######## hamming_tx_arbiter_flat ########
[src/rtl/hamming_tx_arbiter_if.sv]
`default_nettype none
// ============================================================================
// Module   : hamming_tx_arbiter_if
// Brief    : Requester handshakes, encoder hookup and serial frame outputs.
// Revision : 1.0
// ============================================================================
interface hamming_tx_arbiter_if;
    logic       req0_valid;
    logic [3:0] req0_data;
    logic       req0_ready;
    logic       req1_valid;
    logic [3:0] req1_data;
    logic       req1_ready;
    logic [3:0] enc_data;
    logic [6:0] enc_code;
    logic       tx_serial;
    logic       tx_busy;
    logic       tx_src;
    logic       frame_done;

    // Environment side: requesters, the external encoder and the link consumer.
    modport master (
        output req0_valid, req0_data, req1_valid, req1_data, enc_code,
        input  req0_ready, req1_ready, enc_data,
        input  tx_serial, tx_busy, tx_src, frame_done
    );

    modport slave (
        input  req0_valid, req0_data, req1_valid, req1_data, enc_code,
        output req0_ready, req1_ready, enc_data,
        output tx_serial, tx_busy, tx_src, frame_done
    );
endinterface
`default_nettype wire

[src/rtl/hamming_tx_arbiter.sv]
`default_nettype none
// ============================================================================
// Module   : hamming_tx_arbiter
// Brief    : Round-robin nibble arbiter feeding a shared Hamming(7,4) encoder
//            and a start/7-bit/stop serial framer.
// Revision : 1.0
// ============================================================================
module hamming_tx_arbiter #(
    parameter int BIT_TICKS = 4
) (
    input  logic                  clk,
    input  logic                  rst_n,
    hamming_tx_arbiter_if.slave   bus
);

    localparam logic [2:0] c_IDLE  = 3'd0;
    localparam logic [2:0] c_LOAD  = 3'd1;
    localparam logic [2:0] c_START = 3'd2;
    localparam logic [2:0] c_DATA  = 3'd3;
    localparam logic [2:0] c_STOP  = 3'd4;

    localparam logic [7:0] c_LAST_TICK = 8'(BIT_TICKS - 1);
    localparam logic [2:0] c_MSB_BIT   = 3'd6;

    logic [2:0] r_state;
    logic [2:0] w_next_state;

    logic [3:0] r_data;
    logic [6:0] r_shift;
    logic [2:0] r_bit_cnt;
    logic [7:0] r_tick_cnt;
    logic       r_tx_src;
    logic       r_last_grant;
    logic       r_frame_done;

    logic       w_grant0;
    logic       w_grant1;
    logic       w_handshake;
    logic       w_tick_done;
    logic [7:0] w_tick_next;

    logic       w_ready0;
    logic       w_ready1;
    logic       w_serial;
    logic       w_busy;

    // On contention the requester that lost last time wins; a lone valid always wins.
    assign w_grant0    = bus.req0_valid & (~bus.req1_valid | r_last_grant);
    assign w_grant1    = bus.req1_valid & (~bus.req0_valid | ~r_last_grant);
    assign w_handshake = (r_state == c_IDLE) & (w_grant0 | w_grant1);
    assign w_tick_done = (r_tick_cnt == c_LAST_TICK);

    // ------------------------------------------------------------------
    // State register
    // ------------------------------------------------------------------
    always_ff @(posedge clk or negedge rst_n) begin
        if (!rst_n) begin
            r_state <= c_IDLE;
        end else begin
            r_state <= w_next_state;
        end
    end

    // ------------------------------------------------------------------
    // Next-state logic
    // ------------------------------------------------------------------
    always_comb begin
        w_next_state = r_state;
        w_tick_next  = 8'd0;
        case (r_state)
            c_IDLE: begin
                if (w_handshake) begin
                    w_next_state = c_LOAD;
                end
            end
            c_LOAD: begin
                w_next_state = c_START;
            end
            c_START: begin
                w_tick_next = w_tick_done ? 8'd0 : r_tick_cnt + 8'd1;
                if (w_tick_done) begin
                    w_next_state = c_DATA;
                end
            end
            c_DATA: begin
                w_tick_next = w_tick_done ? 8'd0 : r_tick_cnt + 8'd1;
                if (w_tick_done && (r_bit_cnt == 3'd0)) begin
                    w_next_state = c_STOP;
                end
            end
            c_STOP: begin
                w_tick_next = w_tick_done ? 8'd0 : r_tick_cnt + 8'd1;
                if (w_tick_done) begin
                    w_next_state = c_IDLE;
                end
            end
            default: begin
                w_next_state = c_IDLE;
            end
        endcase
    end

    // ------------------------------------------------------------------
    // Output logic
    // ------------------------------------------------------------------
    always_comb begin
        w_ready0 = 1'b0;
        w_ready1 = 1'b0;
        w_serial = 1'b1;
        w_busy   = 1'b1;
        case (r_state)
            c_IDLE: begin
                w_ready0 = w_grant0;
                w_ready1 = w_grant1;
                w_busy   = 1'b0;
            end
            c_START: begin
                w_serial = 1'b0;
            end
            c_DATA: begin
                w_serial = r_shift[6];
            end
            default: begin
                w_serial = 1'b1;
            end
        endcase
    end

    // ------------------------------------------------------------------
    // Datapath: capture, shift and counters
    // ------------------------------------------------------------------
    always_ff @(posedge clk or negedge rst_n) begin
        if (!rst_n) begin
            r_data       <= 4'd0;
            r_shift      <= 7'd0;
            r_bit_cnt    <= 3'd0;
            r_tick_cnt   <= 8'd0;
            r_tx_src     <= 1'b0;
            r_last_grant <= 1'b1;
            r_frame_done <= 1'b0;
        end else begin
            r_tick_cnt <= w_tick_next;
            // Registered one cycle early so the pulse lines up with the last STOP cycle.
            r_frame_done <= (w_next_state == c_STOP) && (w_tick_next == c_LAST_TICK);

            if (w_handshake) begin
                r_data       <= w_grant1 ? bus.req1_data : bus.req0_data;
                r_tx_src     <= w_grant1;
                r_last_grant <= w_grant1;
            end

            if (r_state == c_LOAD) begin
                r_shift   <= bus.enc_code;
                r_bit_cnt <= c_MSB_BIT;
            end else if ((r_state == c_DATA) && w_tick_done) begin
                r_shift <= {r_shift[5:0], 1'b0};
                if (r_bit_cnt != 3'd0) begin
                    r_bit_cnt <= r_bit_cnt - 3'd1;
                end
            end
        end
    end

    assign bus.req0_ready = w_ready0;
    assign bus.req1_ready = w_ready1;
    assign bus.enc_data   = r_data;
    assign bus.tx_serial  = w_serial;
    assign bus.tx_busy    = w_busy;
    assign bus.tx_src     = r_tx_src;
    assign bus.frame_done = r_frame_done;

endmodule
`default_nettype wire

[src/flat_wrapper.sv]
// flat-port wrapper written by rule: the top's interface ports become plain ports
module hamming_tx_arbiter_flat 
#(
    parameter int BIT_TICKS = 4
)
  (clk, rst_n, bus_req0_valid, bus_req0_data, bus_req1_valid, bus_req1_data, bus_enc_code, bus_req0_ready, bus_req1_ready, bus_enc_data, bus_tx_serial, bus_tx_busy, bus_tx_src, bus_frame_done);
  hamming_tx_arbiter_if bus_i ();
  input  logic clk;
  input  logic rst_n;
  input wire logic [$bits(bus_i.req0_valid)-1:0] bus_req0_valid;
  input wire logic [$bits(bus_i.req0_data)-1:0] bus_req0_data;
  input wire logic [$bits(bus_i.req1_valid)-1:0] bus_req1_valid;
  input wire logic [$bits(bus_i.req1_data)-1:0] bus_req1_data;
  input wire logic [$bits(bus_i.enc_code)-1:0] bus_enc_code;
  output wire logic [$bits(bus_i.req0_ready)-1:0] bus_req0_ready;
  output wire logic [$bits(bus_i.req1_ready)-1:0] bus_req1_ready;
  output wire logic [$bits(bus_i.enc_data)-1:0] bus_enc_data;
  output wire logic [$bits(bus_i.tx_serial)-1:0] bus_tx_serial;
  output wire logic [$bits(bus_i.tx_busy)-1:0] bus_tx_busy;
  output wire logic [$bits(bus_i.tx_src)-1:0] bus_tx_src;
  output wire logic [$bits(bus_i.frame_done)-1:0] bus_frame_done;
  assign bus_i.req0_valid = bus_req0_valid;
  assign bus_i.req0_data = bus_req0_data;
  assign bus_i.req1_valid = bus_req1_valid;
  assign bus_i.req1_data = bus_req1_data;
  assign bus_i.enc_code = bus_enc_code;
  assign bus_req0_ready = bus_i.req0_ready;
  assign bus_req1_ready = bus_i.req1_ready;
  assign bus_enc_data = bus_i.enc_data;
  assign bus_tx_serial = bus_i.tx_serial;
  assign bus_tx_busy = bus_i.tx_busy;
  assign bus_tx_src = bus_i.tx_src;
  assign bus_frame_done = bus_i.frame_done;
  hamming_tx_arbiter #(.BIT_TICKS(BIT_TICKS)) u_core (.clk(clk), .rst_n(rst_n), .bus(bus_i));
endmodule
[config.mk]
export PLATFORM = sky130hd
export DESIGN_NAME = hamming_tx_arbiter_flat
export DESIGN_NICKNAME = d
export VERILOG_FILES = /design/src/rtl/hamming_tx_arbiter_if.sv /design/src/rtl/hamming_tx_arbiter.sv /design/src/flat_wrapper.sv
export SDC_FILE = /design/constraint.sdc
export NUM_CORES = 1
export LEC_CHECK = 0
export CORE_MARGIN = 2
export CORE_UTILIZATION = 57
export CTS_BUF_LIST = sky130_fd_sc_hd__clkbuf_4 sky130_fd_sc_hd__clkbuf_8
export DETAILED_ROUTE_END_ITERATION = 10
export HOLD_SLACK_MARGIN = 0.15
export PLACE_DENSITY = 0.92
export SLEW_MARGIN = 15
export SYNTH_ARGS = -nofsm -noshare
export SYNTH_HDL_FRONTEND = slang
export SYNTH_SLANG_ARGS = --single-unit
export TNS_END_PERCENT = 30
[constraint.sdc]
create_clock -name clk -period 4.8 [get_ports clk]
set_clock_uncertainty 0.05 [all_clocks]
set_input_delay 0.96 -clock clk [delete_from_list [all_inputs] [get_ports clk]]
set_output_delay 0.96 -clock clk [all_outputs]
set_load 0.005 [all_outputs]
==> results.sh <==
# implementation run metrics
export IMPL_status="complete, no violations"
export IMPL_ys_sh_simple_pct=21.8
export IMPL_common_cells="dfrtp_1, nor2_1, a21oi_1"
export IMPL_clk_insertion_delay_late_ns=0.33
export IMPL_core_area_sq_um=2430
export IMPL_irDropWorstVdd_mv=0.320
export IMPL_mux_share_pct=6.97
export IMPL_edf_count=0
export IMPL_yosys_area_share_adder_pct=2.62
export IMPL_wl_per_cell_um=14.6
export IMPL_stdcell_count=203
export IMPL_fp_row_count=18
export IMPL_rsz0062_at_grt="no"
export IMPL_first_global_vias=1064
export IMPL_die_h_um=54.2
export IMPL_grt_max_degree=29
export IMPL_synth_seq_share_pct=48.9
export IMPL_setup_tns_ns=0
export IMPL_mostFrequentLayoutCell="clkdlybuf4s50_1"
export IMPL_ys_flop_type="dfrtp_1"
export IMPL_clk_pin_slew_ns=0.14
export IMPL_synth_xor_xnor_area_share_pct=3.66
export IMPL_topCombFamilyByArea="simple AND/OR/NAND/NOR gates"
export IMPL_end_kind="output pin"
export IMPL_slew_viol_final=0
export IMPL_yosys_area_top_type_share_pct=47.1
export IMPL_fin_crit_sh_pct=76.8
export IMPL_place_congestion=0.746
export IMPL_worst_ep_required_time_ns=3.79
export IMPL_ctsHoldBuffers=0
export IMPL_path_delay_family="buffers and inverters"
export IMPL_cts_buffer_depth=2
export IMPL_antenna_found_initial=0
export IMPL_tightestPinTransition_ns=0.533
export IMPL_worstRegToRegCells=5
export IMPL_cp_slowest_cell="clkdlybuf4s50_1"
export IMPL_syn_inst=144
export IMPL_cts_root_buf="clkbuf_4"
export IMPL_ys_seq_elements=28
export IMPL_largest_area_cell="dfrtp_1"
-- sequential cells by signal (all words and copies together), names as in the netlist --
register,cells
u_core.r_tick_cnt,8
u_core.r_last_grant,1
u_core.bus.tx_src,1
u_core.r_state,3
u_core.bus.frame_done,1
u_core.bus.enc_data,4
u_core.r_shift,7
u_core.r_bit_cnt,3
-- metrics by stage --
stage | setup slack (ns) | utilization [%] | hold slack [ns] | total power [mW] | area [sq um]
3_5_place_dp | 1.14 | 71.4 | 0.443 | 0.718 | 1740
2_1_floorplan | 2.24 | - | 0.412 | 0.608 | 1440
4_1_cts | 1.14 | 72.9 | 0.459 | 0.836 | 1770
5_1_grt | 1.07 | 72.9 | 0.484 | 0.896 | 1770
6_report | 1.11 | 72.9 | 0.458 | 0.833 | 1770
3_3_place_gp | 1.19 | 71.4 | 0.425 | 0.691 | 1740
-- cell type report --
type / count / area (sq um)
flip-flops and latches: 28 / 702
inverters: 8 / 30.0
fillers: 188 / 659
repair buffers: 29 / 288
multi-input cells: 104 / 679
clock buffers: 4 / 36.3
well taps: 30 / 37.5
-- power breakdown --
part           switching, mW  internal, mW
combinational          0.158         0.168
clock                 0.0697        0.0465
sequential            0.0723         0.319
total                  0.300         0.533
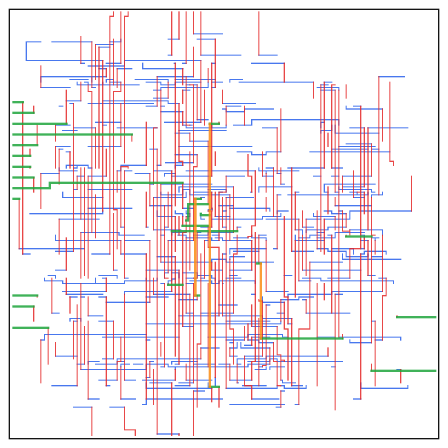
**Above:** hamming_tx_arbiter_flat (routed metal, one colour a layer).
layer	colour	wire length
met2	red	1,600 um
met1	blue	1,180 um
met4	orange	55.1 um
met3	green	117 um
drt total wl: 2960 um
DR vias: 1,136
GRT Total Usage: 23.1%

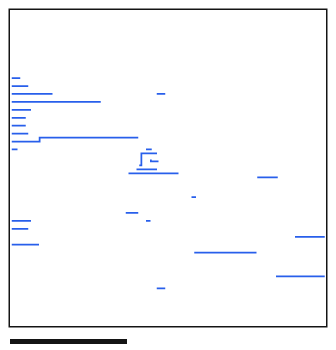
**Above:** hamming_tx_arbiter_flat (met3 routing).
Bar = 20 um.
wire length on this layer	117 um
main direction	horizontal
nets with wire on the layer	22
longest straight run	16.8 um
GR met3 Demand/Resource: 3.89%


######## mem_arbiter_flat ########
==> config.mk <==
export PLATFORM = sky130hd
export DESIGN_NAME = mem_arbiter_flat
export DESIGN_NICKNAME = d
export VERILOG_FILES = /design/src/rtl/mem_arbiter_if.sv /design/src/rtl/mem_arbiter.sv /design/src/flat_wrapper.sv
export SDC_FILE = /design/constraint.sdc
export NUM_CORES = 1
export LEC_CHECK = 0
export CAP_MARGIN = 20
export CORE_MARGIN = 4
export CORE_UTILIZATION = 33
export CTS_CLUSTER_SIZE = 30
export DETAILED_ROUTE_END_ITERATION = 8
export GPL_ROUTABILITY_DRIVEN = 0
export GPL_TIMING_DRIVEN = 1
export HOLD_SLACK_MARGIN = 0.03
export MAX_ROUTING_LAYER = met4
export PLACE_DENSITY_LB_ADDON = 0.12
export SLEW_MARGIN = 15
export SYNTH_ARGS = -nofsm -noshare
export SYNTH_HDL_FRONTEND = slang
export SYNTH_SLANG_ARGS = --single-unit
==> constraint.sdc <==
create_clock -name CLK -period 2 [get_ports CLK]
set_input_delay 0.4 -clock CLK [delete_from_list [all_inputs] [get_ports CLK]]
set_output_delay 0.4 -clock CLK [all_outputs]
set_load 0.01 [all_outputs]
==> src/rtl/mem_arbiter_if.sv <==
// mem_arbiter_if: bundles the fetch requester, the data requester and the
// unified RAM port that mem_arbiter sits between.
//   fetch : iREN, iaddr -> iwait, iload
//   data  : dREN, dWEN, daddr, dstore -> dwait, dload
//   ram   : ramREN, ramWEN, ramaddr, ramstore -> ramload, ramready
// The master modport is the surrounding system (CPU datapath plus RAM);
// the slave modport is the arbiter itself.
interface mem_arbiter_if;
  logic        iREN;
  logic [31:0] iaddr;
  logic        iwait;
  logic [31:0] iload;

  logic        dREN;
  logic        dWEN;
  logic [31:0] daddr;
  logic [31:0] dstore;
  logic        dwait;
  logic [31:0] dload;

  logic        ramREN;
  logic        ramWEN;
  logic [31:0] ramaddr;
  logic [31:0] ramstore;
  logic [31:0] ramload;
  logic        ramready;

  modport master (
    output iREN, iaddr, dREN, dWEN, daddr, dstore, ramload, ramready,
    input  iwait, iload, dwait, dload, ramREN, ramWEN, ramaddr, ramstore
  );

  modport slave (
    input  iREN, iaddr, dREN, dWEN, daddr, dstore, ramload, ramready,
    output iwait, iload, dwait, dload, ramREN, ramWEN, ramaddr, ramstore
  );
endinterface

==> src/rtl/mem_arbiter.sv <==
// mem_arbiter: shares one RAM port between instruction fetch and data access.
// Data wins by default; a registered grant drives the RAM from the registered
// request copy until ramready, then one IDLE cycle follows every access.
//   CLK, RST : clock (rising edge), asynchronous active-high reset
//   bus      : mem_arbiter_if.slave (fetch, data and RAM signal groups)
//   STARVE_MAX : data grants tolerated while fetch waits (1..15)
// Optional feature: define ARB_STARVE_GUARD_EN to enable the fetch
// starvation guard; without it data has strict priority.
module mem_arbiter #(
  parameter int unsigned STARVE_MAX = 4
) (
  input logic          CLK,
  input logic          RST,
  mem_arbiter_if.slave bus
);

  if (STARVE_MAX < 1 || STARVE_MAX > 15) begin : g_bad_starve_max
    $error("mem_arbiter: STARVE_MAX must be in 1..15");
  end

  typedef enum logic [1:0] {IDLE, IACC, DACC} state_t;

  state_t      state, next_state;
  logic        grant_i, grant_d;
  logic        guard_trip;
  logic        dreq;
  logic        busy;
  logic        acc_ren, acc_wen;
  logic [31:0] acc_addr, acc_store;

  assign dreq = bus.dREN | bus.dWEN;

`ifdef ARB_STARVE_GUARD_EN
  logic [3:0] starve;

  assign guard_trip = (starve == 4'(STARVE_MAX)) && bus.iREN;

  // Counts data grants won while fetch was waiting; any fetch grant or an
  // IDLE cycle without a fetch request starts the count over.
  always_ff @(posedge CLK or posedge RST) begin
    if (RST) begin
      starve <= '0;
    end else if (state == IDLE) begin
      if (grant_i || !bus.iREN) begin
        starve <= '0;
      end else if (grant_d && starve != 4'(STARVE_MAX)) begin
        starve <= starve + 4'd1;
      end
    end
  end
`else
  assign guard_trip = 1'b0;
`endif

  always_ff @(posedge CLK or posedge RST) begin
    if (RST) begin
      state <= IDLE;
    end else begin
      state <= next_state;
    end
  end

  always_comb begin
    next_state = state;
    grant_i    = 1'b0;
    grant_d    = 1'b0;
    case (state)
      IDLE: begin
        if (dreq && !guard_trip) begin
          next_state = DACC;
          grant_d    = 1'b1;
        end else if (bus.iREN) begin
          next_state = IACC;
          grant_i    = 1'b1;
        end
      end
      IACC, DACC: begin
        if (bus.ramready) begin
          next_state = IDLE;
        end
      end
      default: next_state = IDLE;
    endcase
  end

  // Request copy captured at grant; a requester may drop or change its lines
  // mid-access without disturbing the RAM transaction. dWEN beats dREN.
  always_ff @(posedge CLK or posedge RST) begin
    if (RST) begin
      acc_ren   <= 1'b0;
      acc_wen   <= 1'b0;
      acc_addr  <= '0;
      acc_store <= '0;
    end else if (grant_d) begin
      acc_ren   <= ~bus.dWEN;
      acc_wen   <= bus.dWEN;
      acc_addr  <= bus.daddr;
      acc_store <= bus.dstore;
    end else if (grant_i) begin
      acc_ren   <= 1'b1;
      acc_wen   <= 1'b0;
      acc_addr  <= bus.iaddr;
      acc_store <= '0;
    end
  end

  assign busy         = (state != IDLE);
  assign bus.ramREN   = busy & acc_ren;
  assign bus.ramWEN   = busy & acc_wen;
  assign bus.ramaddr  = busy ? acc_addr  : '0;
  assign bus.ramstore = busy ? acc_store : '0;

  assign bus.iwait = bus.iREN && !((state == IACC) && bus.ramready);
  assign bus.dwait = dreq     && !((state == DACC) && bus.ramready);
  assign bus.iload = bus.ramload;
  assign bus.dload = bus.ramload;

endmodule

==> src/flat_wrapper.sv <==
// flat-port wrapper written by rule: the top's interface ports become plain ports
module mem_arbiter_flat 
#(
  parameter int unsigned STARVE_MAX = 4
)
  (CLK, RST, bus_iREN, bus_iaddr, bus_dREN, bus_dWEN, bus_daddr, bus_dstore, bus_ramload, bus_ramready, bus_iwait, bus_iload, bus_dwait, bus_dload, bus_ramREN, bus_ramWEN, bus_ramaddr, bus_ramstore);
  mem_arbiter_if bus_i ();
  input logic CLK;
  input logic RST;
  input wire logic [$bits(bus_i.iREN)-1:0] bus_iREN;
  input wire logic [$bits(bus_i.iaddr)-1:0] bus_iaddr;
  input wire logic [$bits(bus_i.dREN)-1:0] bus_dREN;
  input wire logic [$bits(bus_i.dWEN)-1:0] bus_dWEN;
  input wire logic [$bits(bus_i.daddr)-1:0] bus_daddr;
  input wire logic [$bits(bus_i.dstore)-1:0] bus_dstore;
  input wire logic [$bits(bus_i.ramload)-1:0] bus_ramload;
  input wire logic [$bits(bus_i.ramready)-1:0] bus_ramready;
  output wire logic [$bits(bus_i.iwait)-1:0] bus_iwait;
  output wire logic [$bits(bus_i.iload)-1:0] bus_iload;
  output wire logic [$bits(bus_i.dwait)-1:0] bus_dwait;
  output wire logic [$bits(bus_i.dload)-1:0] bus_dload;
  output wire logic [$bits(bus_i.ramREN)-1:0] bus_ramREN;
  output wire logic [$bits(bus_i.ramWEN)-1:0] bus_ramWEN;
  output wire logic [$bits(bus_i.ramaddr)-1:0] bus_ramaddr;
  output wire logic [$bits(bus_i.ramstore)-1:0] bus_ramstore;
  assign bus_i.iREN = bus_iREN;
  assign bus_i.iaddr = bus_iaddr;
  assign bus_i.dREN = bus_dREN;
  assign bus_i.dWEN = bus_dWEN;
  assign bus_i.daddr = bus_daddr;
  assign bus_i.dstore = bus_dstore;
  assign bus_i.ramload = bus_ramload;
  assign bus_i.ramready = bus_ramready;
  assign bus_iwait = bus_i.iwait;
  assign bus_iload = bus_i.iload;
  assign bus_dwait = bus_i.dwait;
  assign bus_dload = bus_i.dload;
  assign bus_ramREN = bus_i.ramREN;
  assign bus_ramWEN = bus_i.ramWEN;
  assign bus_ramaddr = bus_i.ramaddr;
  assign bus_ramstore = bus_i.ramstore;
  mem_arbiter #(.STARVE_MAX(STARVE_MAX)) u_core (.CLK(CLK), .RST(RST), .bus(bus_i));
endmodule
==> results.sh <==
# implementation run metrics
export IMPL_yosys_area_share_adder_pct=1.25
export IMPL_initial_utilization_pct=34.4
export IMPL_sh_comb_area_pct=29.4
export IMPL_worstRegToRegCells=8
export IMPL_period_needed_ns=1.93
export IMPL_holdWs_ns=0.457
export IMPL_ys_cells=443
export IMPL_start_kind="register"
export IMPL_mostFrequentLayoutCell="clkdlybuf4s50_1"
export IMPL_async_flop_share_pct=100
export IMPL_cts_root_buf="clkbuf_16"
export IMPL_totalWireLength_um=10500
export IMPL_comb_area_sq_um=1660
export IMPL_p_leak_nw=2.70
export IMPL_n_all_buffers=190
export IMPL_final_nets=690
export IMPL_final_setup_viol_count=0
export IMPL_syn_area_sq_um=3990
export IMPL_die_area_sq_um=13900
export IMPL_status="complete, no violations"
export IMPL_synth_seq_share_pct=42.6
export IMPL_use_met1_pct=17.2
export IMPL_antenna_found_initial=0
export IMPL_num_io_pins=266
export IMPL_fmax_mhz=519
export IMPL_ant_nets=0
export IMPL_ys_sh_aoi_pct=10.8
export IMPL_drc_errors=0
export IMPL_cp_num_cells=5
export IMPL_rsz0062_at_grt="yes"
export IMPL_clk_pin_slew_ns=0.05
export IMPL_htree_levels=3
export IMPL_synth_avg_cell_area_sq_um=9.01
export IMPL_cts_sinks=68
export IMPL_ys_seq_elements=68
export IMPL_crit_end="bus_iwait"
export IMPL_cp_max_fo=2
export IMPL_reg_top3="u_core.acc_addr: 32 flops, u_core.acc_store: 32 flops, u_core.state: 2 flops"
export IMPL_nWellTaps=143
export IMPL_dr_max_layer_used="met4"
export IMPL_hold_path_depth=2
export IMPL_path_delay_family="buffers and inverters"
power breakdown:
part	total, mW	internal [mW]	leakage, nW	switching (mW)
logic	4.44	2.13	1.70	2.32
registers	2.32	2.04	0.864	0.282
clock network	1.43	0.896	0.135	0.535
per-stage QoR:
| stage | TNS [ns] | power (mW) | area, sq um |
|---|---|---|---|
| global route | -0.0250 | 8.89 | 5650 |
| CTS | 0 | 8.40 | 5660 |
| finish | 0 | 8.19 | 5650 |
| floorplan | 0 | 5.13 | 4000 |
| detailed placement | -1.07 | 7.02 | 5420 |
| global placement | -0.482 | 6.97 | 5420 |
cell usage after synthesis, types with 2 or more instances:
cell / n / area share, %
o21ai_2: 10 / 2.2
o21ai_1: 56 / 7.0
clkbuf_1: 7 / 0.66
buf_6: 2 / 0.56
clkbuf_4: 2 / 0.38
ha_1: 4 / 1.3
inv_1: 3 / 0.28
nand2_1: 100 / 9.4
a21oi_1: 2 / 0.25
nor2b_1: 67 / 11
buf_2: 9 / 1.1
buf_4: 72 / 14
mux2i_1: 34 / 8.5
dfrtp_1: 68 / 43
repair_timing:
item	CTS	global route
setup buffers	3	2
gates resized	115	16
cloned	2	0
endpoints found under the setup margin	68	21
pin swaps	1	1
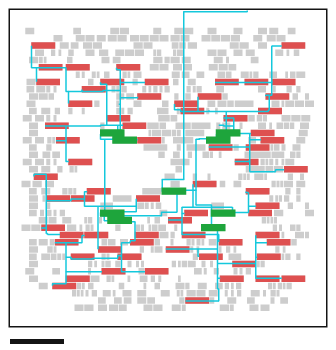
**Above:** mem_arbiter_flat (clock network drawn from the DEF).
Bar = 20 um.
[clock wires] cyan | length: 991 um
[cells driving clock nets] green | count: 9
[flip-flops] red | count: 68
routed clock nets	10
final clock skew: 0.00639 ns
Worst-Skew Late Latency: 0.32 ns


######## regfile_mp ########
**regfile_mp: clock network drawn from the DEF**

Bar = 100 um.
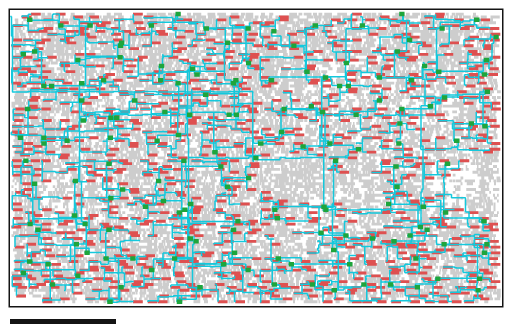
[src/rtl/regfile_mp.sv]
// regfile_mp: parametrised register file with two read ports and two write
// ports (B has priority on address collisions), optional write-to-read bypass,
// optional hardwired-zero register 0, and a sequential sweep-clear engine that
// zeroes one entry per cycle without needing a reset.
//
// Ports:
//   clock, reset         clock and asynchronous active-low reset
//   rd_addr1/rd_data1    read port 1 (combinational data)
//   rd_addr2/rd_data2    read port 2 (combinational data)
//   we_a/wr_addr_a/wr_data_a  write port A (ALU result)
//   we_b/wr_addr_b/wr_data_b  write port B (memory load, priority)
//   clr_req              start a sweep clear (accepted in IDLE only)
//   clr_busy             high for the NUM_REGS cycles of a sweep
//   zero_wr_err          one-cycle pulse after a rejected write to register 0
module regfile_mp #(
  parameter  int unsigned DATA_W   = 32,
  parameter  int unsigned NUM_REGS = 32,
  parameter  int unsigned ZERO_REG = 1,
  parameter  int unsigned BYPASS   = 1,
  localparam int unsigned AW       = $clog2(NUM_REGS)
) (
  input  logic              clock,
  input  logic              reset,
  input  logic [AW-1:0]     rd_addr1,
  input  logic [AW-1:0]     rd_addr2,
  output logic [DATA_W-1:0] rd_data1,
  output logic [DATA_W-1:0] rd_data2,
  input  logic              we_a,
  input  logic [AW-1:0]     wr_addr_a,
  input  logic [DATA_W-1:0] wr_data_a,
  input  logic              we_b,
  input  logic [AW-1:0]     wr_addr_b,
  input  logic [DATA_W-1:0] wr_data_b,
  input  logic              clr_req,
  output logic              clr_busy,
  output logic              zero_wr_err
);

  localparam int unsigned CW = AW + 1;

  typedef enum logic {
    ST_IDLE  = 1'b0,
    ST_CLEAR = 1'b1
  } state_t;

  state_t            r_state;
  logic [CW-1:0]     r_cnt;
  logic              r_clr_busy;
  logic              r_zero_wr_err;
  logic [DATA_W-1:0] r_regs [NUM_REGS];

  logic              w_idle;
  logic              w_wr_ok_a;
  logic              w_wr_ok_b;
  logic              w_zero_hit;

  // Address lies inside the bank (only matters for non-power-of-2 sizes).
  function automatic logic in_range(input logic [AW-1:0] a);
    return {1'b0, a} < CW'(NUM_REGS);
  endfunction

  // Address is the hardwired-zero register.
  function automatic logic is_zero(input logic [AW-1:0] a);
    return (ZERO_REG != 0) && (a == '0);
  endfunction

  // Read mux: range and zero rules first, then bypass (B over A), then storage.
  function automatic logic [DATA_W-1:0] read_port(input logic [AW-1:0] a);
    logic [DATA_W-1:0] v;
    v = '0;
    if (in_range(a) && !is_zero(a)) begin
      if ((BYPASS != 0) && w_idle && we_b && (wr_addr_b == a)) begin
        v = wr_data_b;
      end else if ((BYPASS != 0) && w_idle && we_a && (wr_addr_a == a)) begin
        v = wr_data_a;
      end else begin
        v = r_regs[a];
      end
    end
    return v;
  endfunction

  // Write qualification; both ports are frozen while a sweep runs.
  always_comb begin
    w_idle     = (r_state == ST_IDLE);
    w_wr_ok_a  = w_idle && we_a && in_range(wr_addr_a) && !is_zero(wr_addr_a);
    w_wr_ok_b  = w_idle && we_b && in_range(wr_addr_b) && !is_zero(wr_addr_b);
    w_zero_hit = w_idle && (ZERO_REG != 0) &&
                 ((we_a && (wr_addr_a == '0)) || (we_b && (wr_addr_b == '0)));
  end

  always_comb begin
    rd_data1 = read_port(rd_addr1);
    rd_data2 = read_port(rd_addr2);
  end

  // Storage: sweep clears one entry per cycle; otherwise A then B, so B wins.
  always_ff @(posedge clock or negedge reset) begin
    if (!reset) begin
      r_regs <= '{default: '0};
    end else if (r_state == ST_CLEAR) begin
      r_regs[r_cnt[AW-1:0]] <= '0;
    end else begin
      if (w_wr_ok_a) r_regs[wr_addr_a] <= wr_data_a;
      if (w_wr_ok_b) r_regs[wr_addr_b] <= wr_data_b;
    end
  end

  // Clear engine and registered status flags.
  always_ff @(posedge clock or negedge reset) begin
    if (!reset) begin
      r_state       <= ST_IDLE;
      r_cnt         <= '0;
      r_clr_busy    <= 1'b0;
      r_zero_wr_err <= 1'b0;
    end else begin
      case (r_state)
        ST_IDLE: begin
          r_zero_wr_err <= w_zero_hit;
          if (clr_req) begin
            r_state    <= ST_CLEAR;
            r_cnt      <= '0;
            r_clr_busy <= 1'b1;
          end
        end
        ST_CLEAR: begin
          r_zero_wr_err <= 1'b0;
          r_cnt         <= r_cnt + CW'(1);
          // Clearing the last index ends the sweep in the same cycle.
          if (r_cnt == CW'(NUM_REGS - 1)) begin
            r_state    <= ST_IDLE;
            r_clr_busy <= 1'b0;
          end
        end
      endcase
    end
  end

  assign clr_busy    = r_clr_busy;
  assign zero_wr_err = r_zero_wr_err;

endmodule

[config.mk]
export PLATFORM = sky130hd
export DESIGN_NAME = regfile_mp
export DESIGN_NICKNAME = d
export VERILOG_FILES = /design/src/rtl/regfile_mp.sv
export SDC_FILE = /design/constraint.sdc
export NUM_CORES = 2
export LEC_CHECK = 0
export CAP_MARGIN = 20
export CORE_ASPECT_RATIO = 0.6
export CORE_MARGIN = 1
export CORE_UTILIZATION = 59
export CTS_BUF_LIST = sky130_fd_sc_hd__clkbuf_8
export DETAILED_ROUTE_END_ITERATION = 10
export PLACE_DENSITY_LB_ADDON = 0.12
export SLEW_MARGIN = 10
export SYNTH_ARGS = -nofsm -noshare
export SYNTH_HDL_FRONTEND = slang
export SYNTH_SLANG_ARGS = --single-unit
export TNS_END_PERCENT = 1
[constraint.sdc]
create_clock -name clock -period 2.25 [get_ports clock]
set_input_delay 0.3375 -clock clock [delete_from_list [all_inputs] [get_ports clock]]
set_output_delay 0.3375 -clock clock [all_outputs]
set_load 0.01 [all_outputs]
==> results.sh <==
# implementation run metrics
export IMPL_violations="negative setup slack"
export IMPL_drive_gt1_share_pct=30.0
export IMPL_nWellTaps=1699
export IMPL_yosys_area_top_type_share_pct=34.0
export IMPL_worst_ep_required_time_ns=1.91
export IMPL_synth_nets=8096
export IMPL_grt_pass1_wl_um=534000
export IMPL_cts_tree="done"
export IMPL_syn_area_sq_um=76000
export IMPL_area_growth_pct=27.6
export IMPL_worst_slack_ns=-1.27
export IMPL_status="finished, violations left"
export IMPL_use_met1_pct=70.0
export IMPL_grt_met3_usage_pct=24.7
export IMPL_topCombFamilyByArea="AND-OR/OR-AND gates"
export IMPL_synth_avg_cell_area_sq_um=9.49
export IMPL_final_setup_viol_count=692
export IMPL_ys_warn_count=0
export IMPL_tightestPinTransition_ns=1.13
export IMPL_wl_met2_um=145000
## Picture notes: 'clock network drawn from the DEF' of regfile_mp
[clock wires] cyan | length: 16,800 um
[flip-flops] red | count: 1,033
[cells driving clock nets] green | count: 166
flops lie	all over the die
routed clock nets	167
Worst-Skew Late Latency: 0.96 ns
Clk. pwr: 17.7 mW
Clk pwr share: 27.2%

where the power goes:
part | switching (mW) | internal (mW)
Combinational | 13.2 | 10.3
Sequential | 2.70 | 21.3
Clock | 9.02 | 8.69
path summary, 6_finish.rpt:
| kind | start | cells past startpoint | to |
|---|---|---|---|
| max | r_regs[83]$_DFF_PN0_ | 7 | rd_data2[19] |
| min | wr_data_b[7] | 4 | r_regs[231]$_DFF_PN0_ |
| max reg2reg | r_state$_DFF_PN0_ | 7 | r_regs[122]$_DFF_PN0_ |
| min reg2reg | r_regs[1014]$_DFF_PN0_ | 1 | r_regs[1014]$_DFF_PN0_ |
| max in group asynchronous | reset | 4 | r_regs[482]$_DFF_PN0_ |
| min in group asynchronous | reset | 3 | r_regs[450]$_DFF_PN0_ |
flip-flops by register name, summed over array words and instances (netlist names):
name / flops
clr_busy: 1
r_state: 1
r_cnt: 6
r_regs: 1024
zero_wr_err: 1
worst max-delay path: stages (launching register included):
cell and delay (ns):
dfrtp_1 0.44, mux4_2 0.48, mux2_4 0.31, a221o_2 0.45, nand4_1 0.14, o211ai_1 0.09
buf_4 0.20, buf_6 0.13

######## fp_accum ########
--- config.mk ---
export PLATFORM = sky130hd
export DESIGN_NAME = fp_accum
export DESIGN_NICKNAME = d
export VERILOG_FILES = /design/src/rtl/fp_accum_pkg.sv /design/src/rtl/fp_addnorm.sv /design/src/rtl/fp_accum.sv
export SDC_FILE = /design/constraint.sdc
export NUM_CORES = 1
export LEC_CHECK = 0
export CORE_MARGIN = 8
export CORE_UTILIZATION = 55
export CTS_CLUSTER_DIAMETER = 60
export DETAILED_ROUTE_END_ITERATION = 10
export DONT_BUFFER_PORTS = 1
export GPL_TIMING_DRIVEN = 0
export PLACE_DENSITY_LB_ADDON = 0.05
export SYNTH_ARGS = -nofsm -noshare
export SYNTH_HDL_FRONTEND = slang
export SYNTH_SLANG_ARGS = --single-unit
export TNS_END_PERCENT = 30
--- constraint.sdc ---
create_clock -name clk -period 20.1 [get_ports clk]
set_input_delay 4.02 -clock clk [delete_from_list [all_inputs] [get_ports clk]]
set_output_delay 4.02 -clock clk [all_outputs]
set_load 0.02 [all_outputs]
--- src/rtl/fp_accum_pkg.sv ---
// Shared constants and state encoding for the floating-point accumulator and its adder.
// Values are (-1)^s * m * 2^e with a signed exponent and no hidden mantissa bit.
package fp_accum_pkg;

  localparam int EXP_DEF  = 8;
  localparam int MAN_DEF  = 23;
  localparam int CNTW_DEF = 8;

  localparam logic [EXP_DEF-1:0]         EXP_MIN = {1'b1, {(EXP_DEF-1){1'b0}}};
  localparam logic [EXP_DEF-1:0]         EXP_MAX = {1'b0, {(EXP_DEF-1){1'b1}}};
  localparam logic [EXP_DEF+MAN_DEF:0]   FP_ZERO = {1'b0, EXP_MIN, {MAN_DEF{1'b0}}};

  typedef enum logic [1:0] {
    ST_IDLE = 2'd0,
    ST_ACC  = 2'd1,
    ST_HOLD = 2'd2
  } state_e;

endpackage

--- src/rtl/fp_addnorm.sv ---
// Combinational align / add-or-subtract / normalize of two packed {s, e, m} operands.
// Shared with the IIR feedback path, so it holds no state and no handshake.
module fp_addnorm
  import fp_accum_pkg::*;
#(
  parameter int EXP = EXP_DEF,
  parameter int MAN = MAN_DEF
) (
  input  logic [EXP+MAN:0] a_i,
  input  logic [EXP+MAN:0] b_i,
  output logic [EXP+MAN:0] sum_o
);

  // Two guard bits let carry and normalize move the exponent past its range
  // before the saturate / underflow decision is made.
  localparam int EW = EXP + 2;

  localparam logic [EXP-1:0]        EMIN   = {1'b1, {(EXP-1){1'b0}}};
  localparam logic [EXP-1:0]        EMAX   = {1'b0, {(EXP-1){1'b1}}};
  localparam logic [EXP+MAN:0]      ZERO   = {1'b0, EMIN, {MAN{1'b0}}};
  localparam logic signed [EW-1:0]  EMIN_W = {2'b11, EMIN};
  localparam logic signed [EW-1:0]  EMAX_W = {2'b00, EMAX};
  localparam logic signed [EW-1:0]  MAN_W  = EW'(MAN);

  logic                  s_a, s_b;
  logic [EXP-1:0]        e_a, e_b;
  logic [MAN-1:0]        m_a, m_b;
  logic signed [EW-1:0]  ex_a, ex_b;

  assign {s_a, e_a, m_a} = a_i;
  assign {s_b, e_b, m_b} = b_i;
  assign ex_a = {{2{e_a[EXP-1]}}, e_a};
  assign ex_b = {{2{e_b[EXP-1]}}, e_b};

  logic                  a_big, s_big, s_sml, s_res;
  logic signed [EW-1:0]  e_big, e_sml, e_dif, e_res;
  logic [MAN-1:0]        m_big, m_sml, m_aln, m_pre, m_nrm;
  logic [MAN:0]          m_sum;
  int                    lz;

  always_comb begin
    a_big = (ex_a >= ex_b);
    s_big = a_big ? s_a  : s_b;
    s_sml = a_big ? s_b  : s_a;
    e_big = a_big ? ex_a : ex_b;
    e_sml = a_big ? ex_b : ex_a;
    m_big = a_big ? m_a  : m_b;
    m_sml = a_big ? m_b  : m_a;

    e_dif = e_big - e_sml;
    m_aln = (e_dif >= MAN_W) ? '0 : (m_sml >> e_dif);
    m_sum = {1'b0, m_big} + {1'b0, m_aln};

    s_res = s_big;
    e_res = e_big;
    m_pre = '0;
    if (s_a == s_b) begin
      if (m_sum[MAN]) begin
        m_pre = m_sum[MAN:1];
        e_res = e_big + EW'(1);
      end else begin
        m_pre = m_sum[MAN-1:0];
      end
    end else if (m_big >= m_aln) begin
      m_pre = m_big - m_aln;
    end else begin
      m_pre = m_aln - m_big;
      s_res = s_sml;
    end

    // Highest set bit wins; an all-zero mantissa leaves lz = MAN.
    lz = MAN;
    for (int i = 0; i < MAN; i++) begin
      if (m_pre[i]) lz = MAN - 1 - i;
    end
    m_nrm = m_pre << lz;
    e_res = e_res - EW'(lz);

    if (m_a == '0)           sum_o = b_i;
    else if (m_b == '0)      sum_o = a_i;
    else if (m_pre == '0)    sum_o = ZERO;
    else if (e_res > EMAX_W) sum_o = {s_res, EMAX, {MAN{1'b1}}};
    else if (e_res < EMIN_W) sum_o = ZERO;
    else                     sum_o = {s_res, e_res[EXP-1:0], m_nrm};
  end

endmodule

--- src/rtl/fp_accum.sv ---
// Streaming floating-point accumulator: sums terms until in_last, then holds the
// result with its term count until the consumer takes it.
module fp_accum
  import fp_accum_pkg::*;
#(
  parameter int EXP  = EXP_DEF,
  parameter int MAN  = MAN_DEF,
  parameter int CNTW = CNTW_DEF
) (
  input  logic               clk,
  input  logic               rst,
  input  logic               in_valid,
  output logic               in_ready,
  input  logic               in_last,
  input  logic [EXP+MAN:0]   in_data,
  output logic               out_valid,
  input  logic               out_ready,
  output logic [EXP+MAN:0]   out_data,
  output logic [CNTW-1:0]    out_count
);

  localparam logic [EXP+MAN:0] ZERO = {1'b0, 1'b1, {(EXP-1){1'b0}}, {MAN{1'b0}}};

  state_e            state_q, state_d;
  logic [EXP+MAN:0]  acc_q, acc_d, sum;
  logic [CNTW-1:0]   cnt_q, cnt_d;

  fp_addnorm #(.EXP(EXP), .MAN(MAN)) u_addnorm (
    .a_i   (acc_q),
    .b_i   (in_data),
    .sum_o (sum)
  );

  always_comb begin
    state_d   = state_q;
    acc_d     = acc_q;
    cnt_d     = cnt_q;
    in_ready  = 1'b0;
    out_valid = 1'b0;
    case (state_q)
      ST_IDLE: begin
        in_ready = 1'b1;
        if (in_valid) begin
          acc_d   = in_data;
          cnt_d   = CNTW'(1);
          state_d = in_last ? ST_HOLD : ST_ACC;
        end
      end
      ST_ACC: begin
        in_ready = 1'b1;
        if (in_valid) begin
          acc_d = sum;
          if (cnt_q != '1) cnt_d = cnt_q + CNTW'(1);
          state_d = in_last ? ST_HOLD : ST_ACC;
        end
      end
      ST_HOLD: begin
        out_valid = 1'b1;
        // Empty the accumulator on hand-off so IDLE always means "nothing held".
        if (out_ready) begin
          acc_d   = ZERO;
          cnt_d   = '0;
          state_d = ST_IDLE;
        end
      end
      default: state_d = ST_IDLE;
    endcase
  end

  always_ff @(posedge clk) begin
    if (rst) begin
      state_q <= ST_IDLE;
      acc_q   <= ZERO;
      cnt_q   <= '0;
    end else begin
      state_q <= state_d;
      acc_q   <= acc_d;
      cnt_q   <= cnt_d;
    end
  end

  assign out_data  = acc_q;
  assign out_count = cnt_q;

endmodule

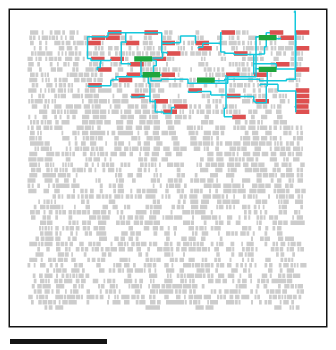
**Above:** fp_accum (clock network drawn from the DEF).
Bar = 50 um.
[cells driving clock nets] green | count: 5
[clock wires] cyan | length: 687 um
[flip-flops] red | count: 42
routed clock nets	6
Clk pwr share: 4.9%
Clk. pwr: 0.0954 mW
Worst-Skew Late Latency: 0.30 ns
final clock skew: 0.00680 ns

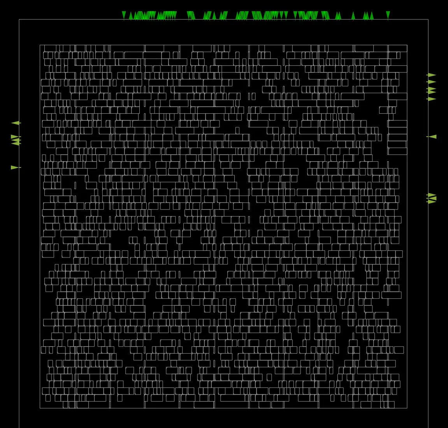
**Above:** fp_accum (placement view).
post-layout instance count excluding filler cells: 1,942
Final Util: 58.6%
Cell Rows: 53
Core Area: 21,000 sq um

==> results.sh <==
# implementation run metrics
export IMPL_ctsHoldBuffers=0
export IMPL_ys_seq_elements=42
export IMPL_worstSetupStartpoint="in_data[23]"
export IMPL_drive_gt1_share_pct=9.36
export IMPL_cts_buffer_depth=2
export IMPL_status="complete, no violations"
export IMPL_relSlewSlack_pct=14.8
export IMPL_io_buffers=0
export IMPL_area_growth_pct=4.40
export IMPL_wl_per_cell_um=26.7
export IMPL_syn_inst=1659
export IMPL_cp_arrival_ns=18.78
export IMPL_wl_met2_um=21100
export IMPL_slowest_delay_ns=1.01
export IMPL_synth_nets=1788
export IMPL_worst_setup_path_type="in -> reg"
export IMPL_largest_reg_flops=32
export IMPL_grt_use_met2_pct=53.5
export IMPL_ys_sh_simple_pct=25.3
export IMPL_grt_max_degree=14
export IMPL_min_delay_path_class="reg -> reg"
## cell type report
class	count	area (sq um)	area share [%]
Sequential cell	42	841	6.82
Inverter	89	337	2.73
Tap cell	275	344	2.79
Clock buffer	5	125	1.02
Clock inverter	3	40.0	0.325
Multi-Input combinational cell	1426	10100	82.2
Buffer	102	505	4.10
## power breakdown
group	internal [mW]	switching, mW	leakage [nW]
registers	0.0972	0.0509	0.346
clock network	0.0583	0.0371	0.0836
logic	0.597	1.11	4.55
total	0.753	1.20	4.98
## through the flow
stage          setup WS (ns)  power (mW)  util (%)  cells  hold slack, ns
4_1_cts                 2.06        1.88      58.6   1942           0.553
6_report                1.52        1.95      58.6   1942           0.560
2_1_floorplan           5.30        1.32         -   1659           0.512
3_3_place_gp            1.93        1.77      57.8   1934           0.540
5_1_grt                0.854        2.05      58.6   1942           0.576
3_5_place_dp            1.82        1.78      57.8   1934           0.545
## critical path, delay by kind of cell
family,cells,cell delay (ns)
AOI/OAI and AO/OA,25,7.19
xor gates and xnor gates,2,0.44
adders and majority gates,5,1.61
buffers and inverters,7,2.46
muxes,1,0.33
and+or+nand+nor,9,2.70

######## mem_arbiter ########
$ cat config.mk
export PLATFORM = sky130hd
export DESIGN_NAME = mem_arbiter
export DESIGN_NICKNAME = d
export VERILOG_FILES = /design/src/rtl/mem_arb_pkg.sv /design/src/rtl/mem_arb_fsm.sv /design/src/rtl/mem_arbiter.sv
export SDC_FILE = /design/constraint.sdc
export NUM_CORES = 1
export LEC_CHECK = 0
export CAP_MARGIN = 20
export CELL_PAD_IN_SITES_DETAIL_PLACEMENT = 2
export CELL_PAD_IN_SITES_GLOBAL_PLACEMENT = 2
export CORE_ASPECT_RATIO = 1.4
export CORE_MARGIN = 5
export CORE_UTILIZATION = 10
export DETAILED_ROUTE_END_ITERATION = 7
export PLACE_DENSITY = 0.87
export SETUP_SLACK_MARGIN = 0.1
export SYNTH_ARGS = -nofsm -noshare
export SYNTH_HDL_FRONTEND = slang
export SYNTH_HIERARCHICAL = 1
export SYNTH_SLANG_ARGS = --single-unit
$ cat constraint.sdc
create_clock -name clk -period 1.5 [get_ports clk]
set_input_delay 0.3 -clock clk [delete_from_list [all_inputs] [get_ports clk]]
set_output_delay 0.3 -clock clk [all_outputs]
set_load 0.05 [all_outputs]
$ cat src/rtl/mem_arb_pkg.sv
// Shared encodings and defaults for the two-master simple_ram arbiter.
package mem_arb_pkg;

    typedef enum logic [1:0] {
        OWN_IDLE = 2'b00,
        OWN_M0   = 2'b01,
        OWN_M1   = 2'b10
    } owner_e;

    localparam int MAX_HOLD_DEFAULT = 4;

    // Encoding of the "last served" bit; reset favours M0 by pretending M1 went last.
    localparam logic LAST_M0 = 1'b0;
    localparam logic LAST_M1 = 1'b1;

    function automatic int hold_cnt_width(input int max_hold);
        return $clog2(max_hold) + 1;
    endfunction

endpackage

$ cat src/rtl/mem_arb_fsm.sv
// Ownership state machine: owner, last-served and hold counter with round-robin
// tie-break and a bounded run length while the other master waits.
module mem_arb_fsm
    import mem_arb_pkg::*;
#(
    parameter int MAX_HOLD = MAX_HOLD_DEFAULT
) (
    input  logic       clk,
    input  logic       rst_n,
    input  logic       m0_req_i,
    input  logic       m1_req_i,
    output logic [1:0] owner_o
);

    localparam int HCW = hold_cnt_width(MAX_HOLD);
    localparam logic [HCW-1:0] HOLD_LAST = HCW'(MAX_HOLD - 1);
    localparam logic [HCW-1:0] HOLD_SAT  = {HCW{1'b1}};

    owner_e         owner_q, owner_d;
    logic           last_q, last_d;
    logic [HCW-1:0] hold_cnt_q, hold_cnt_d;

    logic m0_served, m1_served;
    logic [HCW-1:0] hold_inc;

    assign m0_served = m0_req_i && (owner_q == OWN_M0);
    assign m1_served = m1_req_i && (owner_q == OWN_M1);
    assign hold_inc  = (hold_cnt_q == HOLD_SAT) ? hold_cnt_q : hold_cnt_q + 1'b1;

    always_ff @(posedge clk or negedge rst_n) begin
        if (!rst_n) begin
            owner_q    <= OWN_IDLE;
            last_q     <= LAST_M1;
            hold_cnt_q <= '0;
        end else begin
            owner_q    <= owner_d;
            last_q     <= last_d;
            hold_cnt_q <= hold_cnt_d;
        end
    end

    always_comb begin
        owner_d    = owner_q;
        last_d     = last_q;
        hold_cnt_d = hold_cnt_q;

        if (m0_served) begin
            last_d = LAST_M0;
        end else if (m1_served) begin
            last_d = LAST_M1;
        end

        case (owner_q)
            OWN_IDLE: begin
                hold_cnt_d = '0;
                if (m0_req_i && m1_req_i) begin
                    owner_d = (last_q == LAST_M1) ? OWN_M0 : OWN_M1;
                end else if (m0_req_i) begin
                    owner_d = OWN_M0;
                end else if (m1_req_i) begin
                    owner_d = OWN_M1;
                end
            end
            OWN_M0: begin
                // The run is cut only when the other side is actually waiting.
                if (m0_req_i && (!m1_req_i || (hold_cnt_q < HOLD_LAST))) begin
                    hold_cnt_d = hold_inc;
                end else if (m1_req_i) begin
                    owner_d    = OWN_M1;
                    hold_cnt_d = '0;
                end else begin
                    owner_d    = OWN_IDLE;
                    hold_cnt_d = '0;
                end
            end
            OWN_M1: begin
                if (m1_req_i && (!m0_req_i || (hold_cnt_q < HOLD_LAST))) begin
                    hold_cnt_d = hold_inc;
                end else if (m0_req_i) begin
                    owner_d    = OWN_M0;
                    hold_cnt_d = '0;
                end else begin
                    owner_d    = OWN_IDLE;
                    hold_cnt_d = '0;
                end
            end
            default: begin
                owner_d    = OWN_IDLE;
                hold_cnt_d = '0;
            end
        endcase
    end

    assign owner_o = owner_q;

endmodule

$ cat src/rtl/mem_arbiter.sv
// Two-master front end for simple_ram's single data port: muxes the owning
// master onto the memory bus and generates per-master ready.
module mem_arbiter
    import mem_arb_pkg::*;
#(
    parameter int ADDR_WIDTH = 32,
    parameter int DATA_WIDTH = 32,
    parameter int MAX_HOLD   = MAX_HOLD_DEFAULT
) (
    input  logic                    clk,
    input  logic                    rst_n,

    input  logic                    m0_req,
    input  logic [ADDR_WIDTH-1:0]   m0_addr,
    input  logic [DATA_WIDTH-1:0]   m0_wdata,
    input  logic [DATA_WIDTH/8-1:0] m0_wenable,
    output logic                    m0_ready,
    output logic [DATA_WIDTH-1:0]   m0_rdata,

    input  logic                    m1_req,
    input  logic [ADDR_WIDTH-1:0]   m1_addr,
    input  logic [DATA_WIDTH-1:0]   m1_wdata,
    input  logic [DATA_WIDTH/8-1:0] m1_wenable,
    output logic                    m1_ready,
    output logic [DATA_WIDTH-1:0]   m1_rdata,

    output logic [ADDR_WIDTH-1:0]   mem_addr,
    output logic [DATA_WIDTH-1:0]   mem_wdata,
    output logic [DATA_WIDTH/8-1:0] mem_wenable,
    input  logic [DATA_WIDTH-1:0]   mem_rdata,

    output logic [1:0]              owner
);

    logic [1:0] owner_q;

    mem_arb_fsm #(
        .MAX_HOLD (MAX_HOLD)
    ) u_fsm (
        .clk      (clk),
        .rst_n    (rst_n),
        .m0_req_i (m0_req),
        .m1_req_i (m1_req),
        .owner_o  (owner_q)
    );

    assign owner    = owner_q;
    assign m0_ready = m0_req && (owner_q == OWN_M0);
    assign m1_ready = m1_req && (owner_q == OWN_M1);

    // Both masters see the RAM read port directly; ready qualifies it.
    assign m0_rdata = mem_rdata;
    assign m1_rdata = mem_rdata;

    // Write enables are gated by ready so a dropped request or reset never writes.
    always_comb begin
        mem_addr    = '0;
        mem_wdata   = '0;
        mem_wenable = '0;
        case (owner_q)
            OWN_M0: begin
                mem_addr    = m0_addr;
                mem_wdata   = m0_wdata;
                mem_wenable = m0_ready ? m0_wenable : '0;
            end
            OWN_M1: begin
                mem_addr    = m1_addr;
                mem_wdata   = m1_wdata;
                mem_wenable = m1_ready ? m1_wenable : '0;
            end
            default: begin
                mem_addr    = '0;
                mem_wdata   = '0;
                mem_wenable = '0;
            end
        endcase
    end

endmodule

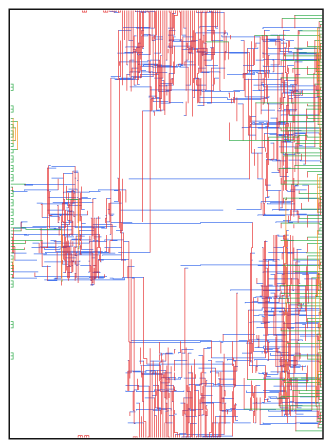
**Above:** mem_arbiter (routed metal, one colour a layer).
layer	colour	wire length
met1	blue	4,460 um
met2	red	7,860 um
met4	orange	400 um
met3	green	1,240 um
drt total wl: 14,000 um
Avg WL per Cell: 18.8 um

==> results.sh <==
# implementation run metrics
export IMPL_status="finished, violations left"
export IMPL_violations="negative setup slack"
export IMPL_drive_gt1_share_pct=60.4
export IMPL_synth_seq_share_pct=6.82
export IMPL_fillCellCount=2390
export IMPL_clk_pin_slew_ns=0.04
export IMPL_relSlewSlack_pct=79.2
export IMPL_topCellsByArea="a22oi_2, buf_4, nor2_2, dfrtp_1, buf_6"
export IMPL_final_setup_viol_count=73
export IMPL_irDropWorstVdd_mv=0.753
export IMPL_fin_util_pct=26.5
export IMPL_largest_reg_flops=3
export IMPL_edf_count=0
export IMPL_grt_ovfl_total=0
export IMPL_holdWs_ns=0.328
export IMPL_power_sequential_total_mw=0.289
export IMPL_fin_total_pwr_mw=12.3
export IMPL_ys_seq_elements=6
export IMPL_antenna_found_initial=0
export IMPL_grt_pass1_wl_um=19300
export IMPL_antenna_cells=0
export IMPL_place_congestion=0.743
export IMPL_stdcell_count=742
export IMPL_ctsHoldBuffers=0
export IMPL_worst_slack_ns=-0.530
export IMPL_tightestPinTransition_ns=0.311
export IMPL_vias=2669
export IMPL_comb_area_sq_um=1760
export IMPL_cts_buffer_depth=2
export IMPL_worst_ep_required_time_ns=1.20
export IMPL_htree_levels=1
export IMPL_ys_warn_count=6
export IMPL_period_needed_ns=2.03
export IMPL_cts_sinks=6
export IMPL_final_area_sq_um=5790
export IMPL_die_x_um=136
export IMPL_p_per_area_nw_per_um2=2120
export IMPL_top_register="u_fsm/hold_cnt_q"
export IMPL_ys_types=25
export IMPL_area_growth_pct=161
export IMPL_worstPathCellList="ha_4, buf_12, and3b_2, a22o_4, buf_6"
export IMPL_mostFrequentLayoutCell="clkdlybuf4s50_1"
export IMPL_initialDrtViolationCount=32
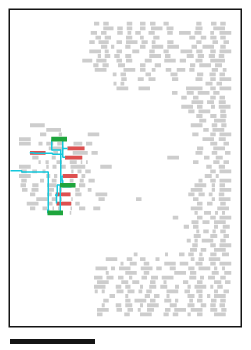
**Above:** mem_arbiter (clock network drawn from the DEF).
Bar = 50 um.
[cells driving clock nets] green | count: 3
[clock wires] cyan | length: 157 um
[flip-flops] red | count: 6
flops lie	left middle
routed clock nets	4
Clk pwr share: 3.7%
Clk. pwr: 0.451 mW
final clock skew: 0.00139 ns
Worst-Skew Late Latency: 0.23 ns

[kinds of logic (layout without fill, tap and decap cells)]
group,Yosys count,in the layout,share of synthesized area [%]
AOI/OAI and AO/OA,80,80,37.1
adders and majority gates,7,7,3.95
muxes,2,2,0.902
buffers and inverters,89,268,30.4
DFF,6,6,6.82
xor gates and xnor gates,1,1,0.395
and+or+nand+nor,81,81,20.4
[metal layers]
layer / track usage, % / vias to the layer above / part of all wire, % / wire (um)
met5: 0 / - / 0 / 0
met3: 2.10 / 32 / 8.9 / 1240
met2: 20.6 / 135 / 56 / 7860
li1: - / 1231 / - / -
met1: 9.58 / 1271 / 32 / 4460
met4: 3.63 / 0 / 2.9 / 400
[critical path, delay by kind of cell (launching register included)]
kind / cells / cell delay [ns]
flip-flops: 1 / 0.49
buffers and inverters: 2 / 0.29
AND-OR/OR-AND: 1 / 0.27
AND/OR/NAND/NOR: 1 / 0.26
adder cells (fa/ha/maj): 1 / 0.18
[layout make-up]
class / instances / share of cell area, %
Tap cell: 297 / 6.42
Inverter: 4 / 0.432
Clock buffer: 4 / 1.36
Multi-Input combinational cell: 171 / 30.4
Sequential cell: 6 / 2.74
Timing Repair Buffer: 260 / 58.6

######## sc_bitstream_src_flat ########
**sc_bitstream_src_flat: register map, names as in the netlist**

Other sequential cells in the stronger grey, the rest of the logic in the fainter grey.
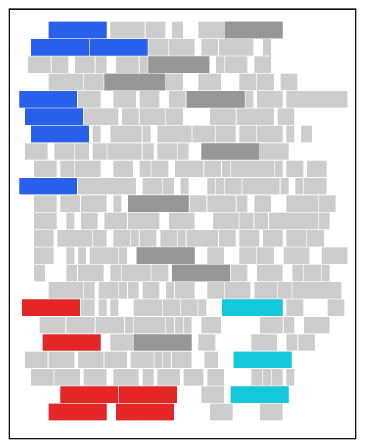
**sc_bitstream_src_flat: placement view**

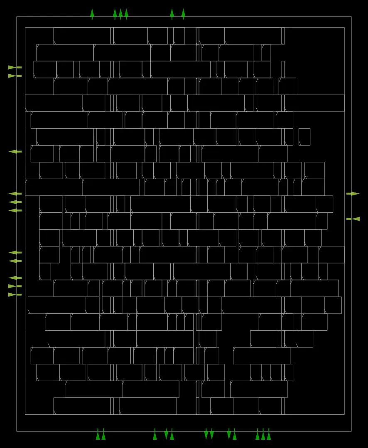
## src/rtl/sc_bitstream_src_if.sv

```systemverilog
// Handshake and stream signals of the stochastic bitstream source.
// The master side drives the request; the slave side is the source itself.
interface sc_bitstream_src_if #(
    parameter int unsigned W  = 6,
    parameter int unsigned LW = $clog2(W + 1)
) ();
    logic          start;
    logic [W-1:0]  x;
    logic [LW-1:0] len_log2;
    logic          et_stop;
    logic          busy;
    logic          z_valid;
    logic          Z;
    logic          rshift;
    logic [W-1:0]  idx;
    logic          done;
    logic [W:0]    n_bits;

    modport master (
        output start, x, len_log2, et_stop,
        input  busy, z_valid, Z, rshift, idx, done, n_bits
    );

    modport slave (
        input  start, x, len_log2, et_stop,
        output busy, z_valid, Z, rshift, idx, done, n_bits
    );
endinterface

```

## src/rtl/sc_bitstream_src.sv

```systemverilog
// Unipolar stochastic bitstream source: compares the latched operand against a
// bit-reversed counter and emits the matching rshift strobe and final length.
module sc_bitstream_src #(
    parameter int unsigned W  = 6,
    parameter int unsigned LW = $clog2(W + 1)
) (
    input logic              clk,
    input logic              rst_n,
    sc_bitstream_src_if.slave bus
);

    typedef enum logic [1:0] {StIdle, StRun, StDone} state_e;

    localparam logic [W:0] One = 1;

    state_e        state_q, state_d;
    logic [W:0]    cnt_q, cnt_d;
    logic [W-1:0]  x_q, x_d;
    logic [LW-1:0] len_q, len_d;
    logic [W:0]    n_bits_q, n_bits_d;
    logic [LW-1:0] len_clamped;
    logic [W:0]    last_cnt;
    logic          last_bit;
    logic          run;

    function automatic logic [W-1:0] bitrev(input logic [W-1:0] v);
        logic [W-1:0] r;
        for (int i = 0; i < W; i++) begin
            r[i] = v[W-1-i];
        end
        return r;
    endfunction

    assign run         = (state_q == StRun);
    assign len_clamped = (bus.len_log2 > LW'(W)) ? LW'(W) : bus.len_log2;
    // Index of the final bit of a 2^len_q stream.
    assign last_cnt    = (One << len_q) - One;
    assign last_bit    = (cnt_q == last_cnt);

    always_comb begin
        state_d  = state_q;
        cnt_d    = cnt_q;
        x_d      = x_q;
        len_d    = len_q;
        n_bits_d = n_bits_q;
        unique case (state_q)
            StIdle: begin
                if (bus.start) begin
                    state_d = StRun;
                    x_d     = bus.x;
                    len_d   = len_clamped;
                    cnt_d   = '0;
                end
            end
            StRun: begin
                // The bit presented this cycle counts as emitted even on early stop.
                if (last_bit || bus.et_stop) begin
                    n_bits_d = cnt_q + One;
                    state_d  = StDone;
                end else begin
                    cnt_d = cnt_q + One;
                end
            end
            StDone: begin
                state_d = StIdle;
            end
            default: begin
                state_d = StIdle;
            end
        endcase
    end

    always_ff @(posedge clk or negedge rst_n) begin
        if (!rst_n) begin
            state_q  <= StIdle;
            cnt_q    <= '0;
            x_q      <= '0;
            len_q    <= '0;
            n_bits_q <= '0;
        end else begin
            state_q  <= state_d;
            cnt_q    <= cnt_d;
            x_q      <= x_d;
            len_q    <= len_d;
            n_bits_q <= n_bits_d;
        end
    end

    assign bus.busy    = run;
    assign bus.z_valid = run;
    assign bus.Z       = run && (x_q > bitrev(cnt_q[W-1:0]));
    assign bus.rshift  = run && (cnt_q != '0) && ((cnt_q & (cnt_q - One)) == '0);
    assign bus.idx     = run ? cnt_q[W-1:0] : '0;
    assign bus.done    = (state_q == StDone);
    assign bus.n_bits  = n_bits_q;

endmodule

```

## src/flat_wrapper.sv

```systemverilog
// flat-port wrapper written by rule: the top's interface ports become plain ports
module sc_bitstream_src_flat 
#(
    parameter int unsigned W  = 6,
    parameter int unsigned LW = $clog2(W + 1)
)
  (clk, rst_n, bus_start, bus_x, bus_len_log2, bus_et_stop, bus_busy, bus_z_valid, bus_Z, bus_rshift, bus_idx, bus_done, bus_n_bits);
  sc_bitstream_src_if #(.W(W), .LW(LW)) bus_i ();
  input logic clk;
  input logic rst_n;
  input wire logic [$bits(bus_i.start)-1:0] bus_start;
  input wire logic [$bits(bus_i.x)-1:0] bus_x;
  input wire logic [$bits(bus_i.len_log2)-1:0] bus_len_log2;
  input wire logic [$bits(bus_i.et_stop)-1:0] bus_et_stop;
  output wire logic [$bits(bus_i.busy)-1:0] bus_busy;
  output wire logic [$bits(bus_i.z_valid)-1:0] bus_z_valid;
  output wire logic [$bits(bus_i.Z)-1:0] bus_Z;
  output wire logic [$bits(bus_i.rshift)-1:0] bus_rshift;
  output wire logic [$bits(bus_i.idx)-1:0] bus_idx;
  output wire logic [$bits(bus_i.done)-1:0] bus_done;
  output wire logic [$bits(bus_i.n_bits)-1:0] bus_n_bits;
  assign bus_i.start = bus_start;
  assign bus_i.x = bus_x;
  assign bus_i.len_log2 = bus_len_log2;
  assign bus_i.et_stop = bus_et_stop;
  assign bus_busy = bus_i.busy;
  assign bus_z_valid = bus_i.z_valid;
  assign bus_Z = bus_i.Z;
  assign bus_rshift = bus_i.rshift;
  assign bus_idx = bus_i.idx;
  assign bus_done = bus_i.done;
  assign bus_n_bits = bus_i.n_bits;
  sc_bitstream_src #(.W(W), .LW(LW)) u_core (.clk(clk), .rst_n(rst_n), .bus(bus_i));
endmodule
```

## config.mk

```make
export PLATFORM = sky130hd
export DESIGN_NAME = sc_bitstream_src_flat
export DESIGN_NICKNAME = d
export VERILOG_FILES = /design/src/rtl/sc_bitstream_src_if.sv /design/src/rtl/sc_bitstream_src.sv /design/src/flat_wrapper.sv
export SDC_FILE = /design/constraint.sdc
export NUM_CORES = 1
export LEC_CHECK = 0
export CORE_ASPECT_RATIO = 1.25
export CORE_UTILIZATION = 46
export CTS_CLUSTER_DIAMETER = 50
export DETAILED_ROUTE_END_ITERATION = 7
export HOLD_SLACK_MARGIN = 0.03
export PLACE_DENSITY_LB_ADDON = 0.2
export SLEW_MARGIN = 25
export SYNTH_ARGS = -nofsm -noshare
export SYNTH_HDL_FRONTEND = slang
export SYNTH_SLANG_ARGS = --single-unit
```

## constraint.sdc

```tcl
create_clock -name clk -period 1.85 [get_ports clk]
set_input_delay 0.37 -clock clk [delete_from_list [all_inputs] [get_ports clk]]
set_output_delay 0.37 -clock clk [all_outputs]
set_load 0.01 [all_outputs]
```

==> results.sh <==
# implementation run metrics
export IMPL_final_setup_viol_count=17
export IMPL_clk_insertion_delay_late_ns=0.27
export IMPL_violations="negative setup slack"
export IMPL_ys_types=43
export IMPL_comb_multi_input_count=111
export IMPL_tool_warnings=30
export IMPL_worst_slack_ns=-0.298
export IMPL_slew_viol_final=0
export IMPL_holdWs_ns=0.456
export IMPL_ys_flop_type="dfrtp_1"
export IMPL_grtUsageTotal_pct=28.8
export IMPL_cp_num_cells=6
export IMPL_largest_class="logic gates"
export IMPL_yosys_area_share_adder_pct=7.07
export IMPL_hold_viol_final=0
export IMPL_syn_inst=157
export IMPL_antenna_found_initial=0
export IMPL_n_all_buffers=75
export IMPL_cts_buffer_depth=2
export IMPL_irDropWorstVdd_mv=1.09
export IMPL_cp_slowest_cell="or4_1"
export IMPL_wl_per_cell_um=18.2
export IMPL_status="finished, violations left"
export IMPL_ant_nets=0
export IMPL_ys_sh_aoi_pct=15.4
export IMPL_ys_chip_area_sq_um=1560
About 'register map, names as in the netlist' of sc_bitstream_src_flat:
signal	colour	placed flops
u_core.len_q	cyan	3
u_core.x_q	red	6
u_core.bus.n_bits	blue	7
Reg area: 631 sq um
flop share of the area: 26.4%
Final Util: 74.1%

About 'placement view' of sc_bitstream_src_flat:
post-layout instance count excluding filler cells: 263
n_taps: 37
Cell Rows: 23

## stage by stage
stage          instances  util, %
2_1_floorplan        157        -
3_3_place_gp         248     66.4
3_5_place_dp         248     66.4
4_1_cts              260     71.3
5_1_grt              263     74.1
6_report             263     74.1
## synthesized netlist by cell type (2+ instances only)
master    number  area, sq um
nor3b_1        2         15.0
mux2_4         2         30.0
dfrtp_1       25          626
inv_2          3         11.3
mux2_1         5         56.3
a31oi_1        2         12.5
o21a_1         2         15.0
o21ai_0        4         20.0
nand2_1        8         30.0
mux2_2         7         78.8
xor2_1         2         17.5
a21oi_1       12         60.1
clkbuf_1       7         26.3
nor2b_1        2         12.5
nor3_1         2         10.0
or4_1          2         15.0
buf_6          2         22.5
mux2i_1        3         30.0
xnor2_1        4         35.0
nand3_1        6         30.0
nor2_1        17         63.8
ha_1           8          100
nand2b_1       3         18.8
inv_1          8         30.0
## timing repair
action,CTS,global route
setup buffers,8,4
hold buffers,0,0
endpoints found under the setup margin,26,19
resized,37,17
pin swaps,11,11
## report_power, final
group	total [mW]	internal, mW	leakage, nW	switching [mW]
clock	0.325	0.154	0.0228	0.171
sequential	1.00	0.774	0.309	0.230
combinational	2.60	1.38	0.748	1.22
total	3.93	2.31	1.08	1.62

######## debug_snapshot_streamer_flat ########
**debug_snapshot_streamer_flat: placement view**

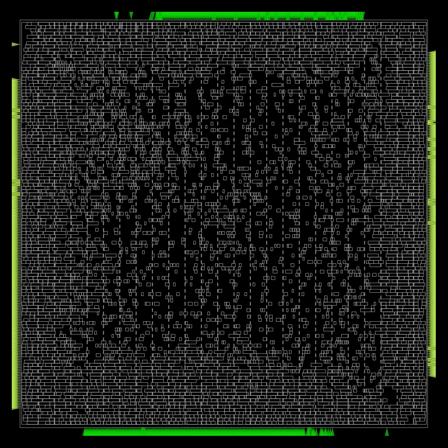
**debug_snapshot_streamer_flat: routed metal, one colour a layer**

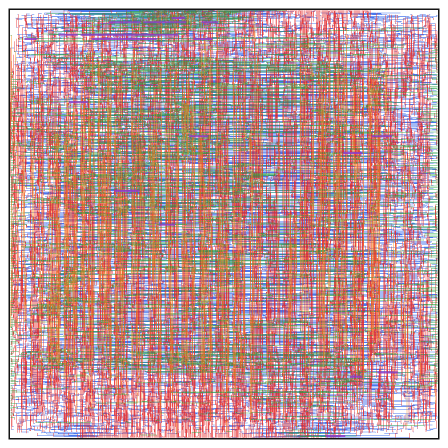
## src/rtl/debug_snapshot_streamer_if.sv

```systemverilog
// Debug snapshot streamer bundle: probe capture, random-access read and byte-stream handshake.
// Latency: n/a (wiring only).
// Backpressure: tx_ready from the sink stalls the byte stream; tx_data/tx_valid hold while stalled.
// Ports: probe_bus/cap_req/stream_req/sel/tx_ready flow into the streamer;
//        sel_data/snap_valid/busy/cap_drop/tx_data/tx_valid/done flow out of it.
// Modports: slave = streamer side, master = debug unit / UART sink side.
interface debug_snapshot_streamer_if #(
  parameter int NUM_WORDS = 24,
  parameter int WORD_W    = 32,
  parameter int IDX_W     = (NUM_WORDS > 1) ? $clog2(NUM_WORDS) : 1
);
  logic [NUM_WORDS*WORD_W-1:0] probe_bus;
  logic                        cap_req;
  logic                        stream_req;
  logic [IDX_W-1:0]            sel;
  logic [WORD_W-1:0]           sel_data;
  logic                        snap_valid;
  logic                        busy;
  logic                        cap_drop;
  logic [7:0]                  tx_data;
  logic                        tx_valid;
  logic                        tx_ready;
  logic                        done;

  modport slave (
    input  probe_bus, cap_req, stream_req, sel, tx_ready,
    output sel_data, snap_valid, busy, cap_drop, tx_data, tx_valid, done
  );

  modport master (
    output probe_bus, cap_req, stream_req, sel, tx_ready,
    input  sel_data, snap_valid, busy, cap_drop, tx_data, tx_valid, done
  );
endinterface

```

## src/rtl/debug_snapshot_streamer.sv

```systemverilog
// Debug snapshot streamer: freezes NUM_WORDS probe words into a bank, exposes them on a
// registered read port and streams them as a byte frame (0xA5, words LSB first, [checksum]).
// Latency: capture 1 edge, sel_data 1 cycle; header valid the cycle after stream_req.
// Backpressure: tx_valid/tx_ready; each stalled cycle holds the byte and extends the frame by one.
// Ports: clk, rst (async, active-high) plus the dbg bundle (slave modport).
// Optional feature: define DBG_STREAM_CHECKSUM_EN to append an XOR checksum byte.
module debug_snapshot_streamer #(
  parameter int NUM_WORDS = 24,
  parameter int WORD_W    = 32,
  parameter int IDX_W     = (NUM_WORDS > 1) ? $clog2(NUM_WORDS) : 1
) (
  input  logic                    clk,
  input  logic                    rst,
  debug_snapshot_streamer_if.slave dbg
);

  localparam int                 BYTES     = WORD_W / 8;
  localparam int                 BIDX_W    = (BYTES > 1) ? $clog2(BYTES) : 1;
  localparam logic [IDX_W-1:0]   LAST_WORD = IDX_W'(NUM_WORDS - 1);
  localparam logic [BIDX_W-1:0]  LAST_BYTE = BIDX_W'(BYTES - 1);
  localparam logic [7:0]         HDR_BYTE  = 8'hA5;

  typedef enum logic [2:0] {
    S_IDLE,
    S_HDR,
    S_DATA,
`ifdef DBG_STREAM_CHECKSUM_EN
    S_CHK,
`endif
    S_DONE
  } state_t;

  state_t              state_q, state_d;
  logic [IDX_W-1:0]    word_idx_q, word_idx_d;
  logic [BIDX_W-1:0]   byte_idx_q, byte_idx_d;
  logic [WORD_W-1:0]   bank_q [NUM_WORDS];
  logic [WORD_W-1:0]   sel_data_q;
  logic                snap_valid_q;
  logic                cap_drop_q;
  logic [WORD_W-1:0]   sel_word;
  logic [WORD_W-1:0]   cur_word;
  logic [7:0]          cur_byte;
  logic [7:0]          tx_data_c;
  logic                tx_valid_c;
`ifdef DBG_STREAM_CHECKSUM_EN
  logic [7:0]          chk_q, chk_d;
`endif

  // Mux-by-compare rather than direct indexing: an index beyond NUM_WORDS naturally
  // yields zero and no index-width assumptions leak into the read path.
  always_comb begin
    sel_word = '0;
    cur_word = '0;
    for (int k = 0; k < NUM_WORDS; k++) begin
      if (int'(dbg.sel) == k)    sel_word = bank_q[k];
      if (int'(word_idx_q) == k) cur_word = bank_q[k];
    end
  end

  assign cur_byte = cur_word[{byte_idx_q, 3'b000} +: 8];

  // Capture is only legal in IDLE so a frame in flight always sees a coherent bank.
  always_ff @(posedge clk or posedge rst) begin
    if (rst) begin
      for (int k = 0; k < NUM_WORDS; k++) bank_q[k] <= '0;
      snap_valid_q <= 1'b0;
      cap_drop_q   <= 1'b0;
    end else if (dbg.cap_req) begin
      if (state_q == S_IDLE) begin
        for (int k = 0; k < NUM_WORDS; k++) bank_q[k] <= dbg.probe_bus[k*WORD_W +: WORD_W];
        snap_valid_q <= 1'b1;
        cap_drop_q   <= 1'b0;
      end else begin
        cap_drop_q <= 1'b1;
      end
    end
  end

  always_ff @(posedge clk or posedge rst) begin
    if (rst) sel_data_q <= '0;
    else     sel_data_q <= sel_word;
  end

  always_ff @(posedge clk or posedge rst) begin
    if (rst) begin
      state_q    <= S_IDLE;
      word_idx_q <= '0;
      byte_idx_q <= '0;
`ifdef DBG_STREAM_CHECKSUM_EN
      chk_q      <= '0;
`endif
    end else begin
      state_q    <= state_d;
      word_idx_q <= word_idx_d;
      byte_idx_q <= byte_idx_d;
`ifdef DBG_STREAM_CHECKSUM_EN
      chk_q      <= chk_d;
`endif
    end
  end

  always_comb begin
    state_d    = state_q;
    word_idx_d = word_idx_q;
    byte_idx_d = byte_idx_q;
    tx_data_c  = 8'h00;
    tx_valid_c = 1'b0;
`ifdef DBG_STREAM_CHECKSUM_EN
    chk_d      = chk_q;
`endif
    case (state_q)
      S_IDLE: begin
        if (dbg.stream_req) begin
          state_d    = S_HDR;
          word_idx_d = '0;
          byte_idx_d = '0;
`ifdef DBG_STREAM_CHECKSUM_EN
          chk_d      = '0;
`endif
        end
      end
      S_HDR: begin
        tx_valid_c = 1'b1;
        tx_data_c  = HDR_BYTE;
        if (dbg.tx_ready) begin
          state_d = S_DATA;
`ifdef DBG_STREAM_CHECKSUM_EN
          chk_d   = chk_q ^ HDR_BYTE;
`endif
        end
      end
      S_DATA: begin
        tx_valid_c = 1'b1;
        tx_data_c  = cur_byte;
        if (dbg.tx_ready) begin
`ifdef DBG_STREAM_CHECKSUM_EN
          chk_d = chk_q ^ cur_byte;
`endif
          if (byte_idx_q == LAST_BYTE) begin
            byte_idx_d = '0;
            if (word_idx_q == LAST_WORD) begin
`ifdef DBG_STREAM_CHECKSUM_EN
              state_d = S_CHK;
`else
              state_d = S_DONE;
`endif
            end else begin
              word_idx_d = word_idx_q + 1'b1;
            end
          end else begin
            byte_idx_d = byte_idx_q + 1'b1;
          end
        end
      end
`ifdef DBG_STREAM_CHECKSUM_EN
      S_CHK: begin
        tx_valid_c = 1'b1;
        tx_data_c  = chk_q;
        if (dbg.tx_ready) state_d = S_DONE;
      end
`endif
      S_DONE: begin
        state_d = S_IDLE;
      end
      default: begin
        state_d = S_IDLE;
      end
    endcase
  end

  // Handshake outputs decode straight from registered state, so reset drops them at once.
  assign dbg.tx_valid   = tx_valid_c;
  assign dbg.tx_data    = tx_data_c;
  assign dbg.busy       = (state_q != S_IDLE);
  assign dbg.done       = (state_q == S_DONE);
  assign dbg.sel_data   = sel_data_q;
  assign dbg.snap_valid = snap_valid_q;
  assign dbg.cap_drop   = cap_drop_q;

endmodule

```

## src/flat_wrapper.sv

```systemverilog
// flat-port wrapper written by rule: the top's interface ports become plain ports
module debug_snapshot_streamer_flat 
#(
  parameter int NUM_WORDS = 24,
  parameter int WORD_W    = 32,
  parameter int IDX_W     = (NUM_WORDS > 1) ? $clog2(NUM_WORDS) : 1
)
  (clk, rst, dbg_probe_bus, dbg_cap_req, dbg_stream_req, dbg_sel, dbg_tx_ready, dbg_sel_data, dbg_snap_valid, dbg_busy, dbg_cap_drop, dbg_tx_data, dbg_tx_valid, dbg_done);
  debug_snapshot_streamer_if #(.NUM_WORDS(NUM_WORDS), .WORD_W(WORD_W), .IDX_W(IDX_W)) dbg_i ();
  input  logic clk;
  input  logic rst;
  input wire logic [$bits(dbg_i.probe_bus)-1:0] dbg_probe_bus;
  input wire logic [$bits(dbg_i.cap_req)-1:0] dbg_cap_req;
  input wire logic [$bits(dbg_i.stream_req)-1:0] dbg_stream_req;
  input wire logic [$bits(dbg_i.sel)-1:0] dbg_sel;
  input wire logic [$bits(dbg_i.tx_ready)-1:0] dbg_tx_ready;
  output wire logic [$bits(dbg_i.sel_data)-1:0] dbg_sel_data;
  output wire logic [$bits(dbg_i.snap_valid)-1:0] dbg_snap_valid;
  output wire logic [$bits(dbg_i.busy)-1:0] dbg_busy;
  output wire logic [$bits(dbg_i.cap_drop)-1:0] dbg_cap_drop;
  output wire logic [$bits(dbg_i.tx_data)-1:0] dbg_tx_data;
  output wire logic [$bits(dbg_i.tx_valid)-1:0] dbg_tx_valid;
  output wire logic [$bits(dbg_i.done)-1:0] dbg_done;
  assign dbg_i.probe_bus = dbg_probe_bus;
  assign dbg_i.cap_req = dbg_cap_req;
  assign dbg_i.stream_req = dbg_stream_req;
  assign dbg_i.sel = dbg_sel;
  assign dbg_i.tx_ready = dbg_tx_ready;
  assign dbg_sel_data = dbg_i.sel_data;
  assign dbg_snap_valid = dbg_i.snap_valid;
  assign dbg_busy = dbg_i.busy;
  assign dbg_cap_drop = dbg_i.cap_drop;
  assign dbg_tx_data = dbg_i.tx_data;
  assign dbg_tx_valid = dbg_i.tx_valid;
  assign dbg_done = dbg_i.done;
  debug_snapshot_streamer #(.NUM_WORDS(NUM_WORDS), .WORD_W(WORD_W), .IDX_W(IDX_W)) u_core (.clk(clk), .rst(rst), .dbg(dbg_i));
endmodule
```

## config.mk

```make
export PLATFORM = sky130hd
export DESIGN_NAME = debug_snapshot_streamer_flat
export DESIGN_NICKNAME = d
export VERILOG_FILES = /design/src/rtl/debug_snapshot_streamer_if.sv /design/src/rtl/debug_snapshot_streamer.sv /design/src/flat_wrapper.sv
export SDC_FILE = /design/constraint.sdc
export NUM_CORES = 2
export LEC_CHECK = 0
export CAP_MARGIN = 0
export CORE_UTILIZATION = 37
export CTS_CLUSTER_DIAMETER = 80
export DETAILED_ROUTE_END_ITERATION = 8
export GPL_TIMING_DRIVEN = 0
export PLACE_DENSITY = 0.71
export SYNTH_ARGS = -nofsm -noshare
export SYNTH_HDL_FRONTEND = slang
export SYNTH_SLANG_ARGS = --single-unit
```

## constraint.sdc

```tcl
create_clock -name clk -period 78.8 [get_ports clk]
set_input_delay 11.82 -clock clk [delete_from_list [all_inputs] [get_ports clk]]
set_output_delay 11.82 -clock clk [all_outputs]
set_load 0.005 [all_outputs]
```

==> results.sh <==
# implementation run metrics
export IMPL_grt_ovfl_total=0
export IMPL_synth_xor_xnor_area_share_pct=0
export IMPL_final_cell_mix="clkdlybuf4s50_1, dfrtp_1, mux2_2"
export IMPL_dpl_cell_count=6204
export IMPL_end_kind="output pin"
export IMPL_cts_buffer_depth=3
export IMPL_ys_flop_type="dfrtp_1"
export IMPL_tightestPinTransition_ns=1.65
export IMPL_num_io_pins=823
export IMPL_ys_seq_elements=811
export IMPL_ys_chip_area_sq_um=43500
export IMPL_initialDrtViolationCount=8003
export IMPL_slew_viol_final=135
export IMPL_status="finished, violations left"
export IMPL_p_leak_nw=22.5
export IMPL_drive_gt1_share_pct=24.1
export IMPL_cp_arrival_ns=8.82
export IMPL_relSlewSlack_pct=-10.3
export IMPL_violations="max-capacitance violations, max-slew violations"
export IMPL_drv_cap=17
export IMPL_syn_inst=3839
About 'placement view' of debug_snapshot_streamer_flat:
Core Area: 116,000 sq um
Cell Rows: 125

About 'routed metal, one colour a layer' of debug_snapshot_streamer_flat:
layer	colour	wire length
met5	purple	377 um
met1	blue	124 mm
met2	red	130 mm
met3	green	44.4 mm
met4	orange	27.9 mm
Avg WL per Cell: 50.9 um
drt total wl: 326,000 um

## worst max-delay path, cell delays in order, from the launching register on
cell and delay (ns):
dfrtp_1 0.44, ha_1 0.31, buf_2 0.34, buf_2 0.33
clkbuf_1 0.68, and3_1 0.25, ha_1 0.43, clkbuf_1 0.79
clkbuf_1 0.74, clkbuf_1 1.02, a221oi_1 0.41, o21ai_0 0.29
a211oi_1 0.22, o41ai_1 1.07, clkdlybuf4s50_1 0.72
## power by group
part	switching, mW	internal (mW)
Clock	0.191	0.245
Sequential	0.384	0.626
Combinational	0.493	0.375
## state kept, by name, indices dropped and copies added (netlist names)
register / count
u_core.dbg.sel_data: 32
u_core.state_q: 2
u_core.bank_q: 768
u_core.byte_idx_q: 2
u_core.word_idx_q: 5
u_core.dbg.snap_valid: 1
u_core.dbg.cap_drop: 1
## through the flow
stage               power, mW  setup slack, ns
finish                   2.31            58.16
global route             2.31            58.45
CTS                      2.23            58.82
detailed placement       1.79            59.58
global placement         1.77            35.07
floorplan                1.21            44.20
## routing by layer
layer,wire length (um),vias up,global-route usage (%)
li1,-,16700,-
met1,124000,23300,67.9
met2,130000,4275,74.0
met3,44400,1135,22.7
met4,27900,38,37.5
met5,376,-,1.64

######## sdram_req_arbiter ########
--- src/rtl/sdram_pkg.sv ---
// Shared types and width helpers for the SDRAM request arbiter slice.
package sdram_pkg;

    localparam int SDRAM_ADDR_W = 13;
    localparam int SDRAM_DATA_W = 16;

    typedef enum logic [1:0] {
        IDLE     = 2'd0,
        ISSUE_WR = 2'd1,
        ISSUE_RD = 2'd2,
        WAIT_RD  = 2'd3
    } arb_state_t;

    typedef struct packed {
        logic [SDRAM_ADDR_W-1:0] addr;
        logic [SDRAM_DATA_W-1:0] data;
    } wr_entry_t;

    // Pointer carries one extra wrap bit so full and empty are distinguishable.
    function automatic int ptr_width(input int depth);
        return $clog2(depth) + 1;
    endfunction

    function automatic int cnt_width(input int max_val);
        return $clog2(max_val + 1);
    endfunction

endpackage

--- src/rtl/sdram_sync_fifo.sv ---
// Small show-ahead FIFO; every slot is exposed so the caller can search pending entries.
module sdram_sync_fifo
    import sdram_pkg::*;
#(
    parameter int Width = 8,
    parameter int Depth = 4
) (
    input  logic                        clk,
    input  logic                        srst,
    input  logic                        push,
    input  logic [Width-1:0]            push_data,
    input  logic                        pop,
    output logic                        full,
    output logic                        empty,
    output logic [Width-1:0]            head,
    output logic [ptr_width(Depth)-1:0] count,
    output logic [Depth-1:0][Width-1:0] entries,
    output logic [Depth-1:0]            entry_valid
);
    localparam int PtrW = ptr_width(Depth);
    localparam int IdxW = PtrW - 1;

    logic [Width-1:0] mem_q [Depth];
    logic [PtrW-1:0]  wr_ptr_q, wr_ptr_d;
    logic [PtrW-1:0]  rd_ptr_q, rd_ptr_d;
    logic             do_push, do_pop;

    assign empty   = (wr_ptr_q == rd_ptr_q);
    assign full    = (wr_ptr_q[PtrW-1] != rd_ptr_q[PtrW-1]) &&
                     (wr_ptr_q[IdxW-1:0] == rd_ptr_q[IdxW-1:0]);
    assign count   = wr_ptr_q - rd_ptr_q;
    assign head    = mem_q[rd_ptr_q[IdxW-1:0]];
    assign do_pop  = pop && !empty;
    assign do_push = push && (!full || do_pop);

    always_comb begin
        wr_ptr_d = wr_ptr_q + PtrW'(do_push);
        rd_ptr_d = rd_ptr_q + PtrW'(do_pop);
    end

    always_ff @(posedge clk) begin
        if (srst) begin
            wr_ptr_q <= '0;
            rd_ptr_q <= '0;
        end else begin
            wr_ptr_q <= wr_ptr_d;
            rd_ptr_q <= rd_ptr_d;
        end
    end

    always_ff @(posedge clk) begin
        if (do_push) begin
            mem_q[wr_ptr_q[IdxW-1:0]] <= push_data;
        end
    end

    genvar gi;
    generate
        for (gi = 0; gi < Depth; gi++) begin : g_entry
            // Slot is live when its distance from the read pointer is below the fill count.
            logic [IdxW-1:0] age;
            assign age             = IdxW'(gi) - rd_ptr_q[IdxW-1:0];
            assign entries[gi]     = mem_q[gi];
            assign entry_valid[gi] = ({1'b0, age} < count);
        end
    endgenerate

endmodule

--- src/rtl/sdram_req_arbiter.sv ---
// Buffers user read/write requests and hands them one at a time to the SDRAM controller,
// with read-after-write protection and a bounded write burst while reads wait.
module sdram_req_arbiter
    import sdram_pkg::*;
#(
    parameter int AddrWidth  = SDRAM_ADDR_W,
    parameter int DataWidth  = SDRAM_DATA_W,
    parameter int FifoDepth  = 4,
    parameter int MaxWrBurst = 8
) (
    input  logic                 i_dram_clk,
    input  logic                 i_rst,
    input  logic                 i_wr_valid,
    output logic                 o_wr_ready,
    input  logic [AddrWidth-1:0] i_wr_addr,
    input  logic [DataWidth-1:0] i_wr_data,
    input  logic                 i_rd_valid,
    output logic                 o_rd_ready,
    input  logic [AddrWidth-1:0] i_rd_addr,
    output logic                 o_rd_data_valid,
    output logic [DataWidth-1:0] o_rd_data,
    input  logic                 i_ctrl_init_done,
    output logic                 o_ctrl_wr_req,
    output logic                 o_ctrl_rd_req,
    output logic [AddrWidth-1:0] o_ctrl_addr,
    output logic [DataWidth-1:0] o_ctrl_wr_data,
    input  logic                 i_ctrl_ack,
    input  logic                 i_ctrl_rd_valid,
    input  logic [DataWidth-1:0] i_ctrl_rd_data
);
    localparam int WrW  = AddrWidth + DataWidth;
    localparam int PtrW = ptr_width(FifoDepth);
    localparam int CntW = cnt_width(MaxWrBurst);

    logic                            wr_push, wr_pop, wr_full;
    logic [WrW-1:0]                  wr_head;
    logic [PtrW-1:0]                 wr_count;
    logic [FifoDepth-1:0][WrW-1:0]   wr_entries;
    logic [FifoDepth-1:0]            wr_entry_valid;
    logic                            rd_push, rd_pop, rd_full, rd_empty;
    logic [AddrWidth-1:0]            rd_head;
    logic [PtrW-1:0]                 rd_count;
    logic                            unused_wr_empty;
    logic [FifoDepth-1:0][AddrWidth-1:0] unused_rd_entries;
    logic [FifoDepth-1:0]            unused_rd_entry_valid;

    arb_state_t           state_q, state_d;
    logic                 wr_req_q, wr_req_d, rd_req_q, rd_req_d;
    logic [AddrWidth-1:0] addr_q, addr_d;
    logic [DataWidth-1:0] wdata_q, wdata_d;
    logic [DataWidth-1:0] rd_data_q, rd_data_d;
    logic                 rd_data_valid_q, rd_data_valid_d;
    logic [CntW-1:0]      burst_q, burst_d;
    logic                 init_done_q;
    logic                 wr_vis_q, wr_vis_d, rd_vis_q, rd_vis_d;
    logic [FifoDepth-1:0] addr_hit;
    logic                 hazard, rd_ok;

    assign o_wr_ready = !wr_full && !i_rst;
    assign o_rd_ready = !rd_full && !i_rst;
    assign wr_push    = i_wr_valid && o_wr_ready;
    assign rd_push    = i_rd_valid && o_rd_ready;

    sdram_sync_fifo #(.Width(WrW), .Depth(FifoDepth)) u_wr_fifo (
        .clk         (i_dram_clk),
        .srst        (i_rst),
        .push        (wr_push),
        .push_data   ({i_wr_addr, i_wr_data}),
        .pop         (wr_pop),
        .full        (wr_full),
        .empty       (unused_wr_empty),
        .head        (wr_head),
        .count       (wr_count),
        .entries     (wr_entries),
        .entry_valid (wr_entry_valid)
    );

    sdram_sync_fifo #(.Width(AddrWidth), .Depth(FifoDepth)) u_rd_fifo (
        .clk         (i_dram_clk),
        .srst        (i_rst),
        .push        (rd_push),
        .push_data   (i_rd_addr),
        .pop         (rd_pop),
        .full        (rd_full),
        .empty       (rd_empty),
        .head        (rd_head),
        .count       (rd_count),
        .entries     (unused_rd_entries),
        .entry_valid (unused_rd_entry_valid)
    );

    genvar gi;
    generate
        for (gi = 0; gi < FifoDepth; gi++) begin : g_hazard
            assign addr_hit[gi] = wr_entry_valid[gi] &&
                                  (wr_entries[gi][WrW-1 -: AddrWidth] == rd_head);
        end
    endgenerate

    assign hazard = (|addr_hit) || ((state_q == ISSUE_WR) && (addr_q == rd_head));
    assign rd_ok  = rd_vis_q && !hazard;

    always_comb begin
        state_d         = state_q;
        wr_req_d        = wr_req_q;
        rd_req_d        = rd_req_q;
        addr_d          = addr_q;
        wdata_d         = wdata_q;
        rd_data_d       = rd_data_q;
        rd_data_valid_d = 1'b0;
        wr_pop          = 1'b0;
        rd_pop          = 1'b0;
        burst_d         = burst_q;

        case (state_q)
            IDLE: begin
                if (init_done_q) begin
                    if (wr_vis_q && !(rd_ok && (burst_q == CntW'(MaxWrBurst)))) begin
                        state_d  = ISSUE_WR;
                        wr_req_d = 1'b1;
                        addr_d   = wr_head[WrW-1 -: AddrWidth];
                        wdata_d  = wr_head[DataWidth-1:0];
                    end else if (rd_ok) begin
                        state_d  = ISSUE_RD;
                        rd_req_d = 1'b1;
                        addr_d   = rd_head;
                    end
                end
            end
            ISSUE_WR: begin
                if (i_ctrl_ack) begin
                    wr_pop   = 1'b1;
                    wr_req_d = 1'b0;
                    state_d  = IDLE;
                end
            end
            ISSUE_RD: begin
                if (i_ctrl_ack) begin
                    rd_pop   = 1'b1;
                    rd_req_d = 1'b0;
                    state_d  = WAIT_RD;
                end
            end
            WAIT_RD: begin
                if (i_ctrl_rd_valid) begin
                    rd_data_d       = i_ctrl_rd_data;
                    rd_data_valid_d = 1'b1;
                    state_d         = IDLE;
                end
            end
            default: state_d = IDLE;
        endcase

        if (rd_empty || rd_pop) begin
            burst_d = '0;
        end else if (wr_pop && (burst_q != CntW'(MaxWrBurst))) begin
            burst_d = burst_q + 1'b1;
        end

        // Arbitration sees pops at once but new pushes one cycle late (two-cycle issue latency).
        wr_vis_d = (wr_count - PtrW'(wr_pop)) != '0;
        rd_vis_d = (rd_count - PtrW'(rd_pop)) != '0;
    end

    always_ff @(posedge i_dram_clk) begin
        if (i_rst) begin
            state_q         <= IDLE;
            wr_req_q        <= 1'b0;
            rd_req_q        <= 1'b0;
            addr_q          <= '0;
            wdata_q         <= '0;
            rd_data_q       <= '0;
            rd_data_valid_q <= 1'b0;
            burst_q         <= '0;
            init_done_q     <= 1'b0;
            wr_vis_q        <= 1'b0;
            rd_vis_q        <= 1'b0;
        end else begin
            state_q         <= state_d;
            wr_req_q        <= wr_req_d;
            rd_req_q        <= rd_req_d;
            addr_q          <= addr_d;
            wdata_q         <= wdata_d;
            rd_data_q       <= rd_data_d;
            rd_data_valid_q <= rd_data_valid_d;
            burst_q         <= burst_d;
            init_done_q     <= i_ctrl_init_done;
            wr_vis_q        <= wr_vis_d;
            rd_vis_q        <= rd_vis_d;
        end
    end

    assign o_ctrl_wr_req   = wr_req_q;
    assign o_ctrl_rd_req   = rd_req_q;
    assign o_ctrl_addr     = addr_q;
    assign o_ctrl_wr_data  = wdata_q;
    assign o_rd_data       = rd_data_q;
    assign o_rd_data_valid = rd_data_valid_q;

    // Controller handshake pulses are only meaningful in the states that expect them.
    a_ack_in_issue: assert property (@(posedge i_dram_clk) disable iff (i_rst)
        i_ctrl_ack |-> ((state_q == ISSUE_WR) || (state_q == ISSUE_RD)));
    a_rd_valid_in_wait: assert property (@(posedge i_dram_clk) disable iff (i_rst)
        i_ctrl_rd_valid |-> (state_q == WAIT_RD));

endmodule

--- config.mk ---
export PLATFORM = sky130hd
export DESIGN_NAME = sdram_req_arbiter
export DESIGN_NICKNAME = d
export VERILOG_FILES = /design/src/rtl/sdram_pkg.sv /design/src/rtl/sdram_sync_fifo.sv /design/src/rtl/sdram_req_arbiter.sv
export SDC_FILE = /design/constraint.sdc
export NUM_CORES = 1
export LEC_CHECK = 0
export CAP_MARGIN = 20
export CORE_UTILIZATION = 40
export DETAILED_ROUTE_END_ITERATION = 8
export PLACE_DENSITY_LB_ADDON = 0.05
export SLEW_MARGIN = 10
export SYNTH_ARGS = -nofsm -noshare
export SYNTH_HDL_FRONTEND = slang
export SYNTH_SLANG_ARGS = --single-unit
--- constraint.sdc ---
create_clock -name i_dram_clk -period 4.15 [get_ports i_dram_clk]
set_clock_uncertainty 0.05 [all_clocks]
set_input_delay 0.83 -clock i_dram_clk [delete_from_list [all_inputs] [get_ports i_dram_clk]]
set_output_delay 0.83 -clock i_dram_clk [all_outputs]
set_load 0.03 [all_outputs]
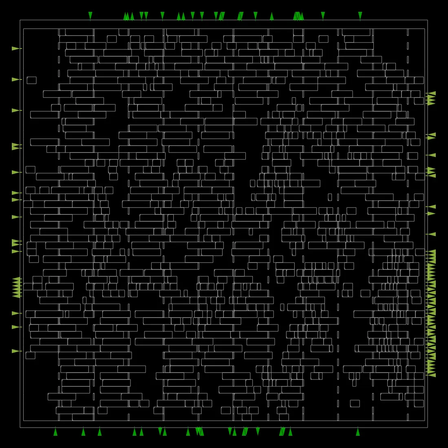
**Above:** sdram_req_arbiter (placement view).
Fill cells: 2,113
n_taps: 324
post-layout instance count excluding filler cells: 1,142
Final Util: 50.6%
flop share of the area: 51.6%

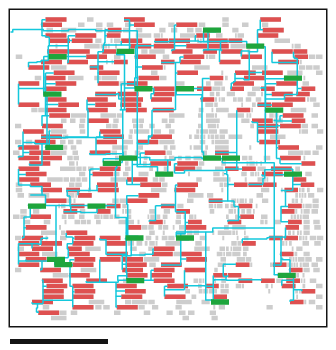
**Above:** sdram_req_arbiter (clock network drawn from the DEF).
Bar = 50 um.
[clock wires] cyan | length: 2,820 um
[cells driving clock nets] green | count: 25
[flip-flops] red | count: 237
routed clock nets	26
flops lie	all over the die
Clk pwr share: 40.9%
Worst-Skew Late Latency: 0.52 ns

==> results.sh <==
# implementation run metrics
export IMPL_final_setup_viol_count=0
export IMPL_final_nets=890
export IMPL_power_switching_mw=1.10
export IMPL_syn_area_sq_um=10100
export IMPL_p_comb_share_pct=7.5
export IMPL_grt_ovfl_total=0
export IMPL_mux_share_pct=13.1
export IMPL_cp_slowest_cell="clkdlybuf4s50_1"
export IMPL_topCombFamilyByArea="multiplexers"
export IMPL_status="complete, no violations"
export IMPL_ys_chip_area_sq_um=10100
export IMPL_ys_seq_elements=237
export IMPL_cts_tree="done"
export IMPL_cts_resized=0
export IMPL_crit_buf_inv=3
export IMPL_largest_reg_flops=116
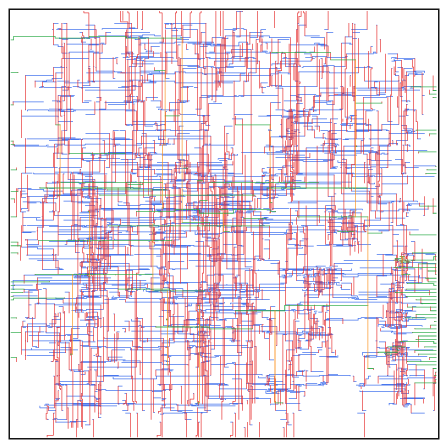
**Above:** sdram_req_arbiter (routed metal, one colour a layer).
layer	colour	wire length
met2	red	10,900 um
met3	green	1,230 um
met4	orange	486 um
met1	blue	9,750 um
DR vias: 5,847
GRT Total Usage: 17.6%

==> placed cells by master (no fill, tap or decap), drive strengths merged, types with 2 or more instances in the layout <==
cell           count
edfxtp           168
clkdlybuf4s50    113
dfxtp             69
xnor2             57
nor2              51
nand2             46
mux4              42
mux2i             38
clkbuf            34
xor2              24
ha                22
a21oi             20
inv               19
buf               18
a211oi            13
nand4             12
nor2b             11
clkinv             8
a31oi              7
nor4               5
and3               4
nand3              3
o21ai              3
fa                 3
nor3b              3
or2                2
and2               2
nor3               2
o41ai              2
o21a               2
==> final timing paths <==
| check | to | slack [ns] | cells past startpoint |
|---|---|---|---|
| min reg2reg | o_rd_data[3]$_SDFFE_PP0P_ | 0.40 | 2 |
| min | o_rd_data[3]$_SDFFE_PP0P_ | 0.40 | 2 |
| max reg2reg | o_ctrl_wr_data[10]$_SDFFE_PP0P_ | 0.51 | 15 |
| max | o_wr_ready | 0.39 | 5 |
==> cell type report <==
| class | instances | area (sq um) |
|---|---|---|
| multi-input combinational | 387 | 3480 |
| fill | 2113 | 12200 |
| sequential | 237 | 6430 |
| tap | 324 | 405 |
| timing repair buffer | 131 | 1300 |
| clock inverter | 11 | 80.1 |
| clock buffer | 34 | 689 |
| inverter | 18 | 67.6 |

######## uart_tx_arbiter ########
## config.mk

```make
export PLATFORM = sky130hd
export DESIGN_NAME = uart_tx_arbiter
export DESIGN_NICKNAME = d
export VERILOG_FILES = /design/src/rtl/uart_tx_arbiter.sv
export SDC_FILE = /design/constraint.sdc
export NUM_CORES = 1
export LEC_CHECK = 0
export ABC_CLOCK_PERIOD_IN_PS = 6600
export CAP_MARGIN = 20
export CORE_MARGIN = 4
export CORE_UTILIZATION = 50
export DETAILED_ROUTE_END_ITERATION = 10
export GPL_TIMING_DRIVEN = 0
export HOLD_SLACK_MARGIN = 0.05
export PLACE_DENSITY = 0.69
export SETUP_SLACK_MARGIN = 0.02
export SLEW_MARGIN = 20
export SYNTH_ARGS = -nofsm -noshare
export SYNTH_HDL_FRONTEND = slang
export SYNTH_SLANG_ARGS = --single-unit
```

## constraint.sdc

```tcl
create_clock -name CLK -period 6.6 [get_ports CLK]
set_input_delay 0.66 -clock CLK [delete_from_list [all_inputs] [get_ports CLK]]
set_output_delay 0.66 -clock CLK [all_outputs]
set_load 0.005 [all_outputs]
```

## src/rtl/uart_tx_arbiter.sv

```systemverilog
// Two-port round-robin byte arbiter feeding a small FIFO and an 8N1 UART serialiser.
// Request ports use the opt-byte convention: bit 8 = valid, bits 7:0 = data.
module uart_tx_arbiter #(
   parameter int CLK_PER_BIT = 217,
   parameter int FIFO_AW     = 2
) (
   input  logic               CLK,
   input  logic               RST_N,
   input  logic [8:0]         req0_opt_byte,
   output logic               req0_ready,
   input  logic [8:0]         req1_opt_byte,
   output logic               req1_ready,
   output logic               uart_line_out,
   output logic               tx_busy,
   output logic [FIFO_AW:0]   fifo_level
);

   localparam int DEPTH = 2 ** FIFO_AW;
   localparam int BW    = (CLK_PER_BIT > 2) ? $clog2(CLK_PER_BIT) : 1;
   localparam logic [BW-1:0]    BAUD_LAST = BW'(CLK_PER_BIT - 1);
   localparam logic [FIFO_AW:0] FULL_LVL  = (FIFO_AW + 1)'(DEPTH);

   typedef enum logic [1:0] {IDLE, START, DATA, STOP} state_e;

   state_e              state_q, state_d;
   logic [BW-1:0]       baud_cnt_q, baud_cnt_d;
   logic [2:0]          bit_idx_q, bit_idx_d;
   logic [7:0]          shift_q, shift_d;
   logic                line_q, line_d;
   logic                last_grant_q, last_grant_d;
   logic [FIFO_AW:0]    wr_ptr_q, wr_ptr_d;
   logic [FIFO_AW:0]    rd_ptr_q, rd_ptr_d;
   logic [7:0]          mem_q [DEPTH];

   logic                full, empty, grant0, grant1, push, pop, baud_end;
   logic [7:0]          push_data, head;

   assign fifo_level    = wr_ptr_q - rd_ptr_q;
   assign head          = mem_q[rd_ptr_q[FIFO_AW-1:0]];
   assign req0_ready    = grant0;
   assign req1_ready    = grant1;
   assign uart_line_out = line_q;
   assign tx_busy       = (state_q != IDLE) || !empty;

   // Full is judged on the pre-edge level, so a same-cycle pop never frees a slot early.
   always_comb begin
      full         = (fifo_level == FULL_LVL);
      empty        = (fifo_level == '0);
      grant0       = 1'b0;
      grant1       = 1'b0;
      if (!full) begin
         if (req0_opt_byte[8] && (!req1_opt_byte[8] || last_grant_q)) grant0 = 1'b1;
         else if (req1_opt_byte[8])                                    grant1 = 1'b1;
      end
      push         = grant0 || grant1;
      push_data    = grant0 ? req0_opt_byte[7:0] : req1_opt_byte[7:0];
      last_grant_d = push ? grant1 : last_grant_q;
      wr_ptr_d     = push ? wr_ptr_q + (FIFO_AW + 1)'(1) : wr_ptr_q;
   end

   always_comb begin
      state_d    = state_q;
      baud_cnt_d = baud_cnt_q;
      bit_idx_d  = bit_idx_q;
      shift_d    = shift_q;
      pop        = 1'b0;
      baud_end   = (baud_cnt_q == BAUD_LAST);
      unique case (state_q)
         IDLE: begin
            if (!empty) begin
               pop        = 1'b1;
               shift_d    = head;
               baud_cnt_d = '0;
               state_d    = START;
            end
         end
         START: begin
            if (baud_end) begin
               baud_cnt_d = '0;
               bit_idx_d  = '0;
               state_d    = DATA;
            end else begin
               baud_cnt_d = baud_cnt_q + BW'(1);
            end
         end
         DATA: begin
            if (baud_end) begin
               baud_cnt_d = '0;
               if (bit_idx_q == 3'd7) begin
                  state_d = STOP;
               end else begin
                  shift_d   = {1'b0, shift_q[7:1]};
                  bit_idx_d = bit_idx_q + 3'd1;
               end
            end else begin
               baud_cnt_d = baud_cnt_q + BW'(1);
            end
         end
         STOP: begin
            if (baud_end) begin
               baud_cnt_d = '0;
               if (!empty) begin
                  pop     = 1'b1;
                  shift_d = head;
                  state_d = START;
               end else begin
                  state_d = IDLE;
               end
            end else begin
               baud_cnt_d = baud_cnt_q + BW'(1);
            end
         end
         default: state_d = IDLE;
      endcase
      rd_ptr_d = pop ? rd_ptr_q + (FIFO_AW + 1)'(1) : rd_ptr_q;
      // The line follows the registered state, one cycle behind each transition.
      line_d   = (state_q == START) ? 1'b0 : (state_q == DATA) ? shift_q[0] : 1'b1;
   end

   always_ff @(posedge CLK or negedge RST_N) begin
      if (!RST_N) begin
         state_q      <= IDLE;
         baud_cnt_q   <= '0;
         bit_idx_q    <= '0;
         shift_q      <= '0;
         line_q       <= 1'b1;
         last_grant_q <= 1'b1;
         wr_ptr_q     <= '0;
         rd_ptr_q     <= '0;
      end else begin
         state_q      <= state_d;
         baud_cnt_q   <= baud_cnt_d;
         bit_idx_q    <= bit_idx_d;
         shift_q      <= shift_d;
         line_q       <= line_d;
         last_grant_q <= last_grant_d;
         wr_ptr_q     <= wr_ptr_d;
         rd_ptr_q     <= rd_ptr_d;
      end
   end

   always_ff @(posedge CLK) begin
      if (push) mem_q[wr_ptr_q[FIFO_AW-1:0]] <= push_data;
   end

endmodule

```

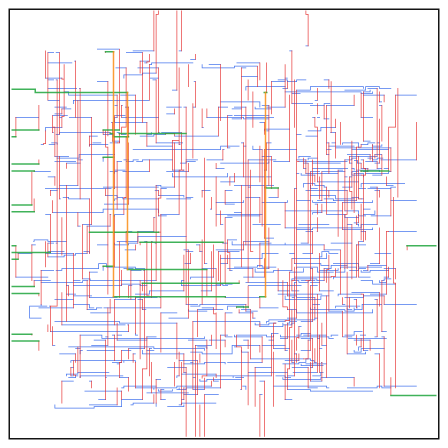
**Above:** uart_tx_arbiter (routed metal, one colour a layer).
layer	colour	wire length
met2	red	2,600 um
met4	orange	125 um
met3	green	217 um
met1	blue	2,300 um
Avg WL per Cell: 15.8 um
drt total wl: 5240 um
GRT Total Usage: 16.0%
DR vias: 1,802

==> results.sh <==
# implementation run metrics
export IMPL_status="complete, no violations"
export IMPL_ys_types=39
export IMPL_edf_count=32
export IMPL_topCellsByArea="edfxtp_1, dfrtp_1, mux2_2, ha_1, mux4_2"
export IMPL_p_comb_share_pct=45.2
export IMPL_ctsHoldBuffers=0
export IMPL_first_global_vias=1886
export IMPL_power_switching_mw=0.621
export IMPL_cts_root_buf="clkbuf_8"
export IMPL_tool_warnings=35
export IMPL_antenna_found_initial=0
export IMPL_timing_rr_start="wr_ptr_q[0]$_DFFE_PN0N_"
export IMPL_fin_crit_sh_pct=53.7
export IMPL_cts_resized=0
export IMPL_grt_ovfl_total=0
export IMPL_vias_per_cell=5.43
export IMPL_start_kind="register"
export IMPL_final_setup_viol_count=0
export IMPL_worst_setup_path_type="reg -> out"
export IMPL_fmax_mhz=282
export IMPL_grt_pass1_wl_um=8800
export IMPL_cp_max_fo=9
export IMPL_io_buffers=26
export IMPL_worst_slack_ns=3.06
export IMPL_maxPowerGroup="combinational cells"
export IMPL_fin_total_pwr_mw=1.80
export IMPL_yosys_area_top_type_share_pct=32.0
export IMPL_drv_cap=0
export IMPL_die_h_um=85.5
export IMPL_common_cells="edfxtp_1, dfrtp_1, mux2_2"
export IMPL_antenna_cells=0
export IMPL_area_growth_pct=18.1
export IMPL_p_per_area_nw_per_um2=508
export IMPL_tightestPinTransition_ns=0.659
export IMPL_synth_xor_xnor_area_share_pct=2.29
export IMPL_drive_gt1_share_pct=22.3
export IMPL_num_io_pins=27
export IMPL_numCtsBuffers=9
export IMPL_syn_area_sq_um=3010
export IMPL_synth_avg_cell_area_sq_um=13.8
export IMPL_p_clk_mw=0.333
export IMPL_ys_sh_simple_pct=7.29
export IMPL_initialDrtViolationCount=104
==> per-stage QoR <==
step | hold WS, ns | utilization [%]
global placement | 0.461 | 59.1
detailed placement | 0.467 | 59.0
global route | 0.399 | 62.5
CTS | 0.360 | 62.5
finish | 0.349 | 62.5
floorplan | 0.364 | -
==> worst max-delay path, stage by stage, from the launching register on <==
cell and delay (ns):
dfrtp_1 0.38, inv_1 0.11, ha_1 0.23, fa_1 0.36, xor3_2 0.31, nand3_1 0.14
nand3_1 0.36, inv_1 0.15, clkdlybuf4s50_1 0.51
==> per-layer routing <==
layer	up-vias	GRT usage [%]
li1	875	-
met1	878	19.1
met5	-	0
met2	40	26.3
met3	9	3.07
met4	0	10.1
==> state kept, by name, summed over array words and instances (netlist names) <==
signal         count
baud_cnt_q         8
rd_ptr_q           3
bit_idx_q          3
state_q            2
wr_ptr_q           3
mem_q             32
last_grant_q       1
shift_q            8
uart_line_out      1
==> area by class of cell <==
cell class / instances / area, sq um
clock inverter: 7 / 73.8
tap: 72 / 90.1
multi-input combinational: 134 / 1230
sequential: 61 / 1690
inverter: 16 / 60.1
fill: 451 / 2130
clock buffer: 9 / 124
timing repair buffer: 26 / 255
buffer: 7 / 28.8

######## counter_sevenseg_mux ########
**counter_sevenseg_mux: routed metal, one colour a layer**

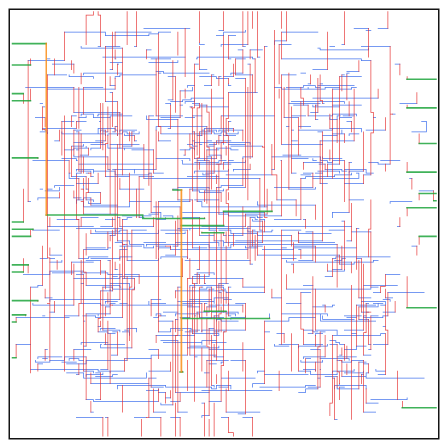
**counter_sevenseg_mux: clock network drawn from the DEF**

Bar = 20 um.
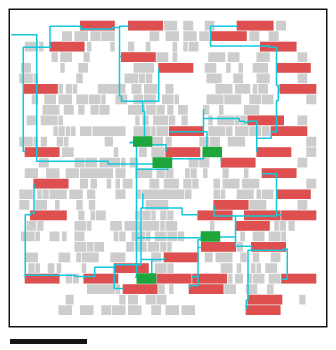
File: src/rtl/counter_sevenseg_pkg.sv
// Shared types and glyph table for the multi-digit counter and seven-segment scan driver.
package counter_sevenseg_pkg;

    typedef logic [3:0] digit_t;

    localparam logic [6:0] BLANK_GLYPH = 7'b0000000;

    // Segment order {a,b,c,d,e,f,g}, active-high, indexed by digit value.
    localparam logic [6:0] GLYPH [16] = '{
        7'b1111110, 7'b0110000, 7'b1101101, 7'b1111001,
        7'b0110011, 7'b1011011, 7'b1011111, 7'b1110000,
        7'b1111111, 7'b1111011, 7'b1110111, 7'b0011111,
        7'b1001110, 7'b0111101, 7'b1001111, 7'b1000111
    };

endpackage

File: src/rtl/counter_sevenseg_mux_decode.sv
// Combinational 4-bit value to seven-segment glyph, forced dark when blank_i is set.
// Zero latency; no flow control.
module sevenseg_decode
    import counter_sevenseg_pkg::*;
(
    input  digit_t     val_i,
    input  logic       blank_i,
    output logic [6:0] seg_o
);

    assign seg_o = blank_i ? BLANK_GLYPH : GLYPH[val_i];

endmodule

File: src/rtl/counter_sevenseg_mux.sv
// Up/down hex or BCD counter with time-multiplexed seven-segment driver; count/carry 1 cycle, seg/an 1 cycle behind count.
// No backpressure: scan free-runs. COUNTER_SEVENSEG_BLANK_EN enables leading-zero blanking.
module counter_sevenseg_mux
    import counter_sevenseg_pkg::*;
#(
    parameter int DIGITS   = 4,
    parameter int DECIMAL  = 0,
    parameter int SCAN_DIV = 1024
) (
    input  logic                clk,
    input  logic                rst_n,
    input  logic                en,
    input  logic                up,
    input  logic                load,
    input  logic [4*DIGITS-1:0] load_val,
    output logic [4*DIGITS-1:0] count,
    output logic                carry,
    output logic [6:0]          seg,
    output logic [DIGITS-1:0]   an
);

    localparam digit_t TERM_UP = (DECIMAL != 0) ? 4'd9 : 4'd15;
    localparam int     DIV_W   = (SCAN_DIV > 1) ? $clog2(SCAN_DIV) : 1;
    localparam int     IDX_W   = (DIGITS > 1) ? $clog2(DIGITS) : 1;

    logic [4*DIGITS-1:0] count_q, count_d;
    logic                carry_q, carry_d;
    logic [DIV_W-1:0]    div_q;
    logic [IDX_W-1:0]    idx_q;
    logic [DIGITS-1:0]   an_q;
    logic [6:0]          seg_q;

    digit_t              dig;
    logic                ripple;
    digit_t              sel_dig;
    logic                blank;
    logic [6:0]          seg_w;
    logic                div_last;
    logic                idx_last;

    // A digit steps only while every lower digit sits at its terminal value.
    always_comb begin
        count_d = count_q;
        carry_d = 1'b0;
        ripple  = 1'b1;
        dig     = '0;
        if (load) begin
            count_d = load_val;
        end else if (en) begin
            for (int i = 0; i < DIGITS; i++) begin
                dig = count_q[4*i +: 4];
                if (ripple) begin
                    if (up) count_d[4*i +: 4] = (dig >= TERM_UP) ? 4'd0 : dig + 4'd1;
                    else    count_d[4*i +: 4] = (dig == 4'd0) ? TERM_UP : dig - 4'd1;
                end
                ripple = ripple & (up ? (dig >= TERM_UP) : (dig == 4'd0));
            end
            carry_d = ripple;
        end
    end

    always_comb begin
        sel_dig = '0;
        for (int i = 0; i < DIGITS; i++) begin
            if (idx_q == IDX_W'(i)) sel_dig = count_q[4*i +: 4];
        end
    end

`ifdef COUNTER_SEVENSEG_BLANK_EN
    logic hi_zero;

    // Digit 0 is excluded from the walk so it always shows a glyph.
    always_comb begin
        blank   = 1'b0;
        hi_zero = 1'b1;
        for (int i = DIGITS - 1; i >= 1; i--) begin
            hi_zero = hi_zero & (count_q[4*i +: 4] == 4'd0);
            if (idx_q == IDX_W'(i)) blank = hi_zero;
        end
    end
`else
    assign blank = 1'b0;
`endif

    sevenseg_decode u_decode (
        .val_i   (sel_dig),
        .blank_i (blank),
        .seg_o   (seg_w)
    );

    assign div_last = (div_q == DIV_W'(SCAN_DIV - 1));
    assign idx_last = (idx_q == IDX_W'(DIGITS - 1));

    always_ff @(posedge clk or negedge rst_n) begin
        if (!rst_n) begin
            count_q <= '0;
            carry_q <= 1'b0;
            div_q   <= '0;
            idx_q   <= '0;
            an_q    <= DIGITS'(1);
            seg_q   <= GLYPH[0];
        end else begin
            count_q <= count_d;
            carry_q <= carry_d;
            div_q   <= div_last ? '0 : div_q + DIV_W'(1);
            if (div_last) idx_q <= idx_last ? '0 : idx_q + IDX_W'(1);
            an_q    <= DIGITS'(1) << idx_q;
            seg_q   <= seg_w;
        end
    end

    assign count = count_q;
    assign carry = carry_q;
    assign seg   = seg_q;
    assign an    = an_q;

endmodule

File: config.mk
export PLATFORM = sky130hd
export DESIGN_NAME = counter_sevenseg_mux
export DESIGN_NICKNAME = d
export VERILOG_FILES = /design/src/rtl/counter_sevenseg_pkg.sv /design/src/rtl/counter_sevenseg_mux_decode.sv /design/src/rtl/counter_sevenseg_mux.sv
export SDC_FILE = /design/constraint.sdc
export NUM_CORES = 1
export LEC_CHECK = 0
export CAP_MARGIN = 20
export CORE_MARGIN = 2
export CORE_UTILIZATION = 45
export DETAILED_ROUTE_END_ITERATION = 16
export PLACE_DENSITY_LB_ADDON = 0.05
export SLEW_MARGIN = 0
export SYNTH_ARGS = -nofsm -noshare
export SYNTH_HDL_FRONTEND = slang
export SYNTH_SLANG_ARGS = --single-unit
File: constraint.sdc
create_clock -name clk -period 2.7 [get_ports clk]
set_clock_uncertainty 0.15 [all_clocks]
set_input_delay 0.54 -clock clk [delete_from_list [all_inputs] [get_ports clk]]
set_output_delay 0.54 -clock clk [all_outputs]
set_load 0.1 [all_outputs]
==> results.sh <==
# implementation run metrics
export IMPL_status="complete, no violations"
export IMPL_cts_tree="done"
export IMPL_worstPathCellList="inv_1, ha_1, nand2_1, o211ai_1, o221a_2, inv_1, ha_1, mux2_2, a22oi_1"
export IMPL_worstSetupStartpoint="idx_q[0]$_DFFE_PN0N_"
export IMPL_final_area_sq_um=3300
export IMPL_final_setup_viol_count=0
export IMPL_post_cts_buffers=0
export IMPL_worst_slack_ns=0.314
export IMPL_buf_share_pct=14.5
export IMPL_dr_pass1_iters=4
export IMPL_fmax_mhz=419
export IMPL_mostFrequentLayoutCell="buf_4"
export IMPL_die_h_um=81.6
export IMPL_slew_viol_final=0
export IMPL_ctsHoldBuffers=0
export IMPL_crit_buf_inv=2
export IMPL_clk_pin_slew_ns=0.08
export IMPL_placedInstanceArea_sq_um=3190
export IMPL_place_ws_ns=0.169
export IMPL_ys_flop_type="dfrtp_1"
export IMPL_grt_pass1_wl_um=9440
export IMPL_drc_errors=0
export IMPL_end_kind="register"
export IMPL_io_buffers=48
export IMPL_synth_avg_cell_area_sq_um=9.53
export IMPL_worst_r2r_endpoint="seg[0]$_DFF_PN0_"
## Picture notes: 'routed metal, one colour a layer' of counter_sevenseg_mux
layer	colour	wire length
met3	green	162 um
met2	red	2,700 um
met4	orange	67.3 um
met1	blue	2,630 um
drt total wl: 5550 um
GRT Total Usage: 18.1%
Avg WL per Cell: 13.6 um

## Picture notes: 'clock network drawn from the DEF' of counter_sevenseg_mux
[cells driving clock nets] green | count: 5
[clock wires] cyan | length: 600 um
[flip-flops] red | count: 40
flops lie	all over the die
Worst-Skew Late Latency: 0.30 ns
Clk pwr share: 25.4%
Clk. pwr: 0.499 mW

synthesized netlist by cell type, types with 3 or more instances:
master,instances,area (sq um)
o211ai_1,3,22.5
dfrtp_1,33,826
o21ai_0,20,100
xor2_1,6,52.6
xnor2_1,11,96.3
o22ai_1,3,18.8
nor2b_1,4,25.0
buf_4,3,22.5
o21bai_1,4,30.0
a21oi_1,21,105
dfstp_2,7,184
mux2_2,6,67.6
buf_2,5,25.0
clkbuf_1,3,11.3
a221oi_1,4,35.0
nor2_1,16,60.1
ha_1,20,250
mux2i_1,9,90.1
and4_1,3,26.3
inv_1,22,82.6
nand3_1,7,35.0
nand2_1,26,97.6
nand3b_1,4,30.0
cells by family (layout without fill, tap and decap cells):
family | Yosys count | after routing | share of synthesized area [%]
AND/OR/NAND/NOR | 80 | 80 | 17.0
AND-OR/OR-AND | 75 | 75 | 18.4
XOR/XNOR | 17 | 17 | 5.50
multiplexers | 16 | 16 | 6.38
buffers and inverters | 36 | 86 | 6.24
adder cells (fa/ha/maj) | 20 | 20 | 9.25
flip-flops | 40 | 40 | 37.3
metal layers:
metal,vias up,track usage (%)
met3,6,3.63
met2,35,30.4
met5,-,0
met1,1032,23.9
met4,0,4.58
li1,1102,-

######## match_controller ########
**match_controller: routed metal, one colour a layer**

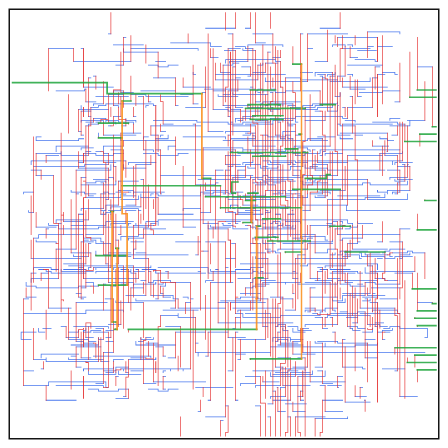
**match_controller: layout detail**

Region (20, 4) to (60, 44) um. Cells in grey, sequential cells in the stronger grey; small squares are vias.
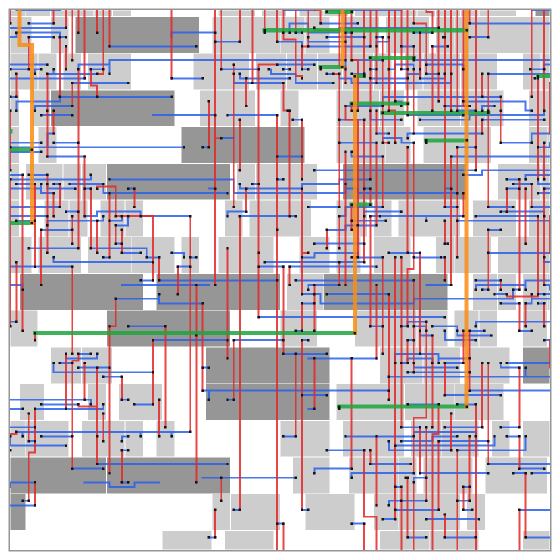
**src/rtl/match_controller.sv**
```systemverilog
// Best-of-N match sequencer wrapped around the game core: round lifecycle,
// round timer with health-decided timeouts, scoring, and overlay status.
module match_controller #(
    parameter int TICK_DIV       = 100_000_000,
    parameter int COUNTDOWN_SECS = 3,
    parameter int ROUND_SECS     = 99,
    parameter int HOLD_SECS      = 2,
    parameter int ROUNDS_TO_WIN  = 2
) (
    input  logic       clk,
    input  logic       reset,
    input  logic       start_btn,
    input  logic [1:0] finish,
    input  logic [3:0] p1_health,
    input  logic [3:0] p2_health,
    output logic       game_reset_n,
    output logic       fight_enable,
    output logic [2:0] state,
    output logic [2:0] countdown,
    output logic [6:0] round_time,
    output logic [2:0] round_num,
    output logic [1:0] p1_rounds,
    output logic [1:0] p2_rounds,
    output logic [1:0] round_winner,
    output logic [1:0] match_winner
);

    typedef enum logic [2:0] {
        S_IDLE       = 3'd0,
        S_COUNTDOWN  = 3'd1,
        S_FIGHT      = 3'd2,
        S_ROUND_OVER = 3'd3,
        S_MATCH_OVER = 3'd4
    } state_t;

    localparam int TW = (TICK_DIV > 1) ? $clog2(TICK_DIV) : 1;
    localparam logic [TW-1:0] TICK_LAST = TW'(TICK_DIV - 1);

    localparam logic [2:0] CD_INIT   = 3'(COUNTDOWN_SECS);
    localparam logic [6:0] RT_INIT   = 7'(ROUND_SECS);
    localparam logic [2:0] HOLD_INIT = 3'(HOLD_SECS);
    localparam logic [1:0] WIN_COUNT = 2'(ROUNDS_TO_WIN);

    localparam logic [1:0] RES_NONE = 2'b00;
    localparam logic [1:0] RES_P1   = 2'b01;
    localparam logic [1:0] RES_DRAW = 2'b10;
    localparam logic [1:0] RES_P2   = 2'b11;

    state_t        state_q;
    logic          start_s1, start_s2, start_s3;
    logic          start_pulse;
    logic [TW-1:0] tick_cnt;
    logic          tick;
    logic [2:0]    hold_cnt;

    assign state       = state_q;
    assign start_pulse = start_s2 & ~start_s3;
    assign tick        = (tick_cnt == TICK_LAST);

    function automatic logic [1:0] sat_inc2(input logic [1:0] v);
        return (v == 2'd3) ? v : v + 2'd1;
    endfunction

    function automatic logic [2:0] sat_inc3(input logic [2:0] v);
        return (v == 3'd7) ? v : v + 3'd1;
    endfunction

    // Two flops resolve metastability on the raw button; the third remembers
    // the previous synchronised level so a held button yields a single pulse.
    always_ff @(posedge clk or posedge reset) begin
        if (reset) begin
            start_s1 <= 1'b0;
            start_s2 <= 1'b0;
            start_s3 <= 1'b0;
        end else begin
            start_s1 <= start_btn;
            start_s2 <= start_s1;
            start_s3 <= start_s2;
        end
    end

    // NOTE: all state lives in one clocked block with non-blocking assignments;
    // a later assignment in the same cycle overrides an earlier default, which
    // is how state transitions restart the tick counter below.
    always_ff @(posedge clk or posedge reset) begin
        if (reset) begin
            state_q      <= S_IDLE;
            game_reset_n <= 1'b0;
            fight_enable <= 1'b0;
            countdown    <= 3'd0;
            round_time   <= RT_INIT;
            round_num    <= 3'd0;
            p1_rounds    <= 2'd0;
            p2_rounds    <= 2'd0;
            round_winner <= RES_NONE;
            match_winner <= RES_NONE;
            tick_cnt     <= '0;
            hold_cnt     <= 3'd0;
        end else begin
            tick_cnt <= tick ? '0 : tick_cnt + TW'(1);

            case (state_q)
                S_IDLE, S_MATCH_OVER: begin
                    if (start_pulse) begin
                        state_q      <= S_COUNTDOWN;
                        tick_cnt     <= '0;
                        game_reset_n <= 1'b0;
                        fight_enable <= 1'b0;
                        p1_rounds    <= 2'd0;
                        p2_rounds    <= 2'd0;
                        round_winner <= RES_NONE;
                        match_winner <= RES_NONE;
                        round_num    <= 3'd1;
                        countdown    <= CD_INIT;
                    end
                end

                S_COUNTDOWN: begin
                    if (tick) begin
                        if (countdown == 3'd1) begin
                            state_q      <= S_FIGHT;
                            tick_cnt     <= '0;
                            countdown    <= 3'd0;
                            round_time   <= RT_INIT;
                            game_reset_n <= 1'b1;
                            fight_enable <= 1'b1;
                        end else begin
                            countdown <= countdown - 3'd1;
                        end
                    end
                end

                S_FIGHT: begin
                    // A KO takes priority over the timer expiring in the same cycle.
                    if (finish[0]) begin
                        state_q      <= S_ROUND_OVER;
                        tick_cnt     <= '0;
                        hold_cnt     <= HOLD_INIT;
                        fight_enable <= 1'b0;
                        round_winner <= finish;
                        if (finish[1]) p2_rounds <= sat_inc2(p2_rounds);
                        else           p1_rounds <= sat_inc2(p1_rounds);
                    end else if (tick) begin
                        if (round_time == 7'd1) begin
                            state_q      <= S_ROUND_OVER;
                            tick_cnt     <= '0;
                            hold_cnt     <= HOLD_INIT;
                            fight_enable <= 1'b0;
                            round_time   <= 7'd0;
                            if (p1_health > p2_health) begin
                                round_winner <= RES_P1;
                                p1_rounds    <= sat_inc2(p1_rounds);
                            end else if (p1_health < p2_health) begin
                                round_winner <= RES_P2;
                                p2_rounds    <= sat_inc2(p2_rounds);
                            end else begin
                                round_winner <= RES_DRAW;
                            end
                        end else begin
                            round_time <= round_time - 7'd1;
                        end
                    end
                end

                S_ROUND_OVER: begin
                    if (tick) begin
                        if (hold_cnt == 3'd1) begin
                            tick_cnt <= '0;
                            hold_cnt <= 3'd0;
                            if (p1_rounds == WIN_COUNT) begin
                                state_q      <= S_MATCH_OVER;
                                match_winner <= RES_P1;
                            end else if (p2_rounds == WIN_COUNT) begin
                                state_q      <= S_MATCH_OVER;
                                match_winner <= RES_P2;
                            end else begin
                                // Draws fall through here too: the round replays
                                // under the next round number.
                                state_q      <= S_COUNTDOWN;
                                game_reset_n <= 1'b0;
                                round_num    <= sat_inc3(round_num);
                                countdown    <= CD_INIT;
                            end
                        end else begin
                            hold_cnt <= hold_cnt - 3'd1;
                        end
                    end
                end

                default: begin
                    state_q      <= S_IDLE;
                    tick_cnt     <= '0;
                    game_reset_n <= 1'b0;
                    fight_enable <= 1'b0;
                end
            endcase
        end
    end

endmodule

```
**config.mk**
```make
export PLATFORM = sky130hd
export DESIGN_NAME = match_controller
export DESIGN_NICKNAME = d
export VERILOG_FILES = /design/src/rtl/match_controller.sv
export SDC_FILE = /design/constraint.sdc
export NUM_CORES = 1
export LEC_CHECK = 0
export ABC_AREA = 0
export CORE_MARGIN = 2
export CORE_UTILIZATION = 58
export CTS_BUF_LIST = sky130_fd_sc_hd__clkbuf_8
export CTS_CLUSTER_DIAMETER = 200
export CTS_CLUSTER_SIZE = 8
export DETAILED_ROUTE_END_ITERATION = 10
export PLACE_DENSITY = 0.82
export SYNTH_ARGS = -nofsm -noshare
export SYNTH_HDL_FRONTEND = slang
export SYNTH_SLANG_ARGS = --single-unit
```
**constraint.sdc**
```tcl
create_clock -name clk -period 4 [get_ports clk]
set_input_delay 0.6 -clock clk [delete_from_list [all_inputs] [get_ports clk]]
set_output_delay 0.6 -clock clk [all_outputs]
set_load 0.02 [all_outputs]
```
==> results.sh <==
# implementation run metrics
export IMPL_worstSetupStartpoint="tick_cnt[11]$_DFF_PP0_"
export IMPL_cts_resized=0
export IMPL_cts_sinks=59
export IMPL_clk_insertion_delay_late_ns=0.34
export IMPL_initial_utilization_pct=59.6
export IMPL_num_io_pins=39
export IMPL_ys_flop_type="dfrtp_1"
export IMPL_final_cell_mix="dfrtp_1, nor2_1, clkdlybuf4s50_1"
export IMPL_post_cts_buffers=0
export IMPL_largest_area_cell="dfrtp_1"
export IMPL_mux_share_pct=3.68
export IMPL_area_growth_pct=20.0
export IMPL_fin_crit_sh_pct=83.0
export IMPL_seq_cells=59
export IMPL_topCellsByArea="dfrtp_1, ha_1, nor2_1, xor2_1, o21ai_0"
export IMPL_numCtsBuffers=9
export IMPL_syn_inst=347
export IMPL_ant_nets=0
export IMPL_ctsHoldBuffers=0
export IMPL_start_kind="register"
export IMPL_ys_seq_elements=59
export IMPL_cts_buffer_depth=2
export IMPL_worstPathCellList="or4_1, or4_1, nor3_1, a21boi_1, nor4_1, mux2_2"
export IMPL_worst_ep_required_time_ns=4.22
export IMPL_n_all_buffers=41
export IMPL_cts_tree="done"
export IMPL_initialDrtViolationCount=272
export IMPL_path_delay_family="simple AND/OR/NAND/NOR gates"
export IMPL_cp_common_cell="or4_1"
export IMPL_crit_buf_inv=0
export IMPL_place_ws_ns=0.787
export IMPL_crit_end="p1_rounds[1]$_DFFE_PP0P_"
export IMPL_die_area_sq_um=6240
export IMPL_ys_types=51
export IMPL_ys_cells=347
export IMPL_status="complete, no violations"
Notes on 'routed metal, one colour a layer' of match_controller above:
layer	colour	wire length
met3	green	318 um
met4	orange	164 um
met1	blue	3,050 um
met2	red	3,260 um
Avg WL per Cell: 14.6 um
DR vias: 2,637
GRT Total Usage: 24.1%
drt total wl: 6790 um

Notes on 'layout detail' of match_controller above:
layer	colour
met3	green
met1	blue
met4	orange
met2	red
sequential cells in the window	13
cells with their middle in the window	130
most frequent	nor2_1 (17), clkdlybuf4s50_1 (13), dfrtp_1 (13)
netlist names of flops here include	tick_cnt (8), p2_rounds (2), round_winner (2)

[metal layers]
layer / wire length (um) / GRT usage (%) / up-vias
met1: 3050 / 31.5 / 1239
met2: 3260 / 38.5 / 81
met3: 317 / 4.77 / 20
met4: 164 / 11.7 / 0
met5: 0 / 0 / -
li1: - / - / 1297
[stage by stage]
step / hold slack (ns) / power (mW) / util (%) / cells
after floorplan: 0.331 / 0.837 / - / 347
after global placement: 0.337 / 0.900 / 67.8 / 449
after detailed placement: 0.335 / 0.908 / 67.8 / 449
after CTS: 0.350 / 1.47 / 71.6 / 465
after global routing: 0.375 / 1.53 / 71.6 / 465
final: 0.347 / 1.46 / 71.6 / 465
[state kept, by name, indices dropped and copies added (netlist names)]
name,cells
start_s1,1
round_num,3
start_s3,1
hold_cnt,3
tick_cnt,27
countdown,3
round_winner,2
state,3
start_s2,1
p1_rounds,2
p2_rounds,2
match_winner,2
fight_enable,1
game_reset_n,1
round_time,7
[power breakdown]
part | total, mW | internal [mW] | switching [mW]
Combinational | 0.201 | 0.0965 | 0.104
Sequential | 0.699 | 0.648 | 0.0515
Clock | 0.557 | 0.318 | 0.239
Total | 1.46 | 1.06 | 0.394

######## ncsi_rbt_tx ########
[src/rtl/ncsi_rbt_tx.sv]
// NC-SI RBT transmit framer: serializes a valid/ready byte stream onto the 2-bit
// RBT receive pins as preamble, SFD, payload, zero pad, FCS, then an inter-packet gap.
module ncsi_rbt_tx #(
    parameter int IPG_DIBITS      = 48,
    parameter int MIN_FRAME_BYTES = 60
) (
    input  logic       clk,
    input  logic       reset,
    input  logic [7:0] tx_data,
    input  logic       tx_valid,
    input  logic       tx_last,
    output logic       tx_ready,
    output logic [1:0] ncsi_rxd,
    output logic       ncsi_crs_dv,
    output logic       busy,
    output logic       underrun
);

    typedef enum logic [2:0] {IDLE, PRE, SFD, DATA, PAD, FCS, IPG} state_t;

    localparam logic [15:0] IPG_LAST  = 16'(IPG_DIBITS - 1);
    localparam logic [10:0] MIN_BYTES = 11'(MIN_FRAME_BYTES);
    localparam logic [31:0] CRC_POLY  = 32'hEDB88320;

    state_t      state_reg, state_next;
    logic [15:0] dcnt_reg, dcnt_next;
    logic [7:0]  sh_reg, sh_next;
    logic        last_reg, last_next;
    logic [10:0] byte_cnt_reg, byte_cnt_next, byte_cnt_inc;
    logic [31:0] crc_reg, crc_next, crc_upd;
    logic [1:0]  rxd_reg, rxd_next;
    logic        crs_dv_reg, crs_dv_next;
    logic        underrun_reg, underrun_next;

    // Reflected CRC-32 advanced by one dibit, bit 0 being the earlier bit on the wire.
    function automatic logic [31:0] crc_dibit(input logic [31:0] c, input logic [1:0] d);
        logic [31:0] r;
        r = c;
        for (int i = 0; i < 2; i++)
            r = (r[0] ^ d[i]) ? ((r >> 1) ^ CRC_POLY) : (r >> 1);
        return r;
    endfunction

    assign crc_upd      = crc_dibit(crc_reg, rxd_reg);
    assign byte_cnt_inc = (&byte_cnt_reg) ? byte_cnt_reg : byte_cnt_reg + 11'd1;

    assign tx_ready    = (dcnt_reg == 16'd3) &&
                         ((state_reg == SFD) || ((state_reg == DATA) && !last_reg));
    assign busy        = (state_reg != IDLE);
    assign ncsi_rxd    = rxd_reg;
    assign ncsi_crs_dv = crs_dv_reg;
    assign underrun    = underrun_reg;

    // Next-state logic also computes the wire value for the next clock so that
    // rxd/crs_dv come straight from flops.
    always_comb begin
        state_next    = state_reg;
        dcnt_next     = dcnt_reg + 16'd1;
        sh_next       = {2'b00, sh_reg[7:2]};
        last_next     = last_reg;
        byte_cnt_next = byte_cnt_reg;
        crc_next      = crc_reg;
        rxd_next      = 2'b00;
        crs_dv_next   = 1'b0;
        underrun_next = 1'b0;

        case (state_reg)
            IDLE: begin
                dcnt_next = '0;
                if (tx_valid) begin
                    state_next  = PRE;
                    crs_dv_next = 1'b1;
                    rxd_next    = 2'b01;
                end
            end
            PRE: begin
                crc_next      = '1;
                byte_cnt_next = '0;
                crs_dv_next   = 1'b1;
                rxd_next      = 2'b01;
                if (dcnt_reg == 16'd27) begin
                    state_next = SFD;
                    dcnt_next  = '0;
                end
            end
            SFD: begin
                crs_dv_next = 1'b1;
                rxd_next    = (dcnt_reg == 16'd2) ? 2'b11 : 2'b01;
            end
            DATA: begin
                crc_next    = crc_upd;
                crs_dv_next = 1'b1;
                rxd_next    = sh_next[1:0];
                if (dcnt_reg == 16'd3) begin
                    byte_cnt_next = byte_cnt_inc;
                    if (last_reg) begin
                        dcnt_next = '0;
                        if (byte_cnt_inc < MIN_BYTES) begin
                            state_next = PAD;
                            sh_next    = '0;
                            rxd_next   = 2'b00;
                        end else begin
                            state_next = FCS;
                            rxd_next   = ~crc_upd[1:0];
                        end
                    end
                end
            end
            PAD: begin
                crc_next    = crc_upd;
                crs_dv_next = 1'b1;
                if (dcnt_reg == 16'd3) begin
                    dcnt_next     = '0;
                    byte_cnt_next = byte_cnt_inc;
                    if (byte_cnt_inc >= MIN_BYTES) begin
                        state_next = FCS;
                        rxd_next   = ~crc_upd[1:0];
                    end
                end
            end
            FCS: begin
                crc_next    = {2'b00, crc_reg[31:2]};
                crs_dv_next = 1'b1;
                rxd_next    = ~crc_next[1:0];
                if (dcnt_reg == 16'd15) begin
                    state_next  = IPG;
                    dcnt_next   = '0;
                    crs_dv_next = 1'b0;
                    rxd_next    = 2'b00;
                end
            end
            IPG: begin
                // A pending frame leaves the gap directly so the gap is exactly IPG_DIBITS.
                if (dcnt_reg == IPG_LAST) begin
                    dcnt_next = '0;
                    if (tx_valid) begin
                        state_next  = PRE;
                        crs_dv_next = 1'b1;
                        rxd_next    = 2'b01;
                    end else begin
                        state_next = IDLE;
                    end
                end
            end
            default: state_next = IDLE;
        endcase

        if (tx_ready) begin
            dcnt_next = '0;
            if (tx_valid) begin
                state_next  = DATA;
                sh_next     = tx_data;
                last_next   = tx_last;
                crs_dv_next = 1'b1;
                rxd_next    = tx_data[1:0];
            end else begin
                state_next    = IPG;
                underrun_next = 1'b1;
                crs_dv_next   = 1'b0;
                rxd_next      = 2'b00;
            end
        end
    end

    always_ff @(posedge clk or posedge reset) begin
        if (reset) begin
            state_reg    <= IDLE;
            dcnt_reg     <= '0;
            sh_reg       <= '0;
            last_reg     <= 1'b0;
            byte_cnt_reg <= '0;
            crc_reg      <= '1;
            rxd_reg      <= 2'b00;
            crs_dv_reg   <= 1'b0;
            underrun_reg <= 1'b0;
        end else begin
            state_reg    <= state_next;
            dcnt_reg     <= dcnt_next;
            sh_reg       <= sh_next;
            last_reg     <= last_next;
            byte_cnt_reg <= byte_cnt_next;
            crc_reg      <= crc_next;
            rxd_reg      <= rxd_next;
            crs_dv_reg   <= crs_dv_next;
            underrun_reg <= underrun_next;
        end
    end

endmodule

[config.mk]
export PLATFORM = sky130hd
export DESIGN_NAME = ncsi_rbt_tx
export DESIGN_NICKNAME = d
export VERILOG_FILES = /design/src/rtl/ncsi_rbt_tx.sv
export SDC_FILE = /design/constraint.sdc
export NUM_CORES = 1
export LEC_CHECK = 0
export CORE_MARGIN = 4
export CORE_UTILIZATION = 30
export DETAILED_ROUTE_END_ITERATION = 12
export REMOVE_ABC_BUFFERS = 1
export SETUP_SLACK_MARGIN = 0.15
export SLEW_MARGIN = 20
export SYNTH_ARGS = -nofsm -noshare
export SYNTH_HDL_FRONTEND = slang
export SYNTH_SLANG_ARGS = --single-unit
[constraint.sdc]
create_clock -name clk -period 3.4 [get_ports clk]
set_input_delay 0.34 -clock clk [delete_from_list [all_inputs] [get_ports clk]]
set_output_delay 0.34 -clock clk [all_outputs]
set_load 0.02 [all_outputs]
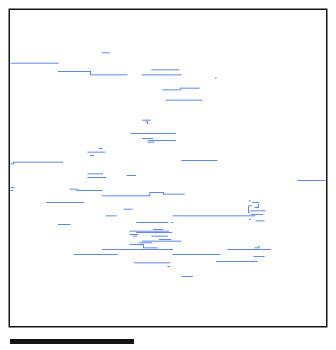
**Above:** ncsi_rbt_tx (met3 routing).
Bar = 50 um.
nets with wire on the layer	42
share of all routed wire	5.0%
wire length on this layer	575 um
GR met3 Demand/Resource: 2.92%
drt total wl: 11,400 um

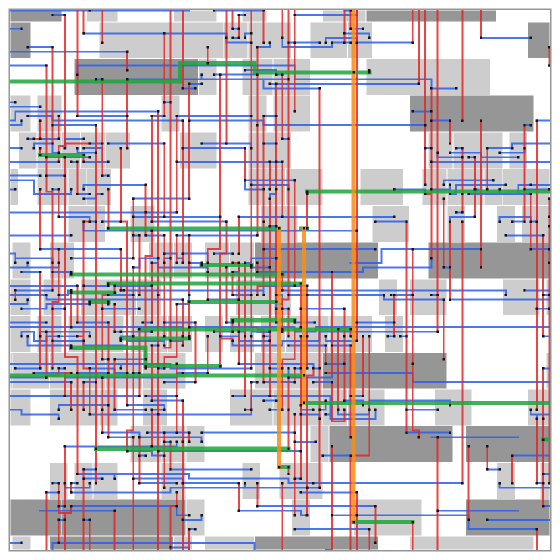
**Above:** ncsi_rbt_tx (layout detail).
Region (44, 18) to (84, 58) um. Cells in grey, sequential cells in the stronger grey; small squares are vias.
layer	colour
met3	green
met1	blue
met4	orange
met2	red
netlist names of flops here include	byte_cnt_reg (4), state_reg (3)
most frequent	nand2_1 (16), buf_4 (11)
sequential cells in the window	9
cells with their middle in the window	105

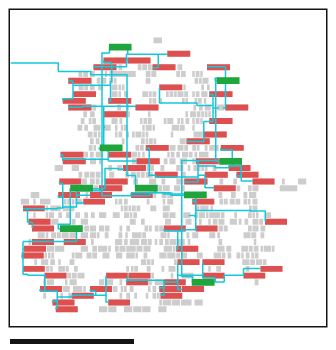
**Above:** ncsi_rbt_tx (clock network drawn from the DEF).
Bar = 50 um.
[cells driving clock nets] green | count: 9
[flip-flops] red | count: 73
[clock wires] cyan | length: 1,120 um
routed clock nets	10
Clk pwr share: 52.1%
final clock skew: 0.00524 ns
Clk. pwr: 0.986 mW

## logic make-up (layout without fill, tap and decap cells)
| group | count (synthesis) | count (layout) |
|---|---|---|
| xor+xnor | 23 | 23 |
| simple gates | 221 | 221 |
| flops | 73 | 73 |
| buf+inv | 36 | 56 |
| fa+ha+maj | 3 | 3 |
| mux | 1 | 1 |
| compound gates | 161 | 161 |
## cells in the mapped netlist (8+ instances only)
| cell | instances |
|---|---|
| nor2_1 | 84 |
| nand2_1 | 50 |
| a21oi_1 | 49 |
| dfrtp_1 | 41 |
| o21ai_0 | 38 |
| dfstp_2 | 32 |
| clkbuf_1 | 23 |
| o22ai_1 | 23 |
| nor3_1 | 21 |
| nand3_1 | 14 |
| a211oi_1 | 13 |
| xnor2_1 | 13 |
| nand4_1 | 10 |
| xor2_1 | 10 |
| inv_1 | 8 |
## metrics by stage
| stage | util (%) | instance area (sq um) |
|---|---|---|
| after global routing | 36.0 | 5030 |
| after detailed placement | 33.8 | 4720 |
| after global placement | 33.8 | 4720 |
| after CTS | 35.9 | 5030 |
| final | 36.0 | 5030 |
| after floorplan | - | 4200 |
==> results.sh <==
# implementation run metrics
export IMPL_yosys_area_share_adder_pct=0.871
export IMPL_min_delay_path_class="in -> async"
export IMPL_mostFrequentLayoutCell="nor2_1"
export IMPL_seq_cells=73
export IMPL_initial_utilization_pct=30.8
export IMPL_ys_types=57
export IMPL_power_switching_mw=0.416
export IMPL_synth_avg_cell_area_sq_um=8.32
export IMPL_cp_arrival_ns=3.06
export IMPL_fp_row_count=43
export IMPL_cts_buffer_depth=2
export IMPL_stdcell_count=718
export IMPL_grt_use_met2_pct=22.0
export IMPL_num_io_pins=18
export IMPL_dr_pass1_iters=5
export IMPL_clkCellAreaFrac_pct=6.07
export IMPL_wl_per_cell_um=15.9
export IMPL_drive_gt1_share_pct=14.7
export IMPL_buf_share_pct=5.92
export IMPL_status="complete, no violations"
export IMPL_grt_pass1_wl_um=19100

######## uart_loopback ########
**uart_loopback: placement view**

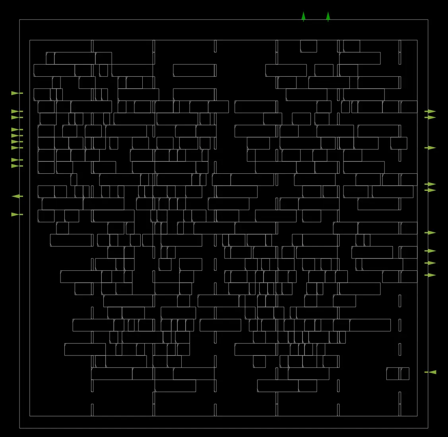
**uart_loopback: met3 routing**

Bar = 20 um.
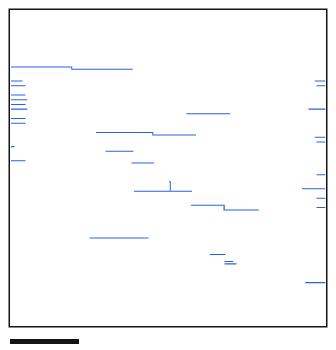
**uart_loopback: layout detail**

Region (26, 7) to (66, 47) um. Cells in grey, sequential cells in the stronger grey; small squares are vias.
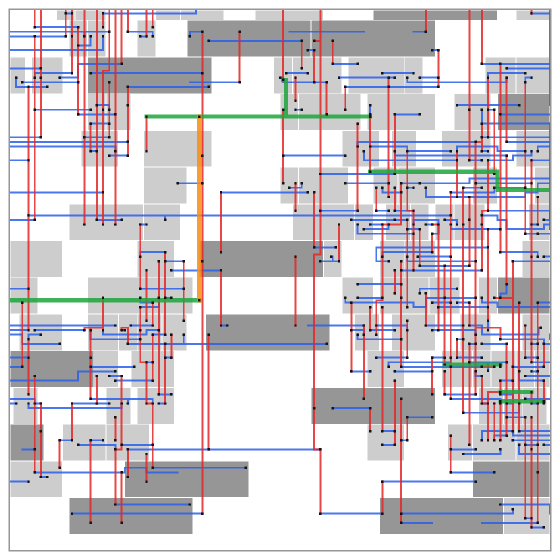
--- src/rtl/uart_pkg.sv ---
// Shared constants, tick-divider helper and frame-state encoding for the
// loopback UART transmitter and receiver.
package uart_pkg;

    localparam int DEF_CLK_FREQ   = 16_000_000;
    localparam int DEF_BAUD       = 9600;
    localparam int DEF_OVERSAMPLE = 16;

    function automatic int tick_div(input int clk_freq, input int baud, input int oversample);
        return clk_freq / (baud * oversample);
    endfunction

    typedef enum logic [2:0] {
        IDLE,
        START,
        DATA,
        PARITY,
        STOP
    } frame_state_t;

endpackage

--- src/rtl/uart_baud_gen.sv ---
// Free-running oversample tick generator; o_tick is high for the one clock
// on which the divider wraps.
module uart_baud_gen #(
    parameter int TICK_DIV = 104
) (
    input  logic clk,
    input  logic rst_n,
    output logic o_tick
);

    localparam int            CW   = (TICK_DIV > 1) ? $clog2(TICK_DIV) : 1;
    localparam logic [CW-1:0] LAST = CW'(TICK_DIV - 1);

    logic [CW-1:0] r_cnt;

    // NOTE: sequential state uses non-blocking assignments so every register samples pre-edge values.
    always_ff @(posedge clk or negedge rst_n) begin
        if (!rst_n) begin
            r_cnt <= '0;
        end else if (r_cnt == LAST) begin
            r_cnt <= '0;
        end else begin
            r_cnt <= r_cnt + 1'b1;
        end
    end

    assign o_tick = (r_cnt == LAST);

endmodule

--- src/rtl/uart_loopback.sv ---
// 8E1 UART whose transmitter drives its own receiver through the internal
// net `serial`; used as a link self-test block.
module uart_loopback
    import uart_pkg::*;
#(
    parameter int CLK_FREQ   = DEF_CLK_FREQ,
    parameter int BAUD       = DEF_BAUD,
    parameter int OVERSAMPLE = DEF_OVERSAMPLE
) (
    input  logic       clk,
    input  logic       reset,
    input  logic       transmit,
    input  logic [7:0] TxData,
    output logic       busy,
    output logic [7:0] RxData,
    output logic       valid_rx,
    output logic       Parity_error,
    output logic       Stop_error
);

    localparam int            TICK_DIV = tick_div(CLK_FREQ, BAUD, OVERSAMPLE);
    localparam int            OW       = $clog2(OVERSAMPLE);
    localparam logic [OW-1:0] OS_LAST  = OW'(OVERSAMPLE - 1);
    localparam logic [OW-1:0] OS_MID   = OW'(OVERSAMPLE / 2 - 1);

    logic          w_tick;
    logic          w_start;
    logic          serial;

    logic          r_transmit_d;
    frame_state_t  r_tx_state;
    logic [7:0]    r_tx_shift;
    logic          r_tx_parity;
    logic [OW-1:0] r_tx_cnt;
    logic [2:0]    r_tx_bit;
    logic          r_tx_line;

    frame_state_t  r_rx_state;
    logic [7:0]    r_rx_shift;
    logic          r_rx_parity;
    logic [OW-1:0] r_rx_cnt;
    logic [2:0]    r_rx_bit;

    uart_baud_gen #(
        .TICK_DIV (TICK_DIV)
    ) u_baud_gen (
        .clk    (clk),
        .rst_n  (reset),
        .o_tick (w_tick)
    );

    assign serial  = r_tx_line;
    assign w_start = transmit & ~r_transmit_d & ~busy;

    // Transmitter: latch on the start event, then advance the line only on ticks.
    always_ff @(posedge clk or negedge reset) begin
        if (!reset) begin
            r_transmit_d <= 1'b0;
            busy         <= 1'b0;
            r_tx_state   <= IDLE;
            r_tx_shift   <= '0;
            r_tx_parity  <= 1'b0;
            r_tx_cnt     <= '0;
            r_tx_bit     <= '0;
            r_tx_line    <= 1'b1;
        end else begin
            r_transmit_d <= transmit;
            if (w_start) begin
                busy        <= 1'b1;
                r_tx_shift  <= TxData;
                r_tx_parity <= ^TxData;
            end else if (w_tick) begin
                if (r_tx_state != IDLE)
                    r_tx_cnt <= (r_tx_cnt == OS_LAST) ? '0 : r_tx_cnt + 1'b1;
                case (r_tx_state)
                    IDLE: if (busy) begin
                        r_tx_state <= START;
                        r_tx_line  <= 1'b0;
                        r_tx_cnt   <= '0;
                    end
                    START: if (r_tx_cnt == OS_LAST) begin
                        r_tx_state <= DATA;
                        r_tx_line  <= r_tx_shift[0];
                        r_tx_bit   <= '0;
                    end
                    DATA: if (r_tx_cnt == OS_LAST) begin
                        if (r_tx_bit == 3'd7) begin
                            r_tx_state <= PARITY;
                            r_tx_line  <= r_tx_parity;
                        end else begin
                            r_tx_shift <= r_tx_shift >> 1;
                            r_tx_line  <= r_tx_shift[1];
                            r_tx_bit   <= r_tx_bit + 1'b1;
                        end
                    end
                    PARITY: if (r_tx_cnt == OS_LAST) begin
                        r_tx_state <= STOP;
                        r_tx_line  <= 1'b1;
                    end
                    STOP: if (r_tx_cnt == OS_LAST) begin
                        r_tx_state <= IDLE;
                        busy       <= 1'b0;
                    end
                    default: r_tx_state <= IDLE;
                endcase
            end
        end
    end

    // Receiver: mid-bit sampling, 8 ticks after the start edge then every 16.
    always_ff @(posedge clk or negedge reset) begin
        if (!reset) begin
            r_rx_state   <= IDLE;
            r_rx_shift   <= '0;
            r_rx_parity  <= 1'b0;
            r_rx_cnt     <= '0;
            r_rx_bit     <= '0;
            RxData       <= '0;
            valid_rx     <= 1'b0;
            Parity_error <= 1'b0;
            Stop_error   <= 1'b0;
        end else begin
            valid_rx <= 1'b0;
            if (w_tick) begin
                case (r_rx_state)
                    IDLE: if (!serial) begin
                        r_rx_state <= START;
                        r_rx_cnt   <= '0;
                    end
                    START: if (r_rx_cnt == OS_MID) begin
                        r_rx_cnt   <= '0;
                        r_rx_bit   <= '0;
                        r_rx_state <= serial ? IDLE : DATA;
                    end else begin
                        r_rx_cnt <= r_rx_cnt + 1'b1;
                    end
                    DATA: if (r_rx_cnt == OS_LAST) begin
                        r_rx_cnt   <= '0;
                        r_rx_shift <= {serial, r_rx_shift[7:1]};
                        if (r_rx_bit == 3'd7)
                            r_rx_state <= PARITY;
                        else
                            r_rx_bit <= r_rx_bit + 1'b1;
                    end else begin
                        r_rx_cnt <= r_rx_cnt + 1'b1;
                    end
                    PARITY: if (r_rx_cnt == OS_LAST) begin
                        r_rx_cnt    <= '0;
                        r_rx_parity <= serial;
                        r_rx_state  <= STOP;
                    end else begin
                        r_rx_cnt <= r_rx_cnt + 1'b1;
                    end
                    STOP: if (r_rx_cnt == OS_LAST) begin
                        r_rx_cnt     <= '0;
                        RxData       <= r_rx_shift;
                        Parity_error <= (^r_rx_shift) != r_rx_parity;
                        Stop_error   <= ~serial;
                        valid_rx     <= 1'b1;
                        r_rx_state   <= IDLE;
                    end else begin
                        r_rx_cnt <= r_rx_cnt + 1'b1;
                    end
                    default: r_rx_state <= IDLE;
                endcase
            end
        end
    end

endmodule

--- config.mk ---
export PLATFORM = sky130hd
export DESIGN_NAME = uart_loopback
export DESIGN_NICKNAME = d
export VERILOG_FILES = /design/src/rtl/uart_pkg.sv /design/src/rtl/uart_baud_gen.sv /design/src/rtl/uart_loopback.sv
export SDC_FILE = /design/constraint.sdc
export NUM_CORES = 1
export LEC_CHECK = 0
export ABC_AREA = 0
export CORE_MARGIN = 2
export CORE_UTILIZATION = 40
export CTS_CLUSTER_SIZE = 20
export DETAILED_ROUTE_END_ITERATION = 8
export SETUP_SLACK_MARGIN = 0.02
export SYNTH_ARGS = -nofsm -noshare
export SYNTH_HDL_FRONTEND = slang
export SYNTH_HIERARCHICAL = 1
export SYNTH_SLANG_ARGS = --single-unit
--- constraint.sdc ---
create_clock -name clk -period 5.5 [get_ports clk]
set_clock_uncertainty 0.05 [all_clocks]
set_input_delay 0.825 -clock clk [delete_from_list [all_inputs] [get_ports clk]]
set_output_delay 0.825 -clock clk [all_outputs]
set_load 0.05 [all_outputs]
==> results.sh <==
# implementation run metrics
export IMPL_status="complete, no violations"
export IMPL_wl_met2_um=2440
export IMPL_fin_util_pct=48.5
export IMPL_fin_total_pwr_mw=0.929
export IMPL_comb_multi_input_count=195
export IMPL_ctsHoldBuffers=0
export IMPL_ys_seq_elements=59
export IMPL_cts_tree="done"
export IMPL_place_ws_ns=2.90
export IMPL_n_clock_buffer=10
export IMPL_syn_inst=275
export IMPL_initialDrtViolationCount=51
export IMPL_synth_xor_xnor_area_share_pct=5.58
export IMPL_worst_ep_required_time_ns=5.67
export IMPL_worstRegToRegCells=7
export IMPL_r2r_slack_ns=2.98
export IMPL_fillCellCount=658
export IMPL_tightestPinTransition_ns=1.20
export IMPL_edf_count=0
export IMPL_fmax_mhz=397
export IMPL_end_kind="register"
export IMPL_dr_pass1_iters=4
export IMPL_cts_sinks=59
export IMPL_gr_max_usage_layer="met2"
export IMPL_wl_met3_um=227
export IMPL_worst_setup_path_type="reg -> reg"
export IMPL_flop_area_sq_um=1480
export IMPL_topCombFamilyByArea="simple AND/OR/NAND/NOR gates"
export IMPL_ys_cells=275
export IMPL_async_flop_share_pct=100
export IMPL_ys_sh_simple_pct=16.1
export IMPL_synth_avg_cell_area_sq_um=11.2
export IMPL_hold_start="u_baud_gen/r_cnt[0]$_DFF_PN0_"
export IMPL_cp_arrival_ns=2.69
export IMPL_post_cts_buffers=0
export IMPL_worstPathCellList="ha_1, nand3_1, nor4_4, buf_4, nand4_4, or3_1, mux2_4"
export IMPL_synth_seq_share_pct=48.1
export IMPL_first_global_vias=2031
export IMPL_initial_utilization_pct=41.9
export IMPL_nWellTaps=99
export IMPL_die_x_um=91.7
Notes on 'placement view' of uart_loopback above:
flop share of the area: 41.5%
Cell Rows: 31

Notes on 'met3 routing' of uart_loopback above:
share of all routed wire	4.4%
wire length on this layer	227 um
drt total wl: 5220 um
GR met3 Demand/Resource: 4.93%

Notes on 'layout detail' of uart_loopback above:
layer	colour
met2	red
met3	green
met4	orange
met1	blue
netlist names of flops here include	u_baud_gen/r_cnt (4), r_rx_bit (3), r_rx_cnt (2)
most frequent	dfrtp_1 (11), nand2_1 (10), nand3_1 (6)
cells with their middle in the window	87
sequential cells in the window	11

worst max-delay path, delay by kind of cell (launching register included):
kind	cells	cell delay, ns
mux	1	0.38
simple gates	4	1.10
buf+inv	1	0.30
fa+ha+maj	1	0.21
flops	1	0.37
kinds of logic after synthesis:
family          count (synthesis)
compound gates                 49
mux                            36
buf+inv                        21
xor+xnor                       18
flops                          59
fa+ha+maj                       8
simple gates                   84
Yosys cell counts (all sizes together), types with 3 or more instances:
library cell / number / share of area, %
dfrtp: 58 / 47
nand2: 26 / 3.3
mux2: 23 / 9.0
o21ai: 23 / 3.7
mux2i: 13 / 4.2
xnor2: 13 / 3.7
nor2: 11 / 1.4
nand3: 10 / 1.6
clkbuf: 9 / 1.1
ha: 8 / 3.3
a21oi: 6 / 1.2
and3: 6 / 1.2
buf: 6 / 1.4
inv: 6 / 0.73
nor3: 5 / 0.81
or3: 5 / 1.0
nor3b: 4 / 0.98
xor2: 4 / 1.1
a21o: 3 / 0.73
a22o: 3 / 0.86
nand3b: 3 / 0.73
where the power goes:
group | internal, mW | switching [mW]
combinational | 0.0286 | 0.0302
sequential | 0.459 | 0.0155
clock | 0.221 | 0.175
total | 0.709 | 0.221

######## rf_mv_seq ########
**rf_mv_seq: placement view**

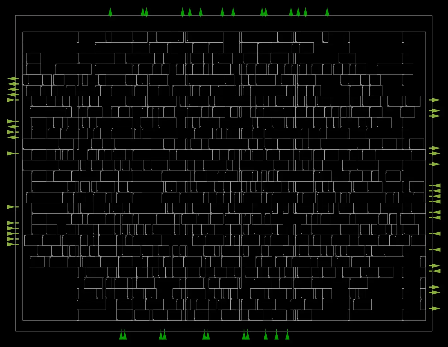
<file path="config.mk">
export PLATFORM = sky130hd
export DESIGN_NAME = rf_mv_seq
export DESIGN_NICKNAME = d
export VERILOG_FILES = /design/src/rtl/rf_mv_seq.sv
export SDC_FILE = /design/constraint.sdc
export NUM_CORES = 1
export LEC_CHECK = 0
export ABC_CLOCK_PERIOD_IN_PS = 5200
export CAP_MARGIN = 20
export CORE_ASPECT_RATIO = 0.75
export CORE_MARGIN = 1.5
export CORE_UTILIZATION = 50
export DETAILED_ROUTE_END_ITERATION = 8
export MAX_ROUTING_LAYER = met4
export PLACE_DENSITY_LB_ADDON = 0.3
export SYNTH_ARGS = -nofsm -noshare
export SYNTH_HDL_FRONTEND = slang
export SYNTH_SLANG_ARGS = --single-unit
</file>
<file path="constraint.sdc">
create_clock -name clk -period 5.2 [get_ports clk]
set_input_delay 1.56 -clock clk [delete_from_list [all_inputs] [get_ports clk]]
set_output_delay 1.56 -clock clk [all_outputs]
set_load 0.005 [all_outputs]
</file>
<file path="src/rtl/rf_mv_seq.sv">
// ---------------------------------------------------------------------------
// rf_mv_seq
//
// Multi-line move sequencer for the RF move engine. One block-move command
// (src, dst, line count) from the NPU master becomes a series of single-line
// move requests to the engine. The sequencer waits for the engine's done level
// after each request. The copy order gives memmove semantics. When the
// destination overlaps the source from above, the copy starts at the highest
// line and walks down, so no source line is overwritten before it is read.
//
// Parameters
//   ADDR_W  RF line address width; all address arithmetic wraps modulo 2**ADDR_W
//   LINE_W  width of the line-count field
//
// Ports
//   clk          in   1       system clock, rising edge
//   rst_n        in   1       asynchronous active-low reset
//   cmd_valid    in   1       command present
//   cmd_ready    out  1       command can be accepted (high only in IDLE)
//   cmd_src      in   ADDR_W  first source line
//   cmd_dst      in   ADDR_W  first destination line
//   cmd_lines    in   LINE_W  number of lines to move; 0 = no-op
//   cmd_done     out  1       one-cycle pulse when the command completes
//   busy         out  1       high from the cycle after accept through cmd_done
//   mv_start     out  1       one-cycle start pulse to the move engine
//   mv_src_addr  out  ADDR_W  source line of the current move (registered)
//   mv_dst_addr  out  ADDR_W  destination line of the current move (registered)
//   mv_line_num  out  8       lines per engine request, always 1
//   mv_done      in   1       engine done level, cleared the cycle after mv_start
// ---------------------------------------------------------------------------
module rf_mv_seq #(
    parameter int ADDR_W = 9,
    parameter int LINE_W = 8
) (
    input  logic              clk,
    input  logic              rst_n,
    input  logic              cmd_valid,
    output logic              cmd_ready,
    input  logic [ADDR_W-1:0] cmd_src,
    input  logic [ADDR_W-1:0] cmd_dst,
    input  logic [LINE_W-1:0] cmd_lines,
    output logic              cmd_done,
    output logic              busy,
    output logic              mv_start,
    output logic [ADDR_W-1:0] mv_src_addr,
    output logic [ADDR_W-1:0] mv_dst_addr,
    output logic [7:0]        mv_line_num,
    input  logic              mv_done
);

    // The overlap test runs one bit wider than the widest operand so that
    // src + lines never wraps. A range that wraps past the top of the RF is
    // therefore treated as non-overlapping and is copied ascending.
    localparam int CMP_W = ((ADDR_W > LINE_W) ? ADDR_W : LINE_W) + 1;

    typedef enum logic [2:0] {
        S_IDLE,
        S_ISSUE,
        S_GUARD,
        S_WAIT,
        S_FIN
    } state_t;

    state_t state;
    state_t state_nxt;

    logic [ADDR_W-1:0] src_addr;
    logic [ADDR_W-1:0] dst_addr;
    logic [LINE_W-1:0] remaining;
    logic              descending;

    logic              accept;
    logic              line_done;
    logic              cmd_desc;
    logic [CMP_W-1:0]  src_ext;
    logic [CMP_W-1:0]  dst_ext;
    logic [CMP_W-1:0]  lines_ext;
    logic [CMP_W-1:0]  src_end_ext;
    logic [ADDR_W-1:0] lines_addr;
    logic [ADDR_W-1:0] src_last;
    logic [ADDR_W-1:0] dst_last;

    // -----------------------------------------------------------------------
    // Command decode: direction and start addresses
    // -----------------------------------------------------------------------
    assign accept      = cmd_valid & cmd_ready;

    assign src_ext     = CMP_W'(cmd_src);
    assign dst_ext     = CMP_W'(cmd_dst);
    assign lines_ext   = CMP_W'(cmd_lines);
    assign src_end_ext = src_ext + lines_ext;

    // Copying down is needed only when dst lands inside (src, src+lines).
    // dst == src and disjoint ranges are both safe to copy upward.
    assign cmd_desc    = (dst_ext > src_ext) && (dst_ext < src_end_ext);

    // Highest line of each range. This value is only used when lines > 0.
    assign lines_addr  = ADDR_W'(cmd_lines);
    assign src_last    = cmd_src + lines_addr - ADDR_W'(1);
    assign dst_last    = cmd_dst + lines_addr - ADDR_W'(1);

    // A line completes when the engine reports done while we are in WAIT.
    // Any mv_done seen earlier is the previous line's stale level.
    assign line_done   = (state == S_WAIT) && mv_done;

    // -----------------------------------------------------------------------
    // State register
    // -----------------------------------------------------------------------
    always_ff @(posedge clk or negedge rst_n) begin
        if (!rst_n) begin
            state <= S_IDLE;
        end else begin
            state <= state_nxt;
        end
    end

    // -----------------------------------------------------------------------
    // Next-state and control outputs
    // -----------------------------------------------------------------------
    always_comb begin
        state_nxt = state;
        cmd_ready = 1'b0;
        cmd_done  = 1'b0;
        busy      = 1'b1;
        mv_start  = 1'b0;

        case (state)
            S_IDLE: begin
                cmd_ready = 1'b1;
                busy      = 1'b0;
                if (cmd_valid) begin
                    state_nxt = (cmd_lines == '0) ? S_FIN : S_ISSUE;
                end
            end

            S_ISSUE: begin
                mv_start  = 1'b1;
                state_nxt = S_GUARD;
            end

            // The engine drops mv_done only after it has seen mv_start.
            // Spend one cycle here so that a level still high from the
            // previous line is not taken as completion of this one.
            S_GUARD: begin
                state_nxt = S_WAIT;
            end

            S_WAIT: begin
                if (mv_done) begin
                    state_nxt = (remaining == LINE_W'(1)) ? S_FIN : S_ISSUE;
                end
            end

            S_FIN: begin
                cmd_done  = 1'b1;
                state_nxt = S_IDLE;
            end

            default: begin
                state_nxt = S_IDLE;
            end
        endcase
    end

    // -----------------------------------------------------------------------
    // Address and line-count registers
    // -----------------------------------------------------------------------
    always_ff @(posedge clk or negedge rst_n) begin
        if (!rst_n) begin
            src_addr   <= '0;
            dst_addr   <= '0;
            remaining  <= '0;
            descending <= 1'b0;
        end else if (accept) begin
            remaining  <= cmd_lines;
            descending <= cmd_desc;
            src_addr   <= cmd_desc ? src_last : cmd_src;
            dst_addr   <= cmd_desc ? dst_last : cmd_dst;
        end else if (line_done) begin
            remaining  <= remaining - LINE_W'(1);
            // Both pointers move together, and each wraps around the RF.
            if (descending) begin
                src_addr <= src_addr - ADDR_W'(1);
                dst_addr <= dst_addr - ADDR_W'(1);
            end else begin
                src_addr <= src_addr + ADDR_W'(1);
                dst_addr <= dst_addr + ADDR_W'(1);
            end
        end
    end

    assign mv_src_addr = src_addr;
    assign mv_dst_addr = dst_addr;
    assign mv_line_num = 8'd1;

endmodule

</file>
==> results.sh <==
# implementation run metrics
export IMPL_status="complete, no violations"
export IMPL_p_clk_share_pct=10.2
export IMPL_place_congestion=0.920
export IMPL_ys_types=54
export IMPL_largest_area_cell="ha_1"
export IMPL_numCtsBuffers=5
export IMPL_timing_rr_start="descending$_DFFE_PN0P_"
export IMPL_grt_ovfl_total=0
export IMPL_tightestPinTransition_ns=0.921
export IMPL_n_clock_buffer=6
export IMPL_drv_cap=0
export IMPL_buf_share_pct=12.2
export IMPL_flop_area_sq_um=751
export IMPL_hold_viol_final=0
export IMPL_vias=3640
export IMPL_ys_flop_type="dfrtp_1"
export IMPL_use_met1_pct=35.1
export IMPL_edf_count=0
export IMPL_fmax_mhz=205
export IMPL_power_sequential_total_mw=0.475
export IMPL_worstPathCellList="clkdlybuf4s50_1, ha_1, inv_1, fa_1, inv_1, a21oi_1, o21bai_1, a21oi_1, o21bai_1, a31oi_1, xnor2_1, ha_1, nor4_2, o21ai_0, nand3_2, nand2_8, mux2i_1, a221oi_1"
export IMPL_relSlewSlack_pct=38.3
About 'placement view' of rf_mv_seq:
n_taps: 101
Final Util: 62.7%
Cell Rows: 27
flop count: 30

## kinds of logic (layout without fill, tap and decap cells)
logic type | Yosys count | in the layout | share of synthesized area (%)
AOI/OAI and AO/OA | 112 | 112 | 18.6
xor gates and xnor gates | 31 | 31 | 6.81
adders and majority gates | 76 | 76 | 24.8
buffers and inverters | 94 | 142 | 9.86
DFF | 30 | 30 | 18.8
muxes | 17 | 17 | 4.36
other | 2 | 8 | 0.188
and+or+nand+nor | 128 | 128 | 16.5
## per-layer routing
layer | up-vias | routed length (um)
li1 | 1804 | -
met4 | 0 | 104
met1 | 1713 | 5230
met3 | 12 | 526
met2 | 111 | 4690
met5 | - | 0
## cell usage in the layout, fill, tap and decap left out, types with 9 or more instances in the layout
cell type	n
inv_1	73
ha_1	71
clkdlybuf4s50_1	51
nor2_1	31
dfrtp_1	30
a21oi_1	27
nand2_1	23
xnor2_1	21
o21ai_0	21
nand3_1	14
mux2i_1	14
nand2b_1	13
xor2_1	10
nor3_1	10
buf_4	9
## registers in the layout, indices dropped and copies added, names as in the netlist
register     cells
mv_dst_addr      9
mv_src_addr      9
descending       1
remaining        8
state            3

######## if_stage ########
**if_stage: met3 routing**

Bar = 20 um.
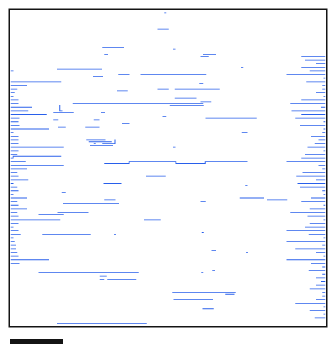
[src/rtl/if_stage.sv]
// Instruction-fetch stage: PC register, next-PC select, imem ready handshake,
// IF/ID pipeline register and a stuck-memory watchdog. Define IF_STAGE_PERF_EN for perf counters.
module if_stage #(
  parameter logic [31:0] RESET_PC = 32'h0000_0000,
  parameter int unsigned TIMEOUT  = 16
) (
  input  logic        clk,
  input  logic        rst,
  input  logic        PC_Write,
  input  logic [1:0]  PC_Mux_select,
  input  logic        IF_ID_Stall,
  input  logic        IF_ID_Flush,
  input  logic [31:0] branch_target,
  input  logic [31:0] jump_target,
  output logic [31:0] imem_addr,
  output logic        imem_req,
  input  logic [31:0] imem_rdata,
  input  logic        imem_ready,
  output logic [31:0] IF_ID_PC,
  output logic [31:0] IF_ID_Instr,
  output logic        IF_ID_Valid,
`ifdef IF_STAGE_PERF_EN
  output logic [31:0] perf_stall_cnt,
  output logic [31:0] perf_flush_cnt,
  output logic [31:0] perf_wait_cnt,
`endif
  output logic        fetch_error
);

  localparam int unsigned   CW        = $clog2(TIMEOUT + 1);
  localparam logic [CW-1:0] TIMEOUT_C = CW'(TIMEOUT);

  typedef enum logic [1:0] {
    ST_BOOT = 2'd0,
    ST_RUN  = 2'd1,
    ST_WAIT = 2'd2
  } state_t;

  state_t        state_q;
  logic          imem_req_q;
  logic [31:0]   pc_q, pc_d;
  logic [CW-1:0] wait_cnt_q, wait_cnt_d;
  logic          fetch_error_q;
  logic [31:0]   if_id_pc_q;
  logic [31:0]   if_id_instr_q;
  logic          if_id_valid_q;
  logic          fetch_done;
  logic          redirect;

  always_comb begin
    fetch_done = (state_q != ST_BOOT) && imem_ready;
    redirect   = PC_Write && ((PC_Mux_select == 2'b01) || (PC_Mux_select == 2'b10));

    pc_d = pc_q;
    if (PC_Write) begin
      case (PC_Mux_select)
        2'b00:   if (fetch_done) pc_d = pc_q + 32'd4;
        2'b01:   pc_d = branch_target;
        2'b10:   pc_d = jump_target;
        default: pc_d = pc_q;
      endcase
    end

    // Counts consecutive unanswered fetch cycles; any completion or redirect restarts it.
    wait_cnt_d = '0;
    if ((state_q != ST_BOOT) && !imem_ready && !redirect) begin
      wait_cnt_d = (wait_cnt_q == TIMEOUT_C) ? wait_cnt_q : wait_cnt_q + CW'(1);
    end
  end

  always_ff @(posedge clk) begin
    if (rst) begin
      state_q       <= ST_BOOT;
      imem_req_q    <= 1'b0;
      pc_q          <= RESET_PC;
      wait_cnt_q    <= '0;
      fetch_error_q <= 1'b0;
      if_id_pc_q    <= 32'd0;
      if_id_instr_q <= 32'd0;
      if_id_valid_q <= 1'b0;
    end else begin
      pc_q       <= pc_d;
      wait_cnt_q <= wait_cnt_d;
      if (wait_cnt_d == TIMEOUT_C) fetch_error_q <= 1'b1;

      case (state_q)
        ST_BOOT: begin
          state_q    <= ST_RUN;
          imem_req_q <= 1'b1;
        end
        ST_RUN, ST_WAIT: begin
          state_q    <= (redirect || imem_ready) ? ST_RUN : ST_WAIT;
          imem_req_q <= 1'b1;
        end
        default: begin
          state_q    <= ST_BOOT;
          imem_req_q <= 1'b0;
        end
      endcase

      // A stalled completion is deliberately dropped; the hazard unit refetches it.
      if (IF_ID_Flush) begin
        if_id_valid_q <= 1'b0;
        if_id_instr_q <= 32'd0;
        if_id_pc_q    <= 32'd0;
      end else if (!IF_ID_Stall) begin
        if (fetch_done) begin
          if_id_valid_q <= 1'b1;
          if_id_instr_q <= imem_rdata;
          if_id_pc_q    <= pc_q + 32'd4;
        end else begin
          if_id_valid_q <= 1'b0;
          if_id_instr_q <= 32'd0;
        end
      end
    end
  end

  assign imem_addr   = pc_q;
  assign imem_req    = imem_req_q;
  assign IF_ID_PC    = if_id_pc_q;
  assign IF_ID_Instr = if_id_instr_q;
  assign IF_ID_Valid = if_id_valid_q;
  assign fetch_error = fetch_error_q;

`ifdef IF_STAGE_PERF_EN
  logic [2:0] perf_inc;

  assign perf_inc = {state_q == ST_WAIT, IF_ID_Flush, IF_ID_Stall && !IF_ID_Flush};

  generate
    for (genvar gi = 0; gi < 3; gi++) begin : g_perf
      logic [31:0] cnt_q;
      always_ff @(posedge clk) begin
        if (rst) begin
          cnt_q <= 32'd0;
        end else if (perf_inc[gi]) begin
          cnt_q <= cnt_q + 32'd1;
        end
      end
    end
  endgenerate

  assign perf_stall_cnt = g_perf[0].cnt_q;
  assign perf_flush_cnt = g_perf[1].cnt_q;
  assign perf_wait_cnt  = g_perf[2].cnt_q;
`endif

endmodule

[config.mk]
export PLATFORM = sky130hd
export DESIGN_NAME = if_stage
export DESIGN_NICKNAME = d
export VERILOG_FILES = /design/src/rtl/if_stage.sv
export SDC_FILE = /design/constraint.sdc
export NUM_CORES = 1
export LEC_CHECK = 0
export CORE_MARGIN = 2
export CORE_UTILIZATION = 40
export CTS_CLUSTER_SIZE = 14
export DETAILED_ROUTE_END_ITERATION = 8
export GPL_TIMING_DRIVEN = 0
export PLACE_DENSITY = 0.82
export REMOVE_ABC_BUFFERS = 1
export SLEW_MARGIN = 0
export SYNTH_ARGS = -nofsm -noshare
export SYNTH_HDL_FRONTEND = slang
export SYNTH_SLANG_ARGS = --single-unit
[constraint.sdc]
create_clock -name clk -period 2.12 [get_ports clk]
set_input_delay 0.424 -clock clk [delete_from_list [all_inputs] [get_ports clk]]
set_output_delay 0.424 -clock clk [all_outputs]
set_load 0.01 [all_outputs]
==> results.sh <==
# implementation run metrics
export IMPL_cp_arrival_ns=2.27
export IMPL_worstPathCellList="ha_4, nand3_4, or3_4, or4_4, xor2_1, a211oi_2"
export IMPL_hold_start="IF_ID_PC[7]$_SDFFE_PP0P_"
export IMPL_rsz0062_at_grt="yes"
export IMPL_setup_tns_ns=0
export IMPL_worst_ep_required_time_ns=2.31
export IMPL_period_needed_ns=2.08
export IMPL_p_comb_share_pct=19.3
export IMPL_slew_viol_final=0
export IMPL_wl_per_cell_um=17.9
export IMPL_ys_warn_count=0
export IMPL_power_switching_mw=1.26
export IMPL_place_congestion=0.804
export IMPL_htree_levels=3
export IMPL_swShare_pct=26.8
export IMPL_tightestPinTransition_ns=1.03
export IMPL_fin_crit_sh_pct=98.1
export IMPL_antenna_found_initial=0
export IMPL_status="complete, no violations"
export IMPL_cp_slowest_cell="or4_4"
export IMPL_async_flop_share_pct=0
export IMPL_final_nets=926
export IMPL_antenna_cells=0
export IMPL_cts_sinks=106
export IMPL_ctsHoldBuffers=0
export IMPL_irDropWorstVdd_mv=0.354
export IMPL_hpwl_um=11000
export IMPL_clk_insertion_delay_late_ns=0.35
export IMPL_ys_flop_type="dfxtp_1"
export IMPL_yosys_area_top_type_share_pct=40.6
export IMPL_syn_inst=634
export IMPL_wl_met3_um=1180
export IMPL_p_clk_mw=1.68
Notes on 'met3 routing' of if_stage above:
nets with wire on the layer	161
wire length on this layer	1,180 um
main direction	horizontal
DR vias: 5,605
GR met3 Demand/Resource: 4.34%
drt total wl: 17,700 um

## timing repair
action,in CTS,in global routing
cloned,4,0
pin swaps,8,5
endpoints found under the setup margin,99,50
gates resized,40,13
setup buffers,15,6
## kinds of logic after synthesis
logic type                 share of synthesized area [%]
and+or+nand+nor                                     19.6
AOI/OAI and AO/OA                                   26.0
DFF                                                 40.6
muxes                                               1.63
xor gates and xnor gates                            5.19
adders and majority gates                           1.91
buffers and inverters                               5.12
## worst paths after layout
path	cells after the start	to	slack (ns)
worst min-delay path	2	IF_ID_PC[7]$_SDFFE_PP0P_	0.48
worst max register to register	6	IF_ID_PC[24]$_SDFFE_PP0P_	0.04
worst min register to register	2	IF_ID_PC[7]$_SDFFE_PP0P_	0.48
worst max-delay path	6	IF_ID_PC[24]$_SDFFE_PP0P_	0.04
## metal layers
layer,GRT usage [%],vias to the layer above
li1,-,2682
met1,29.9,2650
met2,42.0,237
met3,4.34,36
met4,11.4,0
met5,0,-
## final cells by class
type	instances	share of cell area, %
clock buffers	9	2.79
clock inverters	7	0.868
inverters	9	0.418
multi-input cells	461	38.3
flip-flops and latches	106	26.5
well taps	172	2.67
repair buffers	227	28.4

######## div_arb ########
--- src/rtl/div_arb.sv ---
// div_arb: round-robin arbiter sharing one signed divider between two requesters
module div_arb #(
    parameter int TIMEOUT = 40
) (
    input  logic        clk,
    input  logic        reset,
    input  logic        req0,
    input  logic        req1,
    input  logic [31:0] dividend0,
    input  logic [31:0] dividend1,
    input  logic [15:0] divisor0,
    input  logic [15:0] divisor1,
    output logic        ack0,
    output logic        ack1,
    output logic [15:0] quotient,
    output logic        ovf,
    output logic        dz,
    output logic        to,
    output logic        div_ready,
    output logic [31:0] div_dividend,
    output logic [15:0] div_divisor,
    input  logic        div_done,
    input  logic [31:0] div_quotient
);
    typedef enum logic [1:0] {IDLE, START, WAIT, RESP} state_t;
    localparam int CW = $clog2(TIMEOUT + 1);

    state_t state, nxt;
    logic [CW-1:0] cnt;
    logic [31:0] dvd;
    logic [15:0] dvs, quot;
    logic id, last, ovf_q, dz_q, to_q, gnt1, tmo;

    // requester 1 wins alone, or on a tie when requester 0 was served last
    assign gnt1 = req1 && (!req0 || !last);
    assign tmo = cnt == CW'(TIMEOUT - 1);
    assign quotient = quot;
    assign div_dividend = dvd;
    assign div_divisor = dvs;

    // state register
    always_ff @(posedge clk) begin
        if (reset) state <= IDLE;
        else state <= nxt;
    end

    // next state and response/strobe outputs
    always_comb begin
        nxt = state;
        ack0 = 1'b0;
        ack1 = 1'b0;
        ovf = 1'b0;
        dz = 1'b0;
        to = 1'b0;
        div_ready = 1'b0;
        case (state)
            IDLE: nxt = (req0 || req1) ? START : IDLE;
            START: begin
                nxt = (dvs == 16'd0) ? RESP : WAIT;
                div_ready = dvs != 16'd0;
            end
            WAIT: nxt = (div_done || tmo) ? RESP : WAIT;
            RESP: begin
                nxt = IDLE;
                ack0 = !id;
                ack1 = id;
                ovf = ovf_q;
                dz = dz_q;
                to = to_q;
            end
            default: nxt = IDLE;
        endcase
    end

    // operand latch, wait counter, result capture and last-served pointer
    always_ff @(posedge clk) begin
        if (reset) begin
            cnt <= '0;
            dvd <= '0;
            dvs <= '0;
            quot <= '0;
            id <= 1'b0;
            last <= 1'b1;
            {ovf_q, dz_q, to_q} <= 3'b000;
        end else begin
            case (state)
                IDLE: if (req0 || req1) begin
                    id <= gnt1;
                    dvd <= gnt1 ? dividend1 : dividend0;
                    dvs <= gnt1 ? divisor1 : divisor0;
                end
                START: begin
                    cnt <= '0;
                    if (dvs == 16'd0) {ovf_q, dz_q, to_q, quot} <= {3'b110, 16'd0};
                end
                WAIT: begin
                    cnt <= cnt + 1'b1;
                    if (div_done) begin
                        quot <= div_quotient[15:0];
                        ovf_q <= !(&div_quotient[31:15] || ~|div_quotient[31:15]);
                        {dz_q, to_q} <= 2'b00;
                    end else if (tmo) begin
                        {ovf_q, dz_q, to_q, quot} <= {3'b101, 16'd0};
                    end
                end
                RESP: last <= id;
                default: ;
            endcase
        end
    end
endmodule

--- config.mk ---
export PLATFORM = sky130hd
export DESIGN_NAME = div_arb
export DESIGN_NICKNAME = d
export VERILOG_FILES = /design/src/rtl/div_arb.sv
export SDC_FILE = /design/constraint.sdc
export NUM_CORES = 1
export LEC_CHECK = 0
export ABC_CLOCK_PERIOD_IN_PS = 4200
export CORE_MARGIN = 2
export CORE_UTILIZATION = 35
export DETAILED_ROUTE_END_ITERATION = 8
export DONT_BUFFER_PORTS = 1
export GPL_ROUTABILITY_DRIVEN = 0
export HOLD_SLACK_MARGIN = 0.02
export SYNTH_ARGS = -nofsm -noshare
export SYNTH_HDL_FRONTEND = slang
export SYNTH_SLANG_ARGS = --single-unit
--- constraint.sdc ---
create_clock -name clk -period 4.2 [get_ports clk]
set_input_delay 0.42 -clock clk [delete_from_list [all_inputs] [get_ports clk]]
set_output_delay 0.42 -clock clk [all_outputs]
set_load 0.005 [all_outputs]
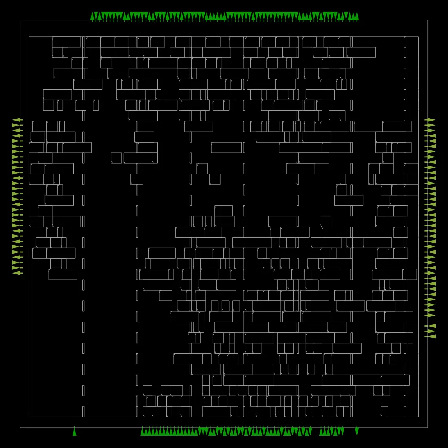
**Above:** div_arb (placement view).
Final Util: 39.2%
post-layout instance count excluding filler cells: 504
Core Area: 9820 sq um

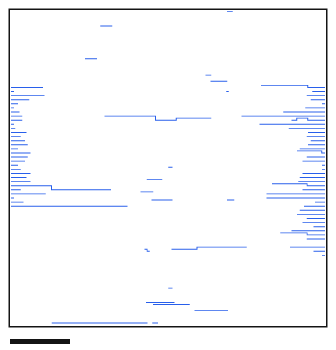
**Above:** div_arb (met3 routing).
Bar = 20 um.
main direction	horizontal
share of all routed wire	8.4%
wire length on this layer	715 um
nets with wire on the layer	81
longest straight run	38.4 um
drt total wl: 8510 um
DR vias: 2,689
GR met3 Demand/Resource: 5.49%

==> results.sh <==
# implementation run metrics
export IMPL_status="complete, no violations"
export IMPL_swShare_pct=35.9
export IMPL_clk_pin_slew_ns=0.08
export IMPL_antenna_cells=0
export IMPL_fin_crit_sh_pct=55.4
export IMPL_irDropWorstVdd_mv=0.187
export IMPL_relSlewSlack_pct=31.5
export IMPL_ys_seq_elements=77
export IMPL_ys_chip_area_sq_um=3570
export IMPL_maxPowerGroup="sequential cells"
export IMPL_p_clk_mw=0.576
export IMPL_dpl_cell_count=488
export IMPL_hpwl_um=6240
export IMPL_die_x_um=105
export IMPL_end_kind="register"
export IMPL_dr_max_layer_used="met4"
export IMPL_async_flop_share_pct=0
export IMPL_area_growth_pct=7.82
export IMPL_rsz0062_at_grt="no"
export IMPL_min_to="dz_q$_SDFFE_PP0P_"
export IMPL_worst_slack_ns=1.88
export IMPL_p_leak_nw=1.34
export IMPL_wl_met2_um=4100
export IMPL_cts_root_buf="clkbuf_8"
export IMPL_ys_flop_type="dfxtp_1"
export IMPL_flop_area_sq_um=1540
export IMPL_dr_pass1_iters=4
export IMPL_holdWs_ns=0.162
export IMPL_die_area_sq_um=11000
export IMPL_ys_warn_count=0
export IMPL_topCellsByArea="dfxtp_1, mux2i_1, a211oi_1, nor2_1, nand2b_1"
export IMPL_ctsHoldBuffers=0
export IMPL_worst_r2r_endpoint="div_divisor[15]$_SDFFE_PP0P_"
export IMPL_seqPwrFrac_pct=47.2
export IMPL_power_sequential_total_mw=1.02
export IMPL_post_cts_buffers=0
export IMPL_first_global_vias=2484
export IMPL_use_met1_pct=17.1
export IMPL_placedInstanceArea_sq_um=3640
export IMPL_timing_rr_start="state[0]$_SDFF_PP0_"
export IMPL_tightestPinTransition_ns=1.02
export IMPL_edf_count=0
export IMPL_p_comb_share_pct=26.2
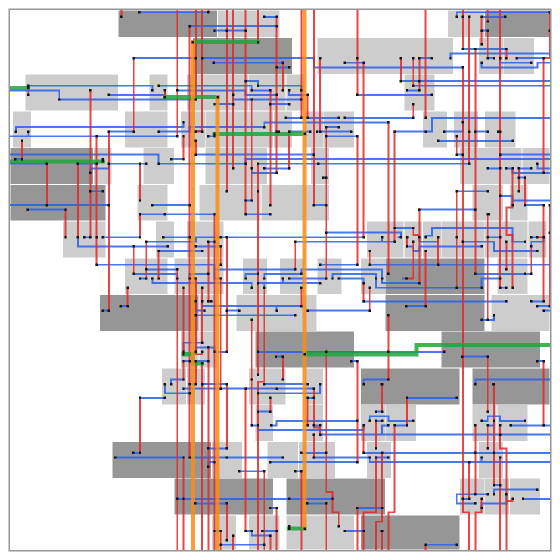
**Above:** div_arb (layout detail).
Region (32, 11) to (72, 51) um. Cells in grey, sequential cells in the stronger grey; small squares are vias.
layer	colour
met1	blue
met2	red
met3	green
met4	orange
most frequent	dfxtp_1 (16), nor2_1 (12)
netlist names of flops here include	quotient (6), cnt (3), state (2)
sequential cells in the window	16
cells with their middle in the window	91

worst max path at each step:
stage,end,slack (ns),cells after the start
final,div_divisor[15]$_SDFFE_PP0P_,1.88,6
after global routing,div_divisor[3]$_SDFFE_PP0P_,1.57,6
after CTS,div_dividend[4]$_SDFFE_PP0P_,1.84,6
after detailed placement,div_dividend[21]$_SDFFE_PP0P_,1.88,6
after global placement,dz_q$_SDFFE_PP0P_,2.00,6
after floorplan,quotient[0]$_SDFFE_PP0P_,2.59,8
critical path, stage by stage, from the launching register on:
cell and delay, ns:
dfxtp_1 0.34, inv_1 0.12, ha_1 0.20, nor2b_4 0.63, buf_4 0.61, nor2_1 0.08
a211oi_1 0.24
layout make-up:
class / instances / share of cell area, %
Clock buffer: 10 / 3.58
Clock inverter: 6 / 1.85
Inverter: 6 / 0.586
Multi-Input combinational cell: 269 / 49.0
Sequential cell: 77 / 40.1
Tap cell: 133 / 4.33
Timing Repair Buffer: 3 / 0.586
logic make-up after synthesis:
kind of cell    count (synthesis)  synth area share [%]
flops                          77                  43.2
xor+xnor                        4                 0.982
buf+inv                        35                  4.49
simple gates                  130                  19.3
compound gates                 81                  16.4
fa+ha+maj                       6                  2.11
mux                            48                  13.5

######## cacheline_burst_adaptor ########
**cacheline_burst_adaptor: clock network drawn from the DEF**

Bar = 100 um.
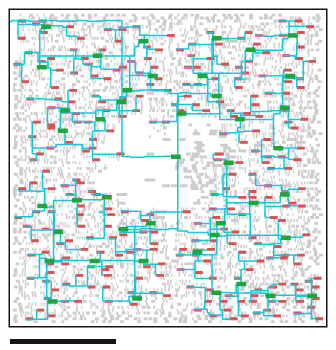
**cacheline_burst_adaptor: met3 routing**

Bar = 100 um.
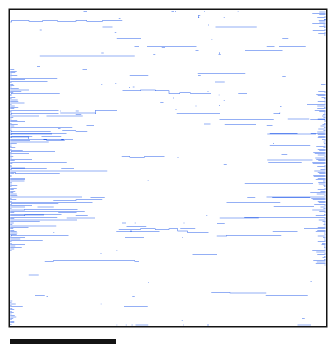
<file path="src/rtl/cacheline_burst_adaptor.sv">
// cacheline_burst_adaptor: cache line <-> memory burst bridge; define CACHELINE_ADAPTOR_CWF_EN for critical-word-first reads
module cacheline_burst_adaptor #(
  parameter int LINE_W  = 256,
  parameter int BURST_W = 64,
  parameter int ADDR_W  = 32
) (
  input  logic               clk,
  input  logic               reset,
  input  logic [LINE_W-1:0]  line_i,
  output logic [LINE_W-1:0]  line_o,
  input  logic [ADDR_W-1:0]  address_i,
  input  logic               read_i,
  input  logic               write_i,
  output logic               resp_o,
  input  logic [BURST_W-1:0] burst_i,
  output logic [BURST_W-1:0] burst_o,
  output logic [ADDR_W-1:0]  address_o,
  output logic               read_o,
  output logic               write_o,
  input  logic               resp_i
);
  localparam int BEATS = LINE_W / BURST_W;
  localparam int CNT_W = $clog2(BEATS);
  localparam int OFF_W = $clog2(LINE_W / 8);
  localparam logic [ADDR_W-1:0] LINE_MASK = ~ADDR_W'((1 << OFF_W) - 1);
  typedef enum logic [1:0] {IDLE, RD, WR, DONE} state_t;
  state_t state, state_nxt;
  logic [CNT_W-1:0]  cnt;
  logic [CNT_W-1:0]  rd_slot;
  logic [LINE_W-1:0] buffer;
  logic [ADDR_W-1:0] addr_q;
  logic [ADDR_W-1:0] rd_addr;
  logic              last;
  assign last = cnt == CNT_W'(BEATS - 1);
`ifdef CACHELINE_ADAPTOR_CWF_EN
  localparam int BOFF_W = $clog2(BURST_W / 8);
  logic [CNT_W-1:0] start;
  assign rd_slot = start + cnt;
  assign rd_addr = address_i & ~ADDR_W'((1 << BOFF_W) - 1);
  always_ff @(posedge clk)
    if (reset) start <= '0;
    else if (state == IDLE && read_i) start <= address_i[OFF_W-1 -: CNT_W];
`else
  assign rd_slot = cnt;
  assign rd_addr = address_i & LINE_MASK;
`endif
  always_ff @(posedge clk)
    if (reset) state <= IDLE;
    else state <= state_nxt;
  always_comb
    state_nxt = state == IDLE ? (read_i ? RD : write_i ? WR : IDLE)
              : state == DONE ? IDLE
              : (resp_i && last) ? DONE : state;
  always_ff @(posedge clk)
    if (reset) begin
      cnt    <= '0;
      buffer <= '0;
      addr_q <= '0;
    end else if (state == IDLE) begin
      cnt <= '0;
      if (read_i) addr_q <= rd_addr;
      else if (write_i) begin
        addr_q <= address_i & LINE_MASK;
        buffer <= line_i;
      end
    end else if (state == RD && resp_i) begin
      buffer[int'(rd_slot)*BURST_W +: BURST_W] <= burst_i;
      cnt <= cnt + CNT_W'(1);
    end else if (state == WR && resp_i)
      cnt <= cnt + CNT_W'(1);
  always_comb begin
    read_o    = state == RD;
    write_o   = state == WR;
    resp_o    = state == DONE;
    address_o = addr_q;
    line_o    = buffer;
    burst_o   = buffer[int'(cnt)*BURST_W +: BURST_W];
  end
endmodule

</file>
<file path="config.mk">
export PLATFORM = sky130hd
export DESIGN_NAME = cacheline_burst_adaptor
export DESIGN_NICKNAME = d
export VERILOG_FILES = /design/src/rtl/cacheline_burst_adaptor.sv
export SDC_FILE = /design/constraint.sdc
export NUM_CORES = 1
export LEC_CHECK = 0
export ABC_AREA = 1
export CELL_PAD_IN_SITES_DETAIL_PLACEMENT = 1
export CELL_PAD_IN_SITES_GLOBAL_PLACEMENT = 2
export CORE_MARGIN = 2
export CORE_UTILIZATION = 21
export CTS_CLUSTER_DIAMETER = 200
export DETAILED_ROUTE_END_ITERATION = 10
export PLACE_DENSITY_LB_ADDON = 0.1
export RECOVER_POWER = 50
export SLEW_MARGIN = 15
export SYNTH_ARGS = -nofsm -noshare
export SYNTH_HDL_FRONTEND = slang
export SYNTH_SLANG_ARGS = --single-unit
</file>
<file path="constraint.sdc">
create_clock -name clk -period 2.7 [get_ports clk]
set_input_delay 0.675 -clock clk [delete_from_list [all_inputs] [get_ports clk]]
set_output_delay 0.675 -clock clk [all_outputs]
set_load 0.02 [all_outputs]
</file>
==> results.sh <==
# implementation run metrics
export IMPL_slew_viol_final=30
export IMPL_final_cell_mix="nand2_1, nor2_1, clkdlybuf4s50_1"
export IMPL_antenna_found_initial=26
export IMPL_dr_max_layer_used="met5"
export IMPL_comb_area_sq_um=9910
export IMPL_violations="max-capacitance violations, max-slew violations"
export IMPL_worst_slack_ns=0.0897
export IMPL_hpwl_um=73200
export IMPL_ys_cells=3278
export IMPL_gr_max_usage_layer="met2"
export IMPL_io_buffers=701
export IMPL_hold_viol_final=0
export IMPL_grt_use_met2_pct=40.6
export IMPL_drv_cap=1
export IMPL_fillCellCount=11000
export IMPL_cp_max_fo=18
export IMPL_status="finished, violations left"
## Picture notes: 'clock network drawn from the DEF' of cacheline_burst_adaptor
[flip-flops] red | count: 287
[cells driving clock nets] green | count: 43
[clock wires] cyan | length: 6,080 um
routed clock nets	44
flops lie	all over the die
Clk pwr share: 32.3%
Clk. pwr: 5.67 mW
Worst-Skew Late Latency: 0.57 ns

## Picture notes: 'met3 routing' of cacheline_burst_adaptor
nets with wire on the layer	342
main direction	horizontal
GR met3 Demand/Resource: 4.73%
DR vias: 21,900
drt total wl: 106,000 um

final cells by class:
type,instances,area share [%]
sequential,287,20.3
inverter,359,4.87
timing repair inverter,3,0.120
antenna,14,0.124
tap,1144,5.07
timing repair buffer,792,29.5
clock buffer,67,4.67
clock inverter,7,0.213
multi-input combinational,2411,35.1
synth_stat cells:
cell type	count	share of area, %
a211oi_1	27	1.1
a21boi_0	1	0.042
a21oi_1	194	5.4
buf_1	8	0.17
buf_2	88	2.4
buf_4	38	1.6
buf_6	14	0.87
clkbuf_1	77	1.6
clkinv_1	1	0.021
conb_1	1	0.021
dfxtp_1	287	32
ha_1	6	0.42
inv_1	357	7.4
inv_2	1	0.021
nand2_1	1233	26
nand2_4	2	0.12
nand3_1	130	3.6
nor2_1	739	15
nor2_4	1	0.062
nor2_8	3	0.33
o21ai_0	66	1.8
o21ai_2	1	0.049
or2_0	3	0.10
registers in the layout (all words and copies together), names as in the netlist:
signal     flops
line_o       256
address_o     27
cnt            2
state          2
cells by family after synthesis:
| kind of cell | share of synthesized area [%] |
|---|---|
| fa+ha+maj | 0.416 |
| buf+inv | 14.1 |
| other cells | 0.0208 |
| flops | 31.8 |
| simple gates | 45.2 |
| compound gates | 8.42 |

######## fft_spectrum_reader ########
[config.mk]
export PLATFORM = sky130hd
export DESIGN_NAME = fft_spectrum_reader
export DESIGN_NICKNAME = d
export VERILOG_FILES = /design/src/rtl/fft_pkg.sv /design/src/rtl/fft_spectrum_reader.sv
export SDC_FILE = /design/constraint.sdc
export NUM_CORES = 1
export LEC_CHECK = 0
export CORE_MARGIN = 4
export CORE_UTILIZATION = 45
export CTS_CLUSTER_SIZE = 8
export DETAILED_ROUTE_END_ITERATION = 7
export GPL_TIMING_DRIVEN = 0
export PLACE_DENSITY = 0.7
export SKIP_CTS_REPAIR_TIMING = 1
export SLEW_MARGIN = 20
export SYNTH_ARGS = -nofsm -noshare
export SYNTH_HDL_FRONTEND = slang
export SYNTH_SLANG_ARGS = --single-unit
[constraint.sdc]
create_clock -name clk -period 9.9 [get_ports clk]
set_input_delay 1.485 -clock clk [delete_from_list [all_inputs] [get_ports clk]]
set_output_delay 1.485 -clock clk [all_outputs]
set_load 0.01 [all_outputs]
[src/rtl/fft_pkg.sv]
// Shared sizing and state encoding for the FFT spectrum reader.
// Latency: n/a (declarations only).
// Backpressure: n/a.
package fft_pkg;

   localparam int NBINS         = 32;
   localparam int MAG_W         = 16;
   localparam int NBANDS        = 4;
   localparam int BINS_PER_BAND = 8;

   typedef enum logic [1:0] {
      IDLE  = 2'd0,
      SWEEP = 2'd1,
      DRAIN = 2'd2,
      HOLD  = 2'd3
   } state_t;

endpackage

[src/rtl/fft_spectrum_reader.sv]
// Sweeps the FFT magnitude RAM once per fft_done and reports peak bin/magnitude, total and per-band energy.
// Latency: res_valid rises NBINS+MAG_LAT+1 cycles after the accepted fft_done cycle.
// Backpressure: results held in HOLD until res_valid&res_ready; fft_done while busy or holding is dropped with an overrun pulse.
module fft_spectrum_reader #(
   parameter int  NBINS   = fft_pkg::NBINS,
   parameter int  MAG_W   = fft_pkg::MAG_W,
   parameter int  MAG_LAT = 1,
   localparam int AW      = $clog2(NBINS),
   localparam int BAND_W  = MAG_W + $clog2(fft_pkg::BINS_PER_BAND),
   localparam int TOT_W   = MAG_W + $clog2(NBINS)
) (
   input  logic                              clk,
   input  logic                              rst_n,
   input  logic                              fft_done,
   output logic [AW-1:0]                     mag_addr,
   input  logic [MAG_W-1:0]                  mag_out,
   output logic                              res_valid,
   input  logic                              res_ready,
   output logic [AW-1:0]                     peak_bin,
   output logic [MAG_W-1:0]                  peak_mag,
   output logic [TOT_W-1:0]                  total_energy,
   output logic [fft_pkg::NBANDS*BAND_W-1:0] band_energy,
   output logic                              busy,
   output logic                              overrun
);

   import fft_pkg::*;

   localparam int            BIDX_W   = $clog2(NBANDS);
   localparam logic [AW-1:0] LAST_BIN = AW'(NBINS - 1);

   state_t                         state;
   state_t                         state_nxt;
   logic                           start;
   logic                           issue_vld;
   logic                           overrun_nxt;
   logic                           tag_vld;
   logic [AW-1:0]                  tag_bin;
   logic [BIDX_W-1:0]              band_idx;
   logic [NBANDS-1:0][BAND_W-1:0]  band_acc;

   // The band a returning sample belongs to is simply the upper bits of its bin index.
   assign band_idx    = tag_bin[AW-1 -: BIDX_W];
   assign band_energy = band_acc;

   // State register.
   always_ff @(posedge clk or negedge rst_n) begin
      if (!rst_n) state <= IDLE;
      else        state <= state_nxt;
   end

   // Next state and status; start also fires when a new fft_done coincides with result acceptance.
   always_comb begin
      state_nxt = state;
      start     = 1'b0;
      issue_vld = 1'b0;
      busy      = 1'b0;
      res_valid = 1'b0;
      case (state)
         IDLE: begin
            if (fft_done) begin
               state_nxt = SWEEP;
               start     = 1'b1;
            end
         end
         SWEEP: begin
            busy      = 1'b1;
            issue_vld = 1'b1;
            if (mag_addr == LAST_BIN) state_nxt = DRAIN;
         end
         DRAIN: begin
            busy = 1'b1;
            if (tag_vld && (tag_bin == LAST_BIN)) state_nxt = HOLD;
         end
         HOLD: begin
            res_valid = 1'b1;
            if (res_ready) begin
               if (fft_done) begin
                  state_nxt = SWEEP;
                  start     = 1'b1;
               end else begin
                  state_nxt = IDLE;
               end
            end
         end
         default: state_nxt = IDLE;
      endcase
      overrun_nxt = fft_done && !start && (state != IDLE);
   end

   // Tag delay line matching the RAM read latency, so each mag_out arrives with its bin index.
   generate
      if (MAG_LAT == 1) begin : g_tag_lat1
         // Single stage: the tag lines up with data one cycle after the address.
         always_ff @(posedge clk or negedge rst_n) begin
            if (!rst_n) begin
               tag_vld <= 1'b0;
               tag_bin <= '0;
            end else begin
               tag_vld <= issue_vld;
               tag_bin <= mag_addr;
            end
         end
      end else begin : g_tag_lat2
         logic          vld_s0;
         logic [AW-1:0] bin_s0;
         // Two stages for a RAM with a registered output.
         always_ff @(posedge clk or negedge rst_n) begin
            if (!rst_n) begin
               vld_s0  <= 1'b0;
               bin_s0  <= '0;
               tag_vld <= 1'b0;
               tag_bin <= '0;
            end else begin
               vld_s0  <= issue_vld;
               bin_s0  <= mag_addr;
               tag_vld <= vld_s0;
               tag_bin <= bin_s0;
            end
         end
      end
   endgenerate

   // Address sweep plus peak/energy accumulation; everything clears on the cycle a sweep is accepted.
   always_ff @(posedge clk or negedge rst_n) begin
      if (!rst_n) begin
         mag_addr     <= '0;
         peak_bin     <= '0;
         peak_mag     <= '0;
         total_energy <= '0;
         band_acc     <= '0;
         overrun      <= 1'b0;
      end else begin
         overrun <= overrun_nxt;
         if (start) begin
            mag_addr     <= '0;
            peak_bin     <= '0;
            peak_mag     <= '0;
            total_energy <= '0;
            band_acc     <= '0;
         end else begin
            if (issue_vld && (mag_addr != LAST_BIN)) mag_addr <= mag_addr + AW'(1);
            if (tag_vld) begin
               // Strict compare keeps the lowest bin on ties.
               if (mag_out > peak_mag) begin
                  peak_mag <= mag_out;
                  peak_bin <= tag_bin;
               end
               total_energy       <= total_energy + {{(TOT_W-MAG_W){1'b0}}, mag_out};
               band_acc[band_idx] <= band_acc[band_idx] + {{(BAND_W-MAG_W){1'b0}}, mag_out};
            end
         end
      end
   end

endmodule

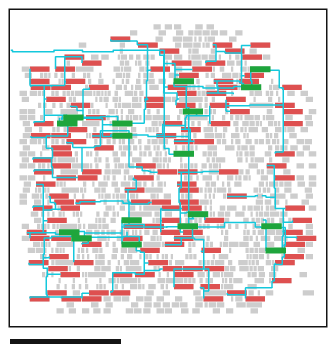
**Above:** fft_spectrum_reader (clock network drawn from the DEF).
Bar = 50 um.
[clock wires] cyan | length: 1,800 um
[flip-flops] red | count: 132
[cells driving clock nets] green | count: 17
routed clock nets	18
Worst-Skew Late Latency: 0.42 ns
Clk. pwr: 0.661 mW
Clk pwr share: 17.3%

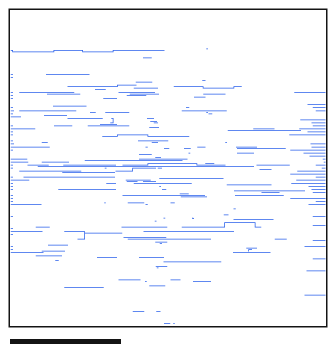
**Above:** fft_spectrum_reader (met3 routing).
Bar = 50 um.
main direction	horizontal
wire length on this layer	2,020 um
nets with wire on the layer	157
longest straight run	97.1 um
GR met3 Demand/Resource: 5.81%
DR vias: 7,622
drt total wl: 25,600 um

==> results.sh <==
# implementation run metrics
export IMPL_yosysMostFrequentCell="dfrtp_1"
export IMPL_synth_avg_cell_area_sq_um=9.23
export IMPL_ys_seq_elements=132
export IMPL_irDropWorstVdd_mv=0.197
export IMPL_wl_met3_um=2020
export IMPL_worstPathCellList="buf_2, buf_1, buf_1, mux4_2, ha_1, buf_2, and2_1, o21ai_0, nor3b_1, o21ai_0, a211oi_1, o21ai_0"
export IMPL_initialDrtViolationCount=535
export IMPL_status="complete, no violations"
export IMPL_worst_setup_path_type="reg -> reg"
export IMPL_synth_nets=956
export IMPL_fin_util_pct=60.0
export IMPL_drv_cap=0
export IMPL_cp_common_cell="o21ai_0"
export IMPL_path_delay_family="buffers and inverters"
export IMPL_worst_r2r_endpoint="band_energy[74]$_DFFE_PN0P_"
export IMPL_p_comb_share_pct=57.5
export IMPL_largest_area_cell="dfrtp_1"
export IMPL_drive_gt1_share_pct=6.91
export IMPL_die_x_um=142
export IMPL_syn_inst=879
export IMPL_cp_max_fo=10
export IMPL_dr_max_layer_used="met4"
export IMPL_ys_cells=879
export IMPL_grt_ovfl_total=0
export IMPL_tool_warnings=30
export IMPL_fin_crit_sh_pct=43.3
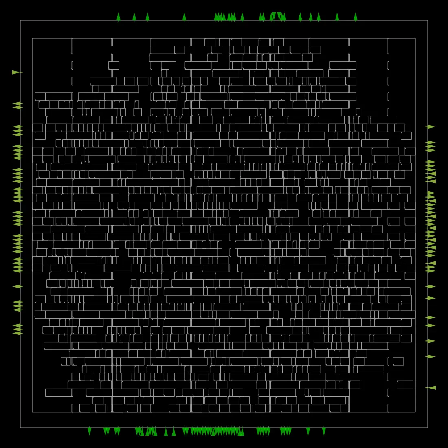
**Above:** fft_spectrum_reader (placement view).
Core Area: 17,500 sq um
Fill cells: 1,547
post-layout instance count excluding filler cells: 1,281
flop share of the area: 31.5%

==> flip-flops by register name, indices dropped and copies added, names as in the netlist <==
register,count
peak_mag,16
overrun,1
peak_bin,5
tag_bin,5
band_energy,76
mag_addr,5
total_energy,21
state,2
tag_vld,1
==> cells by family after synthesis <==
| group | Yosys count | synth area share [%] |
|---|---|---|
| simple gates | 293 | 17.5 |
| compound gates | 261 | 19.5 |
| flops | 132 | 40.7 |
| buf+inv | 78 | 3.79 |
| fa+ha+maj | 57 | 8.98 |
| mux | 33 | 6.88 |
| xor+xnor | 25 | 2.70 |
==> final cells by class <==
cell class	count	area, sq um
Multi-Input combinational cell	669	4500
Clock buffer	21	450
Fill cell	1547	6990
Buffer	49	199
Tap cell	225	282
Inverter	29	109
Timing Repair Buffer	146	1480
Clock inverter	10	156
Sequential cell	132	3300
==> per-stage QoR <==
step,power (mW),cells,area (sq um),hold WS [ns],setup slack [ns]
finish,3.82,1281,10500,0.454,5.61
global route,4.11,1281,10500,0.487,5.39
CTS,3.81,1281,10500,0.458,5.74
detailed placement,3.13,1250,9880,0.437,5.45
global placement,3.10,1249,9840,0.442,1.96
floorplan,2.29,879,8110,0.458,6.45

######## stage_if ########
`src/rtl/stage_if.sv`:
```
// Instruction-fetch stage with the IF/ID pipeline register.
// Holds the PC, drives the instruction-memory address, keeps a bimodal
// branch history table of 2-bit counters and applies redirects from
// decode (predicted taken) and execute (mispredict recovery).
//
// Stall/flush semantics of the IF/ID slot: valid_out=1 marks a real
// fetched instruction; valid_out=0 marks an injected NOP. The slot
// advances only when if_id_write=1; when if_id_write=0 every IF/ID output
// holds, except that an execute mispredict always flushes the slot.
module stage_if #(
  parameter logic [31:0] RESET_PC = 32'h0000_0000,
  parameter int          BHT_IDX  = 6,
  parameter logic [31:0] NOP_INST = 32'h0000_0013
) (
  input  logic        clk,
  input  logic        rst,
  input  logic        pc_write,
  input  logic        if_id_write,
  input  logic        id_redirect,
  input  logic [31:0] id_target,
  input  logic        ex_resolve,
  input  logic [31:0] ex_pc,
  input  logic        ex_predict,
  input  logic        ex_taken,
  input  logic [31:0] ex_target,
  output logic [31:0] imem_addr,
  input  logic [31:0] imem_data,
  output logic [31:0] pc_out,
  output logic [31:0] inst_out,
  output logic        predict_out,
  output logic        valid_out
);

  localparam int BHT_N = 1 << BHT_IDX;

  logic [31:0]        pc_q;
  logic [1:0]         bht [BHT_N];

  logic               mispredict;
  logic               id_flush;
  logic [31:0]        fix_pc;
  logic [31:0]        pc_next;
  logic [BHT_IDX-1:0] rd_idx;
  logic [BHT_IDX-1:0] wr_idx;
  logic [1:0]         wr_cnt;
  logic [1:0]         wr_cnt_next;
  logic               fetch_predict;

  assign imem_addr = pc_q;
  assign rd_idx    = pc_q[BHT_IDX+1:2];
  assign wr_idx    = ex_pc[BHT_IDX+1:2];

  // Prediction for the word being fetched; reads the pre-update counter.
  assign fetch_predict = bht[rd_idx][1];

  // Redirect decisions and next-PC selection, mispredict has top priority.
  always_comb begin
    mispredict = ex_resolve & (ex_predict != ex_taken);
    id_flush   = id_redirect & if_id_write;
    fix_pc     = ex_taken ? ex_target : (ex_pc + 32'd4);
    pc_next    = pc_q;
    if (mispredict) begin
      pc_next = fix_pc;
    end else if (id_flush) begin
      pc_next = id_target;
    end else if (pc_write) begin
      pc_next = pc_q + 32'd4;
    end
  end

  // Saturating counter update for the resolved branch.
  always_comb begin
    wr_cnt      = bht[wr_idx];
    wr_cnt_next = wr_cnt;
    if (ex_taken) begin
      if (wr_cnt != 2'b11) wr_cnt_next = wr_cnt + 2'b01;
    end else begin
      if (wr_cnt != 2'b00) wr_cnt_next = wr_cnt - 2'b01;
    end
  end

  // PC register.
  always_ff @(posedge clk) begin
    if (rst) begin
      pc_q <= RESET_PC;
    end else begin
      pc_q <= pc_next;
    end
  end

  // IF/ID register: flush on redirect, hold on stall, otherwise capture fetch.
  always_ff @(posedge clk) begin
    if (rst) begin
      pc_out      <= 32'h0;
      inst_out    <= NOP_INST;
      predict_out <= 1'b0;
      valid_out   <= 1'b0;
    end else if (mispredict || id_flush) begin
      pc_out      <= pc_q;
      inst_out    <= NOP_INST;
      predict_out <= 1'b0;
      valid_out   <= 1'b0;
    end else if (if_id_write) begin
      pc_out      <= pc_q;
      inst_out    <= imem_data;
      predict_out <= fetch_predict;
      valid_out   <= 1'b1;
    end
  end

  // Branch history table: reset to weakly not-taken, trained on every resolve.
  always_ff @(posedge clk) begin
    if (rst) begin
      for (int i = 0; i < BHT_N; i++) begin
        bht[i] <= 2'b01;
      end
    end else if (ex_resolve) begin
      bht[wr_idx] <= wr_cnt_next;
    end
  end

endmodule

```
`config.mk`:
```
export PLATFORM = sky130hd
export DESIGN_NAME = stage_if
export DESIGN_NICKNAME = d
export VERILOG_FILES = /design/src/rtl/stage_if.sv
export SDC_FILE = /design/constraint.sdc
export NUM_CORES = 1
export LEC_CHECK = 0
export ABC_AREA = 0
export CAP_MARGIN = 25
export CORE_ASPECT_RATIO = 0.75
export CORE_MARGIN = 2
export CORE_UTILIZATION = 57
export CTS_BUF_LIST = sky130_fd_sc_hd__clkbuf_16
export DETAILED_ROUTE_END_ITERATION = 10
export HOLD_SLACK_MARGIN = 0.12
export PLACE_DENSITY_LB_ADDON = 0.15
export SYNTH_ARGS = -nofsm -noshare
export SYNTH_HDL_FRONTEND = slang
export SYNTH_SLANG_ARGS = --single-unit
```
`constraint.sdc`:
```
create_clock -name clk -period 8.53 [get_ports clk]
set_input_delay 1.706 -clock clk [delete_from_list [all_inputs] [get_ports clk]]
set_output_delay 1.706 -clock clk [all_outputs]
set_load 0.01 [all_outputs]
```
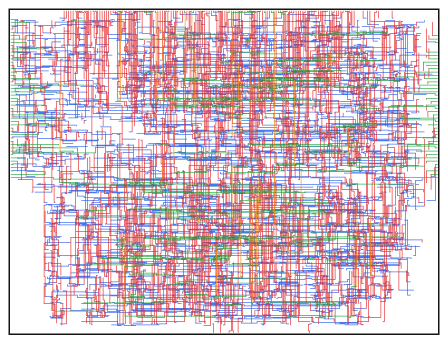
**Above:** stage_if (routed metal, one colour a layer).
layer	colour	wire length
met4	orange	1,250 um
met2	red	17,800 um
met1	blue	15,600 um
met3	green	4,460 um
DR vias: 11,000
Avg WL per Cell: 22.3 um
GRT Total Usage: 32.5%
drt total wl: 39,100 um

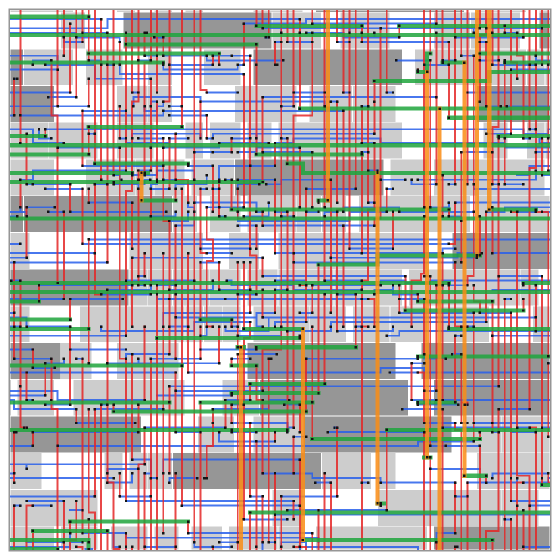
**Above:** stage_if (layout detail).
Region (68, 20) to (108, 60) um. Cells in grey, sequential cells in the stronger grey; small squares are vias.
layer	colour
met1	blue
met2	red
met3	green
met4	orange
cells with their middle in the window	101
netlist names of flops here include	bht (14)
sequential cells in the window	14
most frequent	edfxtp_1 (14), nand3_1 (12)

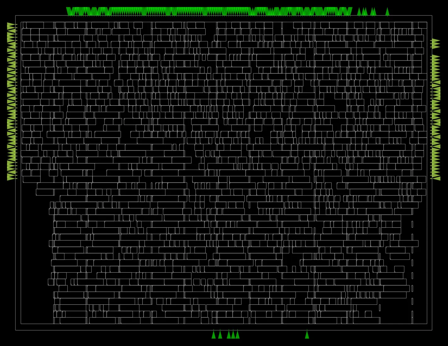
**Above:** stage_if (placement view).
Final Util: 71.8%
Fill cells: 1,643
flop share of the area: 36.8%

==> results.sh <==
# implementation run metrics
export IMPL_status="complete, no violations"
export IMPL_p_leak_nw=5.31
export IMPL_hold_viol_final=0
export IMPL_ys_types=69
export IMPL_ctsHoldBuffers=0
export IMPL_slew_viol_final=0
export IMPL_dr_max_layer_used="met4"
export IMPL_syn_area_sq_um=12700
export IMPL_setup_tns_ns=0
export IMPL_ys_seq_elements=226
export IMPL_synth_xor_xnor_area_share_pct=3.72
export IMPL_io_buffers=233
export IMPL_core_area_sq_um=22000
export IMPL_cts_buffer_depth=3
export IMPL_final_nets=1575
export IMPL_async_flop_share_pct=0
export IMPL_dr_pass1_iters=6
export IMPL_worst_ep_required_time_ns=8.77
export IMPL_irDropWorstVdd_mv=0.139
export IMPL_rsz0062_at_grt="no"
export IMPL_drc_errors=0
export IMPL_cp_slowest_cell="maj3_2"
export IMPL_place_ws_ns=2.55
export IMPL_slowest_delay_ns=0.89
export IMPL_worstRegToRegCells=8
export IMPL_min_delay_path_class="reg -> reg"
export IMPL_fin_total_pwr_mw=2.82
export IMPL_ant_nets=0
export IMPL_die_area_sq_um=23500
export IMPL_vias_per_cell=6.30
export IMPL_worst_r2r_endpoint="bht[42][1]$_SDFFCE_PN0P_"
export IMPL_yosys_area_share_adder_pct=0.364
export IMPL_yosysMostFrequentCell="nand2_1"
export IMPL_grt_max_degree=74
export IMPL_cp_common_cell="buf_4"
export IMPL_worst_slack_ns=3.01
area by class of cell:
cell class	count	area [sq um]
well taps	294	368
clock buffers	25	626
inverters	6	22.5
clock inverters	18	156
repair buffers	258	2510
fillers	1643	6210
diodes	2	5.00
multi-input cells	921	6290
flip-flops and latches	226	5810
where the power goes:
part	switching (mW)	internal, mW
Clock	0.438	0.618
Combinational	0.281	0.233
Sequential	0.0495	1.20
Total	0.769	2.05
stage by stage:
step	cell area [sq um]	hold slack, ns
CTS	15800	0.451
global route	15800	0.467
global placement	15000	0.438
floorplan	12700	0.476
detailed placement	15000	0.443
finish	15800	0.450
worst max-delay path by stage:
| stage | endpoint | cells past startpoint | startpoint |
|---|---|---|---|
| after floorplan | bht[32][0]$_SDFFCE_PN1P_ | 10 | ex_pc[2] |
| after global placement | bht[36][1]$_SDFFCE_PN0P_ | 10 | ex_pc[2] |
| after detailed placement | bht[57][1]$_SDFFCE_PN0P_ | 10 | ex_pc[2] |
| after CTS | bht[57][1]$_SDFFCE_PN0P_ | 10 | ex_pc[2] |
| after global routing | bht[56][1]$_SDFFCE_PN0P_ | 10 | ex_pc[2] |
| final | bht[42][1]$_SDFFCE_PN0P_ | 10 | ex_pc[2] |

######## mult_seq_ctrl ########
**mult_seq_ctrl: clock network drawn from the DEF**

Bar = 10 um.
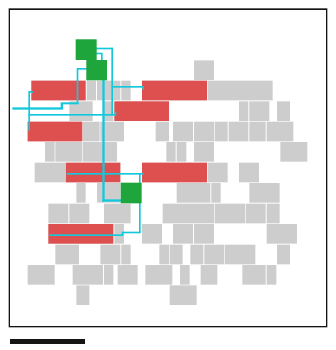
**mult_seq_ctrl: routed metal, one colour a layer**

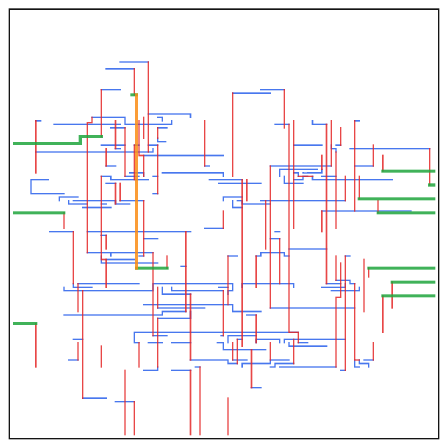
### src/rtl/mult_seq_ctrl_pkg.sv
// mult_pkg: shared width default and controller state encoding for the shift-and-add multiplier
package mult_pkg;
   localparam int DATA_WIDTH = 8;
   typedef enum logic [2:0] {
      IDLE   = 3'd0,
      LOAD_A = 3'd1,
      LOAD_B = 3'd2,
      CLEAR  = 3'd3,
      ITER   = 3'd4,
      DONE   = 3'd5
   } state_e;
endpackage

### src/rtl/mult_seq_ctrl_iter_counter.sv
// iter_counter: add/shift iteration counter with sync clear, enable and terminal-count flag
// ports: i_clk/i_rst_n clock and sync active-low reset; i_clr zeroes the count; i_en
//        advances it; o_tc is high while the count equals DATA_WIDTH-1
module iter_counter #(
   parameter int DATA_WIDTH = mult_pkg::DATA_WIDTH
) (
   input  logic i_clk,
   input  logic i_rst_n,
   input  logic i_clr,
   input  logic i_en,
   output logic o_tc
);
   localparam int CNT_W = $clog2(DATA_WIDTH + 1);
   logic [CNT_W-1:0] cnt_q, cnt_d;
   always_comb cnt_d = i_clr ? '0 : i_en ? cnt_q + 1'b1 : cnt_q;
   always_ff @(posedge i_clk)
      if (!i_rst_n) cnt_q <= '0;
      else cnt_q <= cnt_d;
   assign o_tc = cnt_q == CNT_W'(DATA_WIDTH - 1);
endmodule

### src/rtl/mult_seq_ctrl.sv
// mult_seq_ctrl: sequencing controller for the shift-and-add multiplier datapath
// ports: i_start/i_abort control, i_data_valid/o_data_ready operand handshake on data_in,
//        A_out is the datapath A-register LSB; load_A, load_B, clr_ACC_reg, load_ACC,
//        sel_SUM, shift_A_reg drive the datapath; o_busy outside IDLE, o_done one-cycle pulse
module mult_seq_ctrl
   import mult_pkg::*;
#(
   parameter int DATA_WIDTH = mult_pkg::DATA_WIDTH
) (
   input  logic i_clk,
   input  logic i_rst_n,
   input  logic i_start,
   input  logic i_abort,
   input  logic i_data_valid,
   output logic o_data_ready,
   input  logic A_out,
   output logic load_A,
   output logic load_B,
   output logic clr_ACC_reg,
   output logic load_ACC,
   output logic sel_SUM,
   output logic shift_A_reg,
   output logic o_busy,
   output logic o_done
);
   state_e state_q, state_d;
   logic cnt_tc;
   always_comb begin
      state_d = state_q;
      if (i_abort && state_q != IDLE) state_d = IDLE;
      else
         case (state_q)
            IDLE:    state_d = i_start ? LOAD_A : IDLE;
            LOAD_A:  state_d = i_data_valid ? LOAD_B : LOAD_A;
            LOAD_B:  state_d = i_data_valid ? CLEAR : LOAD_B;
            CLEAR:   state_d = ITER;
            ITER:    state_d = cnt_tc ? DONE : ITER;
            default: state_d = IDLE;
         endcase
   end
   always_ff @(posedge i_clk)
      if (!i_rst_n) state_q <= IDLE;
      else state_q <= state_d;
   iter_counter #(.DATA_WIDTH(DATA_WIDTH)) u_cnt (
      .i_clk   (i_clk),
      .i_rst_n (i_rst_n),
      .i_clr   (state_q == CLEAR),
      .i_en    (state_q == ITER),
      .o_tc    (cnt_tc)
   );
   assign o_data_ready = state_q == LOAD_A || state_q == LOAD_B;
   assign load_A       = state_q == LOAD_A && i_data_valid;
   assign load_B       = state_q == LOAD_B && i_data_valid;
   assign clr_ACC_reg  = state_q == CLEAR;
   assign load_ACC     = state_q == ITER;
   assign shift_A_reg  = state_q == ITER;
   // only Mealy term: add B when the multiplier bit currently at A[0] is set
   assign sel_SUM      = state_q == ITER && A_out;
   assign o_busy       = state_q != IDLE;
   assign o_done       = state_q == DONE;
endmodule

### config.mk
export PLATFORM = sky130hd
export DESIGN_NAME = mult_seq_ctrl
export DESIGN_NICKNAME = d
export VERILOG_FILES = /design/src/rtl/mult_seq_ctrl_pkg.sv /design/src/rtl/mult_seq_ctrl_iter_counter.sv /design/src/rtl/mult_seq_ctrl.sv
export SDC_FILE = /design/constraint.sdc
export NUM_CORES = 1
export LEC_CHECK = 0
export CORE_MARGIN = 2
export CORE_UTILIZATION = 30
export CTS_CLUSTER_SIZE = 12
export DETAILED_ROUTE_END_ITERATION = 6
export PLACE_DENSITY = 0.59
export SLEW_MARGIN = 20
export SYNTH_ARGS = -nofsm -noshare
export SYNTH_HDL_FRONTEND = slang
export SYNTH_SLANG_ARGS = --single-unit
### constraint.sdc
create_clock -name i_clk -period 1.6 [get_ports i_clk]
set_clock_uncertainty 0.15 [all_clocks]
set_input_delay 0.24 -clock i_clk [delete_from_list [all_inputs] [get_ports i_clk]]
set_output_delay 0.24 -clock i_clk [all_outputs]
set_load 0.02 [all_outputs]
==> results.sh <==
# implementation run metrics
export IMPL_status="finished, violations left"
export IMPL_violations="negative setup slack"
export IMPL_slew_viol_final=0
export IMPL_drv_cap=0
export IMPL_crit_end="o_busy"
export IMPL_final_setup_viol_count=1
export IMPL_initialDrtViolationCount=8
export IMPL_hold_path_depth=2
export IMPL_first_global_vias=379
export IMPL_mux_share_pct=2.31
export IMPL_largest_class="logic gates"
export IMPL_ys_sh_simple_pct=31.8
export IMPL_r2r_slack_ns=0.15
export IMPL_num_io_pins=15
export IMPL_clkCellAreaFrac_pct=3.79
export IMPL_final_cell_mix="buf_4, nor2_1, clkdlybuf4s50_1, buf_6, dfxtp_1"
export IMPL_final_nets=84
export IMPL_mostFrequentLayoutCell="buf_4"
export IMPL_nWellTaps=15
export IMPL_rsz0062_at_grt="yes"
export IMPL_buf_share_pct=32.3
export IMPL_worst_slack_ns=-0.0270
export IMPL_async_flop_share_pct=0
export IMPL_antenna_found_initial=0
export IMPL_worst_r2r_endpoint="u_cnt.cnt_q[3]$_SDFFE_PP0N_"
## Picture notes: 'clock network drawn from the DEF' of mult_seq_ctrl
[flip-flops] red | count: 7
[cells driving clock nets] green | count: 3
[clock wires] cyan | length: 107 um
routed clock nets	4
Clk pwr share: 35.1%
Worst-Skew Late Latency: 0.25 ns
Clk. pwr: 0.159 mW

## Picture notes: 'routed metal, one colour a layer' of mult_seq_ctrl
layer	colour	wire length
met1	blue	396 um
met4	orange	17.0 um
met2	red	391 um
met3	green	53.0 um
drt total wl: 856 um
GRT Total Usage: 11.5%
Avg WL per Cell: 9.41 um

## critical path, cell delays in order (launching register included)
cell and delay [ns]:
dfxtp_4 0.35, buf_6 0.12, or3_4 0.37, buf_6 0.14
## report_power, final
group | total, mW | internal [mW] | leakage, nW | switching (mW)
Combinational | 0.110 | 0.0624 | 0.259 | 0.0472
Clock | 0.159 | 0.0951 | 0.0150 | 0.0642
Sequential | 0.185 | 0.177 | 0.0589 | 0.00778
## metrics by stage
step,setup TNS [ns],utilization (%),hold slack [ns],worst slack (ns)
after floorplan,0,-,0.238,0.0329
after global placement,-1.69,48.1,0.347,-0.362
after detailed placement,-1.75,48.1,0.355,-0.420
after CTS,-0.0731,50.7,0.367,-0.0306
after global routing,-0.170,52.6,0.383,-0.0741
final,-0.0270,52.6,0.364,-0.0270
## timing repair
action,in CTS,in global routing
buffers inserted,0,2
resized,45,13
hold buffers,0,0
pin swaps,2,2
setup endpoints to repair,9,8
## registers in the layout, indices dropped and copies added (netlist names)
signal and flops:
u_cnt.cnt_q 4, state_q 3
## metal layers
layer,wire (um),part of all wire (%),up-vias
met2,390,46,12
met3,53,6.2,2
met5,0,0,-
met4,17,2.0,0
met1,395,46,172
li1,-,-,218

######## ps2_scancode_rx ########
[src/rtl/ps2_scancode_rx.sv]
// PS/2 device-to-host receiver: pin conditioning, 11-bit frame deserialiser with
// start/parity/stop checks, and E0/F0 prefix folding into single key events.
module ps2_scancode_rx #(
  parameter int SYNC_STAGES    = 2,
  parameter int FILTER_LEN     = 8,
  parameter int TIMEOUT_CYCLES = 100000
) (
  input  logic       clk,
  input  logic       rst,
  input  logic       kb_clk,
  input  logic       kb_data,
  output logic [7:0] rx_byte,
  output logic       rx_valid,
  output logic [7:0] key_code,
  output logic       key_break,
  output logic       key_ext,
  output logic       key_valid,
  output logic       parity_err,
  output logic       frame_err
);

  localparam int FC_W = $clog2(FILTER_LEN + 1);
  localparam int TO_W = $clog2(TIMEOUT_CYCLES + 1);

  localparam logic [1:0] IDLE   = 2'd0;
  localparam logic [1:0] DATA   = 2'd1;
  localparam logic [1:0] PARITY = 2'd2;
  localparam logic [1:0] STOP   = 2'd3;

  logic [SYNC_STAGES-1:0] r_clk_sync;
  logic [SYNC_STAGES-1:0] r_data_sync;
  logic [FC_W-1:0]        r_filt_cnt;
  logic                   r_clk_filt;
  logic                   r_clk_filt_d;
  logic [1:0]             r_state;
  logic [7:0]             r_shift;
  logic [2:0]             r_bit_cnt;
  logic                   r_par_bit;
  logic [TO_W-1:0]        r_to_cnt;
  logic [7:0]             r_rx_byte;
  logic                   r_rx_valid;
  logic                   r_parity_err;
  logic                   r_frame_err;
  logic                   r_brk;
  logic                   r_ext;
  logic [7:0]             r_key_code;
  logic                   r_key_break;
  logic                   r_key_ext;
  logic                   r_key_valid;

  logic w_clk_s;
  logic w_data_s;
  logic w_fall;

  assign w_clk_s  = r_clk_sync[SYNC_STAGES-1];
  assign w_data_s = r_data_sync[SYNC_STAGES-1];
  assign w_fall   = r_clk_filt_d & ~r_clk_filt;

  // Sync chains idle high so a reset never fabricates a falling edge.
  always_ff @(posedge clk or posedge rst) begin
    if (rst) begin
      r_clk_sync  <= '1;
      r_data_sync <= '1;
    end else begin
      r_clk_sync  <= {r_clk_sync[SYNC_STAGES-2:0], kb_clk};
      r_data_sync <= {r_data_sync[SYNC_STAGES-2:0], kb_data};
    end
  end

  always_ff @(posedge clk or posedge rst) begin
    if (rst) begin
      r_filt_cnt   <= '0;
      r_clk_filt   <= 1'b1;
      r_clk_filt_d <= 1'b1;
    end else begin
      r_clk_filt_d <= r_clk_filt;
      if (w_clk_s == r_clk_filt) begin
        r_filt_cnt <= '0;
      end else if (r_filt_cnt == FC_W'(FILTER_LEN - 1)) begin
        r_clk_filt <= w_clk_s;
        r_filt_cnt <= '0;
      end else begin
        r_filt_cnt <= r_filt_cnt + FC_W'(1);
      end
    end
  end

  // r_to_cnt holds cycles elapsed since the last fall (the fall cycle itself is 0),
  // so the frame is abandoned on the cycle that count would reach TIMEOUT_CYCLES-1.
  always_ff @(posedge clk or posedge rst) begin
    if (rst) begin
      r_state      <= IDLE;
      r_shift      <= '0;
      r_bit_cnt    <= '0;
      r_par_bit    <= 1'b0;
      r_to_cnt     <= '0;
      r_rx_byte    <= '0;
      r_rx_valid   <= 1'b0;
      r_parity_err <= 1'b0;
      r_frame_err  <= 1'b0;
    end else begin
      r_rx_valid   <= 1'b0;
      r_parity_err <= 1'b0;
      r_frame_err  <= 1'b0;
      if (w_fall) begin
        r_to_cnt <= TO_W'(1);
        case (r_state)
          IDLE: begin
            if (!w_data_s) begin
              r_state   <= DATA;
              r_bit_cnt <= '0;
              r_shift   <= '0;
            end
          end
          DATA: begin
            r_shift   <= {w_data_s, r_shift[7:1]};
            r_bit_cnt <= r_bit_cnt + 3'd1;
            if (r_bit_cnt == 3'd7) r_state <= PARITY;
          end
          PARITY: begin
            r_par_bit <= w_data_s;
            r_state   <= STOP;
          end
          STOP: begin
            r_state <= IDLE;
            if (!(^{r_shift, r_par_bit})) begin
              r_parity_err <= 1'b1;
            end else if (!w_data_s) begin
              r_frame_err <= 1'b1;
            end else begin
              r_rx_valid <= 1'b1;
              r_rx_byte  <= r_shift;
            end
          end
          default: r_state <= IDLE;
        endcase
      end else if (r_state == IDLE) begin
        r_to_cnt <= '0;
      end else if (r_to_cnt == TO_W'(TIMEOUT_CYCLES - 2)) begin
        r_state     <= IDLE;
        r_frame_err <= 1'b1;
        r_shift     <= '0;
        r_bit_cnt   <= '0;
        r_to_cnt    <= '0;
      end else begin
        r_to_cnt <= r_to_cnt + TO_W'(1);
      end
    end
  end

  // Prefix folding: E0/F0 only arm flags; the next plain byte emits the event.
  always_ff @(posedge clk or posedge rst) begin
    if (rst) begin
      r_brk       <= 1'b0;
      r_ext       <= 1'b0;
      r_key_code  <= '0;
      r_key_break <= 1'b0;
      r_key_ext   <= 1'b0;
      r_key_valid <= 1'b0;
    end else begin
      r_key_valid <= 1'b0;
      if (r_parity_err || r_frame_err) begin
        r_brk <= 1'b0;
        r_ext <= 1'b0;
      end else if (r_rx_valid) begin
        if (r_rx_byte == 8'hE0) begin
          r_ext <= 1'b1;
        end else if (r_rx_byte == 8'hF0) begin
          r_brk <= 1'b1;
        end else begin
          r_key_valid <= 1'b1;
          r_key_code  <= r_rx_byte;
          r_key_break <= r_brk;
          r_key_ext   <= r_ext;
          r_brk       <= 1'b0;
          r_ext       <= 1'b0;
        end
      end
    end
  end

  assign rx_byte    = r_rx_byte;
  assign rx_valid   = r_rx_valid;
  assign key_code   = r_key_code;
  assign key_break  = r_key_break;
  assign key_ext    = r_key_ext;
  assign key_valid  = r_key_valid;
  assign parity_err = r_parity_err;
  assign frame_err  = r_frame_err;

endmodule

[config.mk]
export PLATFORM = sky130hd
export DESIGN_NAME = ps2_scancode_rx
export DESIGN_NICKNAME = d
export VERILOG_FILES = /design/src/rtl/ps2_scancode_rx.sv
export SDC_FILE = /design/constraint.sdc
export NUM_CORES = 1
export LEC_CHECK = 0
export ABC_AREA = 1
export CORE_ASPECT_RATIO = 0.75
export CORE_MARGIN = 2
export CORE_UTILIZATION = 31
export CTS_CLUSTER_DIAMETER = 150
export DETAILED_ROUTE_END_ITERATION = 8
export PLACE_DENSITY_LB_ADDON = 0.12
export REMOVE_ABC_BUFFERS = 1
export SKIP_LAST_GASP = 1
export SYNTH_ARGS = -nofsm -noshare
export SYNTH_HDL_FRONTEND = slang
export SYNTH_SLANG_ARGS = --single-unit
[constraint.sdc]
create_clock -name clk -period 2.15 [get_ports clk]
set_input_delay 0.3225 -clock clk [delete_from_list [all_inputs] [get_ports clk]]
set_output_delay 0.3225 -clock clk [all_outputs]
set_load 0.01 [all_outputs]
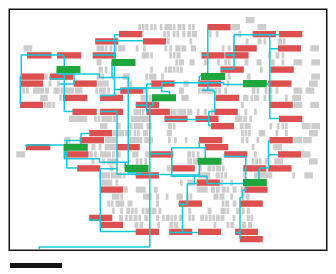
**Above:** ps2_scancode_rx (clock network drawn from the DEF).
Bar = 20 um.
[clock wires] cyan | length: 952 um
[cells driving clock nets] green | count: 9
[flip-flops] red | count: 65
routed clock nets	10
flops lie	all over the die
Clk. pwr: 1.34 mW
final clock skew: 0.00715 ns

==> results.sh <==
# implementation run metrics
export IMPL_dr_pass1_iters=4
export IMPL_worstSetupStartpoint="r_state[1]$_DFFE_PP0P_"
export IMPL_syn_area_sq_um=3220
export IMPL_worst_slack_ns=0.415
export IMPL_drv_cap=0
export IMPL_buf_share_pct=7.27
export IMPL_wl_met3_um=352
export IMPL_edf_count=0
export IMPL_numCtsBuffers=9
export IMPL_drive_gt1_share_pct=12.4
export IMPL_min_delay_path_class="in -> async"
export IMPL_worst_ep_required_time_ns=2.41
export IMPL_path_delay_family="AND-OR/OR-AND gates"
export IMPL_place_ws_ns=0.414
export IMPL_n_all_buffers=28
export IMPL_relSlewSlack_pct=57.5
export IMPL_fmax_mhz=576
export IMPL_status="complete, no violations"
export IMPL_comb_multi_input_count=248
export IMPL_antenna_cells=0
export IMPL_cts_tree="done"
export IMPL_yosys_area_top_type_share_pct=45.8
export IMPL_seq_share_pct=41.6
export IMPL_fin_crit_sh_pct=80.7
export IMPL_power_switching_mw=0.719
export IMPL_start_kind="register"
export IMPL_clkCellAreaFrac_pct=7.05
export IMPL_wl_met2_um=2650
export IMPL_timing_rr_start="r_state[1]$_DFFE_PP0P_"
export IMPL_num_io_pins=26
export IMPL_r2r_slack_ns=0.41
export IMPL_ys_warn_count=0
export IMPL_htree_levels=3
export IMPL_mux_share_pct=0.350
export IMPL_ys_flop_type="dfrtp_1"
export IMPL_use_met1_pct=18.7
[cells in the mapped netlist, types with 4 or more instances]
master / number
o21ai_2: 9
nand2_2: 4
xnor2_1: 5
dfrtp_1: 59
o21ai_0: 18
nand3_1: 17
nand4_1: 18
a21oi_1: 9
nor2_1: 26
dfstp_2: 6
ha_1: 10
inv_1: 50
nand2_1: 99
nor3_1: 11
[power groups by stage]
stage               logic (mW)  clock network, mW  registers, mW
finish                   0.264               1.34           1.34
global route             0.310               1.46           1.35
global placement         0.271                  0           1.36
CTS                      0.271               1.39           1.34
floorplan                0.209                  0           1.35
detailed placement       0.268                  0           1.36
[state kept, by name, summed over array words and instances, names as in the netlist]
signal and flops:
r_to_cnt 17, r_bit_cnt 3, rx_byte 8, r_shift 8, key_break 1, r_clk_filt 1, key_code 8, r_ext 1
r_clk_sync 2, parity_err 1, key_ext 1, r_clk_filt_d 1, frame_err 1, rx_valid 1, r_state 2, r_par_bit 1
r_filt_cnt 4, r_data_sync 2, key_valid 1, r_brk 1
[cells by family after synthesis]
family          after synthesis
compound gates               45
xor+xnor                      7
fa+ha+maj                    10
buf+inv                      57
flops                        65
mux                           1
simple gates                185

######## alu_op_encoder ########
**alu_op_encoder: clock network drawn from the DEF**

Bar = 10 um.
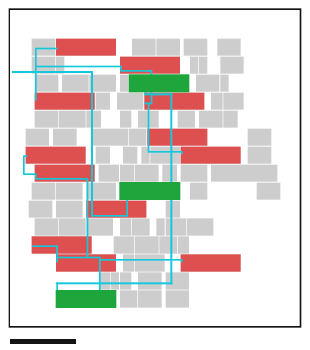
**alu_op_encoder: register map, names as in the netlist**

Other sequential cells in the stronger grey, the rest of the logic in the fainter grey.
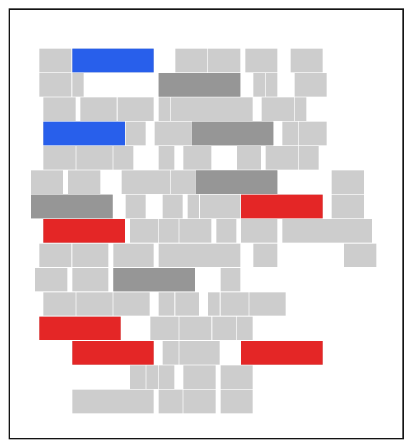
File: src/rtl/alu_op_encoder_pkg.sv
// Shared opcode, ALU_op, funct and FSM encodings for the WISC ALU op encoder
// and the ALU control decoder that consumes its output.
package alu_op_encoder_pkg;

  localparam logic [4:0] OP_HALT  = 5'b00000;
  localparam logic [4:0] OP_NOP   = 5'b00001;
  localparam logic [4:0] OP_SIIC  = 5'b00010;
  localparam logic [4:0] OP_RTI   = 5'b00011;
  localparam logic [4:0] OP_J     = 5'b00100;
  localparam logic [4:0] OP_JR    = 5'b00101;
  localparam logic [4:0] OP_JAL   = 5'b00110;
  localparam logic [4:0] OP_JALR  = 5'b00111;
  localparam logic [4:0] OP_ADDI  = 5'b01000;
  localparam logic [4:0] OP_SUBI  = 5'b01001;
  localparam logic [4:0] OP_XORI  = 5'b01010;
  localparam logic [4:0] OP_ANDNI = 5'b01011;
  localparam logic [4:0] OP_BEQZ  = 5'b01100;
  localparam logic [4:0] OP_BNEZ  = 5'b01101;
  localparam logic [4:0] OP_BLTZ  = 5'b01110;
  localparam logic [4:0] OP_BGEZ  = 5'b01111;
  localparam logic [4:0] OP_ST    = 5'b10000;
  localparam logic [4:0] OP_LD    = 5'b10001;
  localparam logic [4:0] OP_SLBI  = 5'b10010;
  localparam logic [4:0] OP_STU   = 5'b10011;
  localparam logic [4:0] OP_ROLI  = 5'b10100;
  localparam logic [4:0] OP_SLLI  = 5'b10101;
  localparam logic [4:0] OP_RORI  = 5'b10110;
  localparam logic [4:0] OP_SRLI  = 5'b10111;
  localparam logic [4:0] OP_LBI   = 5'b11000;
  localparam logic [4:0] OP_BTR   = 5'b11001;
  localparam logic [4:0] OP_SHFT  = 5'b11010;
  localparam logic [4:0] OP_ARITH = 5'b11011;
  localparam logic [4:0] OP_SEQ   = 5'b11100;
  localparam logic [4:0] OP_SLT   = 5'b11101;
  localparam logic [4:0] OP_SLE   = 5'b11110;
  localparam logic [4:0] OP_SCO   = 5'b11111;

  localparam logic [4:0] ALU_ARITH = 5'b00000;
  localparam logic [4:0] ALU_SHIFT = 5'b00001;
  localparam logic [4:0] ALU_SEQ   = 5'b00010;
  localparam logic [4:0] ALU_SLT   = 5'b00011;
  localparam logic [4:0] ALU_SLE   = 5'b00100;
  localparam logic [4:0] ALU_SCO   = 5'b00101;
  localparam logic [4:0] ALU_BTR   = 5'b00110;
  localparam logic [4:0] ALU_ADDR  = 5'b00111;
  localparam logic [4:0] ALU_SUBI  = 5'b01000;
  localparam logic [4:0] ALU_XORI  = 5'b01001;
  localparam logic [4:0] ALU_ANDNI = 5'b01010;
  localparam logic [4:0] ALU_ROLI  = 5'b01011;
  localparam logic [4:0] ALU_SLLI  = 5'b01100;
  localparam logic [4:0] ALU_RORI  = 5'b01101;
  localparam logic [4:0] ALU_SRLI  = 5'b01110;
  localparam logic [4:0] ALU_SLBI  = 5'b01111;
  localparam logic [4:0] ALU_BR    = 5'b10000;

  localparam logic [1:0] FN_NONE = 2'b00;

  typedef enum logic {
    ST_RUN    = 1'b0,
    ST_HALTED = 1'b1
  } state_t;

  typedef struct packed {
    logic [1:0] funct;
    logic [4:0] alu_op;
    logic       alu_used;
    logic       illegal;
    logic       halt;
  } enc_t;

endpackage

File: src/rtl/alu_op_enc_lut.sv
// Combinational map from a WISC instruction word to its ALU control bundle.
module alu_op_enc_lut
  import alu_op_encoder_pkg::*;
(
  input  logic [15:0] i_instr,
  output logic [1:0]  o_funct,
  output logic [4:0]  o_alu_op,
  output logic        o_alu_used,
  output logic        o_illegal,
  output logic        o_halt
);

  logic [4:0] w_op;
  assign w_op = i_instr[15:11];

  always_comb begin
    o_funct    = FN_NONE;
    o_alu_op   = ALU_ADDR;
    o_alu_used = 1'b1;
    o_illegal  = 1'b0;
    o_halt     = 1'b0;
    unique case (w_op)
      OP_HALT: begin
        o_alu_used = 1'b0;
        o_halt     = 1'b1;
      end
      OP_NOP, OP_J, OP_JAL, OP_LBI:
        o_alu_used = 1'b0;
      OP_SIIC, OP_RTI: begin
        o_alu_used = 1'b0;
        o_illegal  = 1'b1;
      end
      OP_ARITH: begin
        o_alu_op = ALU_ARITH;
        o_funct  = i_instr[1:0];
      end
      OP_SHFT: begin
        o_alu_op = ALU_SHIFT;
        o_funct  = i_instr[1:0];
      end
      OP_SEQ:   o_alu_op = ALU_SEQ;
      OP_SLT:   o_alu_op = ALU_SLT;
      OP_SLE:   o_alu_op = ALU_SLE;
      OP_SCO:   o_alu_op = ALU_SCO;
      OP_BTR:   o_alu_op = ALU_BTR;
      OP_ADDI, OP_ST, OP_LD, OP_STU, OP_JR, OP_JALR:
        o_alu_op = ALU_ADDR;
      OP_SUBI:  o_alu_op = ALU_SUBI;
      OP_XORI:  o_alu_op = ALU_XORI;
      OP_ANDNI: o_alu_op = ALU_ANDNI;
      OP_ROLI:  o_alu_op = ALU_ROLI;
      OP_SLLI:  o_alu_op = ALU_SLLI;
      OP_RORI:  o_alu_op = ALU_RORI;
      OP_SRLI:  o_alu_op = ALU_SRLI;
      OP_SLBI:  o_alu_op = ALU_SLBI;
      OP_BEQZ, OP_BNEZ, OP_BLTZ, OP_BGEZ:
        o_alu_op = ALU_BR;
      default:  o_alu_op = ALU_ADDR;
    endcase
  end

endmodule

File: src/rtl/alu_op_encoder.sv
// Registered decode-to-execute ALU op encoder with flush and HALT parking.
// Define ALU_OP_ENC_SKID_EN for a one-entry skid buffer and flopped in_ready.
module alu_op_encoder
  import alu_op_encoder_pkg::*;
#(
  parameter int SKID_DEPTH = 1
) (
  input  logic        clk,
  input  logic        rst,
  input  logic        flush,
  input  logic        in_valid,
  output logic        in_ready,
  input  logic [15:0] instr,
  output logic        out_valid,
  input  logic        out_ready,
  output logic [1:0]  funct,
  output logic [4:0]  ALU_op,
  output logic        alu_used,
  output logic        illegal,
  output logic        halt
);

  generate
    if (SKID_DEPTH != 1) begin : g_bad_depth
      $error("alu_op_encoder: SKID_DEPTH must be 1");
    end
  endgenerate

  state_t r_state;
  enc_t   r_out;
  logic   r_valid;
  enc_t   w_enc;
  logic   w_take;
  logic   w_fire;

  alu_op_enc_lut u_lut (
    .i_instr    (instr),
    .o_funct    (w_enc.funct),
    .o_alu_op   (w_enc.alu_op),
    .o_alu_used (w_enc.alu_used),
    .o_illegal  (w_enc.illegal),
    .o_halt     (w_enc.halt)
  );

  assign w_take    = in_valid && in_ready;
  assign w_fire    = r_valid && out_ready;
  assign out_valid = r_valid;
  assign funct     = r_out.funct;
  assign ALU_op    = r_out.alu_op;
  assign alu_used  = r_out.alu_used;
  assign illegal   = r_out.illegal;
  assign halt      = r_out.halt;

`ifdef ALU_OP_ENC_SKID_EN
  enc_t r_skid;
  logic r_skid_valid;
  logic r_in_ready;

  assign in_ready = r_in_ready;

  always_ff @(posedge clk or posedge rst) begin
    if (rst) begin
      r_state      <= ST_RUN;
      r_out        <= '0;
      r_valid      <= 1'b0;
      r_skid       <= '0;
      r_skid_valid <= 1'b0;
      r_in_ready   <= 1'b0;
    end else if (flush) begin
      r_valid      <= 1'b0;
      r_skid_valid <= 1'b0;
      r_in_ready   <= (r_state == ST_RUN);
    end else if (w_fire && r_out.halt) begin
      r_state      <= ST_HALTED;
      r_valid      <= 1'b0;
      r_skid_valid <= 1'b0;
      r_in_ready   <= 1'b0;
    end else if (!r_valid || out_ready) begin
      r_in_ready <= (r_state == ST_RUN);
      // The skid entry is older than anything on the input port.
      if (r_skid_valid) begin
        r_out        <= r_skid;
        r_valid      <= 1'b1;
        r_skid_valid <= 1'b0;
      end else if (w_take) begin
        r_out   <= w_enc;
        r_valid <= 1'b1;
      end else begin
        r_valid <= 1'b0;
      end
    end else if (w_take) begin
      r_skid       <= w_enc;
      r_skid_valid <= 1'b1;
      r_in_ready   <= 1'b0;
    end
  end
`else
  assign in_ready = (r_state == ST_RUN) && (!r_valid || out_ready);

  always_ff @(posedge clk or posedge rst) begin
    if (rst) begin
      r_state <= ST_RUN;
      r_out   <= '0;
      r_valid <= 1'b0;
    end else if (flush) begin
      r_valid <= 1'b0;
    end else if (w_fire && r_out.halt) begin
      r_state <= ST_HALTED;
      r_valid <= 1'b0;
    end else if (w_take) begin
      r_out   <= w_enc;
      r_valid <= 1'b1;
    end else if (w_fire) begin
      r_valid <= 1'b0;
    end
  end
`endif

endmodule

File: config.mk
export PLATFORM = sky130hd
export DESIGN_NAME = alu_op_encoder
export DESIGN_NICKNAME = d
export VERILOG_FILES = /design/src/rtl/alu_op_encoder_pkg.sv /design/src/rtl/alu_op_enc_lut.sv /design/src/rtl/alu_op_encoder.sv
export SDC_FILE = /design/constraint.sdc
export NUM_CORES = 1
export LEC_CHECK = 0
export CAP_MARGIN = 20
export CORE_ASPECT_RATIO = 1.1
export CORE_MARGIN = 2
export CORE_UTILIZATION = 44
export CTS_BUF_LIST = sky130_fd_sc_hd__clkbuf_16
export DETAILED_ROUTE_END_ITERATION = 12
export GPL_ROUTABILITY_DRIVEN = 1
export PLACE_DENSITY = 0.87
export SLEW_MARGIN = 20
export SYNTH_ARGS = -nofsm -noshare
export SYNTH_HDL_FRONTEND = slang
export SYNTH_HIERARCHICAL = 1
export SYNTH_SLANG_ARGS = --single-unit
File: constraint.sdc
create_clock -name clk -period 3.75 [get_ports clk]
set_input_delay 0.5625 -clock clk [delete_from_list [all_inputs] [get_ports clk]]
set_output_delay 0.5625 -clock clk [all_outputs]
set_load 0.005 [all_outputs]
==> results.sh <==
# implementation run metrics
export IMPL_antenna_cells=0
export IMPL_post_cts_buffers=0
export IMPL_rsz0062_at_grt="no"
export IMPL_p_leak_nw=0.423
export IMPL_wl_per_cell_um=16.2
export IMPL_hold_path_depth=1
export IMPL_synth_seq_share_pct=39.2
export IMPL_status="complete, no violations"
export IMPL_clk_pin_slew_ns=0.04
export IMPL_crit_end="in_ready"
export IMPL_irDropWorstVdd_mv=0.292
export IMPL_largest_reg_flops=5
export IMPL_die_area_sq_um=2090
export IMPL_stdcell_count=106
export IMPL_cp_common_cell="clkdlybuf4s50_1"
export IMPL_drive_gt1_share_pct=24.7
export IMPL_tool_warnings=35
export IMPL_first_global_vias=630
export IMPL_initialDrtViolationCount=8
export IMPL_grt_pass1_wl_um=2820
export IMPL_period_needed_ns=2.38
export IMPL_vias=598
Notes on 'clock network drawn from the DEF' of alu_op_encoder above:
[clock wires] cyan | length: 207 um
[flip-flops] red | count: 12
[cells driving clock nets] green | count: 3
routed clock nets	4
final clock skew: 0.00187 ns
Clk pwr share: 42.9%
Worst-Skew Late Latency: 0.24 ns
Clk. pwr: 0.192 mW

Notes on 'register map, names as in the netlist' of alu_op_encoder above:
signal	colour	placed flops
funct	blue	2
ALU_op	red	5
Final Util: 65.4%
Reg area: 300 sq um
flop share of the area: 28.8%
sequential power: 0.157 mW

Yosys cell counts:
cell and instances:
dfrtp_1 12, mux2_2 10, inv_1 4, a21oi_1 3
buf_4 3, nand2_1 3, nor2b_1 3, and3_1 2
buf_6 2, nand3b_1 2, nor3b_2 2, nor4b_1 2
o21ai_0 2, o21bai_1 2, a2111oi_4 1, a211oi_1 1
a211oi_2 1, a221oi_2 1, a32oi_1 1, and2_1 1
and2b_4 1, buf_2 1, nand2_2 1, nand2b_1 1
nand2b_2 1, nand3_1 1, nor2_1 1, nor3b_1 1
o21ai_1 1, o21ai_2 1, o32a_1 1
power by group through the flow:
stage	logic, mW	registers [mW]	clock network, mW
2_1_floorplan	0.0490	0.158	0
3_3_place_gp	0.0959	0.157	0
3_5_place_dp	0.0984	0.158	0
4_1_cts	0.0997	0.157	0.196
5_1_grt	0.108	0.158	0.203
6_report	0.0987	0.157	0.192
logic make-up (layout without fill, tap and decap cells):
group | after synthesis | after routing | synth area share (%)
flops | 12 | 12 | 39.2
buf+inv | 10 | 30 | 8.48
compound gates | 15 | 15 | 17.6
simple gates | 22 | 22 | 20.1
mux | 10 | 10 | 14.7

######## captura_jogada ########
**captura_jogada: routed metal, one colour a layer**

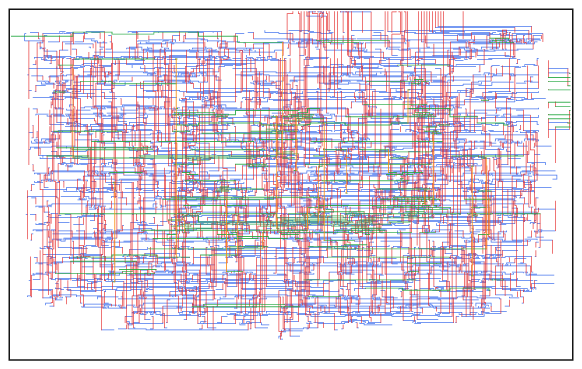
**captura_jogada: layout detail**

Region (73, 15) to (113, 55) um. Cells in grey, sequential cells in the stronger grey; small squares are vias.
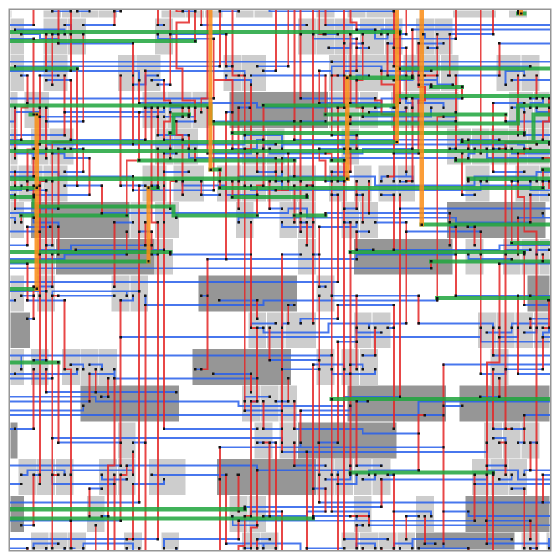
==> src/rtl/jogo_pkg.sv <==
// Shared definitions for the ultimate tic-tac-toe move-capture datapath.
//   estado_t       : capture FSM states (SOLTA, AGUARDA, PENDENTE)
//   JOG_X / JOG_O  : player encodings
//   N_PADRAO       : default board side
//   is_onehot      : true when exactly one bit of the vector is set
//   onehot_to_idx  : binary index of the set bit of a one-hot vector
// Both helper functions work on a VEC_MAX-wide vector. Callers zero-extend
// their narrower vectors into that width.
package jogo_pkg;

  localparam int N_PADRAO = 3;
  localparam int VEC_MAX  = 64;

  localparam logic JOG_X = 1'b0;
  localparam logic JOG_O = 1'b1;

  typedef enum logic [1:0] {
    SOLTA    = 2'd0,
    AGUARDA  = 2'd1,
    PENDENTE = 2'd2
  } estado_t;

  function automatic logic is_onehot(input logic [VEC_MAX-1:0] v);
    return (v != '0) && ((v & (v - 64'd1)) == '0);
  endfunction

  // ORing every set position gives the exact index for a one-hot input.
  function automatic logic [5:0] onehot_to_idx(input logic [VEC_MAX-1:0] v);
    logic [5:0] idx;
    idx = '0;
    for (int i = 0; i < VEC_MAX; i++) begin
      if (v[i]) idx = idx | 6'(i);
    end
    return idx;
  endfunction

endpackage

==> src/rtl/registrador_n.sv <==
// Generic register with synchronous clear and load enable.
//   clk_i  : clock, rising edge
//   clr_i  : synchronous clear, which has priority over the enable
//   en_i   : load d_i on the next edge
//   d_i    : data in (DATA_W bits)
//   q_o    : registered data out
module registrador_n #(
  parameter int DATA_W = 9
) (
  input  logic              clk_i,
  input  logic              clr_i,
  input  logic              en_i,
  input  logic [DATA_W-1:0] d_i,
  output logic [DATA_W-1:0] q_o
);

  logic [DATA_W-1:0] dado_q;

  always_ff @(posedge clk_i) begin
    if (clr_i)     dado_q <= '0;
    else if (en_i) dado_q <= d_i;
  end

  assign q_o = dado_q;

endmodule

==> src/rtl/captura_jogada.sv <==
// Move-capture datapath for ultimate tic-tac-toe on an N x N board.
// The block captures only single-button presses and checks each move
// against the stored occupancy. It holds the move pending until the
// control unit consumes it.
//   clock, reset         : rising-edge clock and synchronous active-high reset
//   botoes[C]            : synchronised button levels, bit i = cell i
//   modo                 : 0 = macro-board selection, 1 = micro-cell move
//   jogador              : player (JOG_X / JOG_O)
//   consome              : control unit takes the pending move
//   limpa_tabuleiro      : new game (clears occupancy, macro, micro)
//   tem_jogada           : a move is pending
//   jogada_valida        : the pending move is legal
//   erro_multiplo        : one-cycle pulse when several buttons are pressed
//   indice               : index of the last captured button
//   macro, micro         : one-hot selected macro-board and last micro cell
//   leds, macro_cheio    : occupancy and full flag of the selected macro-board
//   db_estado            : FSM state
module captura_jogada
  import jogo_pkg::*;
#(
  parameter  int N  = N_PADRAO,
  localparam int C  = N * N,
  localparam int IW = $clog2(C)
) (
  input  logic          clock,
  input  logic          reset,
  input  logic [C-1:0]  botoes,
  input  logic          modo,
  input  logic          jogador,
  input  logic          consome,
  input  logic          limpa_tabuleiro,
  output logic          tem_jogada,
  output logic          jogada_valida,
  output logic          erro_multiplo,
  output logic [IW-1:0] indice,
  output logic [C-1:0]  macro,
  output logic [C-1:0]  micro,
  output logic [C-1:0]  leds,
  output logic          macro_cheio,
  output logic [1:0]    db_estado
);

  localparam int OW = $clog2(C * C);

  estado_t        estado_q, estado_d;
  logic           captura, erro_d, erro_q;
  logic           grava_macro, grava_micro, limpa_regs;
  logic [IW-1:0]  indice_q, macro_idx;
  logic           modo_q, jogador_q;
  logic [C-1:0]   macro_q, micro_q;
  logic [C*C-1:0] occ_x_q, occ_o_q, occ_x_d, occ_o_d;
  logic [C-1:0]   ocup_tab [C];
  logic [OW-1:0]  pos_w;
  logic           macro_sel, valida;

  assign limpa_regs = reset | limpa_tabuleiro;

  // Latched fields of the pending move: index, mode and player.
  registrador_n #(.DATA_W(IW + 2)) u_campos (
    .clk_i (clock),
    .clr_i (reset),
    .en_i  (captura),
    .d_i   ({IW'(onehot_to_idx(VEC_MAX'(botoes))), modo, jogador}),
    .q_o   ({indice_q, modo_q, jogador_q})
  );

  registrador_n #(.DATA_W(C)) u_macro (
    .clk_i (clock),
    .clr_i (limpa_regs),
    .en_i  (grava_macro),
    .d_i   (C'(1) << indice_q),
    .q_o   (macro_q)
  );

  registrador_n #(.DATA_W(C)) u_micro (
    .clk_i (clock),
    .clr_i (limpa_regs),
    .en_i  (grava_micro),
    .d_i   (C'(1) << indice_q),
    .q_o   (micro_q)
  );

  // Combined X|O occupancy viewed one macro-board at a time.
  for (genvar b = 0; b < C; b++) begin : g_tab
    assign ocup_tab[b] = occ_x_q[b*C +: C] | occ_o_q[b*C +: C];
  end

  assign macro_sel = |macro_q;
  assign macro_idx = IW'(onehot_to_idx(VEC_MAX'(macro_q)));

  // A macro selection is legal when the target board still has a free cell.
  // A micro move is legal when a board is selected and the cell is free.
  assign valida = modo_q ? (macro_sel && !ocup_tab[macro_idx][indice_q])
                         : !(&ocup_tab[indice_q]);

  always_comb begin
    estado_d    = estado_q;
    captura     = 1'b0;
    erro_d      = 1'b0;
    grava_macro = 1'b0;
    grava_micro = 1'b0;
    unique case (estado_q)
      SOLTA: begin
        // The FSM re-arms only after a fully released cycle, so a button held
        // through reset, clear or a previous capture is never taken twice.
        if (botoes == '0) estado_d = AGUARDA;
      end
      AGUARDA: begin
        if (is_onehot(VEC_MAX'(botoes))) begin
          captura  = 1'b1;
          estado_d = PENDENTE;
        end else if (botoes != '0) begin
          erro_d   = 1'b1;
          estado_d = SOLTA;
        end
      end
      PENDENTE: begin
        if (consome) begin
          grava_macro = valida & ~modo_q;
          grava_micro = valida & modo_q;
          estado_d    = SOLTA;
        end
      end
      default: estado_d = SOLTA;
    endcase
    // A new game cancels any capture or write in the same cycle.
    if (limpa_tabuleiro) begin
      estado_d    = SOLTA;
      captura     = 1'b0;
      erro_d      = 1'b0;
      grava_macro = 1'b0;
      grava_micro = 1'b0;
    end
  end

  assign pos_w = OW'(macro_idx) * OW'(C) + OW'(indice_q);

  always_comb begin
    occ_x_d = occ_x_q;
    occ_o_d = occ_o_q;
    if (grava_micro) begin
      if (jogador_q == JOG_O) occ_o_d[pos_w] = 1'b1;
      else                    occ_x_d[pos_w] = 1'b1;
    end
  end

  always_ff @(posedge clock) begin
    if (reset) begin
      estado_q <= SOLTA;
      erro_q   <= 1'b0;
    end else begin
      estado_q <= estado_d;
      erro_q   <= erro_d;
    end
  end

  always_ff @(posedge clock) begin
    if (limpa_regs) begin
      occ_x_q <= '0;
      occ_o_q <= '0;
    end else begin
      occ_x_q <= occ_x_d;
      occ_o_q <= occ_o_d;
    end
  end

  assign tem_jogada    = (estado_q == PENDENTE);
  assign jogada_valida = tem_jogada & valida;
  assign erro_multiplo = erro_q;
  assign indice        = indice_q;
  assign macro         = macro_q;
  assign micro         = micro_q;
  assign leds          = macro_sel ? ocup_tab[macro_idx] : '0;
  assign macro_cheio   = macro_sel & (&leds);
  assign db_estado     = 2'(estado_q);

endmodule

==> config.mk <==
export PLATFORM = sky130hd
export DESIGN_NAME = captura_jogada
export DESIGN_NICKNAME = d
export VERILOG_FILES = /design/src/rtl/jogo_pkg.sv /design/src/rtl/registrador_n.sv /design/src/rtl/captura_jogada.sv
export SDC_FILE = /design/constraint.sdc
export NUM_CORES = 1
export LEC_CHECK = 0
export ABC_AREA = 1
export CAP_MARGIN = 20
export CORE_ASPECT_RATIO = 0.6
export CORE_MARGIN = 5
export CORE_UTILIZATION = 50
export CTS_CLUSTER_DIAMETER = 50
export DETAILED_ROUTE_END_ITERATION = 10
export PLACE_DENSITY = 0.66
export SLEW_MARGIN = 20
export SYNTH_ARGS = -nofsm -noshare
export SYNTH_HDL_FRONTEND = slang
export SYNTH_SLANG_ARGS = --single-unit
export TNS_END_PERCENT = 100
==> constraint.sdc <==
create_clock -name clock -period 10.5 [get_ports clock]
set_clock_uncertainty 0.2 [all_clocks]
set_input_delay 2.1 -clock clock [delete_from_list [all_inputs] [get_ports clock]]
set_output_delay 2.1 -clock clock [all_outputs]
set_load 0.02 [all_outputs]
==> results.sh <==
# implementation run metrics
export IMPL_maxPowerGroup="sequential cells"
export IMPL_initial_utilization_pct=50.9
export IMPL_numCtsBuffers=17
export IMPL_dr_pass1_iters=5
export IMPL_core_area_sq_um=18100
export IMPL_rsz0062_at_grt="no"
export IMPL_ys_seq_elements=189
export IMPL_clk_insertion_delay_late_ns=0.45
export IMPL_final_area_sq_um=10300
export IMPL_fin_util_pct=56.9
export IMPL_wl_met2_um=10900
export IMPL_fp_row_count=38
export IMPL_post_cts_buffers=0
export IMPL_final_cell_mix="nor2_1, nand2_1, dfxtp_1"
export IMPL_synth_nets=1443
export IMPL_seq_cells=189
export IMPL_ys_sh_simple_pct=45.4
export IMPL_final_setup_viol_count=0
export IMPL_holdWs_ns=0.251
export IMPL_status="complete, no violations"
export IMPL_worst_ep_required_time_ns=8.20
export IMPL_ant_nets=0
export IMPL_sh_comb_area_pct=47.0
export IMPL_ys_chip_area_sq_um=9200
export IMPL_common_cells="nor2_1, nand2_1, dfxtp_1"
export IMPL_place_ws_ns=4.84
export IMPL_use_met1_pct=39.9
export IMPL_fillCellCount=1837
export IMPL_grt_max_degree=102
Notes on 'routed metal, one colour a layer' of captura_jogada above:
layer	colour	wire length
met4	orange	472 um
met2	red	10,900 um
met3	green	2,640 um
met1	blue	13,700 um
GRT Total Usage: 26.1%
DR vias: 8,938
Avg WL per Cell: 16.4 um
drt total wl: 27,700 um

Notes on 'layout detail' of captura_jogada above:
layer	colour
met4	orange
met2	red
met1	blue
met3	green
netlist names of flops here include	occ_x_q (7), occ_o_q (6)
sequential cells in the window	13
most frequent	nor2_1 (59), nand2_1 (31), nand3_1 (17)
cells with their middle in the window	139

## final timing paths
check	endpoint	start	slack, ns
worst max register to register	occ_x_q[26]$_SDFFE_PP0P_	u_macro.q_o[5]$_SDFFE_PP0P_	5.55
worst min-delay path	db_estado[0]$_SDFFE_PP0P_	db_estado[1]$_SDFFE_PP0P_	0.25
worst min register to register	db_estado[0]$_SDFFE_PP0P_	db_estado[1]$_SDFFE_PP0P_	0.25
worst max-delay path	macro_cheio	u_macro.q_o[5]$_SDFFE_PP0P_	4.28
## worst max-delay path, stage by stage, from the launching register on
cell             delay [ns]
dfxtp_1                0.35
nor2_4                 0.64
nand2_4                0.48
nor2_2                 0.45
nand3_1                0.13
nand2_1                0.11
nand3_1                0.08
a21oi_1                0.23
nand3_1                0.10
nor3_1                 0.23
clkdlybuf4s50_1        0.66
## flip-flops by register name, indices dropped and copies added, names as in the netlist
signal	flops
db_estado	2
u_campos.q_o	6
occ_x_q	81
erro_multiplo	1
occ_o_q	81
u_macro.q_o	9
u_micro.q_o	9

######## posit_unpack_stage ########
## config.mk

```make
export PLATFORM = sky130hd
export DESIGN_NAME = posit_unpack_stage
export DESIGN_NICKNAME = d
export VERILOG_FILES = /design/src/rtl/posit_unpack_stage_pkg.sv /design/src/rtl/posit_unpack_stage_pipe_reg.sv /design/src/rtl/posit_unpack_stage.sv
export SDC_FILE = /design/constraint.sdc
export NUM_CORES = 1
export LEC_CHECK = 0
export CAP_MARGIN = 15
export CORE_MARGIN = 10
export CORE_UTILIZATION = 37
export CTS_CLUSTER_SIZE = 8
export DETAILED_ROUTE_END_ITERATION = 8
export HOLD_SLACK_MARGIN = 0.05
export PLACE_DENSITY = 0.77
export REMOVE_ABC_BUFFERS = 1
export SETUP_SLACK_MARGIN = 0.2
export SKIP_LAST_GASP = 1
export SYNTH_ARGS = -nofsm -noshare
export SYNTH_HDL_FRONTEND = slang
export SYNTH_SLANG_ARGS = --single-unit
```

## constraint.sdc

```tcl
create_clock -name clk -period 1.8 [get_ports clk]
set_input_delay 0.18 -clock clk [delete_from_list [all_inputs] [get_ports clk]]
set_output_delay 0.18 -clock clk [all_outputs]
set_load 0.01 [all_outputs]
```

## src/rtl/posit_unpack_stage_pkg.sv

```systemverilog
// Shared types, constants and helpers for the 64-bit posit unpack datapath.
package posit_types;

  typedef logic [63:0] posit64_t;
  typedef logic        sign_t;

  localparam posit64_t POSIT64_ZERO = 64'h0;
  localparam posit64_t POSIT64_NAR  = 64'h8000_0000_0000_0000;

  localparam int unsigned UNP_SCALE_W = 16;
  localparam int unsigned UNP_FRAC_W  = 59;

  // Default-configuration view of one unpacked operand.
  typedef struct packed {
    logic                          sign;
    logic signed [UNP_SCALE_W-1:0] scale;
    logic [UNP_FRAC_W:0]           sig;
    logic                          sticky;
    logic                          zero;
    logic                          nar;
  } unpacked64_t;

  function automatic logic signed [63:0] posit_scale(input logic signed [63:0] regime,
                                                     input logic signed [63:0] exponent,
                                                     input int unsigned       es);
    return (regime <<< es) + exponent;
  endfunction

endpackage

```

## src/rtl/posit_unpack_stage_pipe_reg.sv

```systemverilog
// Generic valid/ready register slice carrying a payload of parameterised type T.
module posit_pipe_reg #(
  parameter type T = logic [7:0]
) (
  input  logic clk,
  input  logic rst_n,
  input  logic in_valid,
  output logic in_ready,
  input  T     in_data,
  output logic out_valid,
  input  logic out_ready,
  output T     out_data
);

  logic valid_q, valid_d;
  T     data_q, data_d;

  always_comb begin
    in_ready = !valid_q || out_ready;
    valid_d  = valid_q;
    data_d   = data_q;
    if (in_ready) begin
      valid_d = in_valid;
      if (in_valid) data_d = in_data;
    end
  end

  always_ff @(posedge clk or negedge rst_n) begin
    if (!rst_n) begin
      valid_q <= 1'b0;
      data_q  <= '0;
    end else begin
      valid_q <= valid_d;
      data_q  <= data_d;
    end
  end

  assign out_valid = valid_q;
  assign out_data  = data_q;

endmodule

```

## src/rtl/posit_unpack_stage.sv

```systemverilog
// Two-stage posit64 unpack: decoded fields -> sign, scale, hidden-bit significand, sticky, flags.
// Define POSIT_UNPACK_SPECIAL_CNT_EN to add saturating zero/NaR output counters.
module posit_unpack_stage
  import posit_types::*;
#(
  parameter int unsigned ES      = 2,
  parameter int unsigned FRAC_W  = 59,
  parameter int unsigned SCALE_W = 16
) (
  input  logic               clk,
  input  logic               rst_n,
  input  logic               in_valid,
  output logic               in_ready,
  input  posit64_t           in_p,
  input  sign_t              in_sign,
  input  logic [63:0]        in_regime,
  input  logic [63:0]        in_exponent,
  input  logic [63:0]        in_fraction,
  output logic               out_valid,
  input  logic               out_ready,
  output logic               out_sign,
  output logic [SCALE_W-1:0] out_scale,
  output logic [FRAC_W:0]    out_sig,
  output logic               out_sticky,
  output logic               out_zero,
  output logic               out_nar
`ifdef POSIT_UNPACK_SPECIAL_CNT_EN
  ,
  output logic [31:0]        zero_cnt,
  output logic [31:0]        nar_cnt
`endif
);

  typedef struct packed {
    logic        sign;
    logic [63:0] regime;
    logic [63:0] exponent;
    logic [63:0] fraction;
    logic        zero;
    logic        nar;
  } s1_t;

  typedef struct packed {
    logic               sign;
    logic [SCALE_W-1:0] scale;
    logic [FRAC_W:0]    sig;
    logic               sticky;
    logic               zero;
    logic               nar;
  } s2_t;

  s1_t  s1_in, s1_out;
  s2_t  s2_in, s2_out;
  logic s1_valid, s2_in_ready;
  logic frac_sticky;

  always_comb begin
    s1_in          = '0;
    s1_in.sign     = in_sign;
    s1_in.regime   = in_regime;
    s1_in.exponent = in_exponent;
    s1_in.fraction = in_fraction;
    s1_in.zero     = (in_p == POSIT64_ZERO);
    s1_in.nar      = (in_p == POSIT64_NAR);
  end

  posit_pipe_reg #(.T(s1_t)) u_s1 (
    .clk      (clk),
    .rst_n    (rst_n),
    .in_valid (in_valid),
    .in_ready (in_ready),
    .in_data  (s1_in),
    .out_valid(s1_valid),
    .out_ready(s2_in_ready),
    .out_data (s1_out)
  );

  if (FRAC_W < 64) begin : g_sticky
    assign frac_sticky = |s1_out.fraction[63-FRAC_W:0];
  end else begin : g_no_sticky
    assign frac_sticky = 1'b0;
  end

  // Special values ignore the decoder fields entirely.
  always_comb begin
    s2_in = '0;
    if (!(s1_out.zero || s1_out.nar)) begin
      s2_in.sign   = s1_out.sign;
      s2_in.scale  = SCALE_W'(posit_scale(s1_out.regime, s1_out.exponent, ES));
      s2_in.sig    = {1'b1, s1_out.fraction[63 -: FRAC_W]};
      s2_in.sticky = frac_sticky;
    end
    s2_in.zero = s1_out.zero;
    s2_in.nar  = s1_out.nar;
  end

  posit_pipe_reg #(.T(s2_t)) u_s2 (
    .clk      (clk),
    .rst_n    (rst_n),
    .in_valid (s1_valid),
    .in_ready (s2_in_ready),
    .in_data  (s2_in),
    .out_valid(out_valid),
    .out_ready(out_ready),
    .out_data (s2_out)
  );

  assign out_sign   = s2_out.sign;
  assign out_scale  = s2_out.scale;
  assign out_sig    = s2_out.sig;
  assign out_sticky = s2_out.sticky;
  assign out_zero   = s2_out.zero;
  assign out_nar    = s2_out.nar;

`ifdef POSIT_UNPACK_SPECIAL_CNT_EN
  logic [31:0] zero_cnt_q, zero_cnt_d, nar_cnt_q, nar_cnt_d;
  logic        out_fire;

  assign out_fire = out_valid && out_ready;

  always_comb begin
    zero_cnt_d = zero_cnt_q;
    nar_cnt_d  = nar_cnt_q;
    if (out_fire && out_zero && (zero_cnt_q != 32'hFFFF_FFFF)) zero_cnt_d = zero_cnt_q + 32'd1;
    if (out_fire && out_nar && (nar_cnt_q != 32'hFFFF_FFFF))   nar_cnt_d  = nar_cnt_q + 32'd1;
  end

  always_ff @(posedge clk or negedge rst_n) begin
    if (!rst_n) begin
      zero_cnt_q <= '0;
      nar_cnt_q  <= '0;
    end else begin
      zero_cnt_q <= zero_cnt_d;
      nar_cnt_q  <= nar_cnt_d;
    end
  end

  assign zero_cnt = zero_cnt_q;
  assign nar_cnt  = nar_cnt_q;
`endif

endmodule

```

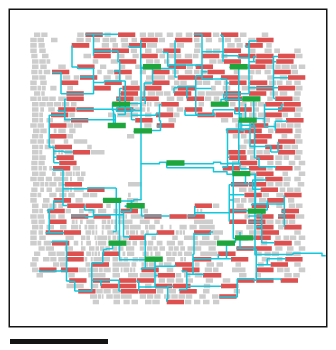
**Above:** posit_unpack_stage (clock network drawn from the DEF).
Bar = 50 um.
[clock wires] cyan | length: 2,290 um
[flip-flops] red | count: 179
[cells driving clock nets] green | count: 17
flops lie	all over the die
routed clock nets	18
Worst-Skew Late Latency: 0.44 ns
final clock skew: 0.0113 ns

==> results.sh <==
# implementation run metrics
export IMPL_status="finished, violations left"
export IMPL_violations="negative setup slack"
export IMPL_clk_pin_slew_ns=0.07
export IMPL_die_h_um=161
export IMPL_ys_cells=525
export IMPL_cts_sinks=179
export IMPL_yosys_area_top_type_share_pct=61.1
export IMPL_antenna_cells=0
export IMPL_comb_area_sq_um=2900
export IMPL_relSlewSlack_pct=67.7
export IMPL_hold_viol_final=0
export IMPL_drive_gt1_share_pct=15.3
export IMPL_start_kind="register"
export IMPL_die_area_sq_um=25900
export IMPL_gr_max_usage_layer="met2"
export IMPL_worstRegToRegCells=7
export IMPL_rsz0062_at_grt="yes"
export IMPL_slew_viol_final=0
export IMPL_initialDrtViolationCount=336
export IMPL_n_clock_buffer=17
export IMPL_syn_inst=525
export IMPL_wl_met3_um=1620
export IMPL_worst_slack_ns=-0.173
export IMPL_die_x_um=161
export IMPL_final_setup_viol_count=8
## worst max-delay path: stages (launching register included)
cell and delay [ns]:
dfrtp_1 0.41, ha_4 0.18, buf_6 0.12, a211oi_4 0.30, o21ai_1 0.12, a31o_2 0.26
nor4b_4 0.13, or3_1 0.34
## registers in the layout, summed over array words and instances (netlist names)
name	flops
u_s2.out_valid	1
u_s2.out_data	80
u_s1.out_data	97
u_s1.out_valid	1
## cell usage in the layout (no fill, tap or decap), drive strengths merged, types with 4 or more instances in the layout
| cell | n |
|---|---|
| a21oi | 10 |
| a22o | 64 |
| buf | 50 |
| clkbuf | 18 |
| clkdlybuf4s50 | 232 |
| dfrtp | 179 |
| dlymetal6s2s | 9 |
| ha | 13 |
| inv | 12 |
| mux2 | 98 |
| nand2 | 23 |
| nand3 | 10 |
| nand4 | 7 |
| nor2 | 8 |
| nor3 | 4 |
| nor4 | 17 |
| o21ai | 19 |
| xor2 | 6 |
## cell families after synthesis
logic type               share of synthesized area, %
flip-flops                                       61.1
AND-OR/OR-AND                                    11.5
multiplexers                                     15.3
AND/OR/NAND/NOR                                  6.06
buffers and inverters                            2.44
adder cells (fa/ha/maj)                          2.49
XOR/XNOR                                         1.07


==> layout pictures side by side <==
Met3 routing.
image #1
Bar = 10 um.
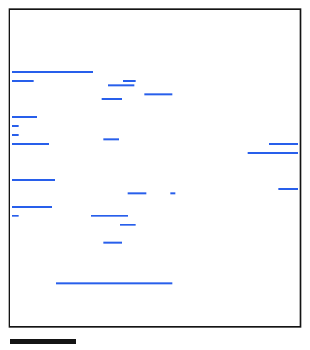
image #2
Bar = 100 um.
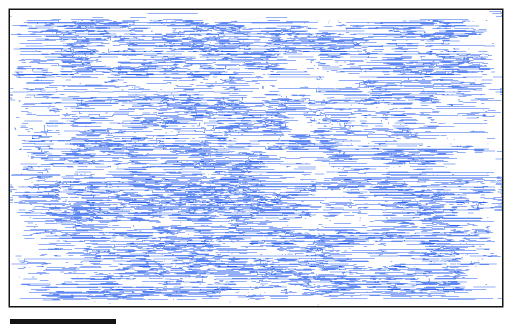
image #3
Bar = 50 um.
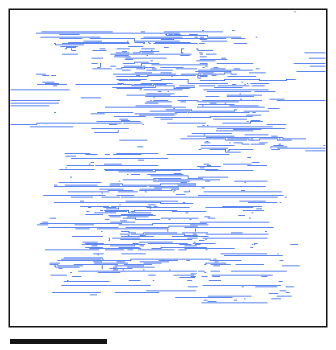
image #4
Bar = 50 um.
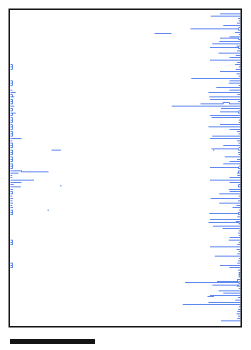
image #5
Bar = 20 um.
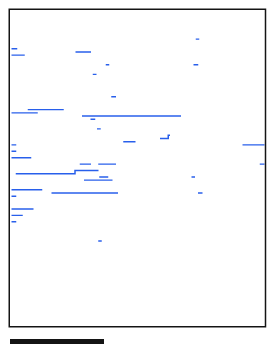
image #6
Bar = 100 um.
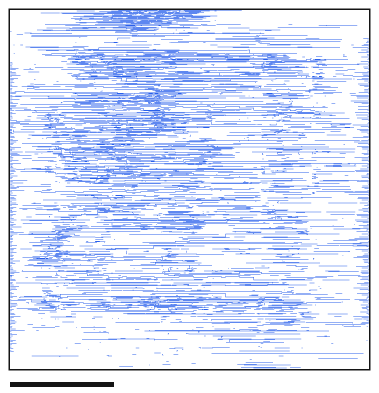
The one with the smallest die is image #1.
| from | picture |
|---|---|
| fp_accum | image #3 |
| alu_op_encoder | image #1 |
| regfile_mp | image #2 |
| debug_snapshot_streamer_flat | image #6 |
| mem_arbiter | image #4 |
| sc_bitstream_src_flat | image #5 |

Key to image #3:
share of all routed wire	13%
longest straight run	80.3 um
main direction	horizontal
wire length on this layer	6,540 um


## Gallery

Routed metal, one colour a layer.
panel A
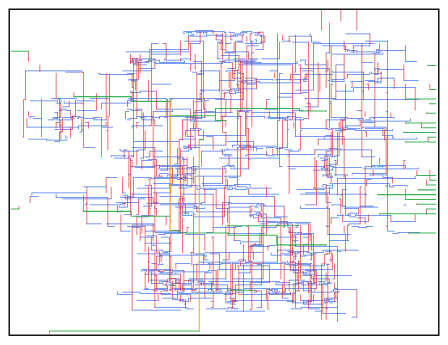
panel B
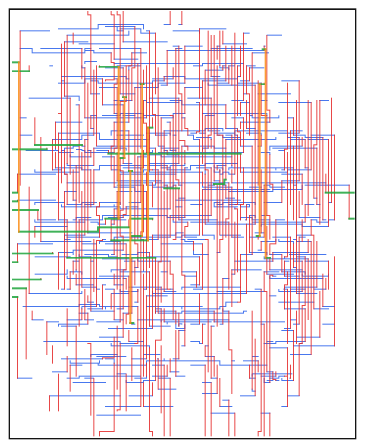
panel C
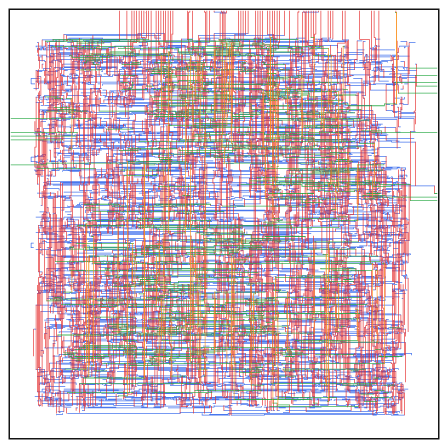
panel D
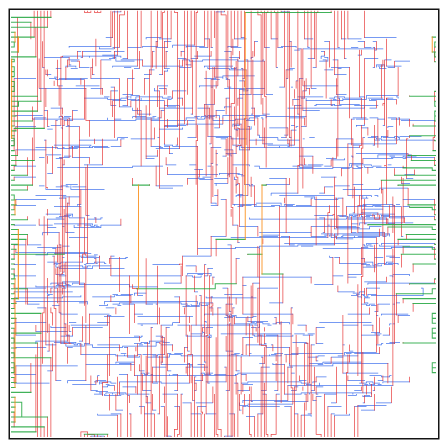
panel E
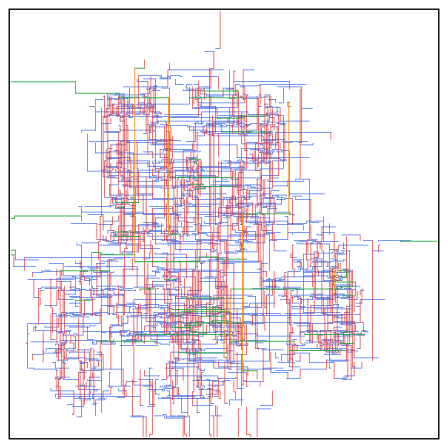
panel F
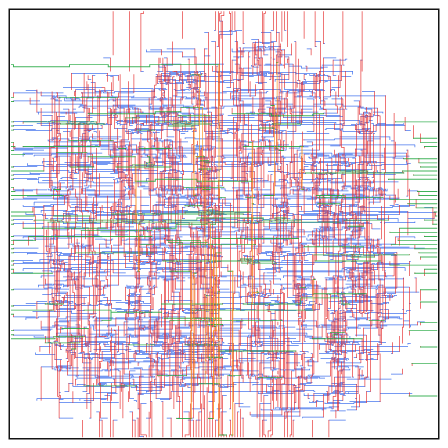
- most wire: panel C
- least wire: panel B
sc_bitstream_src_flat: panel B
mem_arbiter_flat: panel D
fp_accum: panel C
ncsi_rbt_tx: panel E
fft_spectrum_reader: panel F
ps2_scancode_rx: panel A

Key to panel E:
layer	colour	wire length
met1	blue	5,290 um
met4	orange	239 um
met3	green	575 um
met2	red	5,310 um

No activity file was given, so power comes from the tool's default toggle rates.
